==================== pcie_descrambler
### Gate families picked out, pcie_descrambler

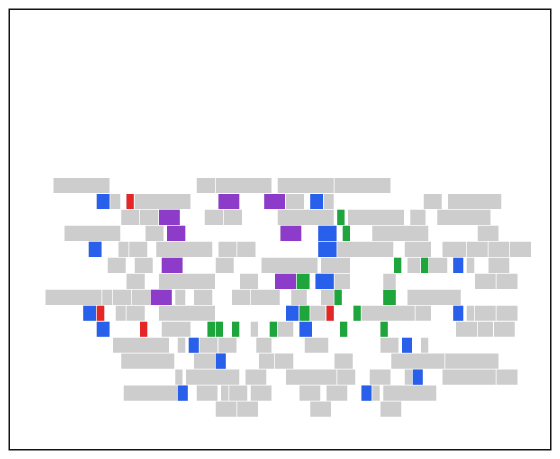

[src/rtl/pcie_descrambler.sv]
// -----------------------------------------------------------------------------
// pcie_descrambler
//   Receive-side descrambler for the 8b/10b (Gen1/Gen2) PCIe physical layer.
//   Sits after the 8b/10b decoder and removes the G(x) = x^16+x^5+x^4+x^3+1
//   keystream one symbol per valid cycle. COM symbols reseed the LFSR and
//   establish lock; SKP symbols freeze it so both ends stay aligned.
//
//   Optional feature (macro PCIE_DESCRAMBLER_LOCK_TIMEOUT_EN):
//     drop lock after COM_TIMEOUT valid symbols seen without a COM.
//
// Ports
//   clk_i      symbol clock, rising edge
//   rst_ni     asynchronous active-low reset
//   data_i     decoded symbol, bit 0 first on the wire
//   k_i        data_i is a control (K) symbol
//   valid_i    data_i/k_i carry a symbol this cycle
//   realign_i  single-cycle request from link training to drop lock
//   data_o     descrambled symbol (one cycle latency)
//   k_o        registered k_i
//   valid_o    registered valid_i
//   locked_o   descrambler is aligned to a received COM
// -----------------------------------------------------------------------------
module pcie_descrambler #(
  parameter int unsigned COM_TIMEOUT = 4096,
  parameter logic [15:0] LFSR_SEED   = 16'hFFFF
) (
  input  logic       clk_i,
  input  logic       rst_ni,
  input  logic [7:0] data_i,
  input  logic       k_i,
  input  logic       valid_i,
  input  logic       realign_i,
  output logic [7:0] data_o,
  output logic       k_o,
  output logic       valid_o,
  output logic       locked_o
);

  localparam logic [0:0] ST_UNLOCKED = 1'b0;
  localparam logic [0:0] ST_LOCKED   = 1'b1;

  localparam logic [7:0] SYM_COM = 8'hBC;
  localparam logic [7:0] SYM_SKP = 8'h1C;

  // A zero limit would make the timeout fire on the very first symbol.
  if (COM_TIMEOUT < 1) begin : g_bad_timeout
    $error("COM_TIMEOUT must be at least 1");
  end

  // One Galois step of the scrambler polynomial.
  function automatic logic [15:0] lfsr_step(input logic [15:0] l);
    return {l[14:6], l[5], l[4] ^ l[15], l[3] ^ l[15], l[2] ^ l[15],
            l[1], l[0], l[15]};
  endfunction

  logic [0:0]  state_q, state_d;
  logic [15:0] lfsr_q, lfsr_d;
  logic [7:0]  data_q, data_d;
  logic        k_q, k_d;
  logic        valid_q, valid_d;

  logic [15:0] lfsr_adv;   // LFSR after eight steps
  logic [7:0]  keystream;  // bit i = LFSR msb before step i

  // NOTE: inside always_comb, blocking assignments are intended: lfsr_adv is
  // rebuilt step by step in the loop, each step reading the previous result.
  always_comb begin
    lfsr_adv  = lfsr_q;
    keystream = '0;
    for (int i = 0; i < 8; i++) begin
      keystream[i] = lfsr_adv[15];
      lfsr_adv     = lfsr_step(lfsr_adv);
    end
  end

  logic is_com;
  logic eff_locked;   // state used for this cycle's symbol
  logic timeout_hit;

  assign is_com     = valid_i && k_i && (data_i == SYM_COM);
  // realign_i acts on the symbol of its own cycle, so it masks the lock here.
  assign eff_locked = (state_q == ST_LOCKED) && !realign_i;

`ifdef PCIE_DESCRAMBLER_LOCK_TIMEOUT_EN
  localparam int unsigned CNT_W = $clog2(COM_TIMEOUT + 1);

  logic [CNT_W-1:0] cnt_q, cnt_d;
  logic [CNT_W-1:0] cnt_inc;

  assign cnt_inc     = cnt_q + CNT_W'(1);
  assign timeout_hit = valid_i && eff_locked && !is_com &&
                       (cnt_inc == CNT_W'(COM_TIMEOUT));

  always_comb begin
    cnt_d = cnt_q;
    if (is_com || !eff_locked) begin
      cnt_d = '0;
    end else if (valid_i) begin
      cnt_d = timeout_hit ? '0 : cnt_inc;
    end
  end

  always_ff @(posedge clk_i or negedge rst_ni) begin
    if (!rst_ni) cnt_q <= '0;
    else         cnt_q <= cnt_d;
  end
`else
  assign timeout_hit = 1'b0;
`endif

  // NOTE: every output of this block gets a default first so no path leaves a
  // signal unassigned, which would otherwise infer a latch.
  always_comb begin
    state_d = state_q;
    lfsr_d  = lfsr_q;
    data_d  = data_q;
    k_d     = k_q;
    valid_d = valid_i;

    // Invalid cycles hold the data/k outputs; only valid_o follows the input.
    if (valid_i) begin
      data_d = data_i;
      k_d    = k_i;
    end

    if (is_com) begin
      // COM always passes raw and wins over a simultaneous realign.
      state_d = ST_LOCKED;
      lfsr_d  = LFSR_SEED;
    end else if (!eff_locked) begin
      // Unlocked: pass through and keep the LFSR parked at the seed.
      state_d = ST_UNLOCKED;
      lfsr_d  = LFSR_SEED;
    end else if (valid_i) begin
      if (!k_i) data_d = data_i ^ keystream;
      if (!(k_i && data_i == SYM_SKP)) lfsr_d = lfsr_adv;
      // The limit-reaching symbol is still descrambled; lock drops after it.
      if (timeout_hit) begin
        state_d = ST_UNLOCKED;
        lfsr_d  = LFSR_SEED;
      end
    end
  end

  // NOTE: sequential state uses non-blocking assignments so every flop samples
  // pre-edge values regardless of statement order.
  always_ff @(posedge clk_i or negedge rst_ni) begin
    if (!rst_ni) begin
      state_q <= ST_UNLOCKED;
      lfsr_q  <= LFSR_SEED;
      data_q  <= '0;
      k_q     <= 1'b0;
      valid_q <= 1'b0;
    end else begin
      state_q <= state_d;
      lfsr_q  <= lfsr_d;
      data_q  <= data_d;
      k_q     <= k_d;
      valid_q <= valid_d;
    end
  end

  assign data_o   = data_q;
  assign k_o      = k_q;
  assign valid_o  = valid_q;
  // State updates on the same edge as the output register, so it lines up
  // with the symbol that caused the change.
  assign locked_o = (state_q == ST_LOCKED);

endmodule

[config.mk]
export PLATFORM = sky130hd
export DESIGN_NAME = pcie_descrambler
export DESIGN_NICKNAME = d
export VERILOG_FILES = /design/src/rtl/pcie_descrambler.sv
export SDC_FILE = /design/constraint.sdc
export NUM_CORES = 1
export LEC_CHECK = 0
export CAP_MARGIN = 20
export CORE_ASPECT_RATIO = 0.8
export CORE_MARGIN = 3
export CORE_UTILIZATION = 24
export CTS_BUF_LIST = sky130_fd_sc_hd__clkbuf_4 sky130_fd_sc_hd__clkbuf_8
export CTS_CLUSTER_SIZE = 14
export DETAILED_ROUTE_END_ITERATION = 8
export HOLD_SLACK_MARGIN = 0.06
export SLEW_MARGIN = 20
export SYNTH_ARGS = -nofsm -noshare
export SYNTH_HDL_FRONTEND = slang
export SYNTH_SLANG_ARGS = --single-unit
[constraint.sdc]
create_clock -name clk_i -period 2.2 [get_ports clk_i]
set_input_delay 0.44 -clock clk_i [delete_from_list [all_inputs] [get_ports clk_i]]
set_output_delay 0.44 -clock clk_i [all_outputs]
set_load 0.01 [all_outputs]
==================== load_store_unit_flat
`src/rtl/lsu_pkg.sv`:
```
// lsu_pkg: shared state encoding, RISC-V funct3 codes and size defaults for the load/store unit
package lsu_pkg;

    localparam int LSU_DATA_WIDTH    = 64;
    localparam int LSU_ADDRESS_WIDTH = 6;

    typedef enum logic [1:0] {IDLE, READ, WRITE, RESP} lsu_state_t;

    localparam logic [2:0] LB  = 3'b000;
    localparam logic [2:0] LH  = 3'b001;
    localparam logic [2:0] LW  = 3'b010;
    localparam logic [2:0] LD  = 3'b011;
    localparam logic [2:0] LBU = 3'b100;
    localparam logic [2:0] LHU = 3'b101;
    localparam logic [2:0] LWU = 3'b110;
    localparam logic [2:0] SB  = 3'b000;
    localparam logic [2:0] SH  = 3'b001;
    localparam logic [2:0] SW  = 3'b010;
    localparam logic [2:0] SD  = 3'b011;

    // A request is bad when its offset is not aligned to its size, or its funct3 has no meaning
    function automatic logic req_is_bad(input logic write, input logic [2:0] funct3, input logic [2:0] offset);
        logic mis;
        mis = (funct3[1:0] == 2'b01 && offset[0]) ||
              (funct3[1:0] == 2'b10 && offset[1:0] != 2'b00) ||
              (funct3[1:0] == 2'b11 && offset != 3'b000);
        return mis || (write && funct3[2]) || (!write && funct3 == 3'b111);
    endfunction

endpackage

```
`src/rtl/load_store_unit_if.sv`:
```
// load_store_unit_if: core request/response and memory port bundle of the load/store unit
interface load_store_unit_if #(
    parameter int DATA_WIDTH    = lsu_pkg::LSU_DATA_WIDTH,
    parameter int ADDRESS_WIDTH = lsu_pkg::LSU_ADDRESS_WIDTH
);
    logic                     req_valid;
    logic                     req_write;
    logic [2:0]               req_funct3;
    logic [ADDRESS_WIDTH-1:0] req_address;
    logic [DATA_WIDTH-1:0]    req_write_data;
    logic                     req_ready;
    logic                     resp_valid;
    logic [DATA_WIDTH-1:0]    resp_data;
    logic                     resp_error;
    logic [ADDRESS_WIDTH-1:0] mem_address;
    logic [DATA_WIDTH-1:0]    mem_write_data;
    logic                     memoryread;
    logic                     memorywrite;
    logic [DATA_WIDTH-1:0]    mem_read_data;

    modport slave (
        input  req_valid, req_write, req_funct3, req_address, req_write_data, mem_read_data,
        output req_ready, resp_valid, resp_data, resp_error, mem_address, mem_write_data, memoryread, memorywrite
    );

    modport master (
        output req_valid, req_write, req_funct3, req_address, req_write_data, mem_read_data,
        input  req_ready, resp_valid, resp_data, resp_error, mem_address, mem_write_data, memoryread, memorywrite
    );
endinterface

```
`src/rtl/lsu_lane_align.sv`:
```
// lsu_lane_align: extracts and extends a load lane, and merges store data into a doubleword
module lsu_lane_align
    import lsu_pkg::*;
#(
    parameter int DATA_WIDTH = LSU_DATA_WIDTH
) (
    input  logic [DATA_WIDTH-1:0] i_dword,
    input  logic [DATA_WIDTH-1:0] i_write_data,
    input  logic [2:0]            i_funct3,
    input  logic [2:0]            i_offset,
    output logic [DATA_WIDTH-1:0] o_load_data,
    output logic [DATA_WIDTH-1:0] o_merged
);
    logic [5:0]            w_shift;
    logic [DATA_WIDTH-1:0] w_lane;
    logic [DATA_WIDTH-1:0] w_size_mask;
    logic [DATA_WIDTH-1:0] w_mask;

    assign w_shift     = {i_offset, 3'b000};
    assign w_lane      = i_dword >> w_shift;
    assign w_size_mask = i_funct3[1:0] == 2'b00 ? DATA_WIDTH'(64'hFF) :
                         i_funct3[1:0] == 2'b01 ? DATA_WIDTH'(64'hFFFF) :
                         i_funct3[1:0] == 2'b10 ? DATA_WIDTH'(64'hFFFF_FFFF) : '1;
    assign w_mask      = w_size_mask << w_shift;

    // Load lane: sign-extend for LB/LH/LW, zero-extend for the unsigned forms, LD passes through
    always_comb begin
        o_load_data = w_lane;
        case (i_funct3)
            LB:      o_load_data = {{(DATA_WIDTH-8){w_lane[7]}}, w_lane[7:0]};
            LH:      o_load_data = {{(DATA_WIDTH-16){w_lane[15]}}, w_lane[15:0]};
            LW:      o_load_data = {{(DATA_WIDTH-32){w_lane[31]}}, w_lane[31:0]};
            LBU:     o_load_data = {{(DATA_WIDTH-8){1'b0}}, w_lane[7:0]};
            LHU:     o_load_data = {{(DATA_WIDTH-16){1'b0}}, w_lane[15:0]};
            LWU:     o_load_data = {{(DATA_WIDTH-32){1'b0}}, w_lane[31:0]};
            default: o_load_data = w_lane;
        endcase
    end

    assign o_merged = (i_dword & ~w_mask) | ((i_write_data << w_shift) & w_mask);
endmodule

```
`src/rtl/load_store_unit.sv`:
```
// load_store_unit: single-outstanding RISC-V load/store unit with read-modify-write sub-doubleword stores
module load_store_unit
    import lsu_pkg::*;
#(
    parameter int DATA_WIDTH    = LSU_DATA_WIDTH,
    parameter int ADDRESS_WIDTH = LSU_ADDRESS_WIDTH
) (
    input logic               clk,
    input logic               reset,
    load_store_unit_if.slave  bus
);
    lsu_state_t               r_state;
    lsu_state_t               w_next;
    logic                     r_write;
    logic                     r_err;
    logic [2:0]               r_funct3;
    logic [ADDRESS_WIDTH-1:0] r_address;
    logic [DATA_WIDTH-1:0]    r_write_data;
    logic [DATA_WIDTH-1:0]    r_dword;
    logic                     w_accept;
    logic [DATA_WIDTH-1:0]    w_load_data;
    logic [DATA_WIDTH-1:0]    w_merged;

    assign w_accept = bus.req_valid && r_state == IDLE;

    // Latch the request on the accept cycle so later input changes are ignored
    always_ff @(posedge clk or posedge reset) begin
        if (reset) begin
            r_write      <= 1'b0;
            r_err        <= 1'b0;
            r_funct3     <= 3'b000;
            r_address    <= '0;
            r_write_data <= '0;
        end else if (w_accept) begin
            r_write      <= bus.req_write;
            r_err        <= req_is_bad(bus.req_write, bus.req_funct3, bus.req_address[2:0]);
            r_funct3     <= bus.req_funct3;
            r_address    <= bus.req_address;
            r_write_data <= bus.req_write_data;
        end
    end

    // Capture the memory doubleword at the edge that ends READ
    always_ff @(posedge clk or posedge reset) begin
        if (reset) r_dword <= '0;
        else if (r_state == READ) r_dword <= bus.mem_read_data;
    end

    // State register
    always_ff @(posedge clk or posedge reset) begin
        if (reset) r_state <= IDLE;
        else r_state <= w_next;
    end

    // Next state: SD skips the read, narrower stores read-modify-write, errors go straight to RESP
    always_comb begin
        w_next = r_state;
        case (r_state)
            IDLE:    w_next = !w_accept ? IDLE :
                              req_is_bad(bus.req_write, bus.req_funct3, bus.req_address[2:0]) ? RESP :
                              (bus.req_write && bus.req_funct3 == SD) ? WRITE : READ;
            READ:    w_next = r_write ? WRITE : RESP;
            WRITE:   w_next = RESP;
            default: w_next = IDLE;
        endcase
    end

    // Outputs decoded from state; all zero outside their active states so reset clears them at once
    always_comb begin
        bus.req_ready      = r_state == IDLE;
        bus.memoryread     = r_state == READ;
        bus.memorywrite    = r_state == WRITE;
        bus.mem_address    = (r_state == READ || r_state == WRITE) ? {r_address[ADDRESS_WIDTH-1:3], 3'b000} : '0;
        bus.mem_write_data = r_state == WRITE ? w_merged : '0;
        bus.resp_valid     = r_state == RESP;
        bus.resp_error     = r_state == RESP && r_err;
        bus.resp_data      = (r_state == RESP && !r_write && !r_err) ? w_load_data : '0;
    end

    lsu_lane_align #(.DATA_WIDTH(DATA_WIDTH)) u_lane_align (
        .i_dword      (r_dword),
        .i_write_data (r_write_data),
        .i_funct3     (r_funct3),
        .i_offset     (r_address[2:0]),
        .o_load_data  (w_load_data),
        .o_merged     (w_merged)
    );
endmodule

```
`src/flat_wrapper.sv`:
```
// flat-port wrapper written by rule: the top's interface ports become plain ports
module load_store_unit_flat import lsu_pkg::*;
#(
    parameter int DATA_WIDTH    = LSU_DATA_WIDTH,
    parameter int ADDRESS_WIDTH = LSU_ADDRESS_WIDTH
)
  (clk, reset, bus_req_valid, bus_req_write, bus_req_funct3, bus_req_address, bus_req_write_data, bus_mem_read_data, bus_req_ready, bus_resp_valid, bus_resp_data, bus_resp_error, bus_mem_address, bus_mem_write_data, bus_memoryread, bus_memorywrite);
  load_store_unit_if #(.DATA_WIDTH(DATA_WIDTH), .ADDRESS_WIDTH(ADDRESS_WIDTH)) bus_i ();
  input logic clk;
  input logic reset;
  input wire logic [$bits(bus_i.req_valid)-1:0] bus_req_valid;
  input wire logic [$bits(bus_i.req_write)-1:0] bus_req_write;
  input wire logic [$bits(bus_i.req_funct3)-1:0] bus_req_funct3;
  input wire logic [$bits(bus_i.req_address)-1:0] bus_req_address;
  input wire logic [$bits(bus_i.req_write_data)-1:0] bus_req_write_data;
  input wire logic [$bits(bus_i.mem_read_data)-1:0] bus_mem_read_data;
  output wire logic [$bits(bus_i.req_ready)-1:0] bus_req_ready;
  output wire logic [$bits(bus_i.resp_valid)-1:0] bus_resp_valid;
  output wire logic [$bits(bus_i.resp_data)-1:0] bus_resp_data;
  output wire logic [$bits(bus_i.resp_error)-1:0] bus_resp_error;
  output wire logic [$bits(bus_i.mem_address)-1:0] bus_mem_address;
  output wire logic [$bits(bus_i.mem_write_data)-1:0] bus_mem_write_data;
  output wire logic [$bits(bus_i.memoryread)-1:0] bus_memoryread;
  output wire logic [$bits(bus_i.memorywrite)-1:0] bus_memorywrite;
  assign bus_i.req_valid = bus_req_valid;
  assign bus_i.req_write = bus_req_write;
  assign bus_i.req_funct3 = bus_req_funct3;
  assign bus_i.req_address = bus_req_address;
  assign bus_i.req_write_data = bus_req_write_data;
  assign bus_i.mem_read_data = bus_mem_read_data;
  assign bus_req_ready = bus_i.req_ready;
  assign bus_resp_valid = bus_i.resp_valid;
  assign bus_resp_data = bus_i.resp_data;
  assign bus_resp_error = bus_i.resp_error;
  assign bus_mem_address = bus_i.mem_address;
  assign bus_mem_write_data = bus_i.mem_write_data;
  assign bus_memoryread = bus_i.memoryread;
  assign bus_memorywrite = bus_i.memorywrite;
  load_store_unit #(.DATA_WIDTH(DATA_WIDTH), .ADDRESS_WIDTH(ADDRESS_WIDTH)) u_core (.clk(clk), .reset(reset), .bus(bus_i));
endmodule
```
`config.mk`:
```
export PLATFORM = sky130hd
export DESIGN_NAME = load_store_unit_flat
export DESIGN_NICKNAME = d
export VERILOG_FILES = /design/src/rtl/lsu_pkg.sv /design/src/rtl/load_store_unit_if.sv /design/src/rtl/lsu_lane_align.sv /design/src/rtl/load_store_unit.sv /design/src/flat_wrapper.sv
export SDC_FILE = /design/constraint.sdc
export NUM_CORES = 1
export LEC_CHECK = 0
export CAP_MARGIN = 25
export CORE_MARGIN = 2
export CORE_UTILIZATION = 54
export DETAILED_ROUTE_END_ITERATION = 8
export PLACE_DENSITY = 0.88
export SLEW_MARGIN = 10
export SYNTH_ARGS = -nofsm -noshare
export SYNTH_HDL_FRONTEND = slang
export SYNTH_SLANG_ARGS = --single-unit
```
`constraint.sdc`:
```
create_clock -name clk -period 13.7 [get_ports clk]
set_input_delay 2.055 -clock clk [delete_from_list [all_inputs] [get_ports clk]]
set_output_delay 2.055 -clock clk [all_outputs]
set_load 0.1 [all_outputs]
```
==================== alu_issue_stage
[config.mk]
export PLATFORM = sky130hd
export DESIGN_NAME = alu_issue_stage
export DESIGN_NICKNAME = d
export VERILOG_FILES = /design/src/rtl/alu_pkg.sv /design/src/rtl/alu_op_decode.sv /design/src/rtl/alu_issue_stage.sv
export SDC_FILE = /design/constraint.sdc
export NUM_CORES = 1
export LEC_CHECK = 0
export CAP_MARGIN = 10
export CELL_PAD_IN_SITES_DETAIL_PLACEMENT = 1
export CELL_PAD_IN_SITES_GLOBAL_PLACEMENT = 1
export CORE_MARGIN = 2
export CORE_UTILIZATION = 30
export CTS_CLUSTER_SIZE = 16
export DETAILED_ROUTE_END_ITERATION = 10
export PLACE_DENSITY = 0.76
export SYNTH_ARGS = -nofsm -noshare
export SYNTH_HDL_FRONTEND = slang
export SYNTH_SLANG_ARGS = --single-unit
export TNS_END_PERCENT = 100
[constraint.sdc]
create_clock -name clk -period 6.65 [get_ports clk]
set_clock_uncertainty 0.15 [all_clocks]
set_input_delay 0.9975 -clock clk [delete_from_list [all_inputs] [get_ports clk]]
set_output_delay 0.9975 -clock clk [all_outputs]
set_load 0.01 [all_outputs]
[src/rtl/alu_pkg.sv]
// alu_pkg
// Shared definitions for the ALU issue path: ALU control encodings (also used
// by the ALU itself), RV32I major opcodes, and the issued-beat record that
// travels from the decoder through the skid buffer to the EX stage.
package alu_pkg;

  // Datapath width of issue_beat_t; alu_issue_stage's XLEN must match it.
  localparam int ALU_XLEN = 32;

  typedef enum logic [3:0] {
    ALU_ADD  = 4'b0000,
    ALU_SLL  = 4'b0001,
    ALU_SLT  = 4'b0010,
    ALU_SLTU = 4'b0011,
    ALU_XOR  = 4'b0100,
    ALU_SRL  = 4'b0101,
    ALU_OR   = 4'b0110,
    ALU_AND  = 4'b0111,
    ALU_SUB  = 4'b1000,
    ALU_SRA  = 4'b1101
  } alu_op_e;

  localparam logic [6:0] OPC_OP     = 7'b0110011;
  localparam logic [6:0] OPC_OPIMM  = 7'b0010011;
  localparam logic [6:0] OPC_LUI    = 7'b0110111;
  localparam logic [6:0] OPC_AUIPC  = 7'b0010111;
  localparam logic [6:0] OPC_LOAD   = 7'b0000011;
  localparam logic [6:0] OPC_STORE  = 7'b0100011;
  localparam logic [6:0] OPC_BRANCH = 7'b1100011;
  localparam logic [6:0] OPC_JAL    = 7'b1101111;
  localparam logic [6:0] OPC_JALR   = 7'b1100111;

  typedef struct packed {
    logic [ALU_XLEN-1:0] x;
    logic [ALU_XLEN-1:0] y;
    alu_op_e             ctrl;
    logic                illegal;
  } issue_beat_t;

  // All-zero beat: ADD, x=y=0, legal. Used as the register reset value.
  localparam issue_beat_t BEAT_RESET = '{x: '0, y: '0, ctrl: ALU_ADD, illegal: 1'b0};

endpackage

[src/rtl/alu_op_decode.sv]
// alu_op_decode
// Purely combinational decode of RV32I instruction fields into an issue beat
// (ALU operands, ALU control code, illegal flag).
// Ports:
//   in_opcode/in_funct3/in_funct7 : instruction fields
//   in_pc, in_rs1_data, in_rs2_data, in_imm : operand sources
//   beat : decoded issue_beat_t
module alu_op_decode
  import alu_pkg::*;
(
  input  logic [6:0]          in_opcode,
  input  logic [2:0]          in_funct3,
  input  logic [6:0]          in_funct7,
  input  logic [ALU_XLEN-1:0] in_pc,
  input  logic [ALU_XLEN-1:0] in_rs1_data,
  input  logic [ALU_XLEN-1:0] in_rs2_data,
  input  logic [ALU_XLEN-1:0] in_imm,
  output issue_beat_t         beat
);

  localparam logic [6:0] F7_ZERO = 7'b0000000;
  localparam logic [6:0] F7_ALT  = 7'b0100000;

  logic [ALU_XLEN-1:0] x;
  logic [ALU_XLEN-1:0] y;
  alu_op_e             ctrl;
  logic                illegal;

  always_comb begin
    x       = '0;
    y       = '0;
    ctrl    = ALU_ADD;
    illegal = 1'b0;
    unique case (in_opcode)
      OPC_OP: begin
        x    = in_rs1_data;
        y    = in_rs2_data;
        ctrl = alu_op_e'({in_funct7[5], in_funct3});
        if (in_funct7 == F7_ALT) begin
          // Only SUB and SRA use the alternate funct7 encoding.
          illegal = !((in_funct3 == 3'b000) || (in_funct3 == 3'b101));
        end else begin
          illegal = (in_funct7 != F7_ZERO);
        end
      end
      OPC_OPIMM: begin
        x    = in_rs1_data;
        y    = in_imm;
        // Only the right-shift immediate uses funct7[5] (SRLI/SRAI); other
        // funct3 values reuse immediate bits there and must not leak into ctrl.
        ctrl = alu_op_e'({(in_funct3 == 3'b101) ? in_funct7[5] : 1'b0, in_funct3});
        if (in_funct3 == 3'b001) begin
          illegal = (in_funct7 != F7_ZERO);
        end else if (in_funct3 == 3'b101) begin
          illegal = (in_funct7 != F7_ZERO) && (in_funct7 != F7_ALT);
        end
      end
      OPC_LUI: begin
        y = in_imm;
      end
      OPC_AUIPC: begin
        x = in_pc;
        y = in_imm;
      end
      OPC_LOAD, OPC_STORE: begin
        x = in_rs1_data;
        y = in_imm;
      end
      OPC_BRANCH: begin
        x = in_rs1_data;
        y = in_rs2_data;
        unique case (in_funct3[2:1])
          2'b00:   ctrl = ALU_SUB;
          2'b10:   ctrl = ALU_SLT;
          2'b11:   ctrl = ALU_SLTU;
          default: illegal = 1'b1;
        endcase
      end
      OPC_JAL, OPC_JALR: begin
        x = in_pc;
        y = ALU_XLEN'(4);
      end
      default: illegal = 1'b1;
    endcase

    // Illegal beats are issued as a harmless ADD of zeros.
    if (illegal) begin
      x    = '0;
      y    = '0;
      ctrl = ALU_ADD;
    end
  end

  assign beat = '{x: x, y: y, ctrl: ctrl, illegal: illegal};

endmodule

[src/rtl/alu_issue_stage.sv]
// alu_issue_stage
// ID->EX issue stage: decodes incoming fields into ALU operands/control and
// registers them into a 2-entry skid buffer (main + skid). Outputs come
// straight from the main register; in_ready depends only on the skid valid
// flop (and reset), never on out_ready.
// Ports:
//   clk, rst (async, active-high), flush (sync, highest priority)
//   in_valid/in_ready + instruction fields and operands (upstream)
//   out_valid/out_ready + out_x, out_y, out_alu_ctrl, out_illegal (to EX)
module alu_issue_stage
  import alu_pkg::*;
#(
  parameter int XLEN = ALU_XLEN
) (
  input  logic            clk,
  input  logic            rst,
  input  logic            flush,
  input  logic            in_valid,
  output logic            in_ready,
  input  logic [6:0]      in_opcode,
  input  logic [2:0]      in_funct3,
  input  logic [6:0]      in_funct7,
  input  logic [XLEN-1:0] in_pc,
  input  logic [XLEN-1:0] in_rs1_data,
  input  logic [XLEN-1:0] in_rs2_data,
  input  logic [XLEN-1:0] in_imm,
  output logic            out_valid,
  input  logic            out_ready,
  output logic [XLEN-1:0] out_x,
  output logic [XLEN-1:0] out_y,
  output logic [3:0]      out_alu_ctrl,
  output logic            out_illegal
);

  issue_beat_t dec_beat;
  issue_beat_t main_q, main_d;
  issue_beat_t skid_q, skid_d;
  logic        main_valid_q, main_valid_d;
  logic        skid_valid_q, skid_valid_d;
  logic        accept;
  logic        drain;

  alu_op_decode u_decode (
    .in_opcode   (in_opcode),
    .in_funct3   (in_funct3),
    .in_funct7   (in_funct7),
    .in_pc       (in_pc),
    .in_rs1_data (in_rs1_data),
    .in_rs2_data (in_rs2_data),
    .in_imm      (in_imm),
    .beat        (dec_beat)
  );

  assign in_ready = !rst && !skid_valid_q;
  assign accept   = in_valid && in_ready;
  assign drain    = main_valid_q && out_ready;

  always_comb begin
    main_d       = main_q;
    skid_d       = skid_q;
    main_valid_d = main_valid_q;
    skid_valid_d = skid_valid_q;
    if (flush) begin
      // Data registers keep their contents; only the valid bits drop.
      main_valid_d = 1'b0;
      skid_valid_d = 1'b0;
    end else if (drain) begin
      if (skid_valid_q) begin
        // in_ready is low while skid is full, so no accept can coincide here.
        main_d       = skid_q;
        skid_valid_d = 1'b0;
      end else if (accept) begin
        main_d = dec_beat;
      end else begin
        main_valid_d = 1'b0;
      end
    end else if (accept) begin
      if (main_valid_q) begin
        skid_d       = dec_beat;
        skid_valid_d = 1'b1;
      end else begin
        main_d       = dec_beat;
        main_valid_d = 1'b1;
      end
    end
  end

  always_ff @(posedge clk or posedge rst) begin
    if (rst) begin
      main_q       <= BEAT_RESET;
      skid_q       <= BEAT_RESET;
      main_valid_q <= 1'b0;
      skid_valid_q <= 1'b0;
    end else begin
      main_q       <= main_d;
      skid_q       <= skid_d;
      main_valid_q <= main_valid_d;
      skid_valid_q <= skid_valid_d;
    end
  end

  assign out_valid    = main_valid_q;
  assign out_x        = main_q.x;
  assign out_y        = main_q.y;
  assign out_alu_ctrl = main_q.ctrl;
  assign out_illegal  = main_q.illegal;

endmodule


==> gallery <==
Routed metal, one colour a layer.
Only two layers are drawn.
picture 1
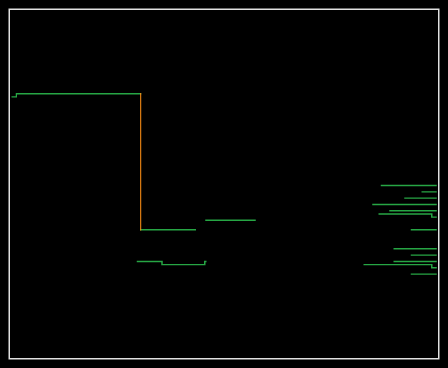
picture 2
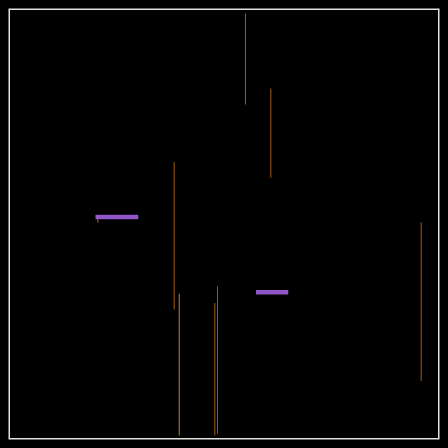
picture 3
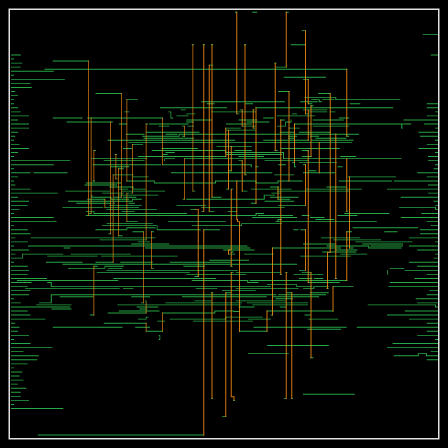
- least wire: picture 1
- most wire: picture 3
| from | picture |
|---|---|
| pcie_descrambler | picture 1 |
| alu_issue_stage | picture 2 |
| load_store_unit_flat | picture 3 |

### Gate families picked out, alu_issue_stage

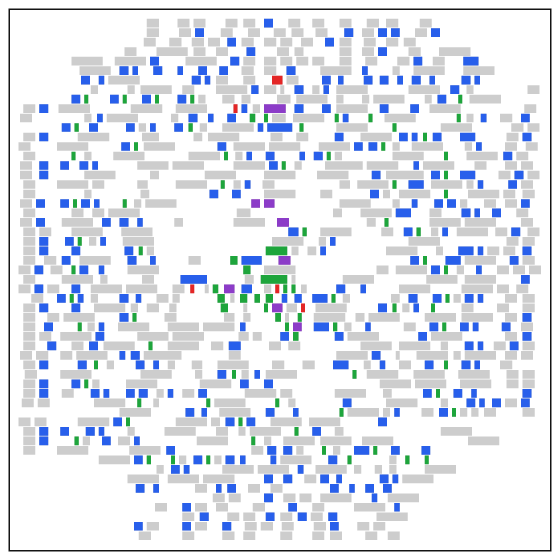
- blue: inverting AOI/OAI gates (cells 280; where spread over the die)
- purple: AND-OR and OR-AND gates (cells 8; where middle)
- red: inverters (cells 5; where middle)
- green: NAND gates (cells 87)
most frequent logic cell in the layout: clkdlybuf4s50_1
non-filler instance count after layout: 1157
combinational share of cell area: 31.1%

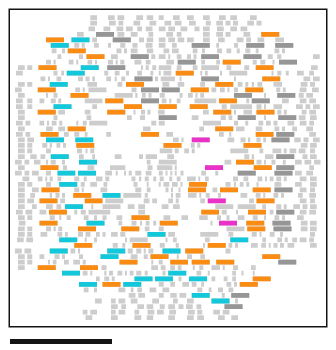
*Register map, names as in the netlist, alu_issue_stage*
Bar = 50 um. Other sequential cells in the stronger grey, the rest of the logic in the fainter grey.
- cyan: `out_y` (placed flops 32)
- magenta: `out_alu_ctrl` (placed flops 4)
- orange: `skid_q` (placed flops 69; where spread over the die)
Finished Core Util: 43.7%
sequential cell area share: 35.7%

==> results.txt, alu_issue_stage <==
run metrics: reg2reg path depth=6, kind of critical path=primary input to flip-flop, Sink Count=140, worst path bufs/invs=2, post-CTS setup buffer count=0, top cell category=sequential cells, grt met2 use=31.1%, setup_tns=0 ns, #MultiIn Comb=around 470, CTS Buf Count=17, outcome=finished clean, yosys warns=0, fin crit period=3.70 ns, number of port buffers=roughly 220, Unique cell types=~44, Reg clk slew, reported paths=approximately 0.06 ns, max incr delay on CP=0.66 ns, GRT Resource Usage Total=around 19%, Logic cell area=~3000 um2, crit path capture type=flip-flop, Hold WC Path Type=flip-flop to flip-flop, Final Max Tran Viols=0, DRT met1 WL=slightly below 10 mm
## alu_issue_stage: kinds of logic after synthesis
family                    synth area share (%)
DFF                                       51.4
AOI/OAI and AO/OA                         30.0
xor gates and xnor gates                 0.129
and+or+nand+nor                           13.5
muxes                                    0.165
buffers and inverters                     4.77
## alu_issue_stage: stage by stage
step / std cells
floorplan: 682
global placement: 1123
detailed placement: 1123
CTS: 1155
global route: 1157
finish: 1157
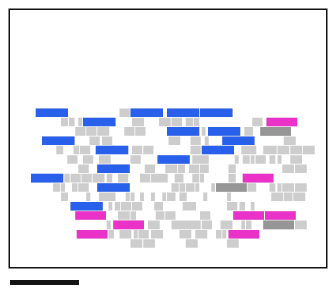
*Register map, names as in the netlist, pcie_descrambler*
Bar = 20 um. Other sequential cells in the stronger grey, the rest of the logic in the fainter grey.
- blue: `lfsr_q` (placed flops 16)
- magenta: `data_o` (placed flops 8)
register area: 696 um2
sequential cell area share: 38.8%

## Picture notes: 'Gate families picked out' of pcie_descrambler
- red: inverters (cells 4)
- green: NAND gates (cells 15)
- blue: inverting AOI/OAI gates (cells 18)
- purple: AND-OR and OR-AND gates (cells 8)
most frequent logic cell in the layout: clkdlybuf4s50_1
non-filler instance count after layout: 236
combinational share of cell area: 36.2%

==> results.txt, pcie_descrambler <==
run metrics: initial antenna violation count=0, maximum root-to-sink buffer count=2, GR peak layer=met2, Top FF cell, synth=dfstp_2, Cell Chain, Critical Path=clkdlybuf4s50_1 -> and3_1 -> and3_4 -> or3_1 -> o22a_1, HP Start=k_o, CTS tree=built, outcome=finished clean, crit path capture type=flip-flop, met3 WL=174 um, fp util=between 20% and 30%, reg2reg path depth=3, cts repair resizes=0
[pcie_descrambler: metrics by stage]
step | util, % | area (um2)
after floorplan | - | 1420
after global placement | 31.3 | 1750
after detailed placement | 31.3 | 1750
after CTS | 32.1 | 1790
after global routing | 32.1 | 1790
final | 32.1 | 1790
[pcie_descrambler: cells in the mapped netlist (all sizes together) (3+ instances only)]
cell	count
nor3	5
nand2	12
o32ai	3
xor2	13
a21oi	8
xnor2	16
buf	4
dfstp	16
o22a	8
a31oi	7
and3	3
dfrtp	11
nor2	9
clkbuf	7
inv	4
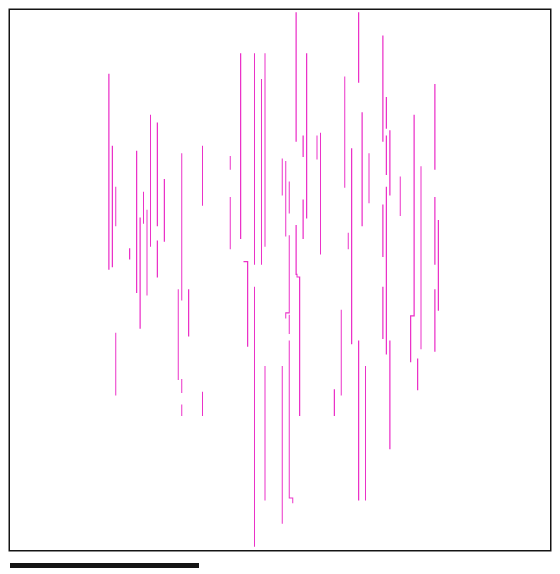
*The metal 4 layer, load_store_unit_flat*
Bar = 50 um.
- share of all routed wire: 4.5%
- main direction: vertical
via count: 9792
drt total wl: 38.4 mm

==> results.txt, load_store_unit_flat <==
run metrics: outcome=finished clean, DP HPWL=27.8 mm, worst hold margin=roughly 0.50 ns, sequential cell area share=around 26%, inverters=9, Flop Count=between 100 and 150, XOR-XNOR Cells, Area Fraction=0%, maximum root-to-sink buffer count=2, H-tree levels=4, Placement Cell Area=13100 um2, #MultiIn Comb=780, first-pass GRT wire length=approximately 57 mm, clk ins delay skew pair=0.43 ns, Diodes inserted=0
-- load_store_unit_flat: through the flow --
step,utilization [%],std cells
after floorplan,-,1023
after global placement,69.4,1475
after detailed placement,69.5,1476
after CTS,72.8,1507
after global routing,72.8,1507
final,72.8,1507
-- load_store_unit_flat: cell families after synthesis --
| family | count (synthesis) |
|---|---|
| buf+inv | 102 |
| compound gates | 203 |
| flops | 141 |
| simple gates | 258 |
| mux | 312 |
| other cells | 1 |
| fa+ha+maj | 4 |

==================== y_sequence_monitor
### Register map, names as in the netlist, y_sequence_monitor

Bar = 20 um. Other sequential cells in the stronger grey, the rest of the logic in the fainter grey.
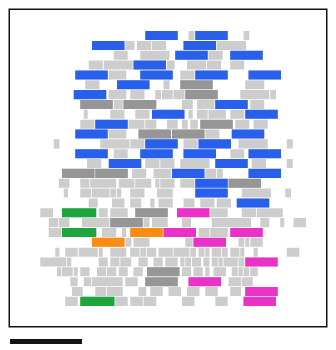

--- src/rtl/y_sequence_monitor.sv ---
// Detects the decode word sequence A -> B -> C(Z=1), counts matches and
// queues a timestamp per match in a small FIFO drained over valid/ready.
module y_sequence_monitor #(
  parameter int CNT_W = 8,
  parameter int TS_W  = 8,
  parameter int DEPTH = 4
) (
  input  logic                       clk,
  input  logic                       reset,
  input  logic                       en,
  input  logic [2:0]                 y_in,
  input  logic                       z_in,
  output logic                       match,
  output logic [CNT_W-1:0]           match_count,
  output logic                       out_valid,
  input  logic                       out_ready,
  output logic [TS_W-1:0]            out_ts,
  output logic [$clog2(DEPTH):0]     level,
  output logic                       overflow
);

  localparam int PTR_W = $clog2(DEPTH);
  localparam int LVL_W = PTR_W + 1;

  localparam logic [2:0] WORD_A = 3'b101;
  localparam logic [2:0] WORD_B = 3'b011;
  localparam logic [2:0] WORD_C = 3'b110;

  typedef enum logic [1:0] {
    IDLE,
    S1,
    S2
  } state_t;

  state_t             state_q, state_d;
  logic               match_q, match_d;
  logic [CNT_W-1:0]   count_q, count_d;
  logic [TS_W-1:0]    ts_q;
  logic [TS_W-1:0]    mem_q [DEPTH];
  logic [PTR_W-1:0]   wr_ptr_q, rd_ptr_q;
  logic [LVL_W-1:0]   level_q, level_d;
  logic               overflow_q, overflow_d;
  logic               full, pop, push_ok;

  // NOTE: every variable gets a default before the case so no path leaves it
  // unassigned; that is what keeps this block free of inferred latches.
  always_comb begin
    state_d = state_q;
    match_d = 1'b0;
    if (en) begin
      unique case (state_q)
        IDLE: state_d = (y_in == WORD_A) ? S1 : IDLE;
        S1: begin
          if (y_in == WORD_B)      state_d = S2;
          else if (y_in == WORD_A) state_d = S1;
          else                     state_d = IDLE;
        end
        S2: begin
          // A completed match returns to IDLE; only a fresh A restarts detection.
          if (y_in == WORD_C && z_in) begin
            state_d = IDLE;
            match_d = 1'b1;
          end else if (y_in == WORD_A) begin
            state_d = S1;
          end else begin
            state_d = IDLE;
          end
        end
        default: state_d = IDLE;
      endcase
    end
  end

  assign full    = (level_q == LVL_W'(DEPTH));
  assign pop     = (level_q != '0) && out_ready;
  assign push_ok = match_d && (!full || pop);

  always_comb begin
    count_d = count_q;
    if (match_d && count_q != '1) count_d = count_q + CNT_W'(1);

    level_d = level_q;
    unique case ({push_ok, pop})
      2'b10:   level_d = level_q + LVL_W'(1);
      2'b01:   level_d = level_q - LVL_W'(1);
      default: level_d = level_q;
    endcase

    overflow_d = overflow_q | (match_d && full && !pop);
  end

  // NOTE: sequential state uses non-blocking assignments so every register
  // samples the pre-edge values regardless of statement order.
  always_ff @(posedge clk or posedge reset) begin
    if (reset) begin
      state_q    <= IDLE;
      match_q    <= 1'b0;
      count_q    <= '0;
      ts_q       <= '0;
      wr_ptr_q   <= '0;
      rd_ptr_q   <= '0;
      level_q    <= '0;
      overflow_q <= 1'b0;
    end else begin
      state_q    <= state_d;
      match_q    <= match_d;
      count_q    <= count_d;
      ts_q       <= ts_q + TS_W'(1);
      level_q    <= level_d;
      overflow_q <= overflow_d;
      if (push_ok) wr_ptr_q <= wr_ptr_q + PTR_W'(1);
      if (pop)     rd_ptr_q <= rd_ptr_q + PTR_W'(1);
    end
  end

  // NOTE: storage is reset on purpose so out_ts reads 0 out of reset instead
  // of X; with DEPTH this small the reset flops are cheap.
  always_ff @(posedge clk or posedge reset) begin
    if (reset) begin
      for (int i = 0; i < DEPTH; i++) mem_q[i] <= '0;
    end else if (push_ok) begin
      mem_q[wr_ptr_q] <= ts_q;
    end
  end

  assign match       = match_q;
  assign match_count = count_q;
  assign out_valid   = (level_q != '0);
  assign out_ts      = mem_q[rd_ptr_q];
  assign level       = level_q;
  assign overflow    = overflow_q;

endmodule

--- config.mk ---
export PLATFORM = sky130hd
export DESIGN_NAME = y_sequence_monitor
export DESIGN_NICKNAME = d
export VERILOG_FILES = /design/src/rtl/y_sequence_monitor.sv
export SDC_FILE = /design/constraint.sdc
export NUM_CORES = 1
export LEC_CHECK = 0
export CAP_MARGIN = 20
export CORE_MARGIN = 5
export CORE_UTILIZATION = 45
export DETAILED_ROUTE_END_ITERATION = 10
export PLACE_DENSITY = 0.76
export SYNTH_ARGS = -nofsm -noshare
export SYNTH_HDL_FRONTEND = slang
export SYNTH_SLANG_ARGS = --single-unit
--- constraint.sdc ---
create_clock -name clk -period 2.1 [get_ports clk]
set_input_delay 0.42 -clock clk [delete_from_list [all_inputs] [get_ports clk]]
set_output_delay 0.42 -clock clk [all_outputs]
set_load 0.03 [all_outputs]
==================== edge_detector_scan_ctrl_flat
File: src/rtl/edge_detector_scan_ctrl_if.sv
// Result channel from the scan controller to the digital back end.
interface edge_detector_scan_ctrl_if #(
  parameter int unsigned N_CH  = 4,
  parameter int unsigned CNT_W = 8
);
  localparam int unsigned CH_W = $clog2(N_CH);

  logic             res_valid;
  logic             res_ready;
  logic [CH_W-1:0]  res_ch;
  logic [CNT_W-1:0] res_rise_cnt;
  logic [CNT_W-1:0] res_fall_cnt;
  logic             res_sat;

  modport master (
    output res_valid,
    output res_ch,
    output res_rise_cnt,
    output res_fall_cnt,
    output res_sat,
    input  res_ready
  );

  modport slave (
    input  res_valid,
    input  res_ch,
    input  res_rise_cnt,
    input  res_fall_cnt,
    input  res_sat,
    output res_ready
  );
endinterface

File: src/rtl/edge_detector_scan_ctrl.sv
// Time-shares one edge-detector datapath among N_CH requesting channels:
// round-robin grant, settle, count edges over a fixed window, report.
module edge_detector_scan_ctrl #(
  parameter int unsigned N_CH       = 4,
  parameter int unsigned SETTLE_CYC = 4,
  parameter int unsigned WIN_CYC    = 64,
  parameter int unsigned CNT_W      = 8,
  localparam int unsigned CH_W      = $clog2(N_CH)
) (
  input  logic            clk,
  input  logic            rst_n,
  input  logic [N_CH-1:0] req,
  output logic [CH_W-1:0] ch_sel,
  output logic            det_en,
  input  logic            rising_edge,
  input  logic            falling_edge,
  output logic            busy,
  edge_detector_scan_ctrl_if.master res
);

  localparam int unsigned TMR_MAX = (SETTLE_CYC > WIN_CYC) ? SETTLE_CYC : WIN_CYC;
  localparam int unsigned TMR_W   = $clog2(TMR_MAX + 1);
  localparam logic [CNT_W-1:0] CNT_MAX = '1;

  typedef enum logic [1:0] {IDLE, SETTLE, MEASURE, REPORT} state_t;

  state_t           state_q;
  state_t           state_d;
  logic [CH_W-1:0]  ptr_q;
  logic [TMR_W-1:0] tmr_q;
  logic [CNT_W-1:0] rise_q;
  logic [CNT_W-1:0] fall_q;
  logic             sat_q;
  logic             valid_q;
  logic             grant_c;
  logic [CH_W-1:0]  grant_ch_c;
  logic [CH_W-1:0]  idx_c;

  // Round-robin search: first asserted request at or after the pointer.
  always_comb begin
    grant_c    = 1'b0;
    grant_ch_c = '0;
    idx_c      = '0;
    for (int unsigned i = 0; i < N_CH; i++) begin
      idx_c = CH_W'((32'(ptr_q) + i) % N_CH);
      if (!grant_c && req[idx_c]) begin
        grant_c    = 1'b1;
        grant_ch_c = idx_c;
      end
    end
  end

  // Next-state logic.
  always_comb begin
    state_d = state_q;
    case (state_q)
      IDLE:    if (grant_c)         state_d = SETTLE;
      SETTLE:  if (tmr_q == '0)     state_d = MEASURE;
      MEASURE: if (tmr_q == '0)     state_d = REPORT;
      REPORT:  if (res.res_ready)   state_d = IDLE;
      default:                      state_d = IDLE;
    endcase
  end

  // State register.
  always_ff @(posedge clk or negedge rst_n) begin
    if (!rst_n) state_q <= IDLE;
    else        state_q <= state_d;
  end

  // Grant bookkeeping, timers, edge counters and registered outputs.
  always_ff @(posedge clk or negedge rst_n) begin
    if (!rst_n) begin
      ptr_q   <= '0;
      ch_sel  <= '0;
      tmr_q   <= '0;
      rise_q  <= '0;
      fall_q  <= '0;
      sat_q   <= 1'b0;
      valid_q <= 1'b0;
      det_en  <= 1'b0;
      busy    <= 1'b0;
    end else begin
      det_en  <= (state_d == SETTLE) || (state_d == MEASURE);
      busy    <= (state_d != IDLE);
      valid_q <= (state_d == REPORT);
      case (state_q)
        IDLE: begin
          if (grant_c) begin
            ch_sel <= grant_ch_c;
            tmr_q  <= TMR_W'(SETTLE_CYC - 1);
            rise_q <= '0;
            fall_q <= '0;
            sat_q  <= 1'b0;
          end
        end
        SETTLE: begin
          if (tmr_q == '0) tmr_q <= TMR_W'(WIN_CYC - 1);
          else             tmr_q <= tmr_q - TMR_W'(1);
        end
        MEASURE: begin
          if (tmr_q != '0) tmr_q <= tmr_q - TMR_W'(1);
          if (rising_edge) begin
            if (rise_q == CNT_MAX) sat_q  <= 1'b1;
            else                   rise_q <= rise_q + CNT_W'(1);
          end
          if (falling_edge) begin
            if (fall_q == CNT_MAX) sat_q  <= 1'b1;
            else                   fall_q <= fall_q + CNT_W'(1);
          end
        end
        REPORT: begin
          if (res.res_ready)
            ptr_q <= (ch_sel == CH_W'(N_CH - 1)) ? '0 : ch_sel + CH_W'(1);
        end
        default: ;
      endcase
    end
  end

  // Result fields come straight from the holding registers, which are frozen in REPORT.
  assign res.res_valid    = valid_q;
  assign res.res_ch       = ch_sel;
  assign res.res_rise_cnt = rise_q;
  assign res.res_fall_cnt = fall_q;
  assign res.res_sat      = sat_q;

endmodule

File: src/flat_wrapper.sv
// flat-port wrapper written by rule: the top's interface ports become plain ports
module edge_detector_scan_ctrl_flat 
#(
  parameter int unsigned N_CH       = 4,
  parameter int unsigned SETTLE_CYC = 4,
  parameter int unsigned WIN_CYC    = 64,
  parameter int unsigned CNT_W      = 8,
  localparam int unsigned CH_W      = $clog2(N_CH)
)
  (clk, rst_n, req, ch_sel, det_en, rising_edge, falling_edge, busy, res_res_valid, res_res_ch, res_res_rise_cnt, res_res_fall_cnt, res_res_sat, res_res_ready);
  edge_detector_scan_ctrl_if #(.N_CH(N_CH), .CNT_W(CNT_W)) res_i ();
  input  logic clk;
  input  logic rst_n;
  input  logic [N_CH-1:0] req;
  output logic [CH_W-1:0] ch_sel;
  output logic det_en;
  input  logic rising_edge;
  input  logic falling_edge;
  output logic busy;
  output wire logic [$bits(res_i.res_valid)-1:0] res_res_valid;
  output wire logic [$bits(res_i.res_ch)-1:0] res_res_ch;
  output wire logic [$bits(res_i.res_rise_cnt)-1:0] res_res_rise_cnt;
  output wire logic [$bits(res_i.res_fall_cnt)-1:0] res_res_fall_cnt;
  output wire logic [$bits(res_i.res_sat)-1:0] res_res_sat;
  input wire logic [$bits(res_i.res_ready)-1:0] res_res_ready;
  assign res_res_valid = res_i.res_valid;
  assign res_res_ch = res_i.res_ch;
  assign res_res_rise_cnt = res_i.res_rise_cnt;
  assign res_res_fall_cnt = res_i.res_fall_cnt;
  assign res_res_sat = res_i.res_sat;
  assign res_i.res_ready = res_res_ready;
  edge_detector_scan_ctrl #(.N_CH(N_CH), .SETTLE_CYC(SETTLE_CYC), .WIN_CYC(WIN_CYC), .CNT_W(CNT_W)) u_core (.clk(clk), .rst_n(rst_n), .req(req), .ch_sel(ch_sel), .det_en(det_en), .rising_edge(rising_edge), .falling_edge(falling_edge), .busy(busy), .res(res_i));
endmodule
File: config.mk
export PLATFORM = sky130hd
export DESIGN_NAME = edge_detector_scan_ctrl_flat
export DESIGN_NICKNAME = d
export VERILOG_FILES = /design/src/rtl/edge_detector_scan_ctrl_if.sv /design/src/rtl/edge_detector_scan_ctrl.sv /design/src/flat_wrapper.sv
export SDC_FILE = /design/constraint.sdc
export NUM_CORES = 1
export LEC_CHECK = 0
export ABC_CLOCK_PERIOD_IN_PS = 5270
export CELL_PAD_IN_SITES_DETAIL_PLACEMENT = 1
export CELL_PAD_IN_SITES_GLOBAL_PLACEMENT = 2
export CORE_MARGIN = 2
export CORE_UTILIZATION = 25
export CTS_CLUSTER_SIZE = 28
export DETAILED_ROUTE_END_ITERATION = 8
export GPL_TIMING_DRIVEN = 1
export PLACE_DENSITY = 0.64
export SYNTH_ARGS = -nofsm -noshare
export SYNTH_HDL_FRONTEND = slang
export SYNTH_SLANG_ARGS = --single-unit
export TNS_END_PERCENT = 100
File: constraint.sdc
create_clock -name clk -period 5.27 [get_ports clk]
set_input_delay 1.3175 -clock clk [delete_from_list [all_inputs] [get_ports clk]]
set_output_delay 1.3175 -clock clk [all_outputs]
set_load 0.1 [all_outputs]
==================== st_buffer
### config.mk
export PLATFORM = sky130hd
export DESIGN_NAME = st_buffer
export DESIGN_NICKNAME = d
export VERILOG_FILES = /design/src/rtl/st_buffer_pkg.sv /design/src/rtl/st_buffer_align.sv /design/src/rtl/st_buffer.sv
export SDC_FILE = /design/constraint.sdc
export NUM_CORES = 1
export LEC_CHECK = 0
export CAP_MARGIN = 20
export CORE_ASPECT_RATIO = 0.5
export CORE_MARGIN = 2
export CORE_UTILIZATION = 52
export DETAILED_ROUTE_END_ITERATION = 8
export PLACE_DENSITY = 0.85
export SYNTH_ARGS = -nofsm -noshare
export SYNTH_HDL_FRONTEND = slang
export SYNTH_SLANG_ARGS = --single-unit
export TNS_END_PERCENT = 100
### constraint.sdc
create_clock -name clk -period 2.9 [get_ports clk]
set_input_delay 0.725 -clock clk [delete_from_list [all_inputs] [get_ports clk]]
set_output_delay 0.725 -clock clk [all_outputs]
set_load 0.05 [all_outputs]
### src/rtl/st_buffer_pkg.sv
// Shared CPU store/load package.
// Holds the store funct3 encodings and the byte-enable width, which the
// store buffer and the load filter both use. It also defines the
// store-buffer entry layout.
package st_buffer_pkg;

  // RISC-V store width encodings (funct3 field)
  localparam logic [2:0] F3_SB = 3'b000;
  localparam logic [2:0] F3_SH = 3'b001;
  localparam logic [2:0] F3_SW = 3'b010;

  // One byte enable per byte lane of the 32-bit data bus
  localparam int BE_W = 4;

  // A queued store: word address, lane-aligned data and byte enables
  typedef struct packed {
    logic [31:0]     addr;
    logic [31:0]     wdata;
    logic [BE_W-1:0] be;
  } st_entry_t;

endpackage

### src/rtl/st_buffer_align.sv
// st_align: combinational store alignment. This is the store-side mirror
// of the load filter.
// Ports:
//   funct3   - store width (SB/SH/SW)
//   addr     - byte address
//   rs2_data - LSB-justified store data
//   be       - byte enables for the addressed word
//   wdata    - data replicated onto every lane it may occupy
//   fault    - misaligned access or unsupported funct3
module st_align
  import st_buffer_pkg::*;
(
  input  logic [2:0]      funct3,
  input  logic [31:0]     addr,
  input  logic [31:0]     rs2_data,
  output logic [BE_W-1:0] be,
  output logic [31:0]     wdata,
  output logic            fault
);

  // Data is replicated across lanes, so only the byte enables depend on the
  // low address bits. A faulting store reports zero enables, which keeps a
  // bad store harmless even if someone forgets to check fault.
  always_comb begin
    be    = '0;
    wdata = '0;
    fault = 1'b0;
    case (funct3)
      F3_SB: begin
        be    = 4'b0001 << addr[1:0];
        wdata = {4{rs2_data[7:0]}};
      end
      F3_SH: begin
        wdata = {2{rs2_data[15:0]}};
        if (addr[0]) begin
          fault = 1'b1;
        end else begin
          be = addr[1] ? 4'b1100 : 4'b0011;
        end
      end
      F3_SW: begin
        wdata = rs2_data;
        if (addr[1:0] != 2'b00) begin
          fault = 1'b1;
        end else begin
          be = 4'b1111;
        end
      end
      default: fault = 1'b1;
    endcase
  end

endmodule

### src/rtl/st_buffer.sv
// st_buffer: in-order store buffer between the MEM stage and data memory.
// Ports:
//   clk, rst          - clock; synchronous active-high reset
//   st_valid/st_ready - store handshake from the MEM stage
//   funct3, addr, rs2_data - store description
//   mem_req/mem_gnt   - head-of-queue write handshake to data memory
//   mem_addr/mem_wdata/mem_be - head entry (all zero while empty)
//   misaligned        - one-cycle pulse after a rejected store
//   empty             - nothing pending (fence/drain indication)
module st_buffer
  import st_buffer_pkg::*;
#(
  parameter int DEPTH = 2
) (
  input  logic            clk,
  input  logic            rst,
  input  logic            st_valid,
  output logic            st_ready,
  input  logic [2:0]      funct3,
  input  logic [31:0]     addr,
  input  logic [31:0]     rs2_data,
  output logic            mem_req,
  input  logic            mem_gnt,
  output logic [31:0]     mem_addr,
  output logic [31:0]     mem_wdata,
  output logic [BE_W-1:0] mem_be,
  output logic            misaligned,
  output logic            empty
);

  localparam int PTR_W = (DEPTH > 1) ? $clog2(DEPTH) : 1;
  localparam int CNT_W = PTR_W + 1;
  localparam logic [CNT_W-1:0] FULL_CNT = CNT_W'(DEPTH);

  logic [PTR_W-1:0] wr_ptr_q, wr_ptr_d;
  logic [PTR_W-1:0] rd_ptr_q, rd_ptr_d;
  logic [CNT_W-1:0] count_q, count_d;
  logic             misaligned_q, misaligned_d;
  st_entry_t        entries_q [DEPTH];
  st_entry_t        entries_d [DEPTH];

  logic [BE_W-1:0] al_be;
  logic [31:0]     al_wdata;
  logic            al_fault;
  logic            accept;
  logic            enq;
  logic            deq;
  st_entry_t       head;

  st_align u_align (
    .funct3   (funct3),
    .addr     (addr),
    .rs2_data (rs2_data),
    .be       (al_be),
    .wdata    (al_wdata),
    .fault    (al_fault)
  );

  // st_ready depends only on registered count, never on mem_gnt. A grant
  // with nothing pending is ignored. A rejected store is still "accepted"
  // (it is consumed from the pipeline) but never enters the queue.
  always_comb begin
    st_ready = (count_q != FULL_CNT);
    mem_req  = (count_q != '0);
    empty    = (count_q == '0);
    accept   = st_valid && st_ready;
    enq      = accept && !al_fault;
    deq      = mem_gnt && mem_req;
  end

  // FIFO next-state. The pointers wrap naturally because DEPTH is a power
  // of two. A simultaneous push and pop leaves the count unchanged. The push
  // always targets a free slot, so it cannot clobber the head being popped.
  always_comb begin
    entries_d    = entries_q;
    wr_ptr_d     = wr_ptr_q;
    rd_ptr_d     = rd_ptr_q;
    count_d      = count_q;
    misaligned_d = accept && al_fault;
    if (enq) begin
      entries_d[wr_ptr_q] = '{addr:  {addr[31:2], 2'b00},
                              wdata: al_wdata,
                              be:    al_be};
      wr_ptr_d = wr_ptr_q + 1'b1;
    end
    if (deq) begin
      rd_ptr_d = rd_ptr_q + 1'b1;
    end
    case ({enq, deq})
      2'b10:   count_d = count_q + 1'b1;
      2'b01:   count_d = count_q - 1'b1;
      default: count_d = count_q;
    endcase
  end

  // State register. Reset wipes every entry so nothing stale can resurface.
  always_ff @(posedge clk) begin
    if (rst) begin
      wr_ptr_q     <= '0;
      rd_ptr_q     <= '0;
      count_q      <= '0;
      misaligned_q <= 1'b0;
      for (int i = 0; i < DEPTH; i++) begin
        entries_q[i] <= '0;
      end
    end else begin
      wr_ptr_q     <= wr_ptr_d;
      rd_ptr_q     <= rd_ptr_d;
      count_q      <= count_d;
      misaligned_q <= misaligned_d;
      entries_q    <= entries_d;
    end
  end

  // The head is presented only while something is pending. The slot behind
  // the read pointer may still hold an already-issued store, so it is masked
  // when the buffer is empty.
  always_comb begin
    head       = entries_q[rd_ptr_q];
    misaligned = misaligned_q;
    mem_addr   = '0;
    mem_wdata  = '0;
    mem_be     = '0;
    if (count_q != '0) begin
      mem_addr  = head.addr;
      mem_wdata = head.wdata;
      mem_be    = head.be;
    end
  end

endmodule

==================== check_node_ems_flat
$ cat config.mk
export PLATFORM = sky130hd
export DESIGN_NAME = check_node_ems_flat
export DESIGN_NICKNAME = d
export VERILOG_FILES = /design/src/rtl/check_node_ems_if.sv /design/src/rtl/check_node_ems.sv /design/src/flat_wrapper.sv
export SDC_FILE = /design/constraint.sdc
export NUM_CORES = 1
export LEC_CHECK = 0
export ABC_AREA = 0
export CAP_MARGIN = 20
export CORE_MARGIN = 3
export CORE_UTILIZATION = 60
export CTS_BUF_LIST = sky130_fd_sc_hd__clkbuf_4 sky130_fd_sc_hd__clkbuf_8
export CTS_CLUSTER_DIAMETER = 40
export CTS_CLUSTER_SIZE = 24
export DETAILED_ROUTE_END_ITERATION = 10
export GPL_ROUTABILITY_DRIVEN = 0
export PLACE_DENSITY = 0.77
export SLEW_MARGIN = 0
export SYNTH_ARGS = -nofsm -noshare
export SYNTH_HDL_FRONTEND = slang
export SYNTH_SLANG_ARGS = --single-unit
$ cat constraint.sdc
create_clock -name clk -period 28.3 [get_ports clk]
set_input_delay 8.49 -clock clk [delete_from_list [all_inputs] [get_ports clk]]
set_output_delay 8.49 -clock clk [all_outputs]
set_load 0.02 [all_outputs]
$ cat src/rtl/check_node_ems_if.sv
`default_nettype none
// check_node_ems_if: A/I sorted-list input streams and the sorted output stream
// of the EMS check node. The master drives the lists in; the slave is the node.
interface check_node_ems_if #(
  parameter int LLR_W = 6,
  parameter int Q_W   = 6
);
  logic             a_valid;
  logic [LLR_W-1:0] a_llr;
  logic [Q_W-1:0]   a_sym;
  logic             a_ready;
  logic             i_valid;
  logic [LLR_W-1:0] i_llr;
  logic [Q_W-1:0]   i_sym;
  logic             i_ready;
  logic             out_valid;
  logic [LLR_W-1:0] out_llr;
  logic [Q_W-1:0]   out_sym;
  logic             out_last;
  logic             out_ready;

  modport master (
    output a_valid, a_llr, a_sym, input a_ready,
    output i_valid, i_llr, i_sym, input i_ready,
    input  out_valid, out_llr, out_sym, out_last, output out_ready
  );

  modport slave (
    input  a_valid, a_llr, a_sym, output a_ready,
    input  i_valid, i_llr, i_sym, output i_ready,
    output out_valid, out_llr, out_sym, out_last, input out_ready
  );
endinterface
`default_nettype wire

$ cat src/rtl/check_node_ems.sv
`default_nettype none
// check_node_ems: elementary EMS check node; merges two LLR-sorted lists and emits
// the NOUT best unique-symbol combinations, padding with unseen symbols at LLR_MAX.
module check_node_ems #(
  parameter int LLR_W = 6,
  parameter int Q_W   = 6,
  parameter int NA    = 8,
  parameter int NI    = 8,
  parameter int NOUT  = 8,
  parameter int NSTEP = 16
) (
  input  logic              clk,
  input  logic              force_reset_n,
  input  logic              clr,
  check_node_ems_if.slave   bus,
  output logic              busy
);

  localparam int NSYM = 1 << Q_W;
  localparam int AC_W = $clog2(NA + 1);
  localparam int AX_W = $clog2(NA);
  localparam int PT_W = $clog2(NI + 1);
  localparam int IX_W = $clog2(NI);
  localparam int EM_W = $clog2(NOUT + 1);
  localparam int ST_W = $clog2(NSTEP + 1);
  localparam logic [LLR_W-1:0] LLR_MAX = '1;

  localparam logic [1:0] S_LOAD = 2'd0;
  localparam logic [1:0] S_INIT = 2'd1;
  localparam logic [1:0] S_RUN  = 2'd2;
  localparam logic [1:0] S_FILL = 2'd3;

  logic [1:0]       state_q, state_d;
  logic [AC_W-1:0]  a_cnt_q, a_cnt_d;
  logic [PT_W-1:0]  i_cnt_q, i_cnt_d;
  logic [EM_W-1:0]  emit_q, emit_d;
  logic [ST_W-1:0]  step_q, step_d;
  logic [NSYM-1:0]  seen_q, seen_d;
  logic [PT_W-1:0]  ptr_q [NA];
  logic [PT_W-1:0]  ptr_d [NA];

  logic [LLR_W-1:0] a_llr_q [NA];
  logic [Q_W-1:0]   a_sym_q [NA];
  logic [LLR_W-1:0] i_llr_q [NI];
  logic [Q_W-1:0]   i_sym_q [NI];
  logic [LLR_W-1:0] cand_llr_q [NA];
  logic [LLR_W-1:0] cand_llr_d [NA];
  logic [Q_W-1:0]   cand_sym_q [NA];
  logic [Q_W-1:0]   cand_sym_d [NA];

  logic             a_full, i_full, a_take, i_take;
  logic             sel_found, sel_seen, run_ok, advance;
  logic [AX_W-1:0]  sel_row;
  logic [LLR_W-1:0] sel_llr;
  logic [Q_W-1:0]   sel_sym;
  logic [Q_W-1:0]   fill_sym;
  logic [PT_W-1:0]  nxt;
  logic             last_word;

  function automatic logic [LLR_W-1:0] sat_add(input logic [LLR_W-1:0] x, input logic [LLR_W-1:0] y);
    logic [LLR_W:0] s;
    s = {1'b0, x} + {1'b0, y};
    return s[LLR_W] ? LLR_MAX : s[LLR_W-1:0];
  endfunction

  assign a_full    = (a_cnt_q == AC_W'(NA));
  assign i_full    = (i_cnt_q == PT_W'(NI));
  assign a_take    = bus.a_valid && bus.a_ready;
  assign i_take    = bus.i_valid && bus.i_ready;
  assign last_word = (emit_q == EM_W'(NOUT - 1));

  // Minimum-LLR live row; strict '<' keeps ties on the lowest row index.
  always_comb begin
    sel_found = 1'b0;
    sel_row   = '0;
    sel_llr   = '0;
    sel_sym   = '0;
    for (int r = 0; r < NA; r++) begin
      if (ptr_q[r] < PT_W'(NI) && (!sel_found || cand_llr_q[r] < sel_llr)) begin
        sel_found = 1'b1;
        sel_row   = AX_W'(r);
        sel_llr   = cand_llr_q[r];
        sel_sym   = cand_sym_q[r];
      end
    end
  end

  always_comb begin
    fill_sym = '0;
    for (int s = NSYM - 1; s >= 0; s--) begin
      if (!seen_q[s]) fill_sym = Q_W'(s);
    end
  end

  assign sel_seen = seen_q[sel_sym];
  assign run_ok   = sel_found && (step_q != ST_W'(NSTEP));

  // FSM: state register
  always_ff @(posedge clk or negedge force_reset_n) begin
    if (!force_reset_n)  state_q <= S_LOAD;
    else if (clr)        state_q <= S_LOAD;
    else                 state_q <= state_d;
  end

  // FSM: next state
  always_comb begin
    state_d = state_q;
    case (state_q)
      S_LOAD: if (a_full && i_full) state_d = S_INIT;
      S_INIT: state_d = S_RUN;
      S_RUN: begin
        if (!run_ok)                                  state_d = S_FILL;
        else if (!sel_seen && bus.out_ready && last_word) state_d = S_LOAD;
      end
      S_FILL: if (bus.out_ready && last_word) state_d = S_LOAD;
      default: state_d = S_LOAD;
    endcase
  end

  // FSM: outputs, from registered state only
  always_comb begin
    bus.a_ready   = (state_q == S_LOAD) && !a_full;
    bus.i_ready   = (state_q == S_LOAD) && !i_full;
    busy          = (state_q != S_LOAD);
    bus.out_valid = ((state_q == S_RUN) && run_ok && !sel_seen) || (state_q == S_FILL);
    bus.out_llr   = (state_q == S_FILL) ? LLR_MAX : sel_llr;
    bus.out_sym   = (state_q == S_FILL) ? fill_sym : sel_sym;
    bus.out_last  = bus.out_valid && last_word;
  end

  always_comb begin
    a_cnt_d    = a_cnt_q;
    i_cnt_d    = i_cnt_q;
    emit_d     = emit_q;
    step_d     = step_q;
    seen_d     = seen_q;
    ptr_d      = ptr_q;
    cand_llr_d = cand_llr_q;
    cand_sym_d = cand_sym_q;
    advance    = 1'b0;
    nxt        = ptr_q[sel_row] + PT_W'(1);
    case (state_q)
      S_LOAD: begin
        if (a_take) a_cnt_d = a_cnt_q + AC_W'(1);
        if (i_take) i_cnt_d = i_cnt_q + PT_W'(1);
      end
      S_INIT: begin
        for (int r = 0; r < NA; r++) begin
          cand_llr_d[r] = sat_add(a_llr_q[r], i_llr_q[0]);
          cand_sym_d[r] = a_sym_q[r] ^ i_sym_q[0];
          ptr_d[r]      = '0;
        end
      end
      S_RUN: begin
        // A duplicate is consumed without a handshake; a fresh symbol waits for out_ready.
        if (run_ok && (sel_seen || bus.out_ready)) begin
          advance = 1'b1;
          step_d  = step_q + ST_W'(1);
          if (!sel_seen) begin
            seen_d[sel_sym] = 1'b1;
            emit_d          = emit_q + EM_W'(1);
          end
        end
      end
      S_FILL: begin
        if (bus.out_ready) begin
          seen_d[fill_sym] = 1'b1;
          emit_d           = emit_q + EM_W'(1);
        end
      end
      default: ;
    endcase
    if (advance) begin
      ptr_d[sel_row] = nxt;
      if (nxt < PT_W'(NI)) begin
        cand_llr_d[sel_row] = sat_add(a_llr_q[sel_row], i_llr_q[nxt[IX_W-1:0]]);
        cand_sym_d[sel_row] = a_sym_q[sel_row] ^ i_sym_q[nxt[IX_W-1:0]];
      end
    end
    if (state_q != S_LOAD && state_d == S_LOAD) begin
      a_cnt_d = '0;
      i_cnt_d = '0;
      emit_d  = '0;
      step_d  = '0;
      seen_d  = '0;
      for (int r = 0; r < NA; r++) ptr_d[r] = '0;
    end
  end

  always_ff @(posedge clk or negedge force_reset_n) begin
    if (!force_reset_n) begin
      a_cnt_q <= '0;
      i_cnt_q <= '0;
      emit_q  <= '0;
      step_q  <= '0;
      seen_q  <= '0;
      ptr_q   <= '{default: '0};
    end else if (clr) begin
      a_cnt_q <= '0;
      i_cnt_q <= '0;
      emit_q  <= '0;
      step_q  <= '0;
      seen_q  <= '0;
      ptr_q   <= '{default: '0};
    end else begin
      a_cnt_q <= a_cnt_d;
      i_cnt_q <= i_cnt_d;
      emit_q  <= emit_d;
      step_q  <= step_d;
      seen_q  <= seen_d;
      ptr_q   <= ptr_d;
    end
  end

  // List storage and candidates carry no reset; they are rewritten before use.
  always_ff @(posedge clk) begin
    if (a_take) begin
      a_llr_q[a_cnt_q[AX_W-1:0]] <= bus.a_llr;
      a_sym_q[a_cnt_q[AX_W-1:0]] <= bus.a_sym;
    end
    if (i_take) begin
      i_llr_q[i_cnt_q[IX_W-1:0]] <= bus.i_llr;
      i_sym_q[i_cnt_q[IX_W-1:0]] <= bus.i_sym;
    end
    cand_llr_q <= cand_llr_d;
    cand_sym_q <= cand_sym_d;
  end

endmodule
`default_nettype wire

$ cat src/flat_wrapper.sv
// flat-port wrapper written by rule: the top's interface ports become plain ports
module check_node_ems_flat 
#(
  parameter int LLR_W = 6,
  parameter int Q_W   = 6,
  parameter int NA    = 8,
  parameter int NI    = 8,
  parameter int NOUT  = 8,
  parameter int NSTEP = 16
)
  (clk, force_reset_n, clr, busy, bus_a_valid, bus_a_llr, bus_a_sym, bus_a_ready, bus_i_valid, bus_i_llr, bus_i_sym, bus_i_ready, bus_out_valid, bus_out_llr, bus_out_sym, bus_out_last, bus_out_ready);
  check_node_ems_if #(.LLR_W(LLR_W), .Q_W(Q_W)) bus_i ();
  input  logic clk;
  input  logic force_reset_n;
  input  logic clr;
  output logic busy;
  input wire logic [$bits(bus_i.a_valid)-1:0] bus_a_valid;
  input wire logic [$bits(bus_i.a_llr)-1:0] bus_a_llr;
  input wire logic [$bits(bus_i.a_sym)-1:0] bus_a_sym;
  output wire logic [$bits(bus_i.a_ready)-1:0] bus_a_ready;
  input wire logic [$bits(bus_i.i_valid)-1:0] bus_i_valid;
  input wire logic [$bits(bus_i.i_llr)-1:0] bus_i_llr;
  input wire logic [$bits(bus_i.i_sym)-1:0] bus_i_sym;
  output wire logic [$bits(bus_i.i_ready)-1:0] bus_i_ready;
  output wire logic [$bits(bus_i.out_valid)-1:0] bus_out_valid;
  output wire logic [$bits(bus_i.out_llr)-1:0] bus_out_llr;
  output wire logic [$bits(bus_i.out_sym)-1:0] bus_out_sym;
  output wire logic [$bits(bus_i.out_last)-1:0] bus_out_last;
  input wire logic [$bits(bus_i.out_ready)-1:0] bus_out_ready;
  assign bus_i.a_valid = bus_a_valid;
  assign bus_i.a_llr = bus_a_llr;
  assign bus_i.a_sym = bus_a_sym;
  assign bus_a_ready = bus_i.a_ready;
  assign bus_i.i_valid = bus_i_valid;
  assign bus_i.i_llr = bus_i_llr;
  assign bus_i.i_sym = bus_i_sym;
  assign bus_i_ready = bus_i.i_ready;
  assign bus_out_valid = bus_i.out_valid;
  assign bus_out_llr = bus_i.out_llr;
  assign bus_out_sym = bus_i.out_sym;
  assign bus_out_last = bus_i.out_last;
  assign bus_i.out_ready = bus_out_ready;
  check_node_ems #(.LLR_W(LLR_W), .Q_W(Q_W), .NA(NA), .NI(NI), .NOUT(NOUT), .NSTEP(NSTEP)) u_core (.clk(clk), .force_reset_n(force_reset_n), .clr(clr), .bus(bus_i), .busy(busy));
endmodule
### Register map, names as in the netlist, st_buffer

Bar = 50 um. Other sequential cells in the stronger grey, the rest of the logic in the fainter grey.
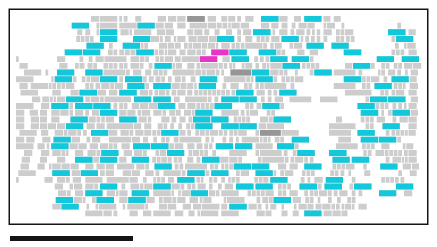
- cyan: `entries_q` (placed flops 132; where spread over the die)
- magenta: `count_q` (placed flops 2)
register area: 2750 um2
Finished Core Util: 68.9%
sequential cell area share: 29.7%

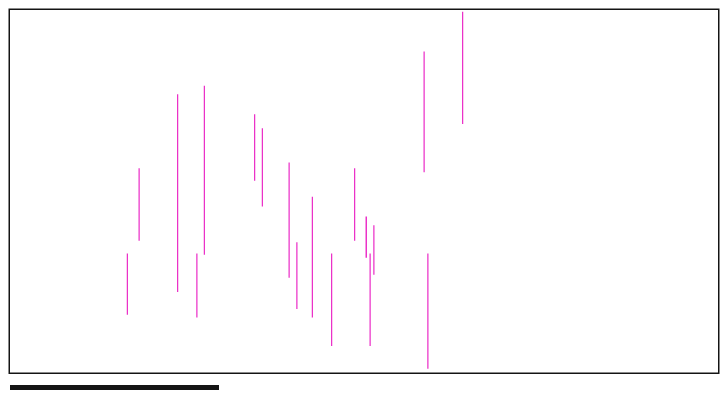
*The metal 4 layer, st_buffer*
Bar = 50 um.
- main direction: vertical
- share of all routed wire: 2.1%
- nets with wire on the layer: 17
via count: 6741
drt total wl: 19.4 mm

==> results.txt, st_buffer <==
run metrics: outcome=finished clean, Post-CTS Hold Fix Bufs=0, reg2reg start=count_q[0], total core area=roughly 13000 um2, RSZ-0062 raised after global routing=false, first-pass GRT wire length=31.6 mm, setup_tns=0 ns, fin crit period=around 2.8 ns, yosys warns=0, Synth Area in Compound Gates=about 20%, Starting DRT DRC Count=roughly 670, Sink Count=137, routability cong.=~0.8, DP HPWL=11.2 mm, Slew HR=roughly 46%, die area=roughly 15000 um2, Synth flops=137, Hold Path Depth=2, mux share=10.4%, Placement Cell Area=8640 um2, final-stage net count=1000, Top FF cell, synth=dfxtp_1, DRT met1 WL=around 8 mm
-- st_buffer: worst max-delay path, stage by stage, from the launching register on --
cell,delay [ns]
dfxtp_4,0.60
buf_12,0.37
mux2i_1,0.34
nor2_1,0.12
buf_12,0.17
-- st_buffer: flip-flops by register name, indices dropped and copies added, names as in the netlist --
name	flops
wr_ptr_q	1
misaligned	1
rd_ptr_q	1
count_q	2
entries_q	132
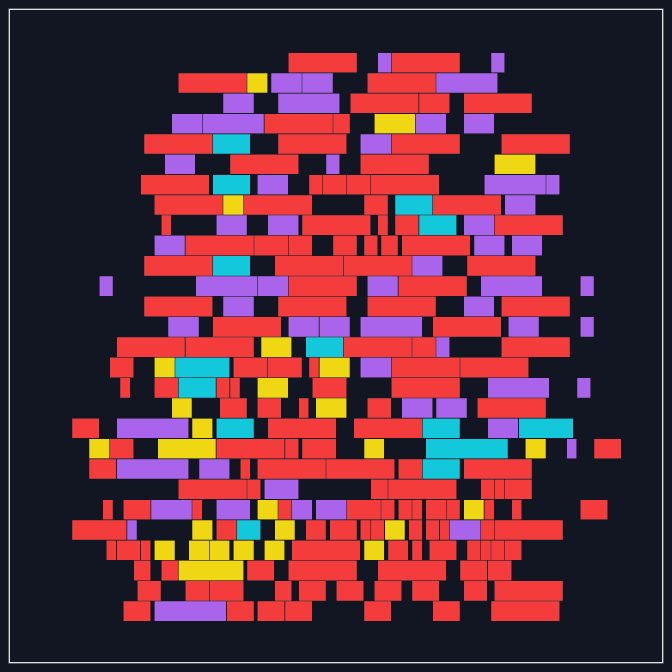
*Sizing map, y_sequence_monitor*
- purple: _2 cells (cells 58; most used mux2_2)
- red: _0 and _1 cells (cells 150; most used dfrtp_1)
- yellow: _3 and _4 cells (cells 27; most used buf_4)
- cyan: _6 and larger (cells 14; most used clkbuf_8)
Area Overhead vs Synth: 26.7%
final instance area: 3410 um2
nonclk buf count: 47
Setup WS post-layout: 0.106 ns

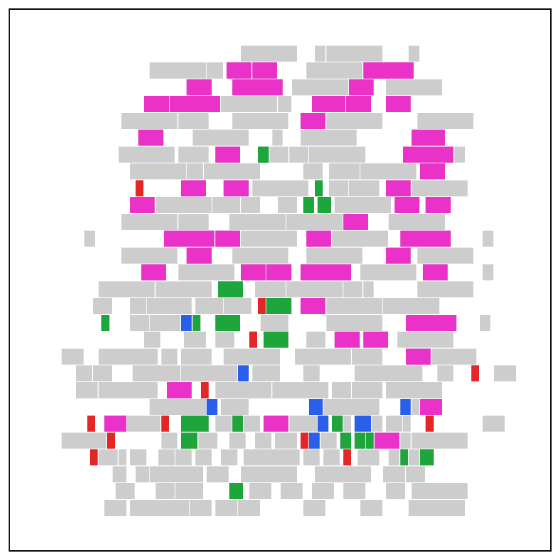
*Gate families picked out, y_sequence_monitor*
- blue: inverting AOI/OAI gates (cells 8; where bottom middle)
- red: inverters (cells 12)
- magenta: multiplexers (cells 45)
- green: NAND gates (cells 20)
most frequent logic cell in the layout: dfrtp_1
non-filler instance count after layout: 324

About 'Register map, names as in the netlist' of y_sequence_monitor:
- blue: `mem_q` (placed flops 32)
- orange: `state_q` (placed flops 2)
- green: `level` (placed flops 3)
- magenta: `match_count` (placed flops 8)
- not coloured: 14
sequential cell area share: 43.5%
register area: 1480 um2
Finished Core Util: 58.2%

==> results.txt, y_sequence_monitor <==
run metrics: outcome=finished clean, post-synth top area cell=dfrtp_1, reg2reg start=level[0], yosys stat chip area=approximately 2700 um2, reg2reg end=level[2], RSZ-0062 raised after global routing=true, Worst Clk Skew=about 0.0053 ns, die width=a little under 90 um, WL met2=between 2 and 2.5 mm, final-stage net count=around 260, final setup violation count=0, Cells after Synth=189, Reg clk slew, reported paths=0.07 ns, drt total wl=approximately 4.9 mm, H-tree levels=3, #MultiIn Comb=115, worst-path maximum fanout=8, vias in the first global route=approximately 1700, critical path depth in cells=3, Worst Setup EP=out_ts[6], maximum root-to-sink buffer count=2, via count=around 1700
y_sequence_monitor: kinds of logic after synthesis:
| logic type | Yosys count | synth area share, % |
|---|---|---|
| AOI/OAI and AO/OA | 10 | 2.19 |
| xor gates and xnor gates | 16 | 5.21 |
| buffers and inverters | 15 | 2.19 |
| and+or+nand+nor | 36 | 9.12 |
| adders and majority gates | 8 | 4.00 |
| DFF | 59 | 54.9 |
| muxes | 45 | 22.4 |
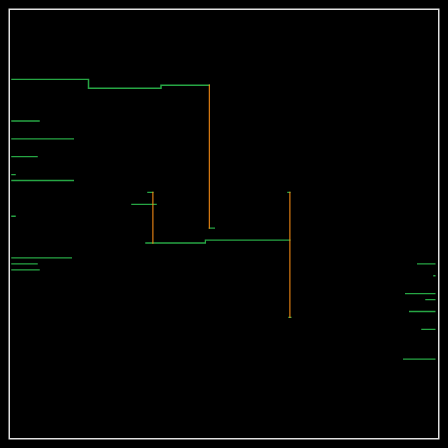
*Routed metal, one colour a layer, edge_detector_scan_ctrl_flat*
Only two layers are drawn.
- green: metal 3 (wire length 185 um)
- orange: metal 4 (wire length 72.8 um)
routed len/inst: 16.0 um
GRT Resource Usage Total: 13.7%
via count: 1997

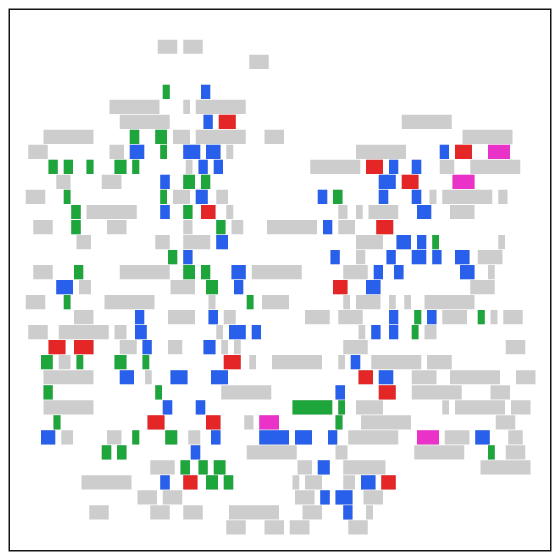
*Gate families picked out, edge_detector_scan_ctrl_flat*
- green: NAND gates (cells 49)
- red: AND-OR and OR-AND gates (cells 16)
- blue: inverting AOI/OAI gates (cells 67)
- magenta: multiplexers (cells 4)
non-filler instance count after layout: 383
combinational share of cell area: 47.0%

==> results.txt, edge_detector_scan_ctrl_flat <==
run metrics: outcome=finished clean, count leader, synth=dfrtp_1, max incr delay on CP=about 1.2 ns, Root Driver=clkbuf_8, cts repair resizes=0, sequential cell area share=a little under a third, RSZ-0062 raised after global routing=false, Cell Chain, Critical Path=clkdlybuf4s50_1, drt total wl=between 6 and 7 mm, CTS Buf Count=5, final hold vios=0, H-tree levels=2, Reg clk slew, reported paths=roughly 0.080 ns, Area Overhead vs Synth=22.6%
edge_detector_scan_ctrl_flat: how the worst min path moves through the flow:
stage	start	endpoint	slack (ns)	cells past startpoint
after CTS	u_core.tmr_q[5]	u_core.tmr_q[5]	0.56	1
after global placement	u_core.tmr_q[1]	u_core.tmr_q[1]	0.54	1
after floorplan	u_core.ptr_q[0]	u_core.ptr_q[0]	0.49	2
after global routing	u_core.tmr_q[5]	u_core.tmr_q[5]	0.58	1
final	u_core.tmr_q[5]	u_core.tmr_q[5]	0.55	1
after detailed placement	u_core.tmr_q[1]	u_core.tmr_q[1]	0.54	1
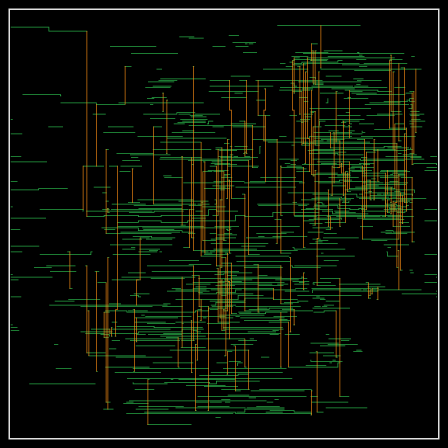
*Routed metal, one colour a layer, check_node_ems_flat*
Only two layers are drawn.
- orange: metal 4 (wire length 4130 um)
- green: metal 3 (wire length 9150 um)
GRT Resource Usage Total: 34.1%
via count: 21600
routed len/inst: 24.5 um
drt total wl: 75.9 mm

==> results.txt, check_node_ems_flat <==
run metrics: Post-CTS Hold Fix Bufs=0, synthesized area=24300 um2, Biggest register=u_core.seen_q, ys cells=between 2000 and 3000, post-synth top area cell=edfxtp_1, CP startpoint kind=flip-flop, synth cell count leaders=294 x a21oi_1, 214 x nand2_1, 192 x edfxtp_1, fraction of registers with async set/reset=between 20 and 30%, final setup violation count=0, outcome=finished clean, num rows=between 70 and 80, Slew @ Worst Pin=1.13 ns, Residual DRC=0, grt met2 use=around 52%, slowest cell on the critical path=clkdlybuf4s50_1, via/cell ratio=6.97, Logic cell area=between 10000 and 15000 um2, Post-synth EDFFs=about 190, mux share=8.03%, Finished Core Util=between 60 and 70%, first-pass GRT wire length=118 mm
[check_node_ems_flat: layout make-up]
cell class | count | area share, %
clock buffer | 63 | 3.20
clock inverter | 46 | 1.91
inverter | 97 | 1.37
multi-input combinational | 1864 | 47.9
sequential | 403 | 39.8
tap | 525 | 2.47
timing repair buffer | 98 | 3.31
[check_node_ems_flat: metrics by stage]
| stage | std cells | instance area [um2] |
|---|---|---|
| final | 3096 | 26600 |
| after global routing | 3096 | 26600 |
| after CTS | 3085 | 26400 |
| after detailed placement | 2976 | 25100 |
| after global placement | 2975 | 25100 |
| after floorplan | 2522 | 24300 |

==> notes/layouts.md <==
Pictures saved along the way, in no particular order.

Routing congestion map.
(a)
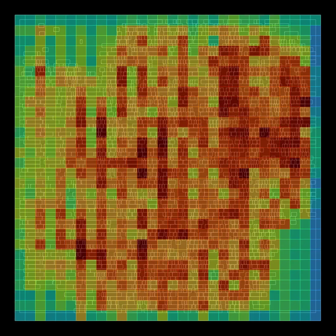
(b)
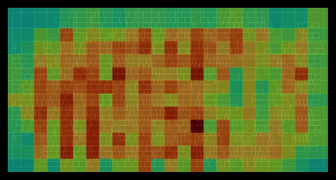
(c)
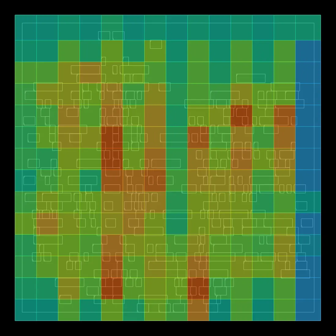
(d)
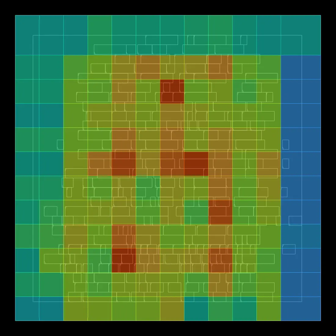
(a) -> check_node_ems_flat
(b) -> st_buffer
(d) -> y_sequence_monitor
(c) -> edge_detector_scan_ctrl_flat


==================== bt656_capture_ctrl
`config.mk`:
```
export PLATFORM = sky130hd
export DESIGN_NAME = bt656_capture_ctrl
export DESIGN_NICKNAME = d
export VERILOG_FILES = /design/src/rtl/bt656_pkg.sv /design/src/rtl/bt656_capture_ctrl_if.sv /design/src/rtl/bt656_cap_fifo.sv /design/src/rtl/bt656_capture_ctrl.sv
export SDC_FILE = /design/constraint.sdc
export NUM_CORES = 1
export LEC_CHECK = 0
export ABC_AREA = 1
export CAP_MARGIN = 20
export CORE_UTILIZATION = 38
export DETAILED_ROUTE_END_ITERATION = 8
export HOLD_SLACK_MARGIN = 0.08
export PLACE_DENSITY_LB_ADDON = 0.2
export SYNTH_ARGS = -nofsm -noshare
export SYNTH_HDL_FRONTEND = slang
export SYNTH_SLANG_ARGS = --single-unit
```
`constraint.sdc`:
```
create_clock -name ACLK -period 6 [get_ports ACLK]
set_input_delay 1.2 -clock ACLK [delete_from_list [all_inputs] [get_ports ACLK]]
set_output_delay 1.2 -clock ACLK [all_outputs]
set_load 0.1 [all_outputs]
```
`src/rtl/bt656_pkg.sv`:
```
// Shared types for the BT.656 capture controller: TRS constants, header fields, FSM states.
// The protection check rebuilds P3..P0 from F/V/H and compares them with the received XY.
package bt656_pkg;

    localparam logic [7:0] TRS_FF = 8'hFF;
    localparam logic [7:0] TRS_00 = 8'h00;

    typedef struct packed {
        logic f;
        logic v;
        logic h;
    } trs_hdr_t;

    typedef struct packed {
        logic       sof;
        logic       eol;
        logic [7:0] dat;
    } cap_word_t;

    typedef enum logic [1:0] {P_IDLE, P_FF, P_Z1, P_Z2} parse_state_t;
    typedef enum logic [1:0] {C_OFF, C_ARMED, C_ACTIVE} cap_state_t;

    function automatic logic xy_valid(input logic [7:0] xy);
        logic f, v, h;
        f = xy[6];
        v = xy[5];
        h = xy[4];
        return xy[7] && (xy[3:0] == {v ^ h, f ^ h, f ^ v, f ^ v ^ h});
    endfunction

endpackage

```
`src/rtl/bt656_capture_ctrl_if.sv`:
```
// Valid/ready stream of captured words {sof, eol, data}.
// Producer holds vld/dat stable until rdy is seen.
interface bt656_capture_ctrl_if;
    import bt656_pkg::*;

    logic      vld;
    logic      rdy;
    cap_word_t dat;

    modport master (output vld, output dat, input rdy);
    modport slave  (input vld, input dat, output rdy);
endinterface

```
`src/rtl/bt656_cap_fifo.sv`:
```
// Synchronous FIFO of captured words; writes into a full FIFO are dropped.
// Latency: a written word is visible on rd the cycle after the write.
// Backpressure: rd.rdy low holds the head word; no backpressure on the write side.
module bt656_cap_fifo
    import bt656_pkg::*;
#(
    parameter int DEPTH = 16
) (
    input  logic                 clk,
    input  logic                 rstn,
    input  logic                 wr_vld,
    input  cap_word_t            wr_dat,
    output logic                 full,
    bt656_capture_ctrl_if.master rd
);
    localparam int AW = $clog2(DEPTH);

    cap_word_t   mem [DEPTH];
    logic [AW:0] wptr, rptr;

    // Extra pointer MSB separates full from empty when the indices match.
    assign full   = (wptr[AW] != rptr[AW]) && (wptr[AW-1:0] == rptr[AW-1:0]);
    assign rd.vld = (wptr != rptr);
    assign rd.dat = mem[rptr[AW-1:0]];

    always_ff @(posedge clk or negedge rstn) begin
        if (!rstn) begin
            wptr <= '0;
            rptr <= '0;
        end else begin
            if (wr_vld && !full) wptr <= wptr + 1'b1;
            if (rd.vld && rd.rdy) rptr <= rptr + 1'b1;
        end
    end

    always_ff @(posedge clk) begin
        if (wr_vld && !full) mem[wptr[AW-1:0]] <= wr_dat;
    end
endmodule

```
`src/rtl/bt656_capture_ctrl.sv`:
```
// BT.656 frame capture: TRS parsing, whole-frame gating, SOF/EOL framing into an output FIFO.
// Latency: a byte reaches the FIFO output 2 cycles after the following byte (or EAV FF).
// Backpressure: out_ready_i stalls the FIFO only; input never stalls, overflow drops bytes.
module bt656_capture_ctrl
    import bt656_pkg::*;
#(
    parameter int FIFO_DEPTH = 16,
    parameter int CNT_W      = 16
) (
    input  logic             ACLK,
    input  logic             ARESETn,
    input  logic             in_valid_i,
    input  logic [7:0]       in_data_i,
    input  logic             ctrl_start_i,
    input  logic             ctrl_stop_i,
    input  logic             ctrl_continuous_i,
    input  logic             err_clr_i,
    output logic             out_valid_o,
    input  logic             out_ready_i,
    output logic [7:0]       out_data_o,
    output logic             out_sof_o,
    output logic             out_eol_o,
    output logic             status_busy_o,
    output logic [CNT_W-1:0] status_frame_cnt_o,
    output logic [CNT_W-1:0] status_line_len_o,
    output logic [CNT_W-1:0] status_lines_o,
    output logic             err_hdr_o,
    output logic             err_ovf_o
);
    parse_state_t     p_q, p_d;
    cap_state_t       c_q, c_d;
    trs_hdr_t         hdr_q, new_hdr;
    logic             hdr_seen, hdr_ok, hdr_strobe, hdr_err;
    logic             ff_idle, act_byte, cap_byte, eol_evt, enter_active, frame_done;
    logic             stop_pend_q, f1_seen_q, sof_pend_q;
    logic             hold_vld_q, hold_sof_q;
    logic [7:0]       hold_dat_q;
    logic             wr_vld_q, fifo_full;
    cap_word_t        wr_dat_q;
    logic [CNT_W-1:0] line_cnt_q, lines_acc_q, frame_cnt_q, line_len_q, lines_q;
    logic             err_hdr_q, err_ovf_q;

    bt656_capture_ctrl_if out_if ();

    assign new_hdr    = trs_hdr_t'(in_data_i[6:4]);
    assign hdr_strobe = hdr_seen && hdr_ok;
    assign hdr_err    = hdr_seen && !hdr_ok;
    assign ff_idle    = in_valid_i && (p_q == P_IDLE) && (in_data_i == TRS_FF);
    assign act_byte   = in_valid_i && (p_q == P_IDLE) && !hdr_q.h && !hdr_q.v && (in_data_i != TRS_FF);
    assign cap_byte   = act_byte && (c_q == C_ACTIVE);
    // The EAV FF closes a captured line exactly when a byte is still held.
    assign eol_evt    = ff_idle && hold_vld_q;

    always_comb begin
        p_d      = p_q;
        hdr_seen = 1'b0;
        hdr_ok   = 1'b0;
        if (in_valid_i) begin
            unique case (p_q)
                P_IDLE:  if (in_data_i == TRS_FF) p_d = P_FF;
                P_FF:    p_d = (in_data_i == TRS_00) ? P_Z1 : (in_data_i == TRS_FF) ? P_FF : P_IDLE;
                P_Z1:    p_d = (in_data_i == TRS_00) ? P_Z2 : (in_data_i == TRS_FF) ? P_FF : P_IDLE;
                P_Z2: begin
                    p_d      = P_IDLE;
                    hdr_seen = 1'b1;
                    hdr_ok   = xy_valid(in_data_i);
                end
                default: p_d = P_IDLE;
            endcase
        end
    end

    always_comb begin
        c_d          = c_q;
        enter_active = 1'b0;
        frame_done   = 1'b0;
        unique case (c_q)
            C_OFF:    if (ctrl_start_i && !ctrl_stop_i) c_d = C_ARMED;
            C_ARMED: begin
                if (ctrl_stop_i) begin
                    c_d = C_OFF;
                end else if (hdr_strobe && (new_hdr == '0) && hdr_q.v) begin
                    c_d          = C_ACTIVE;
                    enter_active = 1'b1;
                end
            end
            C_ACTIVE: begin
                if (hdr_strobe && new_hdr.f && new_hdr.v && f1_seen_q) begin
                    frame_done = 1'b1;
                    c_d = (!ctrl_continuous_i || stop_pend_q || ctrl_stop_i) ? C_OFF : C_ARMED;
                end
            end
            default:  c_d = C_OFF;
        endcase
    end

    always_ff @(posedge ACLK or negedge ARESETn) begin
        if (!ARESETn) begin
            p_q <= P_IDLE;
            c_q <= C_OFF;
        end else begin
            p_q <= p_d;
            c_q <= c_d;
        end
    end

    always_ff @(posedge ACLK or negedge ARESETn) begin
        if (!ARESETn) begin
            hdr_q       <= '0;
            stop_pend_q <= 1'b0;
            f1_seen_q   <= 1'b0;
            sof_pend_q  <= 1'b0;
            hold_vld_q  <= 1'b0;
            hold_sof_q  <= 1'b0;
            hold_dat_q  <= '0;
            wr_vld_q    <= 1'b0;
            wr_dat_q    <= '0;
            line_cnt_q  <= '0;
            lines_acc_q <= '0;
            frame_cnt_q <= '0;
            line_len_q  <= '0;
            lines_q     <= '0;
            err_hdr_q   <= 1'b0;
            err_ovf_q   <= 1'b0;
        end else begin
            if (hdr_strobe) hdr_q <= new_hdr;
            stop_pend_q <= (c_q == C_OFF) ? 1'b0 : (stop_pend_q || ((c_q == C_ACTIVE) && ctrl_stop_i));

            if (enter_active || frame_done) f1_seen_q <= 1'b0;
            else if (cap_byte && hdr_q.f)   f1_seen_q <= 1'b1;

            if (enter_active)  sof_pend_q <= 1'b1;
            else if (cap_byte) sof_pend_q <= 1'b0;

            if (cap_byte) begin
                hold_vld_q <= 1'b1;
                hold_dat_q <= in_data_i;
                hold_sof_q <= sof_pend_q;
            end else if (ff_idle) begin
                hold_vld_q <= 1'b0;
            end

            wr_vld_q <= hold_vld_q && (cap_byte || ff_idle);
            wr_dat_q <= {hold_sof_q, ff_idle, hold_dat_q};

            if (eol_evt) begin
                line_len_q  <= line_cnt_q;
                line_cnt_q  <= '0;
                lines_acc_q <= lines_acc_q + 1'b1;
            end else if (cap_byte && (line_cnt_q != '1)) begin
                line_cnt_q  <= line_cnt_q + 1'b1;
            end

            if (frame_done) begin
                frame_cnt_q <= frame_cnt_q + 1'b1;
                lines_q     <= lines_acc_q;
                lines_acc_q <= '0;
            end

            err_hdr_q <= (err_hdr_q && !err_clr_i) || hdr_err;
            err_ovf_q <= (err_ovf_q && !err_clr_i) || (wr_vld_q && fifo_full);
        end
    end

    bt656_cap_fifo #(.DEPTH(FIFO_DEPTH)) u_fifo (
        .clk    (ACLK),
        .rstn   (ARESETn),
        .wr_vld (wr_vld_q),
        .wr_dat (wr_dat_q),
        .full   (fifo_full),
        .rd     (out_if.master)
    );

    assign out_if.rdy         = out_ready_i;
    assign out_valid_o        = out_if.vld;
    assign out_data_o         = out_if.vld ? out_if.dat.dat : 8'h00;
    assign out_sof_o          = out_if.vld && out_if.dat.sof;
    assign out_eol_o          = out_if.vld && out_if.dat.eol;
    assign status_busy_o      = (c_q != C_OFF);
    assign status_frame_cnt_o = frame_cnt_q;
    assign status_line_len_o  = line_len_q;
    assign status_lines_o     = lines_q;
    assign err_hdr_o          = err_hdr_q;
    assign err_ovf_o          = err_ovf_q;
endmodule

```
==================== prog_truth_table
--- src/rtl/ptt_pkg.sv ---
// Shared types and constants for the programmable truth table.
package ptt_pkg;

    // Controller states. INIT clears the table after reset; IDLE serves
    // writes and lookups. There are no other states.
    typedef enum logic {
        ST_INIT = 1'b0,
        ST_IDLE = 1'b1
    } state_t;

    // Default value driven on output bits whose don't-care mask bit is set.
    localparam logic DC_FILL_DEFAULT = 1'b0;

endpackage

--- src/rtl/ptt_mem.sv ---
// Register-array storage for the truth table: one synchronous write port and
// one combinational read port. The parent handles write-first bypass.
module ptt_mem #(
    parameter int ADDR_W = 4,
    parameter int DATA_W = 6
) (
    input  logic              clk,
    input  logic              we,
    input  logic [ADDR_W-1:0] waddr,
    input  logic [DATA_W-1:0] wdata,
    input  logic [ADDR_W-1:0] raddr,
    output logic [DATA_W-1:0] rdata
);

    localparam int DEPTH = 1 << ADDR_W;

    logic [DATA_W-1:0] mem [DEPTH];

    // Table contents carry no reset; the parent's INIT sweep clears them.
    always_ff @(posedge clk) begin
        if (we) begin
            mem[waddr] <= wdata;
        end
    end

    assign rdata = mem[raddr];

endmodule

--- src/rtl/prog_truth_table.sv ---
// Programmable registered truth table with per-bit don't-care masks.
// Run-time loadable through a write port; lookups use valid/ready with one
// cycle of latency and full throughput.
//
//  state   | meaning
//  --------+-----------------------------------------------------------
//  ST_INIT | clearing entry[init_ptr] each cycle; writes dropped, no lookups
//  ST_IDLE | normal operation: writes and lookups accepted
module prog_truth_table
    import ptt_pkg::*;
#(
    parameter int   IN_W    = 4,
    parameter int   OUT_W   = 3,
    parameter logic DC_FILL = DC_FILL_DEFAULT
) (
    input  logic             clk,
    input  logic             rst,
    output logic             busy,
    input  logic             wr_en,
    input  logic [IN_W-1:0]  wr_addr,
    input  logic [OUT_W-1:0] wr_f,
    input  logic [OUT_W-1:0] wr_dc,
    input  logic             in_valid,
    output logic             in_ready,
    input  logic [IN_W-1:0]  in_a,
    output logic             out_valid,
    input  logic             out_ready,
    output logic [OUT_W-1:0] out_f,
    output logic [OUT_W-1:0] out_dc
);

    localparam int ENTRY_W = 2 * OUT_W;

    state_t            state;
    logic [IN_W-1:0]   init_ptr;
    logic              init_last;

    logic              wr_accept;
    logic              mem_we;
    logic [IN_W-1:0]   mem_waddr;
    logic [ENTRY_W-1:0] mem_wdata;
    logic [ENTRY_W-1:0] mem_rdata;

    logic              bypass;
    logic [OUT_W-1:0]  hit_f;
    logic [OUT_W-1:0]  hit_dc;
    logic [OUT_W-1:0]  fill_f;
    logic              lookup_fire;

    // Terminal flag for the clearing sweep: the last entry is all-ones.
    assign init_last = &init_ptr;

    // Writes only land once the table is initialised; the reset cycle is
    // excluded so nothing leaks into a table that is about to be cleared.
    assign wr_accept = wr_en && (state == ST_IDLE) && !rst;

    // During INIT the sweep owns the write port; afterwards the user does.
    always_comb begin
        mem_we    = wr_accept;
        mem_waddr = wr_addr;
        mem_wdata = {wr_f, wr_dc};
        if (state == ST_INIT) begin
            mem_we    = 1'b1;
            mem_waddr = init_ptr;
            mem_wdata = '0;
        end
    end

    ptt_mem #(
        .ADDR_W (IN_W),
        .DATA_W (ENTRY_W)
    ) u_mem (
        .clk   (clk),
        .we    (mem_we),
        .waddr (mem_waddr),
        .wdata (mem_wdata),
        .raddr (in_a),
        .rdata (mem_rdata)
    );

    // A same-cycle write to the looked-up address wins over the stored entry.
    assign bypass = wr_accept && (wr_addr == in_a);

    // Select the entry seen by the lookup, honouring write-first ordering.
    always_comb begin
        hit_f  = mem_rdata[ENTRY_W-1:OUT_W];
        hit_dc = mem_rdata[OUT_W-1:0];
        if (bypass) begin
            hit_f  = wr_f;
            hit_dc = wr_dc;
        end
    end

    // Don't-care bits are forced to the fill value rather than left floating.
    assign fill_f = (hit_f & ~hit_dc) | ({OUT_W{DC_FILL}} & hit_dc);

    assign in_ready    = (state == ST_IDLE) && (!out_valid || out_ready);
    assign lookup_fire = in_valid && in_ready;

    // Controller: clearing sweep after reset, then idle forever.
    always_ff @(posedge clk) begin
        if (rst) begin
            state    <= ST_INIT;
            init_ptr <= '0;
            busy     <= 1'b1;
        end else begin
            case (state)
                ST_INIT: begin
                    init_ptr <= init_ptr + 1'b1;
                    if (init_last) begin
                        state <= ST_IDLE;
                        busy  <= 1'b0;
                    end
                end
                ST_IDLE: begin
                    busy <= 1'b0;
                end
                default: begin
                    state    <= ST_INIT;
                    init_ptr <= '0;
                    busy     <= 1'b1;
                end
            endcase
        end
    end

    // Output register: load on accepted lookup, drop valid on drain,
    // hold everything while downstream stalls.
    always_ff @(posedge clk) begin
        if (rst) begin
            out_valid <= 1'b0;
            out_f     <= '0;
            out_dc    <= '0;
        end else if (lookup_fire) begin
            out_valid <= 1'b1;
            out_f     <= fill_f;
            out_dc    <= hit_dc;
        end else if (out_ready) begin
            out_valid <= 1'b0;
        end
    end

endmodule

--- config.mk ---
export PLATFORM = sky130hd
export DESIGN_NAME = prog_truth_table
export DESIGN_NICKNAME = d
export VERILOG_FILES = /design/src/rtl/ptt_pkg.sv /design/src/rtl/ptt_mem.sv /design/src/rtl/prog_truth_table.sv
export SDC_FILE = /design/constraint.sdc
export NUM_CORES = 1
export LEC_CHECK = 0
export CAP_MARGIN = 10
export CORE_MARGIN = 1
export CORE_UTILIZATION = 55
export CTS_CLUSTER_DIAMETER = 100
export DETAILED_ROUTE_END_ITERATION = 16
export GPL_ROUTABILITY_DRIVEN = 0
export PLACE_DENSITY = 0.84
export SYNTH_ARGS = -nofsm -noshare
export SYNTH_HDL_FRONTEND = slang
export SYNTH_SLANG_ARGS = --single-unit
export TNS_END_PERCENT = 10
--- constraint.sdc ---
create_clock -name clk -period 2.36 [get_ports clk]
set_input_delay 0.472 -clock clk [delete_from_list [all_inputs] [get_ports clk]]
set_output_delay 0.472 -clock clk [all_outputs]
set_load 0.03 [all_outputs]
==================== cp0_regfile
--- config.mk ---
export PLATFORM = sky130hd
export DESIGN_NAME = cp0_regfile
export DESIGN_NICKNAME = d
export VERILOG_FILES = /design/src/rtl/cp0_regfile.sv
export SDC_FILE = /design/constraint.sdc
export NUM_CORES = 1
export LEC_CHECK = 0
export ABC_CLOCK_PERIOD_IN_PS = 5200
export CELL_PAD_IN_SITES_DETAIL_PLACEMENT = 0
export CELL_PAD_IN_SITES_GLOBAL_PLACEMENT = 2
export CORE_MARGIN = 2
export CORE_UTILIZATION = 29
export DETAILED_ROUTE_END_ITERATION = 10
export GPL_TIMING_DRIVEN = 0
export PLACE_DENSITY_LB_ADDON = 0.05
export SETUP_SLACK_MARGIN = 0.1
export SYNTH_ARGS = -nofsm -noshare
export SYNTH_HDL_FRONTEND = slang
export SYNTH_SLANG_ARGS = --single-unit
export TNS_END_PERCENT = 20
--- constraint.sdc ---
create_clock -name clk -period 5.2 [get_ports clk]
set_input_delay 0.52 -clock clk [delete_from_list [all_inputs] [get_ports clk]]
set_output_delay 0.52 -clock clk [all_outputs]
set_load 0.03 [all_outputs]
--- src/rtl/cp0_regfile.sv ---
// CP0 system-control register file.
// Decodes mtc0/mfc0 accesses, forwards MMU-owned registers to the MMU, and holds
// Count/Compare, Status, Cause and EPC with exception entry, ERET and interrupt request.
module cp0_regfile #(
    parameter int unsigned HW_IRQS   = 6,
    parameter int unsigned COUNT_DIV = 2,
    parameter logic [31:0] MMU_MASK  = 32'h0000047F
) (
    input  logic               clk,
    input  logic               rst,
    input  logic               we,
    input  logic               re,
    input  logic [4:0]         rd,
    input  logic [2:0]         sel,
    input  logic [31:0]        dataIn,
    output logic [31:0]        dataOut,
    input  logic [31:0]        mmu_dataOut,
    output logic [31:0]        mmu_dataIn,
    output logic [4:0]         mmu_rd,
    output logic               readMMUReg,
    output logic               writeMMUReg,
    input  logic [HW_IRQS-1:0] hw_irq,
    input  logic               exc_valid,
    input  logic [4:0]         exc_code,
    input  logic [31:0]        exc_pc,
    input  logic               exc_bd,
    input  logic               eret,
    output logic [31:0]        epc_out,
    output logic               exl,
    output logic               irq_req
);

    localparam logic [4:0]  REG_COUNT   = 5'd9;
    localparam logic [4:0]  REG_COMPARE = 5'd11;
    localparam logic [4:0]  REG_STATUS  = 5'd12;
    localparam logic [4:0]  REG_CAUSE   = 5'd13;
    localparam logic [4:0]  REG_EPC     = 5'd14;
    localparam logic [31:0] PRESC_LAST  = 32'(COUNT_DIV - 1);

    logic        is_mmu;
    logic        local_we;
    logic        rd_take;
    logic        wr_count, wr_compare, wr_status, wr_cause, wr_epc;
    logic        count_tick;

    logic [31:0] count_q;
    logic [31:0] presc_q;
    logic [31:0] compare_q;
    logic [7:0]  im_q;
    logic        exl_q;
    logic        ie_q;
    logic        bd_q;
    logic        ti_q;
    logic [1:0]  ipsw_q;
    logic [5:0]  iphw_q;
    logic [4:0]  exccode_q;
    logic [31:0] epc_q;
    logic [31:0] rdata_q;
    logic        rd_mmu_q;
    logic        irq_req_q;

    logic [5:0]  hw_pad;
    logic [7:0]  cause_ip;
    logic [31:0] status_val;
    logic [31:0] cause_val;
    logic [31:0] local_rdata;

    assign is_mmu      = MMU_MASK[rd];
    assign local_we    = we & ~is_mmu & (sel == 3'd0);
    assign rd_take     = re & ~we;
    assign wr_count    = local_we & (rd == REG_COUNT);
    assign wr_compare  = local_we & (rd == REG_COMPARE);
    assign wr_status   = local_we & (rd == REG_STATUS);
    assign wr_cause    = local_we & (rd == REG_CAUSE);
    assign wr_epc      = local_we & (rd == REG_EPC);
    assign count_tick  = ~wr_count & (presc_q == PRESC_LAST);

    assign mmu_dataIn  = dataIn;
    assign mmu_rd      = rd;
    assign readMMUReg  = re & is_mmu;
    assign writeMMUReg = we & is_mmu;
    assign dataOut     = rd_mmu_q ? mmu_dataOut : rdata_q;
    assign epc_out     = epc_q;
    assign exl         = exl_q;
    assign irq_req     = irq_req_q;

    // Widen the hardware lines to the six IP slots; unused slots read as zero.
    always_comb begin
        hw_pad                = '0;
        hw_pad[HW_IRQS-1:0]   = hw_irq;
    end

    // Assemble architectural Status/Cause views; IP[7] shares the timer with line 5.
    always_comb begin
        cause_ip    = {iphw_q, ipsw_q};
        cause_ip[7] = iphw_q[5] | ti_q;
        status_val  = {16'h0000, im_q, 6'b000000, exl_q, ie_q};
        cause_val   = {bd_q, ti_q, 14'h0000, cause_ip, 1'b0, exccode_q, 2'b00};
    end

    // Local read multiplexer; unimplemented (rd,sel) pairs read zero.
    always_comb begin
        local_rdata = '0;
        if (sel == 3'd0) begin
            case (rd)
                REG_COUNT:   local_rdata = count_q;
                REG_COMPARE: local_rdata = compare_q;
                REG_STATUS:  local_rdata = status_val;
                REG_CAUSE:   local_rdata = cause_val;
                REG_EPC:     local_rdata = epc_q;
                default:     local_rdata = '0;
            endcase
        end
    end

    // Count and its prescaler; a Count write restarts the prescaler.
    always_ff @(posedge clk or posedge rst) begin
        if (rst) begin
            count_q <= '0;
            presc_q <= '0;
        end else if (wr_count) begin
            count_q <= dataIn;
            presc_q <= '0;
        end else if (presc_q == PRESC_LAST) begin
            count_q <= count_q + 32'd1;
            presc_q <= '0;
        end else begin
            presc_q <= presc_q + 32'd1;
        end
    end

    // Compare register and timer interrupt flag; a Compare write clears TI over a match.
    always_ff @(posedge clk or posedge rst) begin
        if (rst) begin
            compare_q <= '0;
            ti_q      <= 1'b0;
        end else if (wr_compare) begin
            compare_q <= dataIn;
            ti_q      <= 1'b0;
        end else if (count_tick && ((count_q + 32'd1) == compare_q)) begin
            ti_q      <= 1'b1;
        end
    end

    // Status; exception entry and ERET override the written EXL bit.
    always_ff @(posedge clk or posedge rst) begin
        if (rst) begin
            im_q  <= '0;
            ie_q  <= 1'b0;
            exl_q <= 1'b1;
        end else begin
            if (wr_status) begin
                im_q <= dataIn[15:8];
                ie_q <= dataIn[0];
            end
            if (exc_valid)
                exl_q <= 1'b1;
            else if (eret)
                exl_q <= 1'b0;
            else if (wr_status)
                exl_q <= dataIn[1];
        end
    end

    // Cause fields and EPC; exception capture wins over a same-cycle EPC write.
    always_ff @(posedge clk or posedge rst) begin
        if (rst) begin
            ipsw_q    <= '0;
            iphw_q    <= '0;
            bd_q      <= 1'b0;
            exccode_q <= '0;
            epc_q     <= '0;
        end else begin
            iphw_q <= hw_pad;
            if (wr_cause)
                ipsw_q <= dataIn[9:8];
            if (exc_valid)
                exccode_q <= exc_code;
            if (exc_valid && !exl_q) begin
                bd_q  <= exc_bd;
                epc_q <= exc_bd ? (exc_pc - 32'd4) : exc_pc;
            end else if (wr_epc) begin
                epc_q <= dataIn;
            end
        end
    end

    // mfc0 capture: remember the source and snapshot the local value before this edge's updates.
    always_ff @(posedge clk or posedge rst) begin
        if (rst) begin
            rdata_q  <= '0;
            rd_mmu_q <= 1'b0;
        end else if (rd_take) begin
            rdata_q  <= local_rdata;
            rd_mmu_q <= is_mmu;
        end
    end

    // Registered interrupt request from the current Status/Cause state.
    always_ff @(posedge clk or posedge rst) begin
        if (rst)
            irq_req_q <= 1'b0;
        else
            irq_req_q <= ie_q & ~exl_q & (|(cause_ip & im_q));
    end

endmodule
### Register map, names as in the netlist, cp0_regfile

Bar = 50 um. Other sequential cells in the stronger grey, the rest of the logic in the fainter grey.
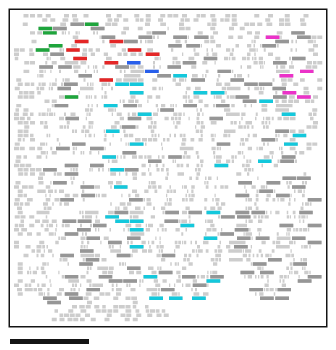
- cyan: `compare_q` (placed flops 32)
- blue: `ipsw_q` (placed flops 2)
- red: `im_q` (placed flops 8)
- green: `iphw_q` (placed flops 6; where top left)
- magenta: `exccode_q` (placed flops 5; where top right)
P_seq: 1670 uW
register area: 4680 um2

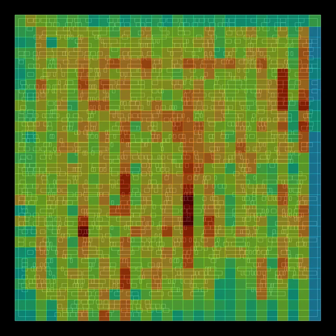
*Routing congestion map, cp0_regfile*
met1 Usage GRT: 29.5%
GR peak layer: met2
grt met2 use: 32.0%

==> results.txt, cp0_regfile <==
run metrics: Cell Chain, Critical Path=clkdlybuf4s50_1 -> clkbuf_1 -> clkbuf_1 -> buf_1 -> mux2i_1 -> nor2_1 -> a21oi_1 -> o21ai_0, die width=approximately 200 um, maximum root-to-sink buffer count=2, CP most frequent cell=clkbuf_1, via/cell ratio=approximately 4.9, Worst Setup EP=rdata_q[24], reg2reg start=count_q[1], ys cells=1190, crit path capture type=flip-flop, Tool Warnings=27, cts repair resizes=0, Synth flops=187, fin crit period=~3.6 ns, XOR-XNOR Cells, Area Fraction=under 10%, slowest cell on the critical path=buf_1, via count=approximately 9700, setup_tns=0 ns, DP HPWL=between 30 and 40 mm, Placement Setup Slack=around 1.1 ns, Diodes inserted=0, outcome=finished clean, share of cells above drive strength 1=13.0%, Cells after Synth=around 1200, Hold WC Path Type=primary input to asynchronous set/reset pin, initial antenna violation count=0, H-tree levels=4, Synth Area in Compound Gates=between 10% and 20%, Post-CTS Hold Fix Bufs=0, Main logic family=simple AND/OR/NAND/NOR gates, Root Driver=clkbuf_16
-- cp0_regfile: per-layer routing --
metal,share of wire [%],wire length (um)
met5,0,0
met4,1.1,429
met1,50,20300
met3,4.3,1770
met2,45,18300
-- cp0_regfile: area by class of cell --
class	count	area [um2]
Buffer	110	572
Clock buffer	19	453
Clock inverter	13	164
Fill cell	3964	23600
Inverter	12	48.8
Multi-Input combinational cell	881	5940
Sequential cell	187	4680
Tap cell	518	648
Timing Repair Buffer	230	2360
-- cp0_regfile: where the power goes --
part	total, uW	switching, uW	internal (uW)
logic	1190	680	513
registers	1670	105	1560
clock network	1430	638	788
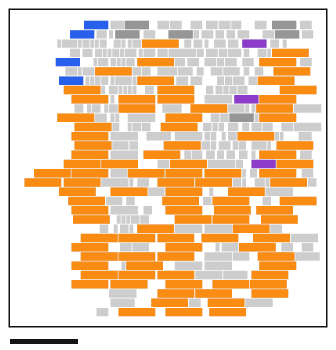
*Register map, names as in the netlist, prog_truth_table*
Bar = 20 um. Other sequential cells in the stronger grey, the rest of the logic in the fainter grey.
- blue: `init_ptr` (placed flops 4; where top left)
- orange: `u_mem.mem` (placed flops 96)
- purple: `out_f` (placed flops 3)
- not coloured: 6
register area: 3140 um2
Finished Core Util: 67.2%

==> results.txt, prog_truth_table <==
run metrics: R2R setup slack=between 0.4 and 0.5 ns, reg2reg end=u_mem.mem[2][0], non-filler instance count after layout=433, die area=8620 um2, Flop Count=about 110, Reg clk slew, reported paths=0.10 ns, routed len/inst=22.6 um, Die Span Y=~93 um, CTS Buf Count=9, #MultiIn Comb=~150, fin crit period=approximately 2.1 ns, Arrival @ worst endpoint=around 2.3 ns, Tool Warnings=26, outcome=finished clean, synthesized area=4540 um2, met3 WL=approximately 670 um, mux share=a little over an eighth, Comb pwr share=under 10%, fraction of registers with async set/reset=0%, Max Cap Viol=0
## prog_truth_table: worst min path at each step
stage,start,to,cells after the start
after floorplan,init_ptr[3],init_ptr[3],2
after global placement,busy,busy,2
after detailed placement,busy,busy,2
after CTS,busy,busy,2
after global routing,out_dc[1],out_dc[1],2
final,busy,busy,2
## prog_truth_table: tightest hold or removal path, stage by stage, from the launching register on
cell	delay (ns)
dfxtp_1	0.35
nor2_1	0.05
nor2_1	0.07
## prog_truth_table: flip-flops by register name, indices dropped and copies added (netlist names)
register   cells
busy           1
out_f          3
state          1
out_valid      1
out_dc         3
u_mem.mem     96
init_ptr       4
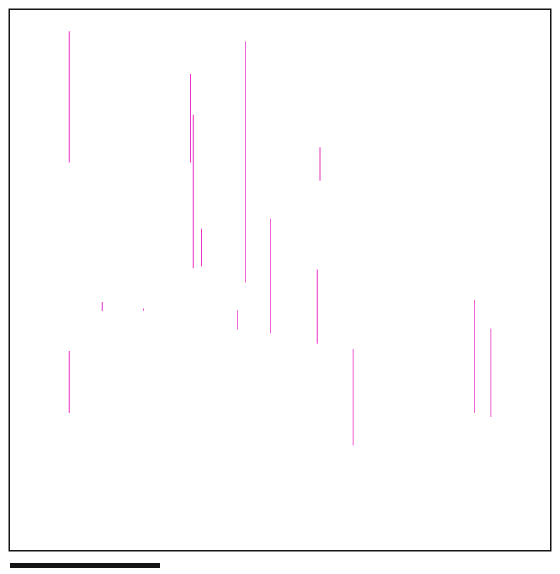
*The metal 4 layer, bt656_capture_ctrl*
Bar = 50 um.
- main direction: vertical
- wire length on this layer: 418 um
- share of all routed wire: 1.5%
- nets with wire on the layer: 8
via count: 8141
drt total wl: 27.1 mm

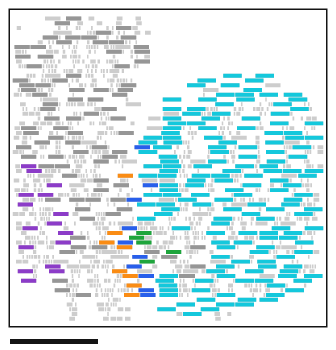
*Register map, names as in the netlist, bt656_capture_ctrl*
Bar = 50 um. Other sequential cells in the stronger grey, the rest of the logic in the fainter grey.
- green: `u_fifo.wptr` (placed flops 5; where bottom middle)
- cyan: `u_fifo.mem` (placed flops 160)
- orange: `hold_dat_q` (placed flops 8)
- purple: `status_frame_cnt_o` (placed flops 16)
- blue: `wr_dat_q` (placed flops 10)
- not coloured: 84
sequential cell area share: 55.5%
Finished Core Util: 46.0%

==> results.txt, bt656_capture_ctrl <==
run metrics: outcome=finished clean, Worst Clk Skew=~0.022 ns, post-synth top area cell=edfxtp_1, Post-synth EDFFs=between 150 and 200, via/cell ratio=between 5 and 6, Synth flops=around 280, Max Clk Rate=190 MHz, Tool Warnings=30, Logic power comb=between 1500 and 2000 uW, Comb pwr share=roughly 30%, Sink Count=~280, buffer share of cell area=about 6.3%, Final Max Tran Viols=0, worst path bufs/invs=3, met3 WL=roughly 1.5 mm, XOR-XNOR Cells, Area Fraction=2.47%, Yosys top cell area share=between 30% and 40%, Cells after Synth=1127, die area=around 33000 um2, Area Overhead vs Synth=17.6%, num rows=around 64, net load switching power=approximately 2400 uW
-- bt656_capture_ctrl: worst paths after layout --
check,start,end,slack (ns),depth (start not counted)
min in group asynchronous,ARESETn,line_cnt_q[2],0.64,1
max,u_fifo.rptr[0],out_data_o[1],0.74,7
max in group asynchronous,ARESETn,u_fifo.rptr[0],4.28,2
max reg2reg,u_fifo.rptr[2],u_fifo.mem[7][5],3.15,7
min reg2reg,hold_dat_q[6],wr_dat_q[6],0.37,0
min,hold_dat_q[6],wr_dat_q[6],0.37,0

==> notes/layouts.md <==
Pictures saved along the way, in no particular order.

Routed metal, one colour a layer.
Only two layers are drawn.
image #1
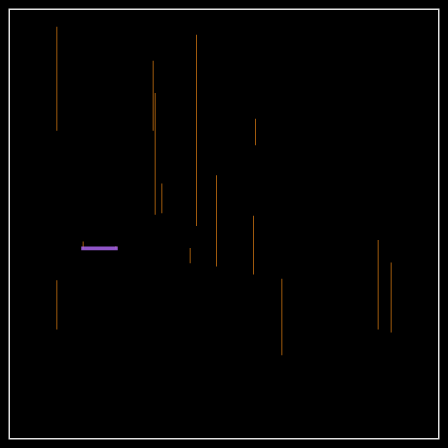
image #2
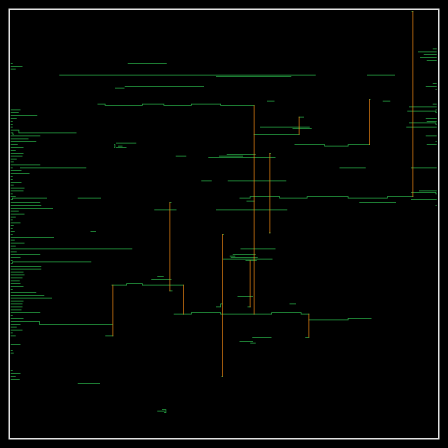
image #3
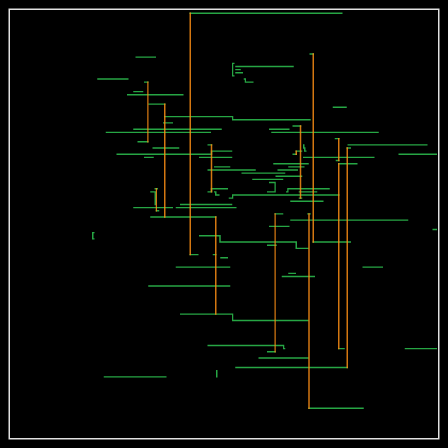
Image #3 comes from prog_truth_table.
Image #1 comes from bt656_capture_ctrl.
Image #2 comes from cp0_regfile.
The one with the most wire is image #2.


==================== stg_ifq
### The metal 4 layer, stg_ifq

Bar = 50 um.
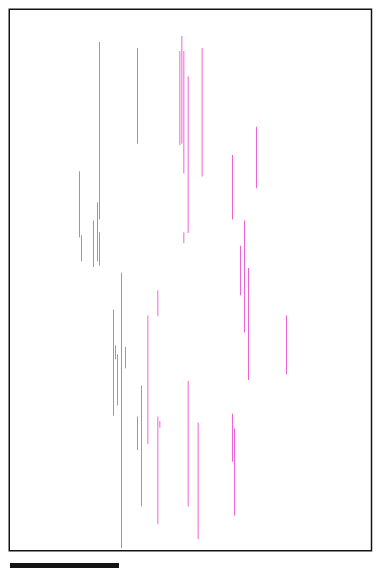

==> src/rtl/stg_ifq_pkg.sv <==
// Shared sizes and the instruction-queue entry layout for the fetch stage.
package stg_ifq_pkg;
  localparam int SIZE_DATA = 32;
  localparam int SIZE_ADDR = 16;
  localparam int HBIT_DATA = SIZE_DATA - 1;
  localparam int HBIT_ADDR = SIZE_ADDR - 1;

  typedef struct packed {
    logic [HBIT_ADDR:0] pc;
    logic [HBIT_DATA:0] instr;
  } ifq_entry_t;

  localparam int ENTRY_W = $bits(ifq_entry_t);
endpackage

==> src/rtl/ifq_ram.sv <==
// Entry storage for the fetch queue: FETCH_W write lanes, one asynchronous read port.
module ifq_ram
  import stg_ifq_pkg::*;
#(
  parameter int DEPTH   = 4,
  parameter int FETCH_W = 2
) (
  input  logic                               iw_clk,
  input  logic                               iw_rst_n,
  input  logic [FETCH_W-1:0]                 iw_we,
  input  logic [FETCH_W*$clog2(DEPTH)-1:0]   iw_waddr,
  input  logic [FETCH_W*ENTRY_W-1:0]         iw_wdata,
  input  logic [$clog2(DEPTH)-1:0]           iw_raddr,
  output ifq_entry_t                         ow_rdata
);
  localparam int PTR_W = $clog2(DEPTH);

  ifq_entry_t mem_reg [DEPTH];

  // Lanes never alias: a group is at most FETCH_W <= DEPTH consecutive slots.
  always_ff @(posedge iw_clk or negedge iw_rst_n) begin
    if (!iw_rst_n) begin
      for (int e = 0; e < DEPTH; e++) begin
        mem_reg[e] <= '0;
      end
    end else begin
      for (int e = 0; e < DEPTH; e++) begin
        for (int l = 0; l < FETCH_W; l++) begin
          if (iw_we[l] && (iw_waddr[l*PTR_W +: PTR_W] == PTR_W'(e))) begin
            mem_reg[e] <= iw_wdata[l*ENTRY_W +: ENTRY_W];
          end
        end
      end
    end
  end

  assign ow_rdata = mem_reg[iw_raddr];
endmodule

==> src/rtl/stg_ifq.sv <==
// Fetch-to-decode instruction queue with multi-word push and single-word pop.
// Optional performance counters are enabled with the STG_IFQ_PERF_EN macro.
module stg_ifq
  import stg_ifq_pkg::*;
#(
  parameter int FETCH_W = 2,
  parameter int DEPTH   = 4
) (
  input  logic                         iw_clk,
  input  logic                         iw_rst_n,
  input  logic [FETCH_W*SIZE_DATA-1:0] iw_mem_data,
  input  logic                         iw_ia_valid,
  input  logic [$clog2(FETCH_W):0]     iw_ia_cnt,
  input  logic [HBIT_ADDR:0]           iw_pc,
  input  logic                         iw_flush,
  input  logic                         iw_id_ready,
  output logic                         ow_ia_ready,
  output logic                         ow_valid,
  output logic [HBIT_ADDR:0]           ow_pc,
  output logic [HBIT_DATA:0]           ow_instr,
  output logic [31:0]                  ow_stall_cnt,
  output logic [15:0]                  ow_flush_cnt
);
  localparam int PTR_W = $clog2(DEPTH);
  localparam int CNT_W = PTR_W + 1;
  localparam int IAC_W = $clog2(FETCH_W) + 1;

  logic [PTR_W-1:0] rd_ptr_reg, rd_ptr_next;
  logic [PTR_W-1:0] wr_ptr_reg, wr_ptr_next;
  logic [CNT_W-1:0] count_reg, count_next;
  logic             push, pop;

  logic [FETCH_W-1:0]         lane_we;
  logic [FETCH_W*PTR_W-1:0]   lane_addr;
  logic [FETCH_W*ENTRY_W-1:0] lane_data;
  ifq_entry_t                 head;

  // Ready looks only at the registered count; a same-cycle pop earns no credit.
  assign ow_ia_ready = (count_reg <= CNT_W'(DEPTH - FETCH_W));
  assign ow_valid    = (count_reg != '0);

  always_comb begin
    push        = iw_ia_valid && ow_ia_ready && !iw_flush;
    pop         = ow_valid && iw_id_ready && !iw_flush;
    rd_ptr_next = rd_ptr_reg;
    wr_ptr_next = wr_ptr_reg;
    count_next  = count_reg;
    if (iw_flush) begin
      rd_ptr_next = '0;
      wr_ptr_next = '0;
      count_next  = '0;
    end else begin
      if (push) begin
        wr_ptr_next = wr_ptr_reg + PTR_W'(iw_ia_cnt);
        count_next  = count_next + CNT_W'(iw_ia_cnt);
      end
      if (pop) begin
        rd_ptr_next = rd_ptr_reg + PTR_W'(1);
        count_next  = count_next - CNT_W'(1);
      end
    end
  end

  always_ff @(posedge iw_clk or negedge iw_rst_n) begin
    if (!iw_rst_n) begin
      rd_ptr_reg <= '0;
      wr_ptr_reg <= '0;
      count_reg  <= '0;
    end else begin
      rd_ptr_reg <= rd_ptr_next;
      wr_ptr_reg <= wr_ptr_next;
      count_reg  <= count_next;
    end
  end

  for (genvar gi = 0; gi < FETCH_W; gi++) begin : g_lane
    assign lane_we[gi]                     = push && (iw_ia_cnt > IAC_W'(gi));
    assign lane_addr[gi*PTR_W +: PTR_W]    = wr_ptr_reg + PTR_W'(gi);
    assign lane_data[gi*ENTRY_W +: ENTRY_W] =
      {iw_pc + SIZE_ADDR'(gi), iw_mem_data[gi*SIZE_DATA +: SIZE_DATA]};
  end

  ifq_ram #(
    .DEPTH   (DEPTH),
    .FETCH_W (FETCH_W)
  ) u_ram (
    .iw_clk   (iw_clk),
    .iw_rst_n (iw_rst_n),
    .iw_we    (lane_we),
    .iw_waddr (lane_addr),
    .iw_wdata (lane_data),
    .iw_raddr (rd_ptr_reg),
    .ow_rdata (head)
  );

  // Popped slots keep stale data, so an empty queue must present a zero bubble.
  assign ow_pc    = ow_valid ? head.pc    : '0;
  assign ow_instr = ow_valid ? head.instr : '0;

`ifdef STG_IFQ_PERF_EN
  logic [31:0] stall_cnt_reg;
  logic [15:0] flush_cnt_reg;

  always_ff @(posedge iw_clk or negedge iw_rst_n) begin
    if (!iw_rst_n) begin
      stall_cnt_reg <= '0;
      flush_cnt_reg <= '0;
    end else begin
      if (iw_ia_valid && !ow_ia_ready && (stall_cnt_reg != '1)) begin
        stall_cnt_reg <= stall_cnt_reg + 32'd1;
      end
      if (iw_flush && (flush_cnt_reg != '1)) begin
        flush_cnt_reg <= flush_cnt_reg + 16'd1;
      end
    end
  end

  assign ow_stall_cnt = stall_cnt_reg;
  assign ow_flush_cnt = flush_cnt_reg;
`else
  assign ow_stall_cnt = '0;
  assign ow_flush_cnt = '0;
`endif

  a_ia_cnt_legal: assert property (@(posedge iw_clk) disable iff (!iw_rst_n)
    iw_ia_valid |-> ((iw_ia_cnt != '0) && (iw_ia_cnt <= IAC_W'(FETCH_W))));

  a_count_bound: assert property (@(posedge iw_clk) disable iff (!iw_rst_n)
    count_reg <= CNT_W'(DEPTH));
endmodule
==> config.mk <==
export PLATFORM = sky130hd
export DESIGN_NAME = stg_ifq
export DESIGN_NICKNAME = d
export VERILOG_FILES = /design/src/rtl/stg_ifq_pkg.sv /design/src/rtl/ifq_ram.sv /design/src/rtl/stg_ifq.sv
export SDC_FILE = /design/constraint.sdc
export NUM_CORES = 1
export LEC_CHECK = 0
export ABC_CLOCK_PERIOD_IN_PS = 3700
export CORE_AREA = 2 2 163 245
export DETAILED_ROUTE_END_ITERATION = 8
export DIE_AREA = 0 0 165 247
export PLACE_DENSITY = 0.59
export SETUP_SLACK_MARGIN = 0.3
export SLEW_MARGIN = 20
export SYNTH_ARGS = -nofsm -noshare
export SYNTH_HDL_FRONTEND = slang
export SYNTH_SLANG_ARGS = --single-unit
==> constraint.sdc <==
create_clock -name iw_clk -period 3.7 [get_ports iw_clk]
set_input_delay 0.74 -clock iw_clk [delete_from_list [all_inputs] [get_ports iw_clk]]
set_output_delay 0.74 -clock iw_clk [all_outputs]
set_load 0.02 [all_outputs]
==================== eth_udp_tx_flat
===== src/rtl/eth_pkg.sv =====
// Shared constants and types for the Ethernet UDP transmit/receive path.
package eth_pkg;

    localparam logic [15:0] ETH_TYPE_IPV4   = 16'h0800;
    localparam logic [7:0]  IP_PROTO_UDP    = 8'h11;
    localparam logic [31:0] TXC_FLAG_WORD   = 32'hA000_0000;
    localparam int          HDR_BYTES       = 42;
    localparam int          MAX_UDP_PAYLOAD = 1472;
    localparam int          TXC_WORDS       = 6;
    // The last two header bytes (UDP checksum) ride in the first payload word.
    localparam int          HDR_WORDS       = (HDR_BYTES - 2) / 4;

    typedef enum logic [2:0] {
        ST_IDLE,
        ST_CTRL,
        ST_HDR,
        ST_PAY,
        ST_TAIL
    } tx_state_t;

    function automatic logic len_valid(input logic [15:0] len);
        return (len[1:0] == 2'b00) && (len >= 16'd4) && (len <= 16'(MAX_UDP_PAYLOAD));
    endfunction

endpackage


===== src/rtl/eth_udp_tx_if.sv =====
// Request, payload, control and frame streams of the UDP transmit framer.
interface eth_udp_tx_if;
    // Every stream moves one beat on a cycle where tvalid and tready are both high;
    // a source never drops valid or changes data/keep/last while stalled.
    logic        tx_req_valid;
    logic        tx_req_ready;
    logic [15:0] tx_payload_len;

    logic [31:0] data_tdata;
    logic [3:0]  data_tkeep;
    logic        data_tlast;
    logic        data_tvalid;
    logic        data_tready;

    logic [31:0] eth_txc_tdata;
    logic [3:0]  eth_txc_tkeep;
    logic        eth_txc_tlast;
    logic        eth_txc_tvalid;
    logic        eth_txc_tready;

    logic [31:0] eth_txd_tdata;
    logic [3:0]  eth_txd_tkeep;
    logic        eth_txd_tlast;
    logic        eth_txd_tvalid;
    logic        eth_txd_tready;

    logic        err;

    modport slave (
        input  tx_req_valid, tx_payload_len,
        input  data_tdata, data_tkeep, data_tlast, data_tvalid,
        input  eth_txc_tready, eth_txd_tready,
        output tx_req_ready, data_tready,
        output eth_txc_tdata, eth_txc_tkeep, eth_txc_tlast, eth_txc_tvalid,
        output eth_txd_tdata, eth_txd_tkeep, eth_txd_tlast, eth_txd_tvalid,
        output err
    );

    modport master (
        output tx_req_valid, tx_payload_len,
        output data_tdata, data_tkeep, data_tlast, data_tvalid,
        output eth_txc_tready, eth_txd_tready,
        input  tx_req_ready, data_tready,
        input  eth_txc_tdata, eth_txc_tkeep, eth_txc_tlast, eth_txc_tvalid,
        input  eth_txd_tdata, eth_txd_tkeep, eth_txd_tlast, eth_txd_tvalid,
        input  err
    );

endinterface


===== src/rtl/eth_ip_csum.sv =====
// IPv4 header checksum over nine 16-bit words: one's-complement sum, fold, invert.
module eth_ip_csum (
    input  logic [8:0][15:0] words,
    output logic [15:0]      csum
);

    logic [19:0] sum;
    logic [16:0] fold1;
    logic [15:0] fold2;

    always_comb begin
        sum = '0;
        for (int i = 0; i < 9; i++) begin
            sum = sum + {4'h0, words[i]};
        end
        // Second fold cannot carry: a carry from the first leaves the low half small.
        fold1 = {1'b0, sum[15:0]} + {13'h0, sum[19:16]};
        fold2 = fold1[15:0] + {15'h0, fold1[16]};
        csum  = ~fold2;
    end

endmodule


===== src/rtl/eth_udp_tx.sv =====
// UDP/IPv4 transmit framer: control frame on eth_txc, then header + realigned
// payload on eth_txd, with header checksum and per-frame identification.
module eth_udp_tx
    import eth_pkg::*;
#(
    parameter logic [47:0] DST_MAC  = 48'h02_00_00_00_00_00,
    parameter logic [47:0] SRC_MAC  = 48'h01_00_00_00_00_00,
    parameter logic [31:0] SRC_IP   = 32'hC0A8010A,
    parameter logic [31:0] DST_IP   = 32'hC0A80101,
    parameter logic [15:0] SRC_PORT = 16'd5000,
    parameter logic [15:0] DST_PORT = 16'd5001,
    parameter logic [7:0]  TTL      = 8'd64
) (
    input  logic        data_aclk,
    input  logic        data_aresetn,
    eth_udp_tx_if.slave bus,
    output tx_state_t   dbg_state
);

    tx_state_t   state, state_n;
    logic [15:0] len_r, ident, hold, csum_r, csum_c, tot_len, udp_len;
    logic [8:0]  cnt, n_words;
    logic        pay_last, req_hs, txc_hs, txd_hs, err_c;
    logic [7:0]  hb [40];
    logic [31:0] hw [HDR_WORDS];
    logic        unused_tkeep;

    assign unused_tkeep = ^bus.data_tkeep;
    assign tot_len      = 16'd28 + len_r;
    assign udp_len      = 16'd8 + len_r;
    assign n_words      = len_r[10:2];
    assign pay_last     = (cnt == n_words - 9'd1);
    assign dbg_state    = state;
    assign bus.err      = err_c;

    eth_ip_csum u_csum (
        .words ({16'h4500, tot_len, ident, 16'h4000, {TTL, IP_PROTO_UDP},
                 SRC_IP[31:16], SRC_IP[15:0], DST_IP[31:16], DST_IP[15:0]}),
        .csum  (csum_c)
    );

    // Header bytes in wire order, packed four per word with byte 0 in [7:0].
    always_comb begin
        for (int i = 0; i < 6; i++) begin
            hb[i]     = DST_MAC[8*(5-i) +: 8];
            hb[6 + i] = SRC_MAC[8*(5-i) +: 8];
        end
        hb[12] = ETH_TYPE_IPV4[15:8];
        hb[13] = ETH_TYPE_IPV4[7:0];
        hb[14] = 8'h45;
        hb[15] = 8'h00;
        hb[16] = tot_len[15:8];
        hb[17] = tot_len[7:0];
        hb[18] = ident[15:8];
        hb[19] = ident[7:0];
        hb[20] = 8'h40;
        hb[21] = 8'h00;
        hb[22] = TTL;
        hb[23] = IP_PROTO_UDP;
        hb[24] = csum_r[15:8];
        hb[25] = csum_r[7:0];
        for (int i = 0; i < 4; i++) begin
            hb[26 + i] = SRC_IP[8*(3-i) +: 8];
            hb[30 + i] = DST_IP[8*(3-i) +: 8];
        end
        hb[34] = SRC_PORT[15:8];
        hb[35] = SRC_PORT[7:0];
        hb[36] = DST_PORT[15:8];
        hb[37] = DST_PORT[7:0];
        hb[38] = udp_len[15:8];
        hb[39] = udp_len[7:0];
        for (int w = 0; w < HDR_WORDS; w++) begin
            hw[w] = {hb[4*w+3], hb[4*w+2], hb[4*w+1], hb[4*w]};
        end
    end

    always_comb begin
        state_n            = state;
        err_c              = 1'b0;
        req_hs             = 1'b0;
        txc_hs             = 1'b0;
        txd_hs             = 1'b0;
        bus.tx_req_ready   = 1'b0;
        bus.data_tready    = 1'b0;
        bus.eth_txc_tvalid = 1'b0;
        bus.eth_txc_tdata  = '0;
        bus.eth_txc_tkeep  = '0;
        bus.eth_txc_tlast  = 1'b0;
        bus.eth_txd_tvalid = 1'b0;
        bus.eth_txd_tdata  = '0;
        bus.eth_txd_tkeep  = '0;
        bus.eth_txd_tlast  = 1'b0;
        case (state)
            ST_IDLE: begin
                bus.tx_req_ready = data_aresetn;
                req_hs           = bus.tx_req_valid & data_aresetn;
                if (req_hs) begin
                    if (len_valid(bus.tx_payload_len)) state_n = ST_CTRL;
                    else                               err_c   = 1'b1;
                end
            end
            ST_CTRL: begin
                bus.eth_txc_tvalid = 1'b1;
                bus.eth_txc_tdata  = (cnt == 9'd0) ? TXC_FLAG_WORD : 32'h0;
                bus.eth_txc_tkeep  = 4'hF;
                bus.eth_txc_tlast  = (cnt == 9'(TXC_WORDS - 1));
                txc_hs             = bus.eth_txc_tready;
                if (txc_hs && bus.eth_txc_tlast) state_n = ST_HDR;
            end
            ST_HDR: begin
                bus.eth_txd_tvalid = 1'b1;
                bus.eth_txd_tdata  = hw[cnt[3:0]];
                bus.eth_txd_tkeep  = 4'hF;
                txd_hs             = bus.eth_txd_tready;
                if (txd_hs && cnt == 9'(HDR_WORDS - 1)) state_n = ST_PAY;
            end
            ST_PAY: begin
                // Pass-through: the first word carries the zero UDP checksum below.
                bus.eth_txd_tvalid = bus.data_tvalid;
                bus.data_tready    = bus.eth_txd_tready;
                bus.eth_txd_tdata  = {bus.data_tdata[15:0], (cnt == 9'd0) ? 16'h0000 : hold};
                bus.eth_txd_tkeep  = 4'hF;
                txd_hs             = bus.data_tvalid & bus.eth_txd_tready;
                if (txd_hs) begin
                    err_c = (bus.data_tlast != pay_last);
                    if (pay_last) state_n = ST_TAIL;
                end
            end
            ST_TAIL: begin
                bus.eth_txd_tvalid = 1'b1;
                bus.eth_txd_tdata  = {16'h0000, hold};
                bus.eth_txd_tkeep  = 4'b0011;
                bus.eth_txd_tlast  = 1'b1;
                txd_hs             = bus.eth_txd_tready;
                if (txd_hs) state_n = ST_IDLE;
            end
            default: state_n = ST_IDLE;
        endcase
    end

    always_ff @(posedge data_aclk) begin
        if (!data_aresetn) begin
            state  <= ST_IDLE;
            cnt    <= '0;
            len_r  <= '0;
            hold   <= '0;
            ident  <= '0;
            csum_r <= '0;
        end else begin
            state <= state_n;
            case (state)
                ST_IDLE: if (req_hs) begin
                    len_r <= bus.tx_payload_len;
                    cnt   <= '0;
                end
                ST_CTRL: begin
                    csum_r <= csum_c;
                    if (txc_hs) cnt <= bus.eth_txc_tlast ? 9'd0 : cnt + 9'd1;
                end
                ST_HDR: if (txd_hs) cnt <= (cnt == 9'(HDR_WORDS - 1)) ? 9'd0 : cnt + 9'd1;
                ST_PAY: if (txd_hs) begin
                    hold <= bus.data_tdata[31:16];
                    cnt  <= cnt + 9'd1;
                end
                ST_TAIL: if (txd_hs) ident <= ident + 16'd1;
                default: ;
            endcase
        end
    end

endmodule


===== src/flat_wrapper.sv =====
// flat-port wrapper written by rule: the top's interface ports become plain ports
module eth_udp_tx_flat import eth_pkg::*;
#(
    parameter logic [47:0] DST_MAC  = 48'h02_00_00_00_00_00,
    parameter logic [47:0] SRC_MAC  = 48'h01_00_00_00_00_00,
    parameter logic [31:0] SRC_IP   = 32'hC0A8010A,
    parameter logic [31:0] DST_IP   = 32'hC0A80101,
    parameter logic [15:0] SRC_PORT = 16'd5000,
    parameter logic [15:0] DST_PORT = 16'd5001,
    parameter logic [7:0]  TTL      = 8'd64
)
  (data_aclk, data_aresetn, dbg_state, bus_tx_req_valid, bus_tx_payload_len, bus_data_tdata, bus_data_tkeep, bus_data_tlast, bus_data_tvalid, bus_eth_txc_tready, bus_eth_txd_tready, bus_tx_req_ready, bus_data_tready, bus_eth_txc_tdata, bus_eth_txc_tkeep, bus_eth_txc_tlast, bus_eth_txc_tvalid, bus_eth_txd_tdata, bus_eth_txd_tkeep, bus_eth_txd_tlast, bus_eth_txd_tvalid, bus_err);
  eth_udp_tx_if bus_i ();
  input  logic data_aclk;
  input  logic data_aresetn;
  output tx_state_t dbg_state;
  input wire logic [$bits(bus_i.tx_req_valid)-1:0] bus_tx_req_valid;
  input wire logic [$bits(bus_i.tx_payload_len)-1:0] bus_tx_payload_len;
  input wire logic [$bits(bus_i.data_tdata)-1:0] bus_data_tdata;
  input wire logic [$bits(bus_i.data_tkeep)-1:0] bus_data_tkeep;
  input wire logic [$bits(bus_i.data_tlast)-1:0] bus_data_tlast;
  input wire logic [$bits(bus_i.data_tvalid)-1:0] bus_data_tvalid;
  input wire logic [$bits(bus_i.eth_txc_tready)-1:0] bus_eth_txc_tready;
  input wire logic [$bits(bus_i.eth_txd_tready)-1:0] bus_eth_txd_tready;
  output wire logic [$bits(bus_i.tx_req_ready)-1:0] bus_tx_req_ready;
  output wire logic [$bits(bus_i.data_tready)-1:0] bus_data_tready;
  output wire logic [$bits(bus_i.eth_txc_tdata)-1:0] bus_eth_txc_tdata;
  output wire logic [$bits(bus_i.eth_txc_tkeep)-1:0] bus_eth_txc_tkeep;
  output wire logic [$bits(bus_i.eth_txc_tlast)-1:0] bus_eth_txc_tlast;
  output wire logic [$bits(bus_i.eth_txc_tvalid)-1:0] bus_eth_txc_tvalid;
  output wire logic [$bits(bus_i.eth_txd_tdata)-1:0] bus_eth_txd_tdata;
  output wire logic [$bits(bus_i.eth_txd_tkeep)-1:0] bus_eth_txd_tkeep;
  output wire logic [$bits(bus_i.eth_txd_tlast)-1:0] bus_eth_txd_tlast;
  output wire logic [$bits(bus_i.eth_txd_tvalid)-1:0] bus_eth_txd_tvalid;
  output wire logic [$bits(bus_i.err)-1:0] bus_err;
  assign bus_i.tx_req_valid = bus_tx_req_valid;
  assign bus_i.tx_payload_len = bus_tx_payload_len;
  assign bus_i.data_tdata = bus_data_tdata;
  assign bus_i.data_tkeep = bus_data_tkeep;
  assign bus_i.data_tlast = bus_data_tlast;
  assign bus_i.data_tvalid = bus_data_tvalid;
  assign bus_i.eth_txc_tready = bus_eth_txc_tready;
  assign bus_i.eth_txd_tready = bus_eth_txd_tready;
  assign bus_tx_req_ready = bus_i.tx_req_ready;
  assign bus_data_tready = bus_i.data_tready;
  assign bus_eth_txc_tdata = bus_i.eth_txc_tdata;
  assign bus_eth_txc_tkeep = bus_i.eth_txc_tkeep;
  assign bus_eth_txc_tlast = bus_i.eth_txc_tlast;
  assign bus_eth_txc_tvalid = bus_i.eth_txc_tvalid;
  assign bus_eth_txd_tdata = bus_i.eth_txd_tdata;
  assign bus_eth_txd_tkeep = bus_i.eth_txd_tkeep;
  assign bus_eth_txd_tlast = bus_i.eth_txd_tlast;
  assign bus_eth_txd_tvalid = bus_i.eth_txd_tvalid;
  assign bus_err = bus_i.err;
  eth_udp_tx #(.DST_MAC(DST_MAC), .SRC_MAC(SRC_MAC), .SRC_IP(SRC_IP), .DST_IP(DST_IP), .SRC_PORT(SRC_PORT), .DST_PORT(DST_PORT), .TTL(TTL)) u_core (.data_aclk(data_aclk), .data_aresetn(data_aresetn), .bus(bus_i), .dbg_state(dbg_state));
endmodule

===== config.mk =====
export PLATFORM = sky130hd
export DESIGN_NAME = eth_udp_tx_flat
export DESIGN_NICKNAME = d
export VERILOG_FILES = /design/src/rtl/eth_pkg.sv /design/src/rtl/eth_udp_tx_if.sv /design/src/rtl/eth_ip_csum.sv /design/src/rtl/eth_udp_tx.sv /design/src/flat_wrapper.sv
export SDC_FILE = /design/constraint.sdc
export NUM_CORES = 1
export LEC_CHECK = 0
export ABC_AREA = 1
export CORE_ASPECT_RATIO = 0.75
export CORE_UTILIZATION = 41
export CTS_CLUSTER_DIAMETER = 150
export CTS_CLUSTER_SIZE = 12
export DETAILED_ROUTE_END_ITERATION = 16
export PLACE_DENSITY = 0.64
export RECOVER_POWER = 100
export SYNTH_ARGS = -nofsm -noshare
export SYNTH_HDL_FRONTEND = slang
export SYNTH_SLANG_ARGS = --single-unit

===== constraint.sdc =====
create_clock -name data_aclk -period 5.05 [get_ports data_aclk]
set_input_delay 0.7575 -clock data_aclk [delete_from_list [all_inputs] [get_ports data_aclk]]
set_output_delay 0.7575 -clock data_aclk [all_outputs]
set_load 0.05 [all_outputs]

==================== d_branch_resolve
--- src/rtl/d_branch_pkg.sv ---
// Shared types for the decode-stage branch resolver: branch opcodes,
// 2-bit saturating counter encoding and the counter update function.
package d_branch_pkg;

  typedef enum logic [2:0] {
    BOP_NONE = 3'b000,
    BOP_BEQ  = 3'b001,
    BOP_BNE  = 3'b010,
    BOP_BLEZ = 3'b011,
    BOP_BGTZ = 3'b100,
    BOP_BLTZ = 3'b101,
    BOP_BGEZ = 3'b110,
    BOP_RSVD = 3'b111
  } bop_t;

  typedef logic [1:0] ctr2_t;

  localparam ctr2_t CTR_SNT = 2'b00;
  localparam ctr2_t CTR_WNT = 2'b01;
  localparam ctr2_t CTR_WT  = 2'b10;
  localparam ctr2_t CTR_ST  = 2'b11;

  // Move a counter one step toward the resolved direction, clamping at the ends.
  function automatic ctr2_t sat_update(input ctr2_t ctr, input logic taken);
    ctr2_t nxt;
    nxt = ctr;
    if (taken) begin
      if (ctr != CTR_ST) nxt = ctr + 2'd1;
    end else begin
      if (ctr != CTR_SNT) nxt = ctr - 2'd1;
    end
    return nxt;
  endfunction

endpackage

--- src/rtl/d_bht.sv ---
// Branch history table: BHT_ENTRIES 2-bit saturating counters indexed by
// pc[IDX_W+1:2]. One combinational read port for fetch, one synchronous
// update port for the resolve stage. A read of the entry being updated in
// the same cycle returns the old value.
module d_bht
  import d_branch_pkg::*;
#(
  parameter int BHT_ENTRIES = 16,
  parameter int PC_W        = 32,
  localparam int IDX_W      = $clog2(BHT_ENTRIES)
) (
  input  logic             i_clk,
  input  logic             i_rst_n,
  input  logic [PC_W-1:0]  i_rd_pc,
  output logic             o_rd_pred,
  input  logic             i_upd_en,
  input  logic [IDX_W-1:0] i_upd_idx,
  input  logic             i_upd_taken
);

  ctr2_t ctr_q [BHT_ENTRIES];
  ctr2_t ctr_d [BHT_ENTRIES];

  logic [IDX_W-1:0] rd_idx;
  logic             unused_rd_bits;

  assign rd_idx         = i_rd_pc[IDX_W+1:2];
  assign o_rd_pred      = ctr_q[rd_idx][1];
  assign unused_rd_bits = ^{i_rd_pc[PC_W-1:IDX_W+2], i_rd_pc[1:0]};

  // Next counter array: only the addressed entry moves on an update.
  always_comb begin
    ctr_d = ctr_q;
    if (i_upd_en) ctr_d[i_upd_idx] = sat_update(ctr_q[i_upd_idx], i_upd_taken);
  end

  // Counter storage, all entries start weakly not taken.
  always_ff @(posedge i_clk or negedge i_rst_n) begin
    if (!i_rst_n) begin
      for (int i = 0; i < BHT_ENTRIES; i++) ctr_q[i] <= CTR_WNT;
    end else begin
      ctr_q <= ctr_d;
    end
  end

endmodule

--- src/rtl/d_branch_resolve.sv ---
// Decode-stage branch resolver with a registered resolve stage and a
// PC-indexed 2-bit counter predictor read by fetch.
// Optional statistics counters are enabled by defining BRANCH_STATS_EN.
//
// Handshake: i_valid qualifies the decode inputs for one cycle; there is no
// ready. i_stall freezes the resolve stage (the decode inputs are ignored),
// i_flush drops whatever would enter it and wins over i_stall. A resolved
// branch trains the table on the first edge it sits in the resolve stage
// with i_stall low, so each branch trains exactly once.
module d_branch_resolve
  import d_branch_pkg::*;
#(
  parameter int DATA_W      = 32,
  parameter int PC_W        = 32,
  parameter int BHT_ENTRIES = 16,
  localparam int IDX_W      = $clog2(BHT_ENTRIES)
) (
  input  logic              i_clk,
  input  logic              i_rst_n,
  input  logic              i_valid,
  input  logic [2:0]        i_con_bop,
  input  logic [DATA_W-1:0] i_data_rs,
  input  logic [DATA_W-1:0] i_data_rt,
  input  logic [PC_W-1:0]   i_pc,
  input  logic [PC_W-1:0]   i_target,
  input  logic              i_pred_taken,
  input  logic              i_stall,
  input  logic              i_flush,
  input  logic [PC_W-1:0]   i_fetch_pc,
  output logic              o_pred_taken,
  output logic              o_res_valid,
  output logic              o_con_ifbranch,
  output logic              o_mispredict,
  output logic [PC_W-1:0]   o_redirect_pc
`ifdef BRANCH_STATS_EN
  ,
  output logic [31:0]       o_branch_cnt,
  output logic [31:0]       o_mispred_cnt
`endif
);

  bop_t bop;
  logic is_br;
  logic cond;
  logic rs_zero;
  logic rs_neg;

  logic             res_valid_q, res_valid_d;
  logic             taken_q, taken_d;
  logic             mispred_q, mispred_d;
  logic [IDX_W-1:0] idx_q, idx_d;
  logic [PC_W-1:0]  redirect_q, redirect_d;

  logic upd_en;

  assign bop     = bop_t'(i_con_bop);
  assign rs_zero = (i_data_rs == '0);
  assign rs_neg  = i_data_rs[DATA_W-1];

  // Branch condition evaluation on the forwarded operands.
  always_comb begin
    is_br = 1'b1;
    cond  = 1'b0;
    case (bop)
      BOP_BEQ:  cond = (i_data_rs == i_data_rt);
      BOP_BNE:  cond = (i_data_rs != i_data_rt);
      BOP_BLEZ: cond = rs_zero | rs_neg;
      BOP_BGTZ: cond = ~rs_zero & ~rs_neg;
      BOP_BLTZ: cond = rs_neg;
      BOP_BGEZ: cond = ~rs_neg;
      default:  is_br = 1'b0;
    endcase
  end

  // Resolve-stage next state: flush clears, stall holds, else capture.
  // taken/mispredict are cleared alongside valid so they read 0 when idle.
  always_comb begin
    res_valid_d = res_valid_q;
    taken_d     = taken_q;
    mispred_d   = mispred_q;
    idx_d       = idx_q;
    redirect_d  = redirect_q;
    if (i_flush) begin
      res_valid_d = 1'b0;
      taken_d     = 1'b0;
      mispred_d   = 1'b0;
    end else if (!i_stall) begin
      res_valid_d = i_valid & is_br;
      taken_d     = res_valid_d & cond;
      mispred_d   = res_valid_d & (cond ^ i_pred_taken);
      idx_d       = i_pc[IDX_W+1:2];
      redirect_d  = cond ? i_target : i_pc + PC_W'(4);
    end
  end

  // Resolve-stage registers.
  always_ff @(posedge i_clk or negedge i_rst_n) begin
    if (!i_rst_n) begin
      res_valid_q <= 1'b0;
      taken_q     <= 1'b0;
      mispred_q   <= 1'b0;
      idx_q       <= '0;
      redirect_q  <= '0;
    end else begin
      res_valid_q <= res_valid_d;
      taken_q     <= taken_d;
      mispred_q   <= mispred_d;
      idx_q       <= idx_d;
      redirect_q  <= redirect_d;
    end
  end

  assign upd_en         = res_valid_q & ~i_stall;
  assign o_res_valid    = res_valid_q;
  assign o_con_ifbranch = taken_q;
  assign o_mispredict   = mispred_q;
  assign o_redirect_pc  = redirect_q;

  d_bht #(
    .BHT_ENTRIES (BHT_ENTRIES),
    .PC_W        (PC_W)
  ) u_bht (
    .i_clk       (i_clk),
    .i_rst_n     (i_rst_n),
    .i_rd_pc     (i_fetch_pc),
    .o_rd_pred   (o_pred_taken),
    .i_upd_en    (upd_en),
    .i_upd_idx   (idx_q),
    .i_upd_taken (taken_q)
  );

`ifdef BRANCH_STATS_EN
  logic [31:0] branch_cnt_q, branch_cnt_d;
  logic [31:0] mispred_cnt_q, mispred_cnt_d;

  // Saturating event counters advanced on each table training edge.
  always_comb begin
    branch_cnt_d  = branch_cnt_q;
    mispred_cnt_d = mispred_cnt_q;
    if (upd_en) begin
      if (branch_cnt_q != 32'hFFFF_FFFF) branch_cnt_d = branch_cnt_q + 32'd1;
      if (mispred_q && (mispred_cnt_q != 32'hFFFF_FFFF)) mispred_cnt_d = mispred_cnt_q + 32'd1;
    end
  end

  // Statistics registers.
  always_ff @(posedge i_clk or negedge i_rst_n) begin
    if (!i_rst_n) begin
      branch_cnt_q  <= '0;
      mispred_cnt_q <= '0;
    end else begin
      branch_cnt_q  <= branch_cnt_d;
      mispred_cnt_q <= mispred_cnt_d;
    end
  end

  assign o_branch_cnt  = branch_cnt_q;
  assign o_mispred_cnt = mispred_cnt_q;
`endif

endmodule
--- config.mk ---
export PLATFORM = sky130hd
export DESIGN_NAME = d_branch_resolve
export DESIGN_NICKNAME = d
export VERILOG_FILES = /design/src/rtl/d_branch_pkg.sv /design/src/rtl/d_bht.sv /design/src/rtl/d_branch_resolve.sv
export SDC_FILE = /design/constraint.sdc
export NUM_CORES = 1
export LEC_CHECK = 0
export CORE_MARGIN = 2
export CORE_UTILIZATION = 43
export CTS_CLUSTER_DIAMETER = 200
export DETAILED_ROUTE_END_ITERATION = 8
export MAX_ROUTING_LAYER = met4
export PLACE_DENSITY = 0.89
export SKIP_CTS_REPAIR_TIMING = 1
export SLEW_MARGIN = 5
export SYNTH_ARGS = -nofsm -noshare
export SYNTH_HDL_FRONTEND = slang
export SYNTH_SLANG_ARGS = --single-unit
--- constraint.sdc ---
create_clock -name i_clk -period 3.4 [get_ports i_clk]
set_clock_uncertainty 0.1 [all_clocks]
set_input_delay 0.68 -clock i_clk [delete_from_list [all_inputs] [get_ports i_clk]]
set_output_delay 0.68 -clock i_clk [all_outputs]
set_load 0.05 [all_outputs]

==> notes/layouts.md <==
Pictures saved along the way, in no particular order.

Routed metal, one colour a layer.
Only two layers are drawn.
Plate I
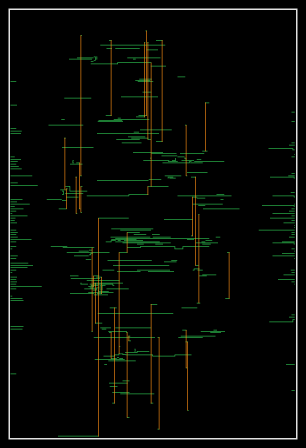
Plate II
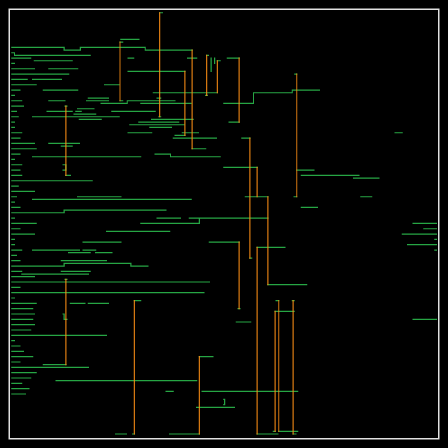
Plate III
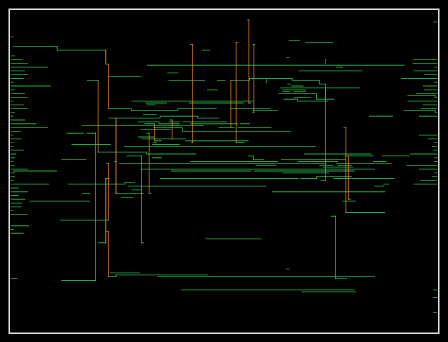
d_branch_resolve -> Plate II
stg_ifq -> Plate I
eth_udp_tx_flat -> Plate III

### Routing congestion map, eth_udp_tx_flat

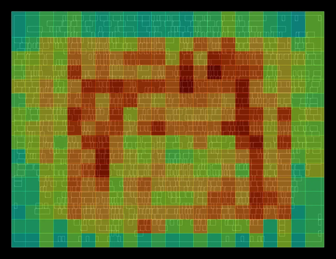
GR peak layer: met2
met1 Usage GRT: 40.2%
grt met3 use: 7.72%
GRT Resource Usage Total: 28.5%

==> results.txt, eth_udp_tx_flat <==
run metrics: final instance area=between 10000 and 15000 um2, Setup WS post-layout=-0.677 ns, crit path DRT=5.29 ns, Root Driver=clkbuf_16, Max Cap Viol=1, routability cong.=around 0.95, max incr delay on CP=0.35 ns, slowest cell on the critical path=dfxtp_2, Final Max Tran Viols=23, fill cell count=between 1500 and 2000, DP HPWL=19.5 mm, combinational share of cell area=roughly 50%, net load switching power=~740 uW, Starting DRT DRC Count=681, most frequent logic cell in the layout=nand2_1, CTS Buf Count=9, outcome=complete, but fails checks, max layer used=met4, Switching Share=35.7%, Worst Setup EP=u_core.csum_r[12], Clock Network Area Fraction=under 10%, placed insts=about 1500, Hold Path Depth=2, fraction of registers with async set/reset=0%, failing checks=capacitance limit, slew limit, setup timing, final setup violation count=12
## eth_udp_tx_flat: through the flow
stage / utilization, % / hold WS [ns] / TNS, ns / setup slack [ns]
5_1_grt: 61.9 / 0.546 / -11.12 / -1.07
3_3_place_gp: 55.7 / 0.493 / -5.56 / -0.639
2_1_floorplan: - / 0.462 / -0.346 / -0.101
3_5_place_dp: 55.7 / 0.498 / -6.30 / -0.704
4_1_cts: 61.3 / 0.519 / -3.72 / -0.470
6_report: 62.0 / 0.517 / -6.28 / -0.677
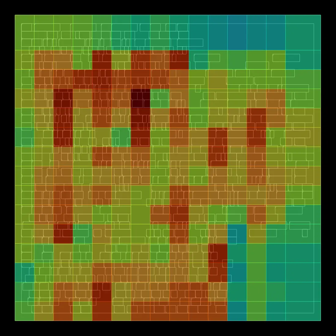
*Routing congestion map, d_branch_resolve*
GR peak layer: met2
Finished Core Util: 65.1%

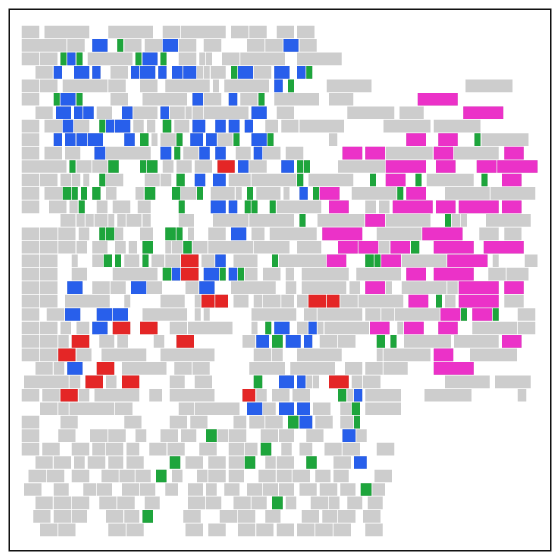
*Gate families picked out, d_branch_resolve*
- blue: inverting AOI/OAI gates (cells 80)
- red: AND-OR and OR-AND gates (cells 18)
- magenta: multiplexers (cells 47)
- green: NAND gates (cells 85)
combinational share of cell area: 39.7%
non-filler instance count after layout: 809
most frequent logic cell in the layout: clkdlybuf4s50_1

==> results.txt, d_branch_resolve <==
run metrics: Slew HR=approximately 49%, outcome=finished clean, Cell Chain, Critical Path=clkdlybuf4s50_1 -> nor4_1 -> buf_4 -> nand4_1 -> or4_1 -> and3_1 -> buf_12 -> buf_4 -> a31oi_1 -> o21ai_0, Main power group=sequential cells, mux share=approximately 15%, Boundary Pins=205, post-synth top area cell=dfrtp_1, Tool Warnings=around 54, clock buf count=10, final setup violation count=0, CP delay by family, top=simple AND/OR/NAND/NOR gates, Post-synth seq share=between 30% and 40%, Clock Network Area Fraction=under 10%, sequential fraction of design power=between 30% and 40%, die area=about 12000 um2, Slew @ Worst Pin=0.763 ns, Max Cap Viol=0, total core area=roughly 11000 um2
## d_branch_resolve: path summary, 6_finish.rpt
path	to	cells past startpoint	slack, ns
max in group asynchronous	u_bht.ctr_q[12]	2	2.60
min	u_bht.ctr_q[17]	2	0.23
max reg2reg	u_bht.ctr_q[11]	4	0.51
min in group i_clk	o_redirect_pc[10]	2	0.39
min reg2reg	o_redirect_pc[10]	2	0.39
max	o_redirect_pc[10]	10	0.29
## d_branch_resolve: layer usage
layer	vias up	global-route usage [%]	share of wire [%]
li1	2198	-	-
met1	2392	36.5	40
met2	250	47.1	49
met3	42	7.23	7.7
met4	0	9.89	2.8
met5	-	-	0
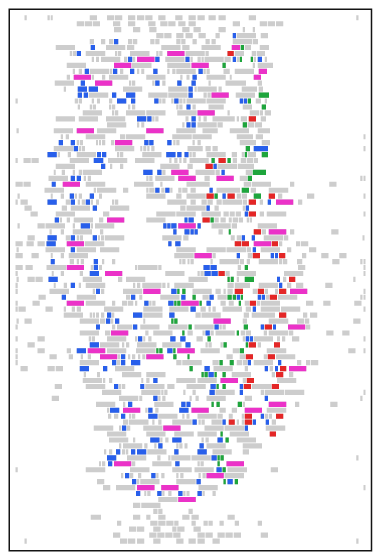
*Gate families picked out, stg_ifq*
- red: AND-OR and OR-AND gates (cells 39)
- green: NAND gates (cells 69)
- magenta: multiplexers (cells 51)
- blue: inverting AOI/OAI gates (cells 206)
combinational share of cell area: 41.7%
non-filler instance count after layout: 1765
most frequent logic cell in the layout: dfrtp_1

About 'The metal 4 layer' of stg_ifq:
- main direction: vertical
- longest straight run: 126 um
- nets with wire on the layer: 29
via count: 10100
drt total wl: 39.3 mm

==> results.txt, stg_ifq <==
run metrics: DRT met1 WL=about 16 mm, post-synth top area cell=dfrtp_1, total core area=around 39000 um2, worst-path maximum fanout=25, DRT Pass-1 Iters=5, Main power group=combinational logic, net load switching power=approximately 3900 uW, Switching Share=approximately 36%, kind of critical path=flip-flop to output port, total power divided by cell area=slightly below 800 nW/um2, RSZ-0062 raised after global routing=false, Flop Count=between 150 and 200, Clock Network Area Fraction=around 4.5%, outcome=finished clean, max reg flops=~190, mux share=under 10%, Placement Cell Area=roughly 13000 um2, Synth flops=199, via/cell ratio=roughly 5.7, maximum root-to-sink buffer count=2, fraction of registers with async set/reset=100%, ANT nets after route=0, Worst Setup EP=ow_pc[7], simple share=21.2%, met3 WL=~2.5 mm
-- stg_ifq: worst max-delay path, stage by stage (launching register included) --
cell and delay [ns]:
dfrtp_4 0.46, buf_12 0.25, mux4_2 0.60, and2_1 0.19, clkdlybuf4s50_1 0.53
-- stg_ifq: metal layers --
layer	up-vias	track usage (%)
met5	-	0
met4	0	7.98
met3	76	3.34
met2	508	33.6
met1	5067	24.1
li1	4428	-
-- stg_ifq: repair_timing --
action	in CTS	in global routing
buffers inserted	2	0
endpoints found under the hold margin	0	0
endpoints found under the setup margin	48	0
gates resized	1	0


==> notes/layouts.md <==
Pictures saved along the way, in no particular order.

Register map, names as in the netlist.
shot_01.png
Bar = 50 um. Other sequential cells in the stronger grey, the rest of the logic in the fainter grey.
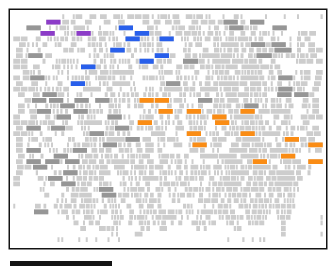
shot_02.png
Bar = 50 um. Other sequential cells in the stronger grey, the rest of the logic in the fainter grey.
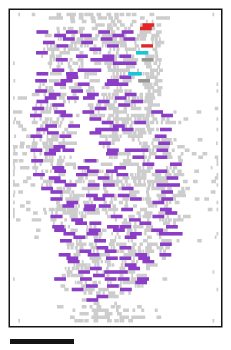
shot_03.png
Bar = 50 um. Other sequential cells in the stronger grey, the rest of the logic in the fainter grey.
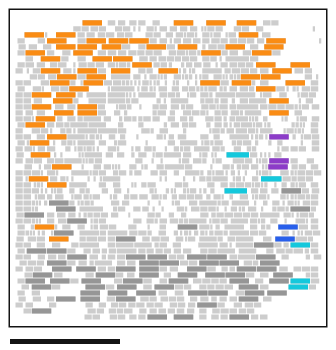
shot_04.png
Bar = 20 um. Other sequential cells in the stronger grey, the rest of the logic in the fainter grey.
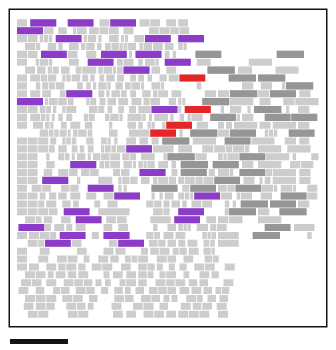
shot_05.png
Bar = 50 um. Other sequential cells in the stronger grey, the rest of the logic in the fainter grey.
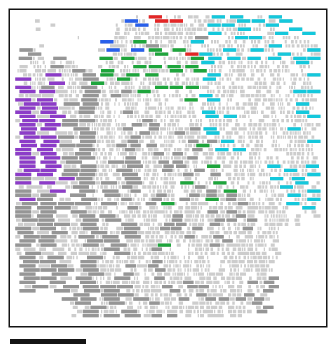
shot_06.png
Bar = 20 um. Other sequential cells in the stronger grey, the rest of the logic in the fainter grey.
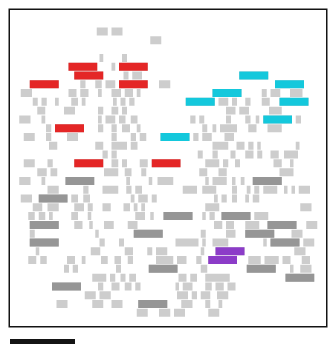
shot_05.png is check_node_ems_flat.
shot_03.png is load_store_unit_flat.
shot_04.png is d_branch_resolve.
shot_01.png is eth_udp_tx_flat.
shot_06.png is edge_detector_scan_ctrl_flat.
shot_02.png is stg_ifq.


==> gallery <==
The metal 4 layer.
panel A
Bar = 50 um.
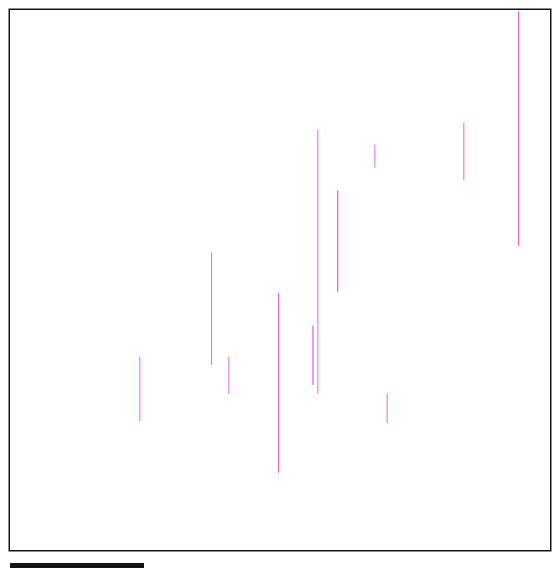
panel B
Bar = 50 um.
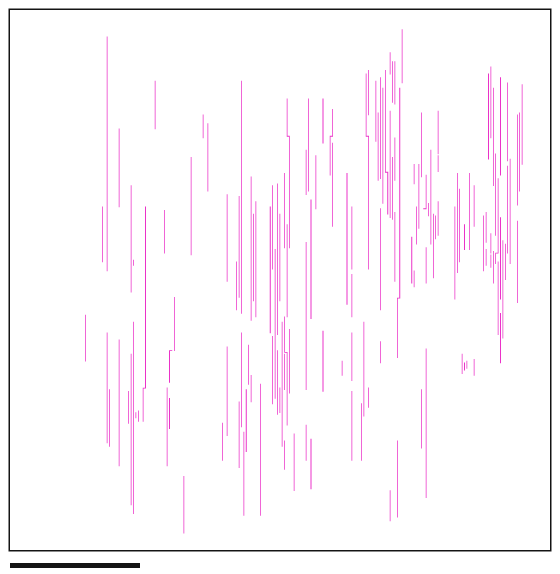
panel C
Bar = 50 um.
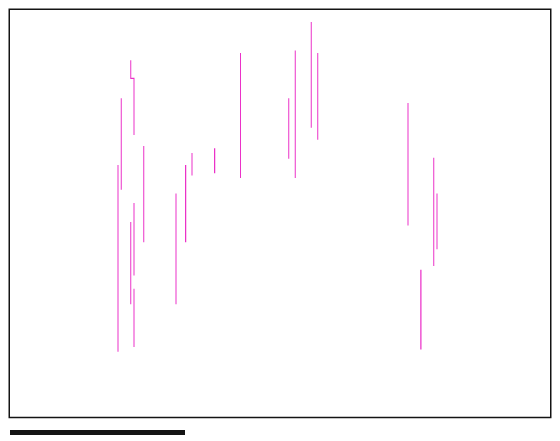
panel D
Bar = 20 um.
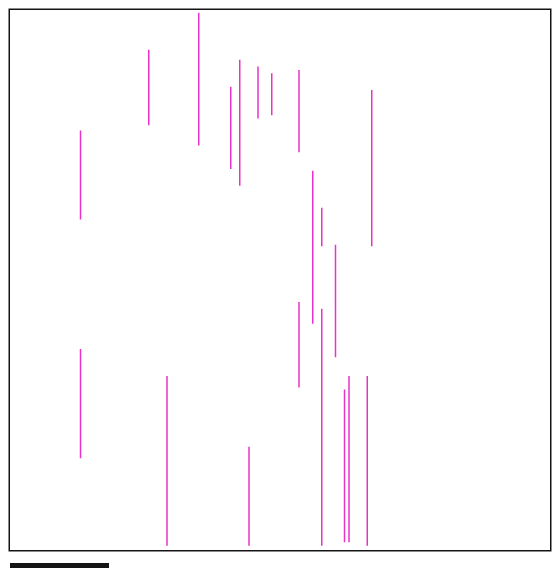
panel E
Bar = 20 um.
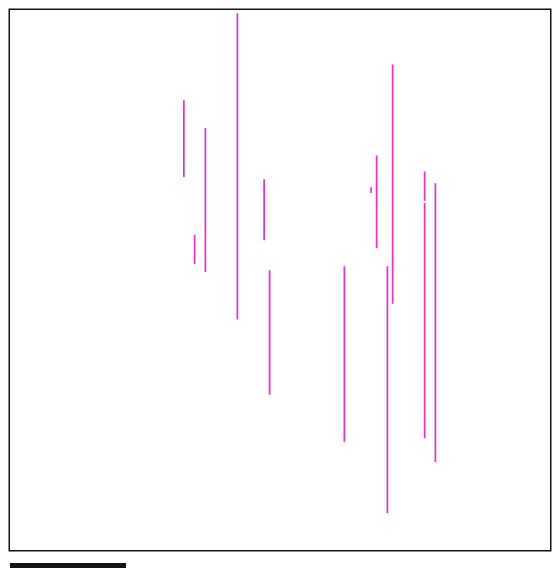
Of these, smallest die: panel E
d_branch_resolve is panel D.
prog_truth_table is panel E.
check_node_ems_flat is panel B.
eth_udp_tx_flat is panel C.
cp0_regfile is panel A.

Power is estimated from default activity; no workload was simulated.
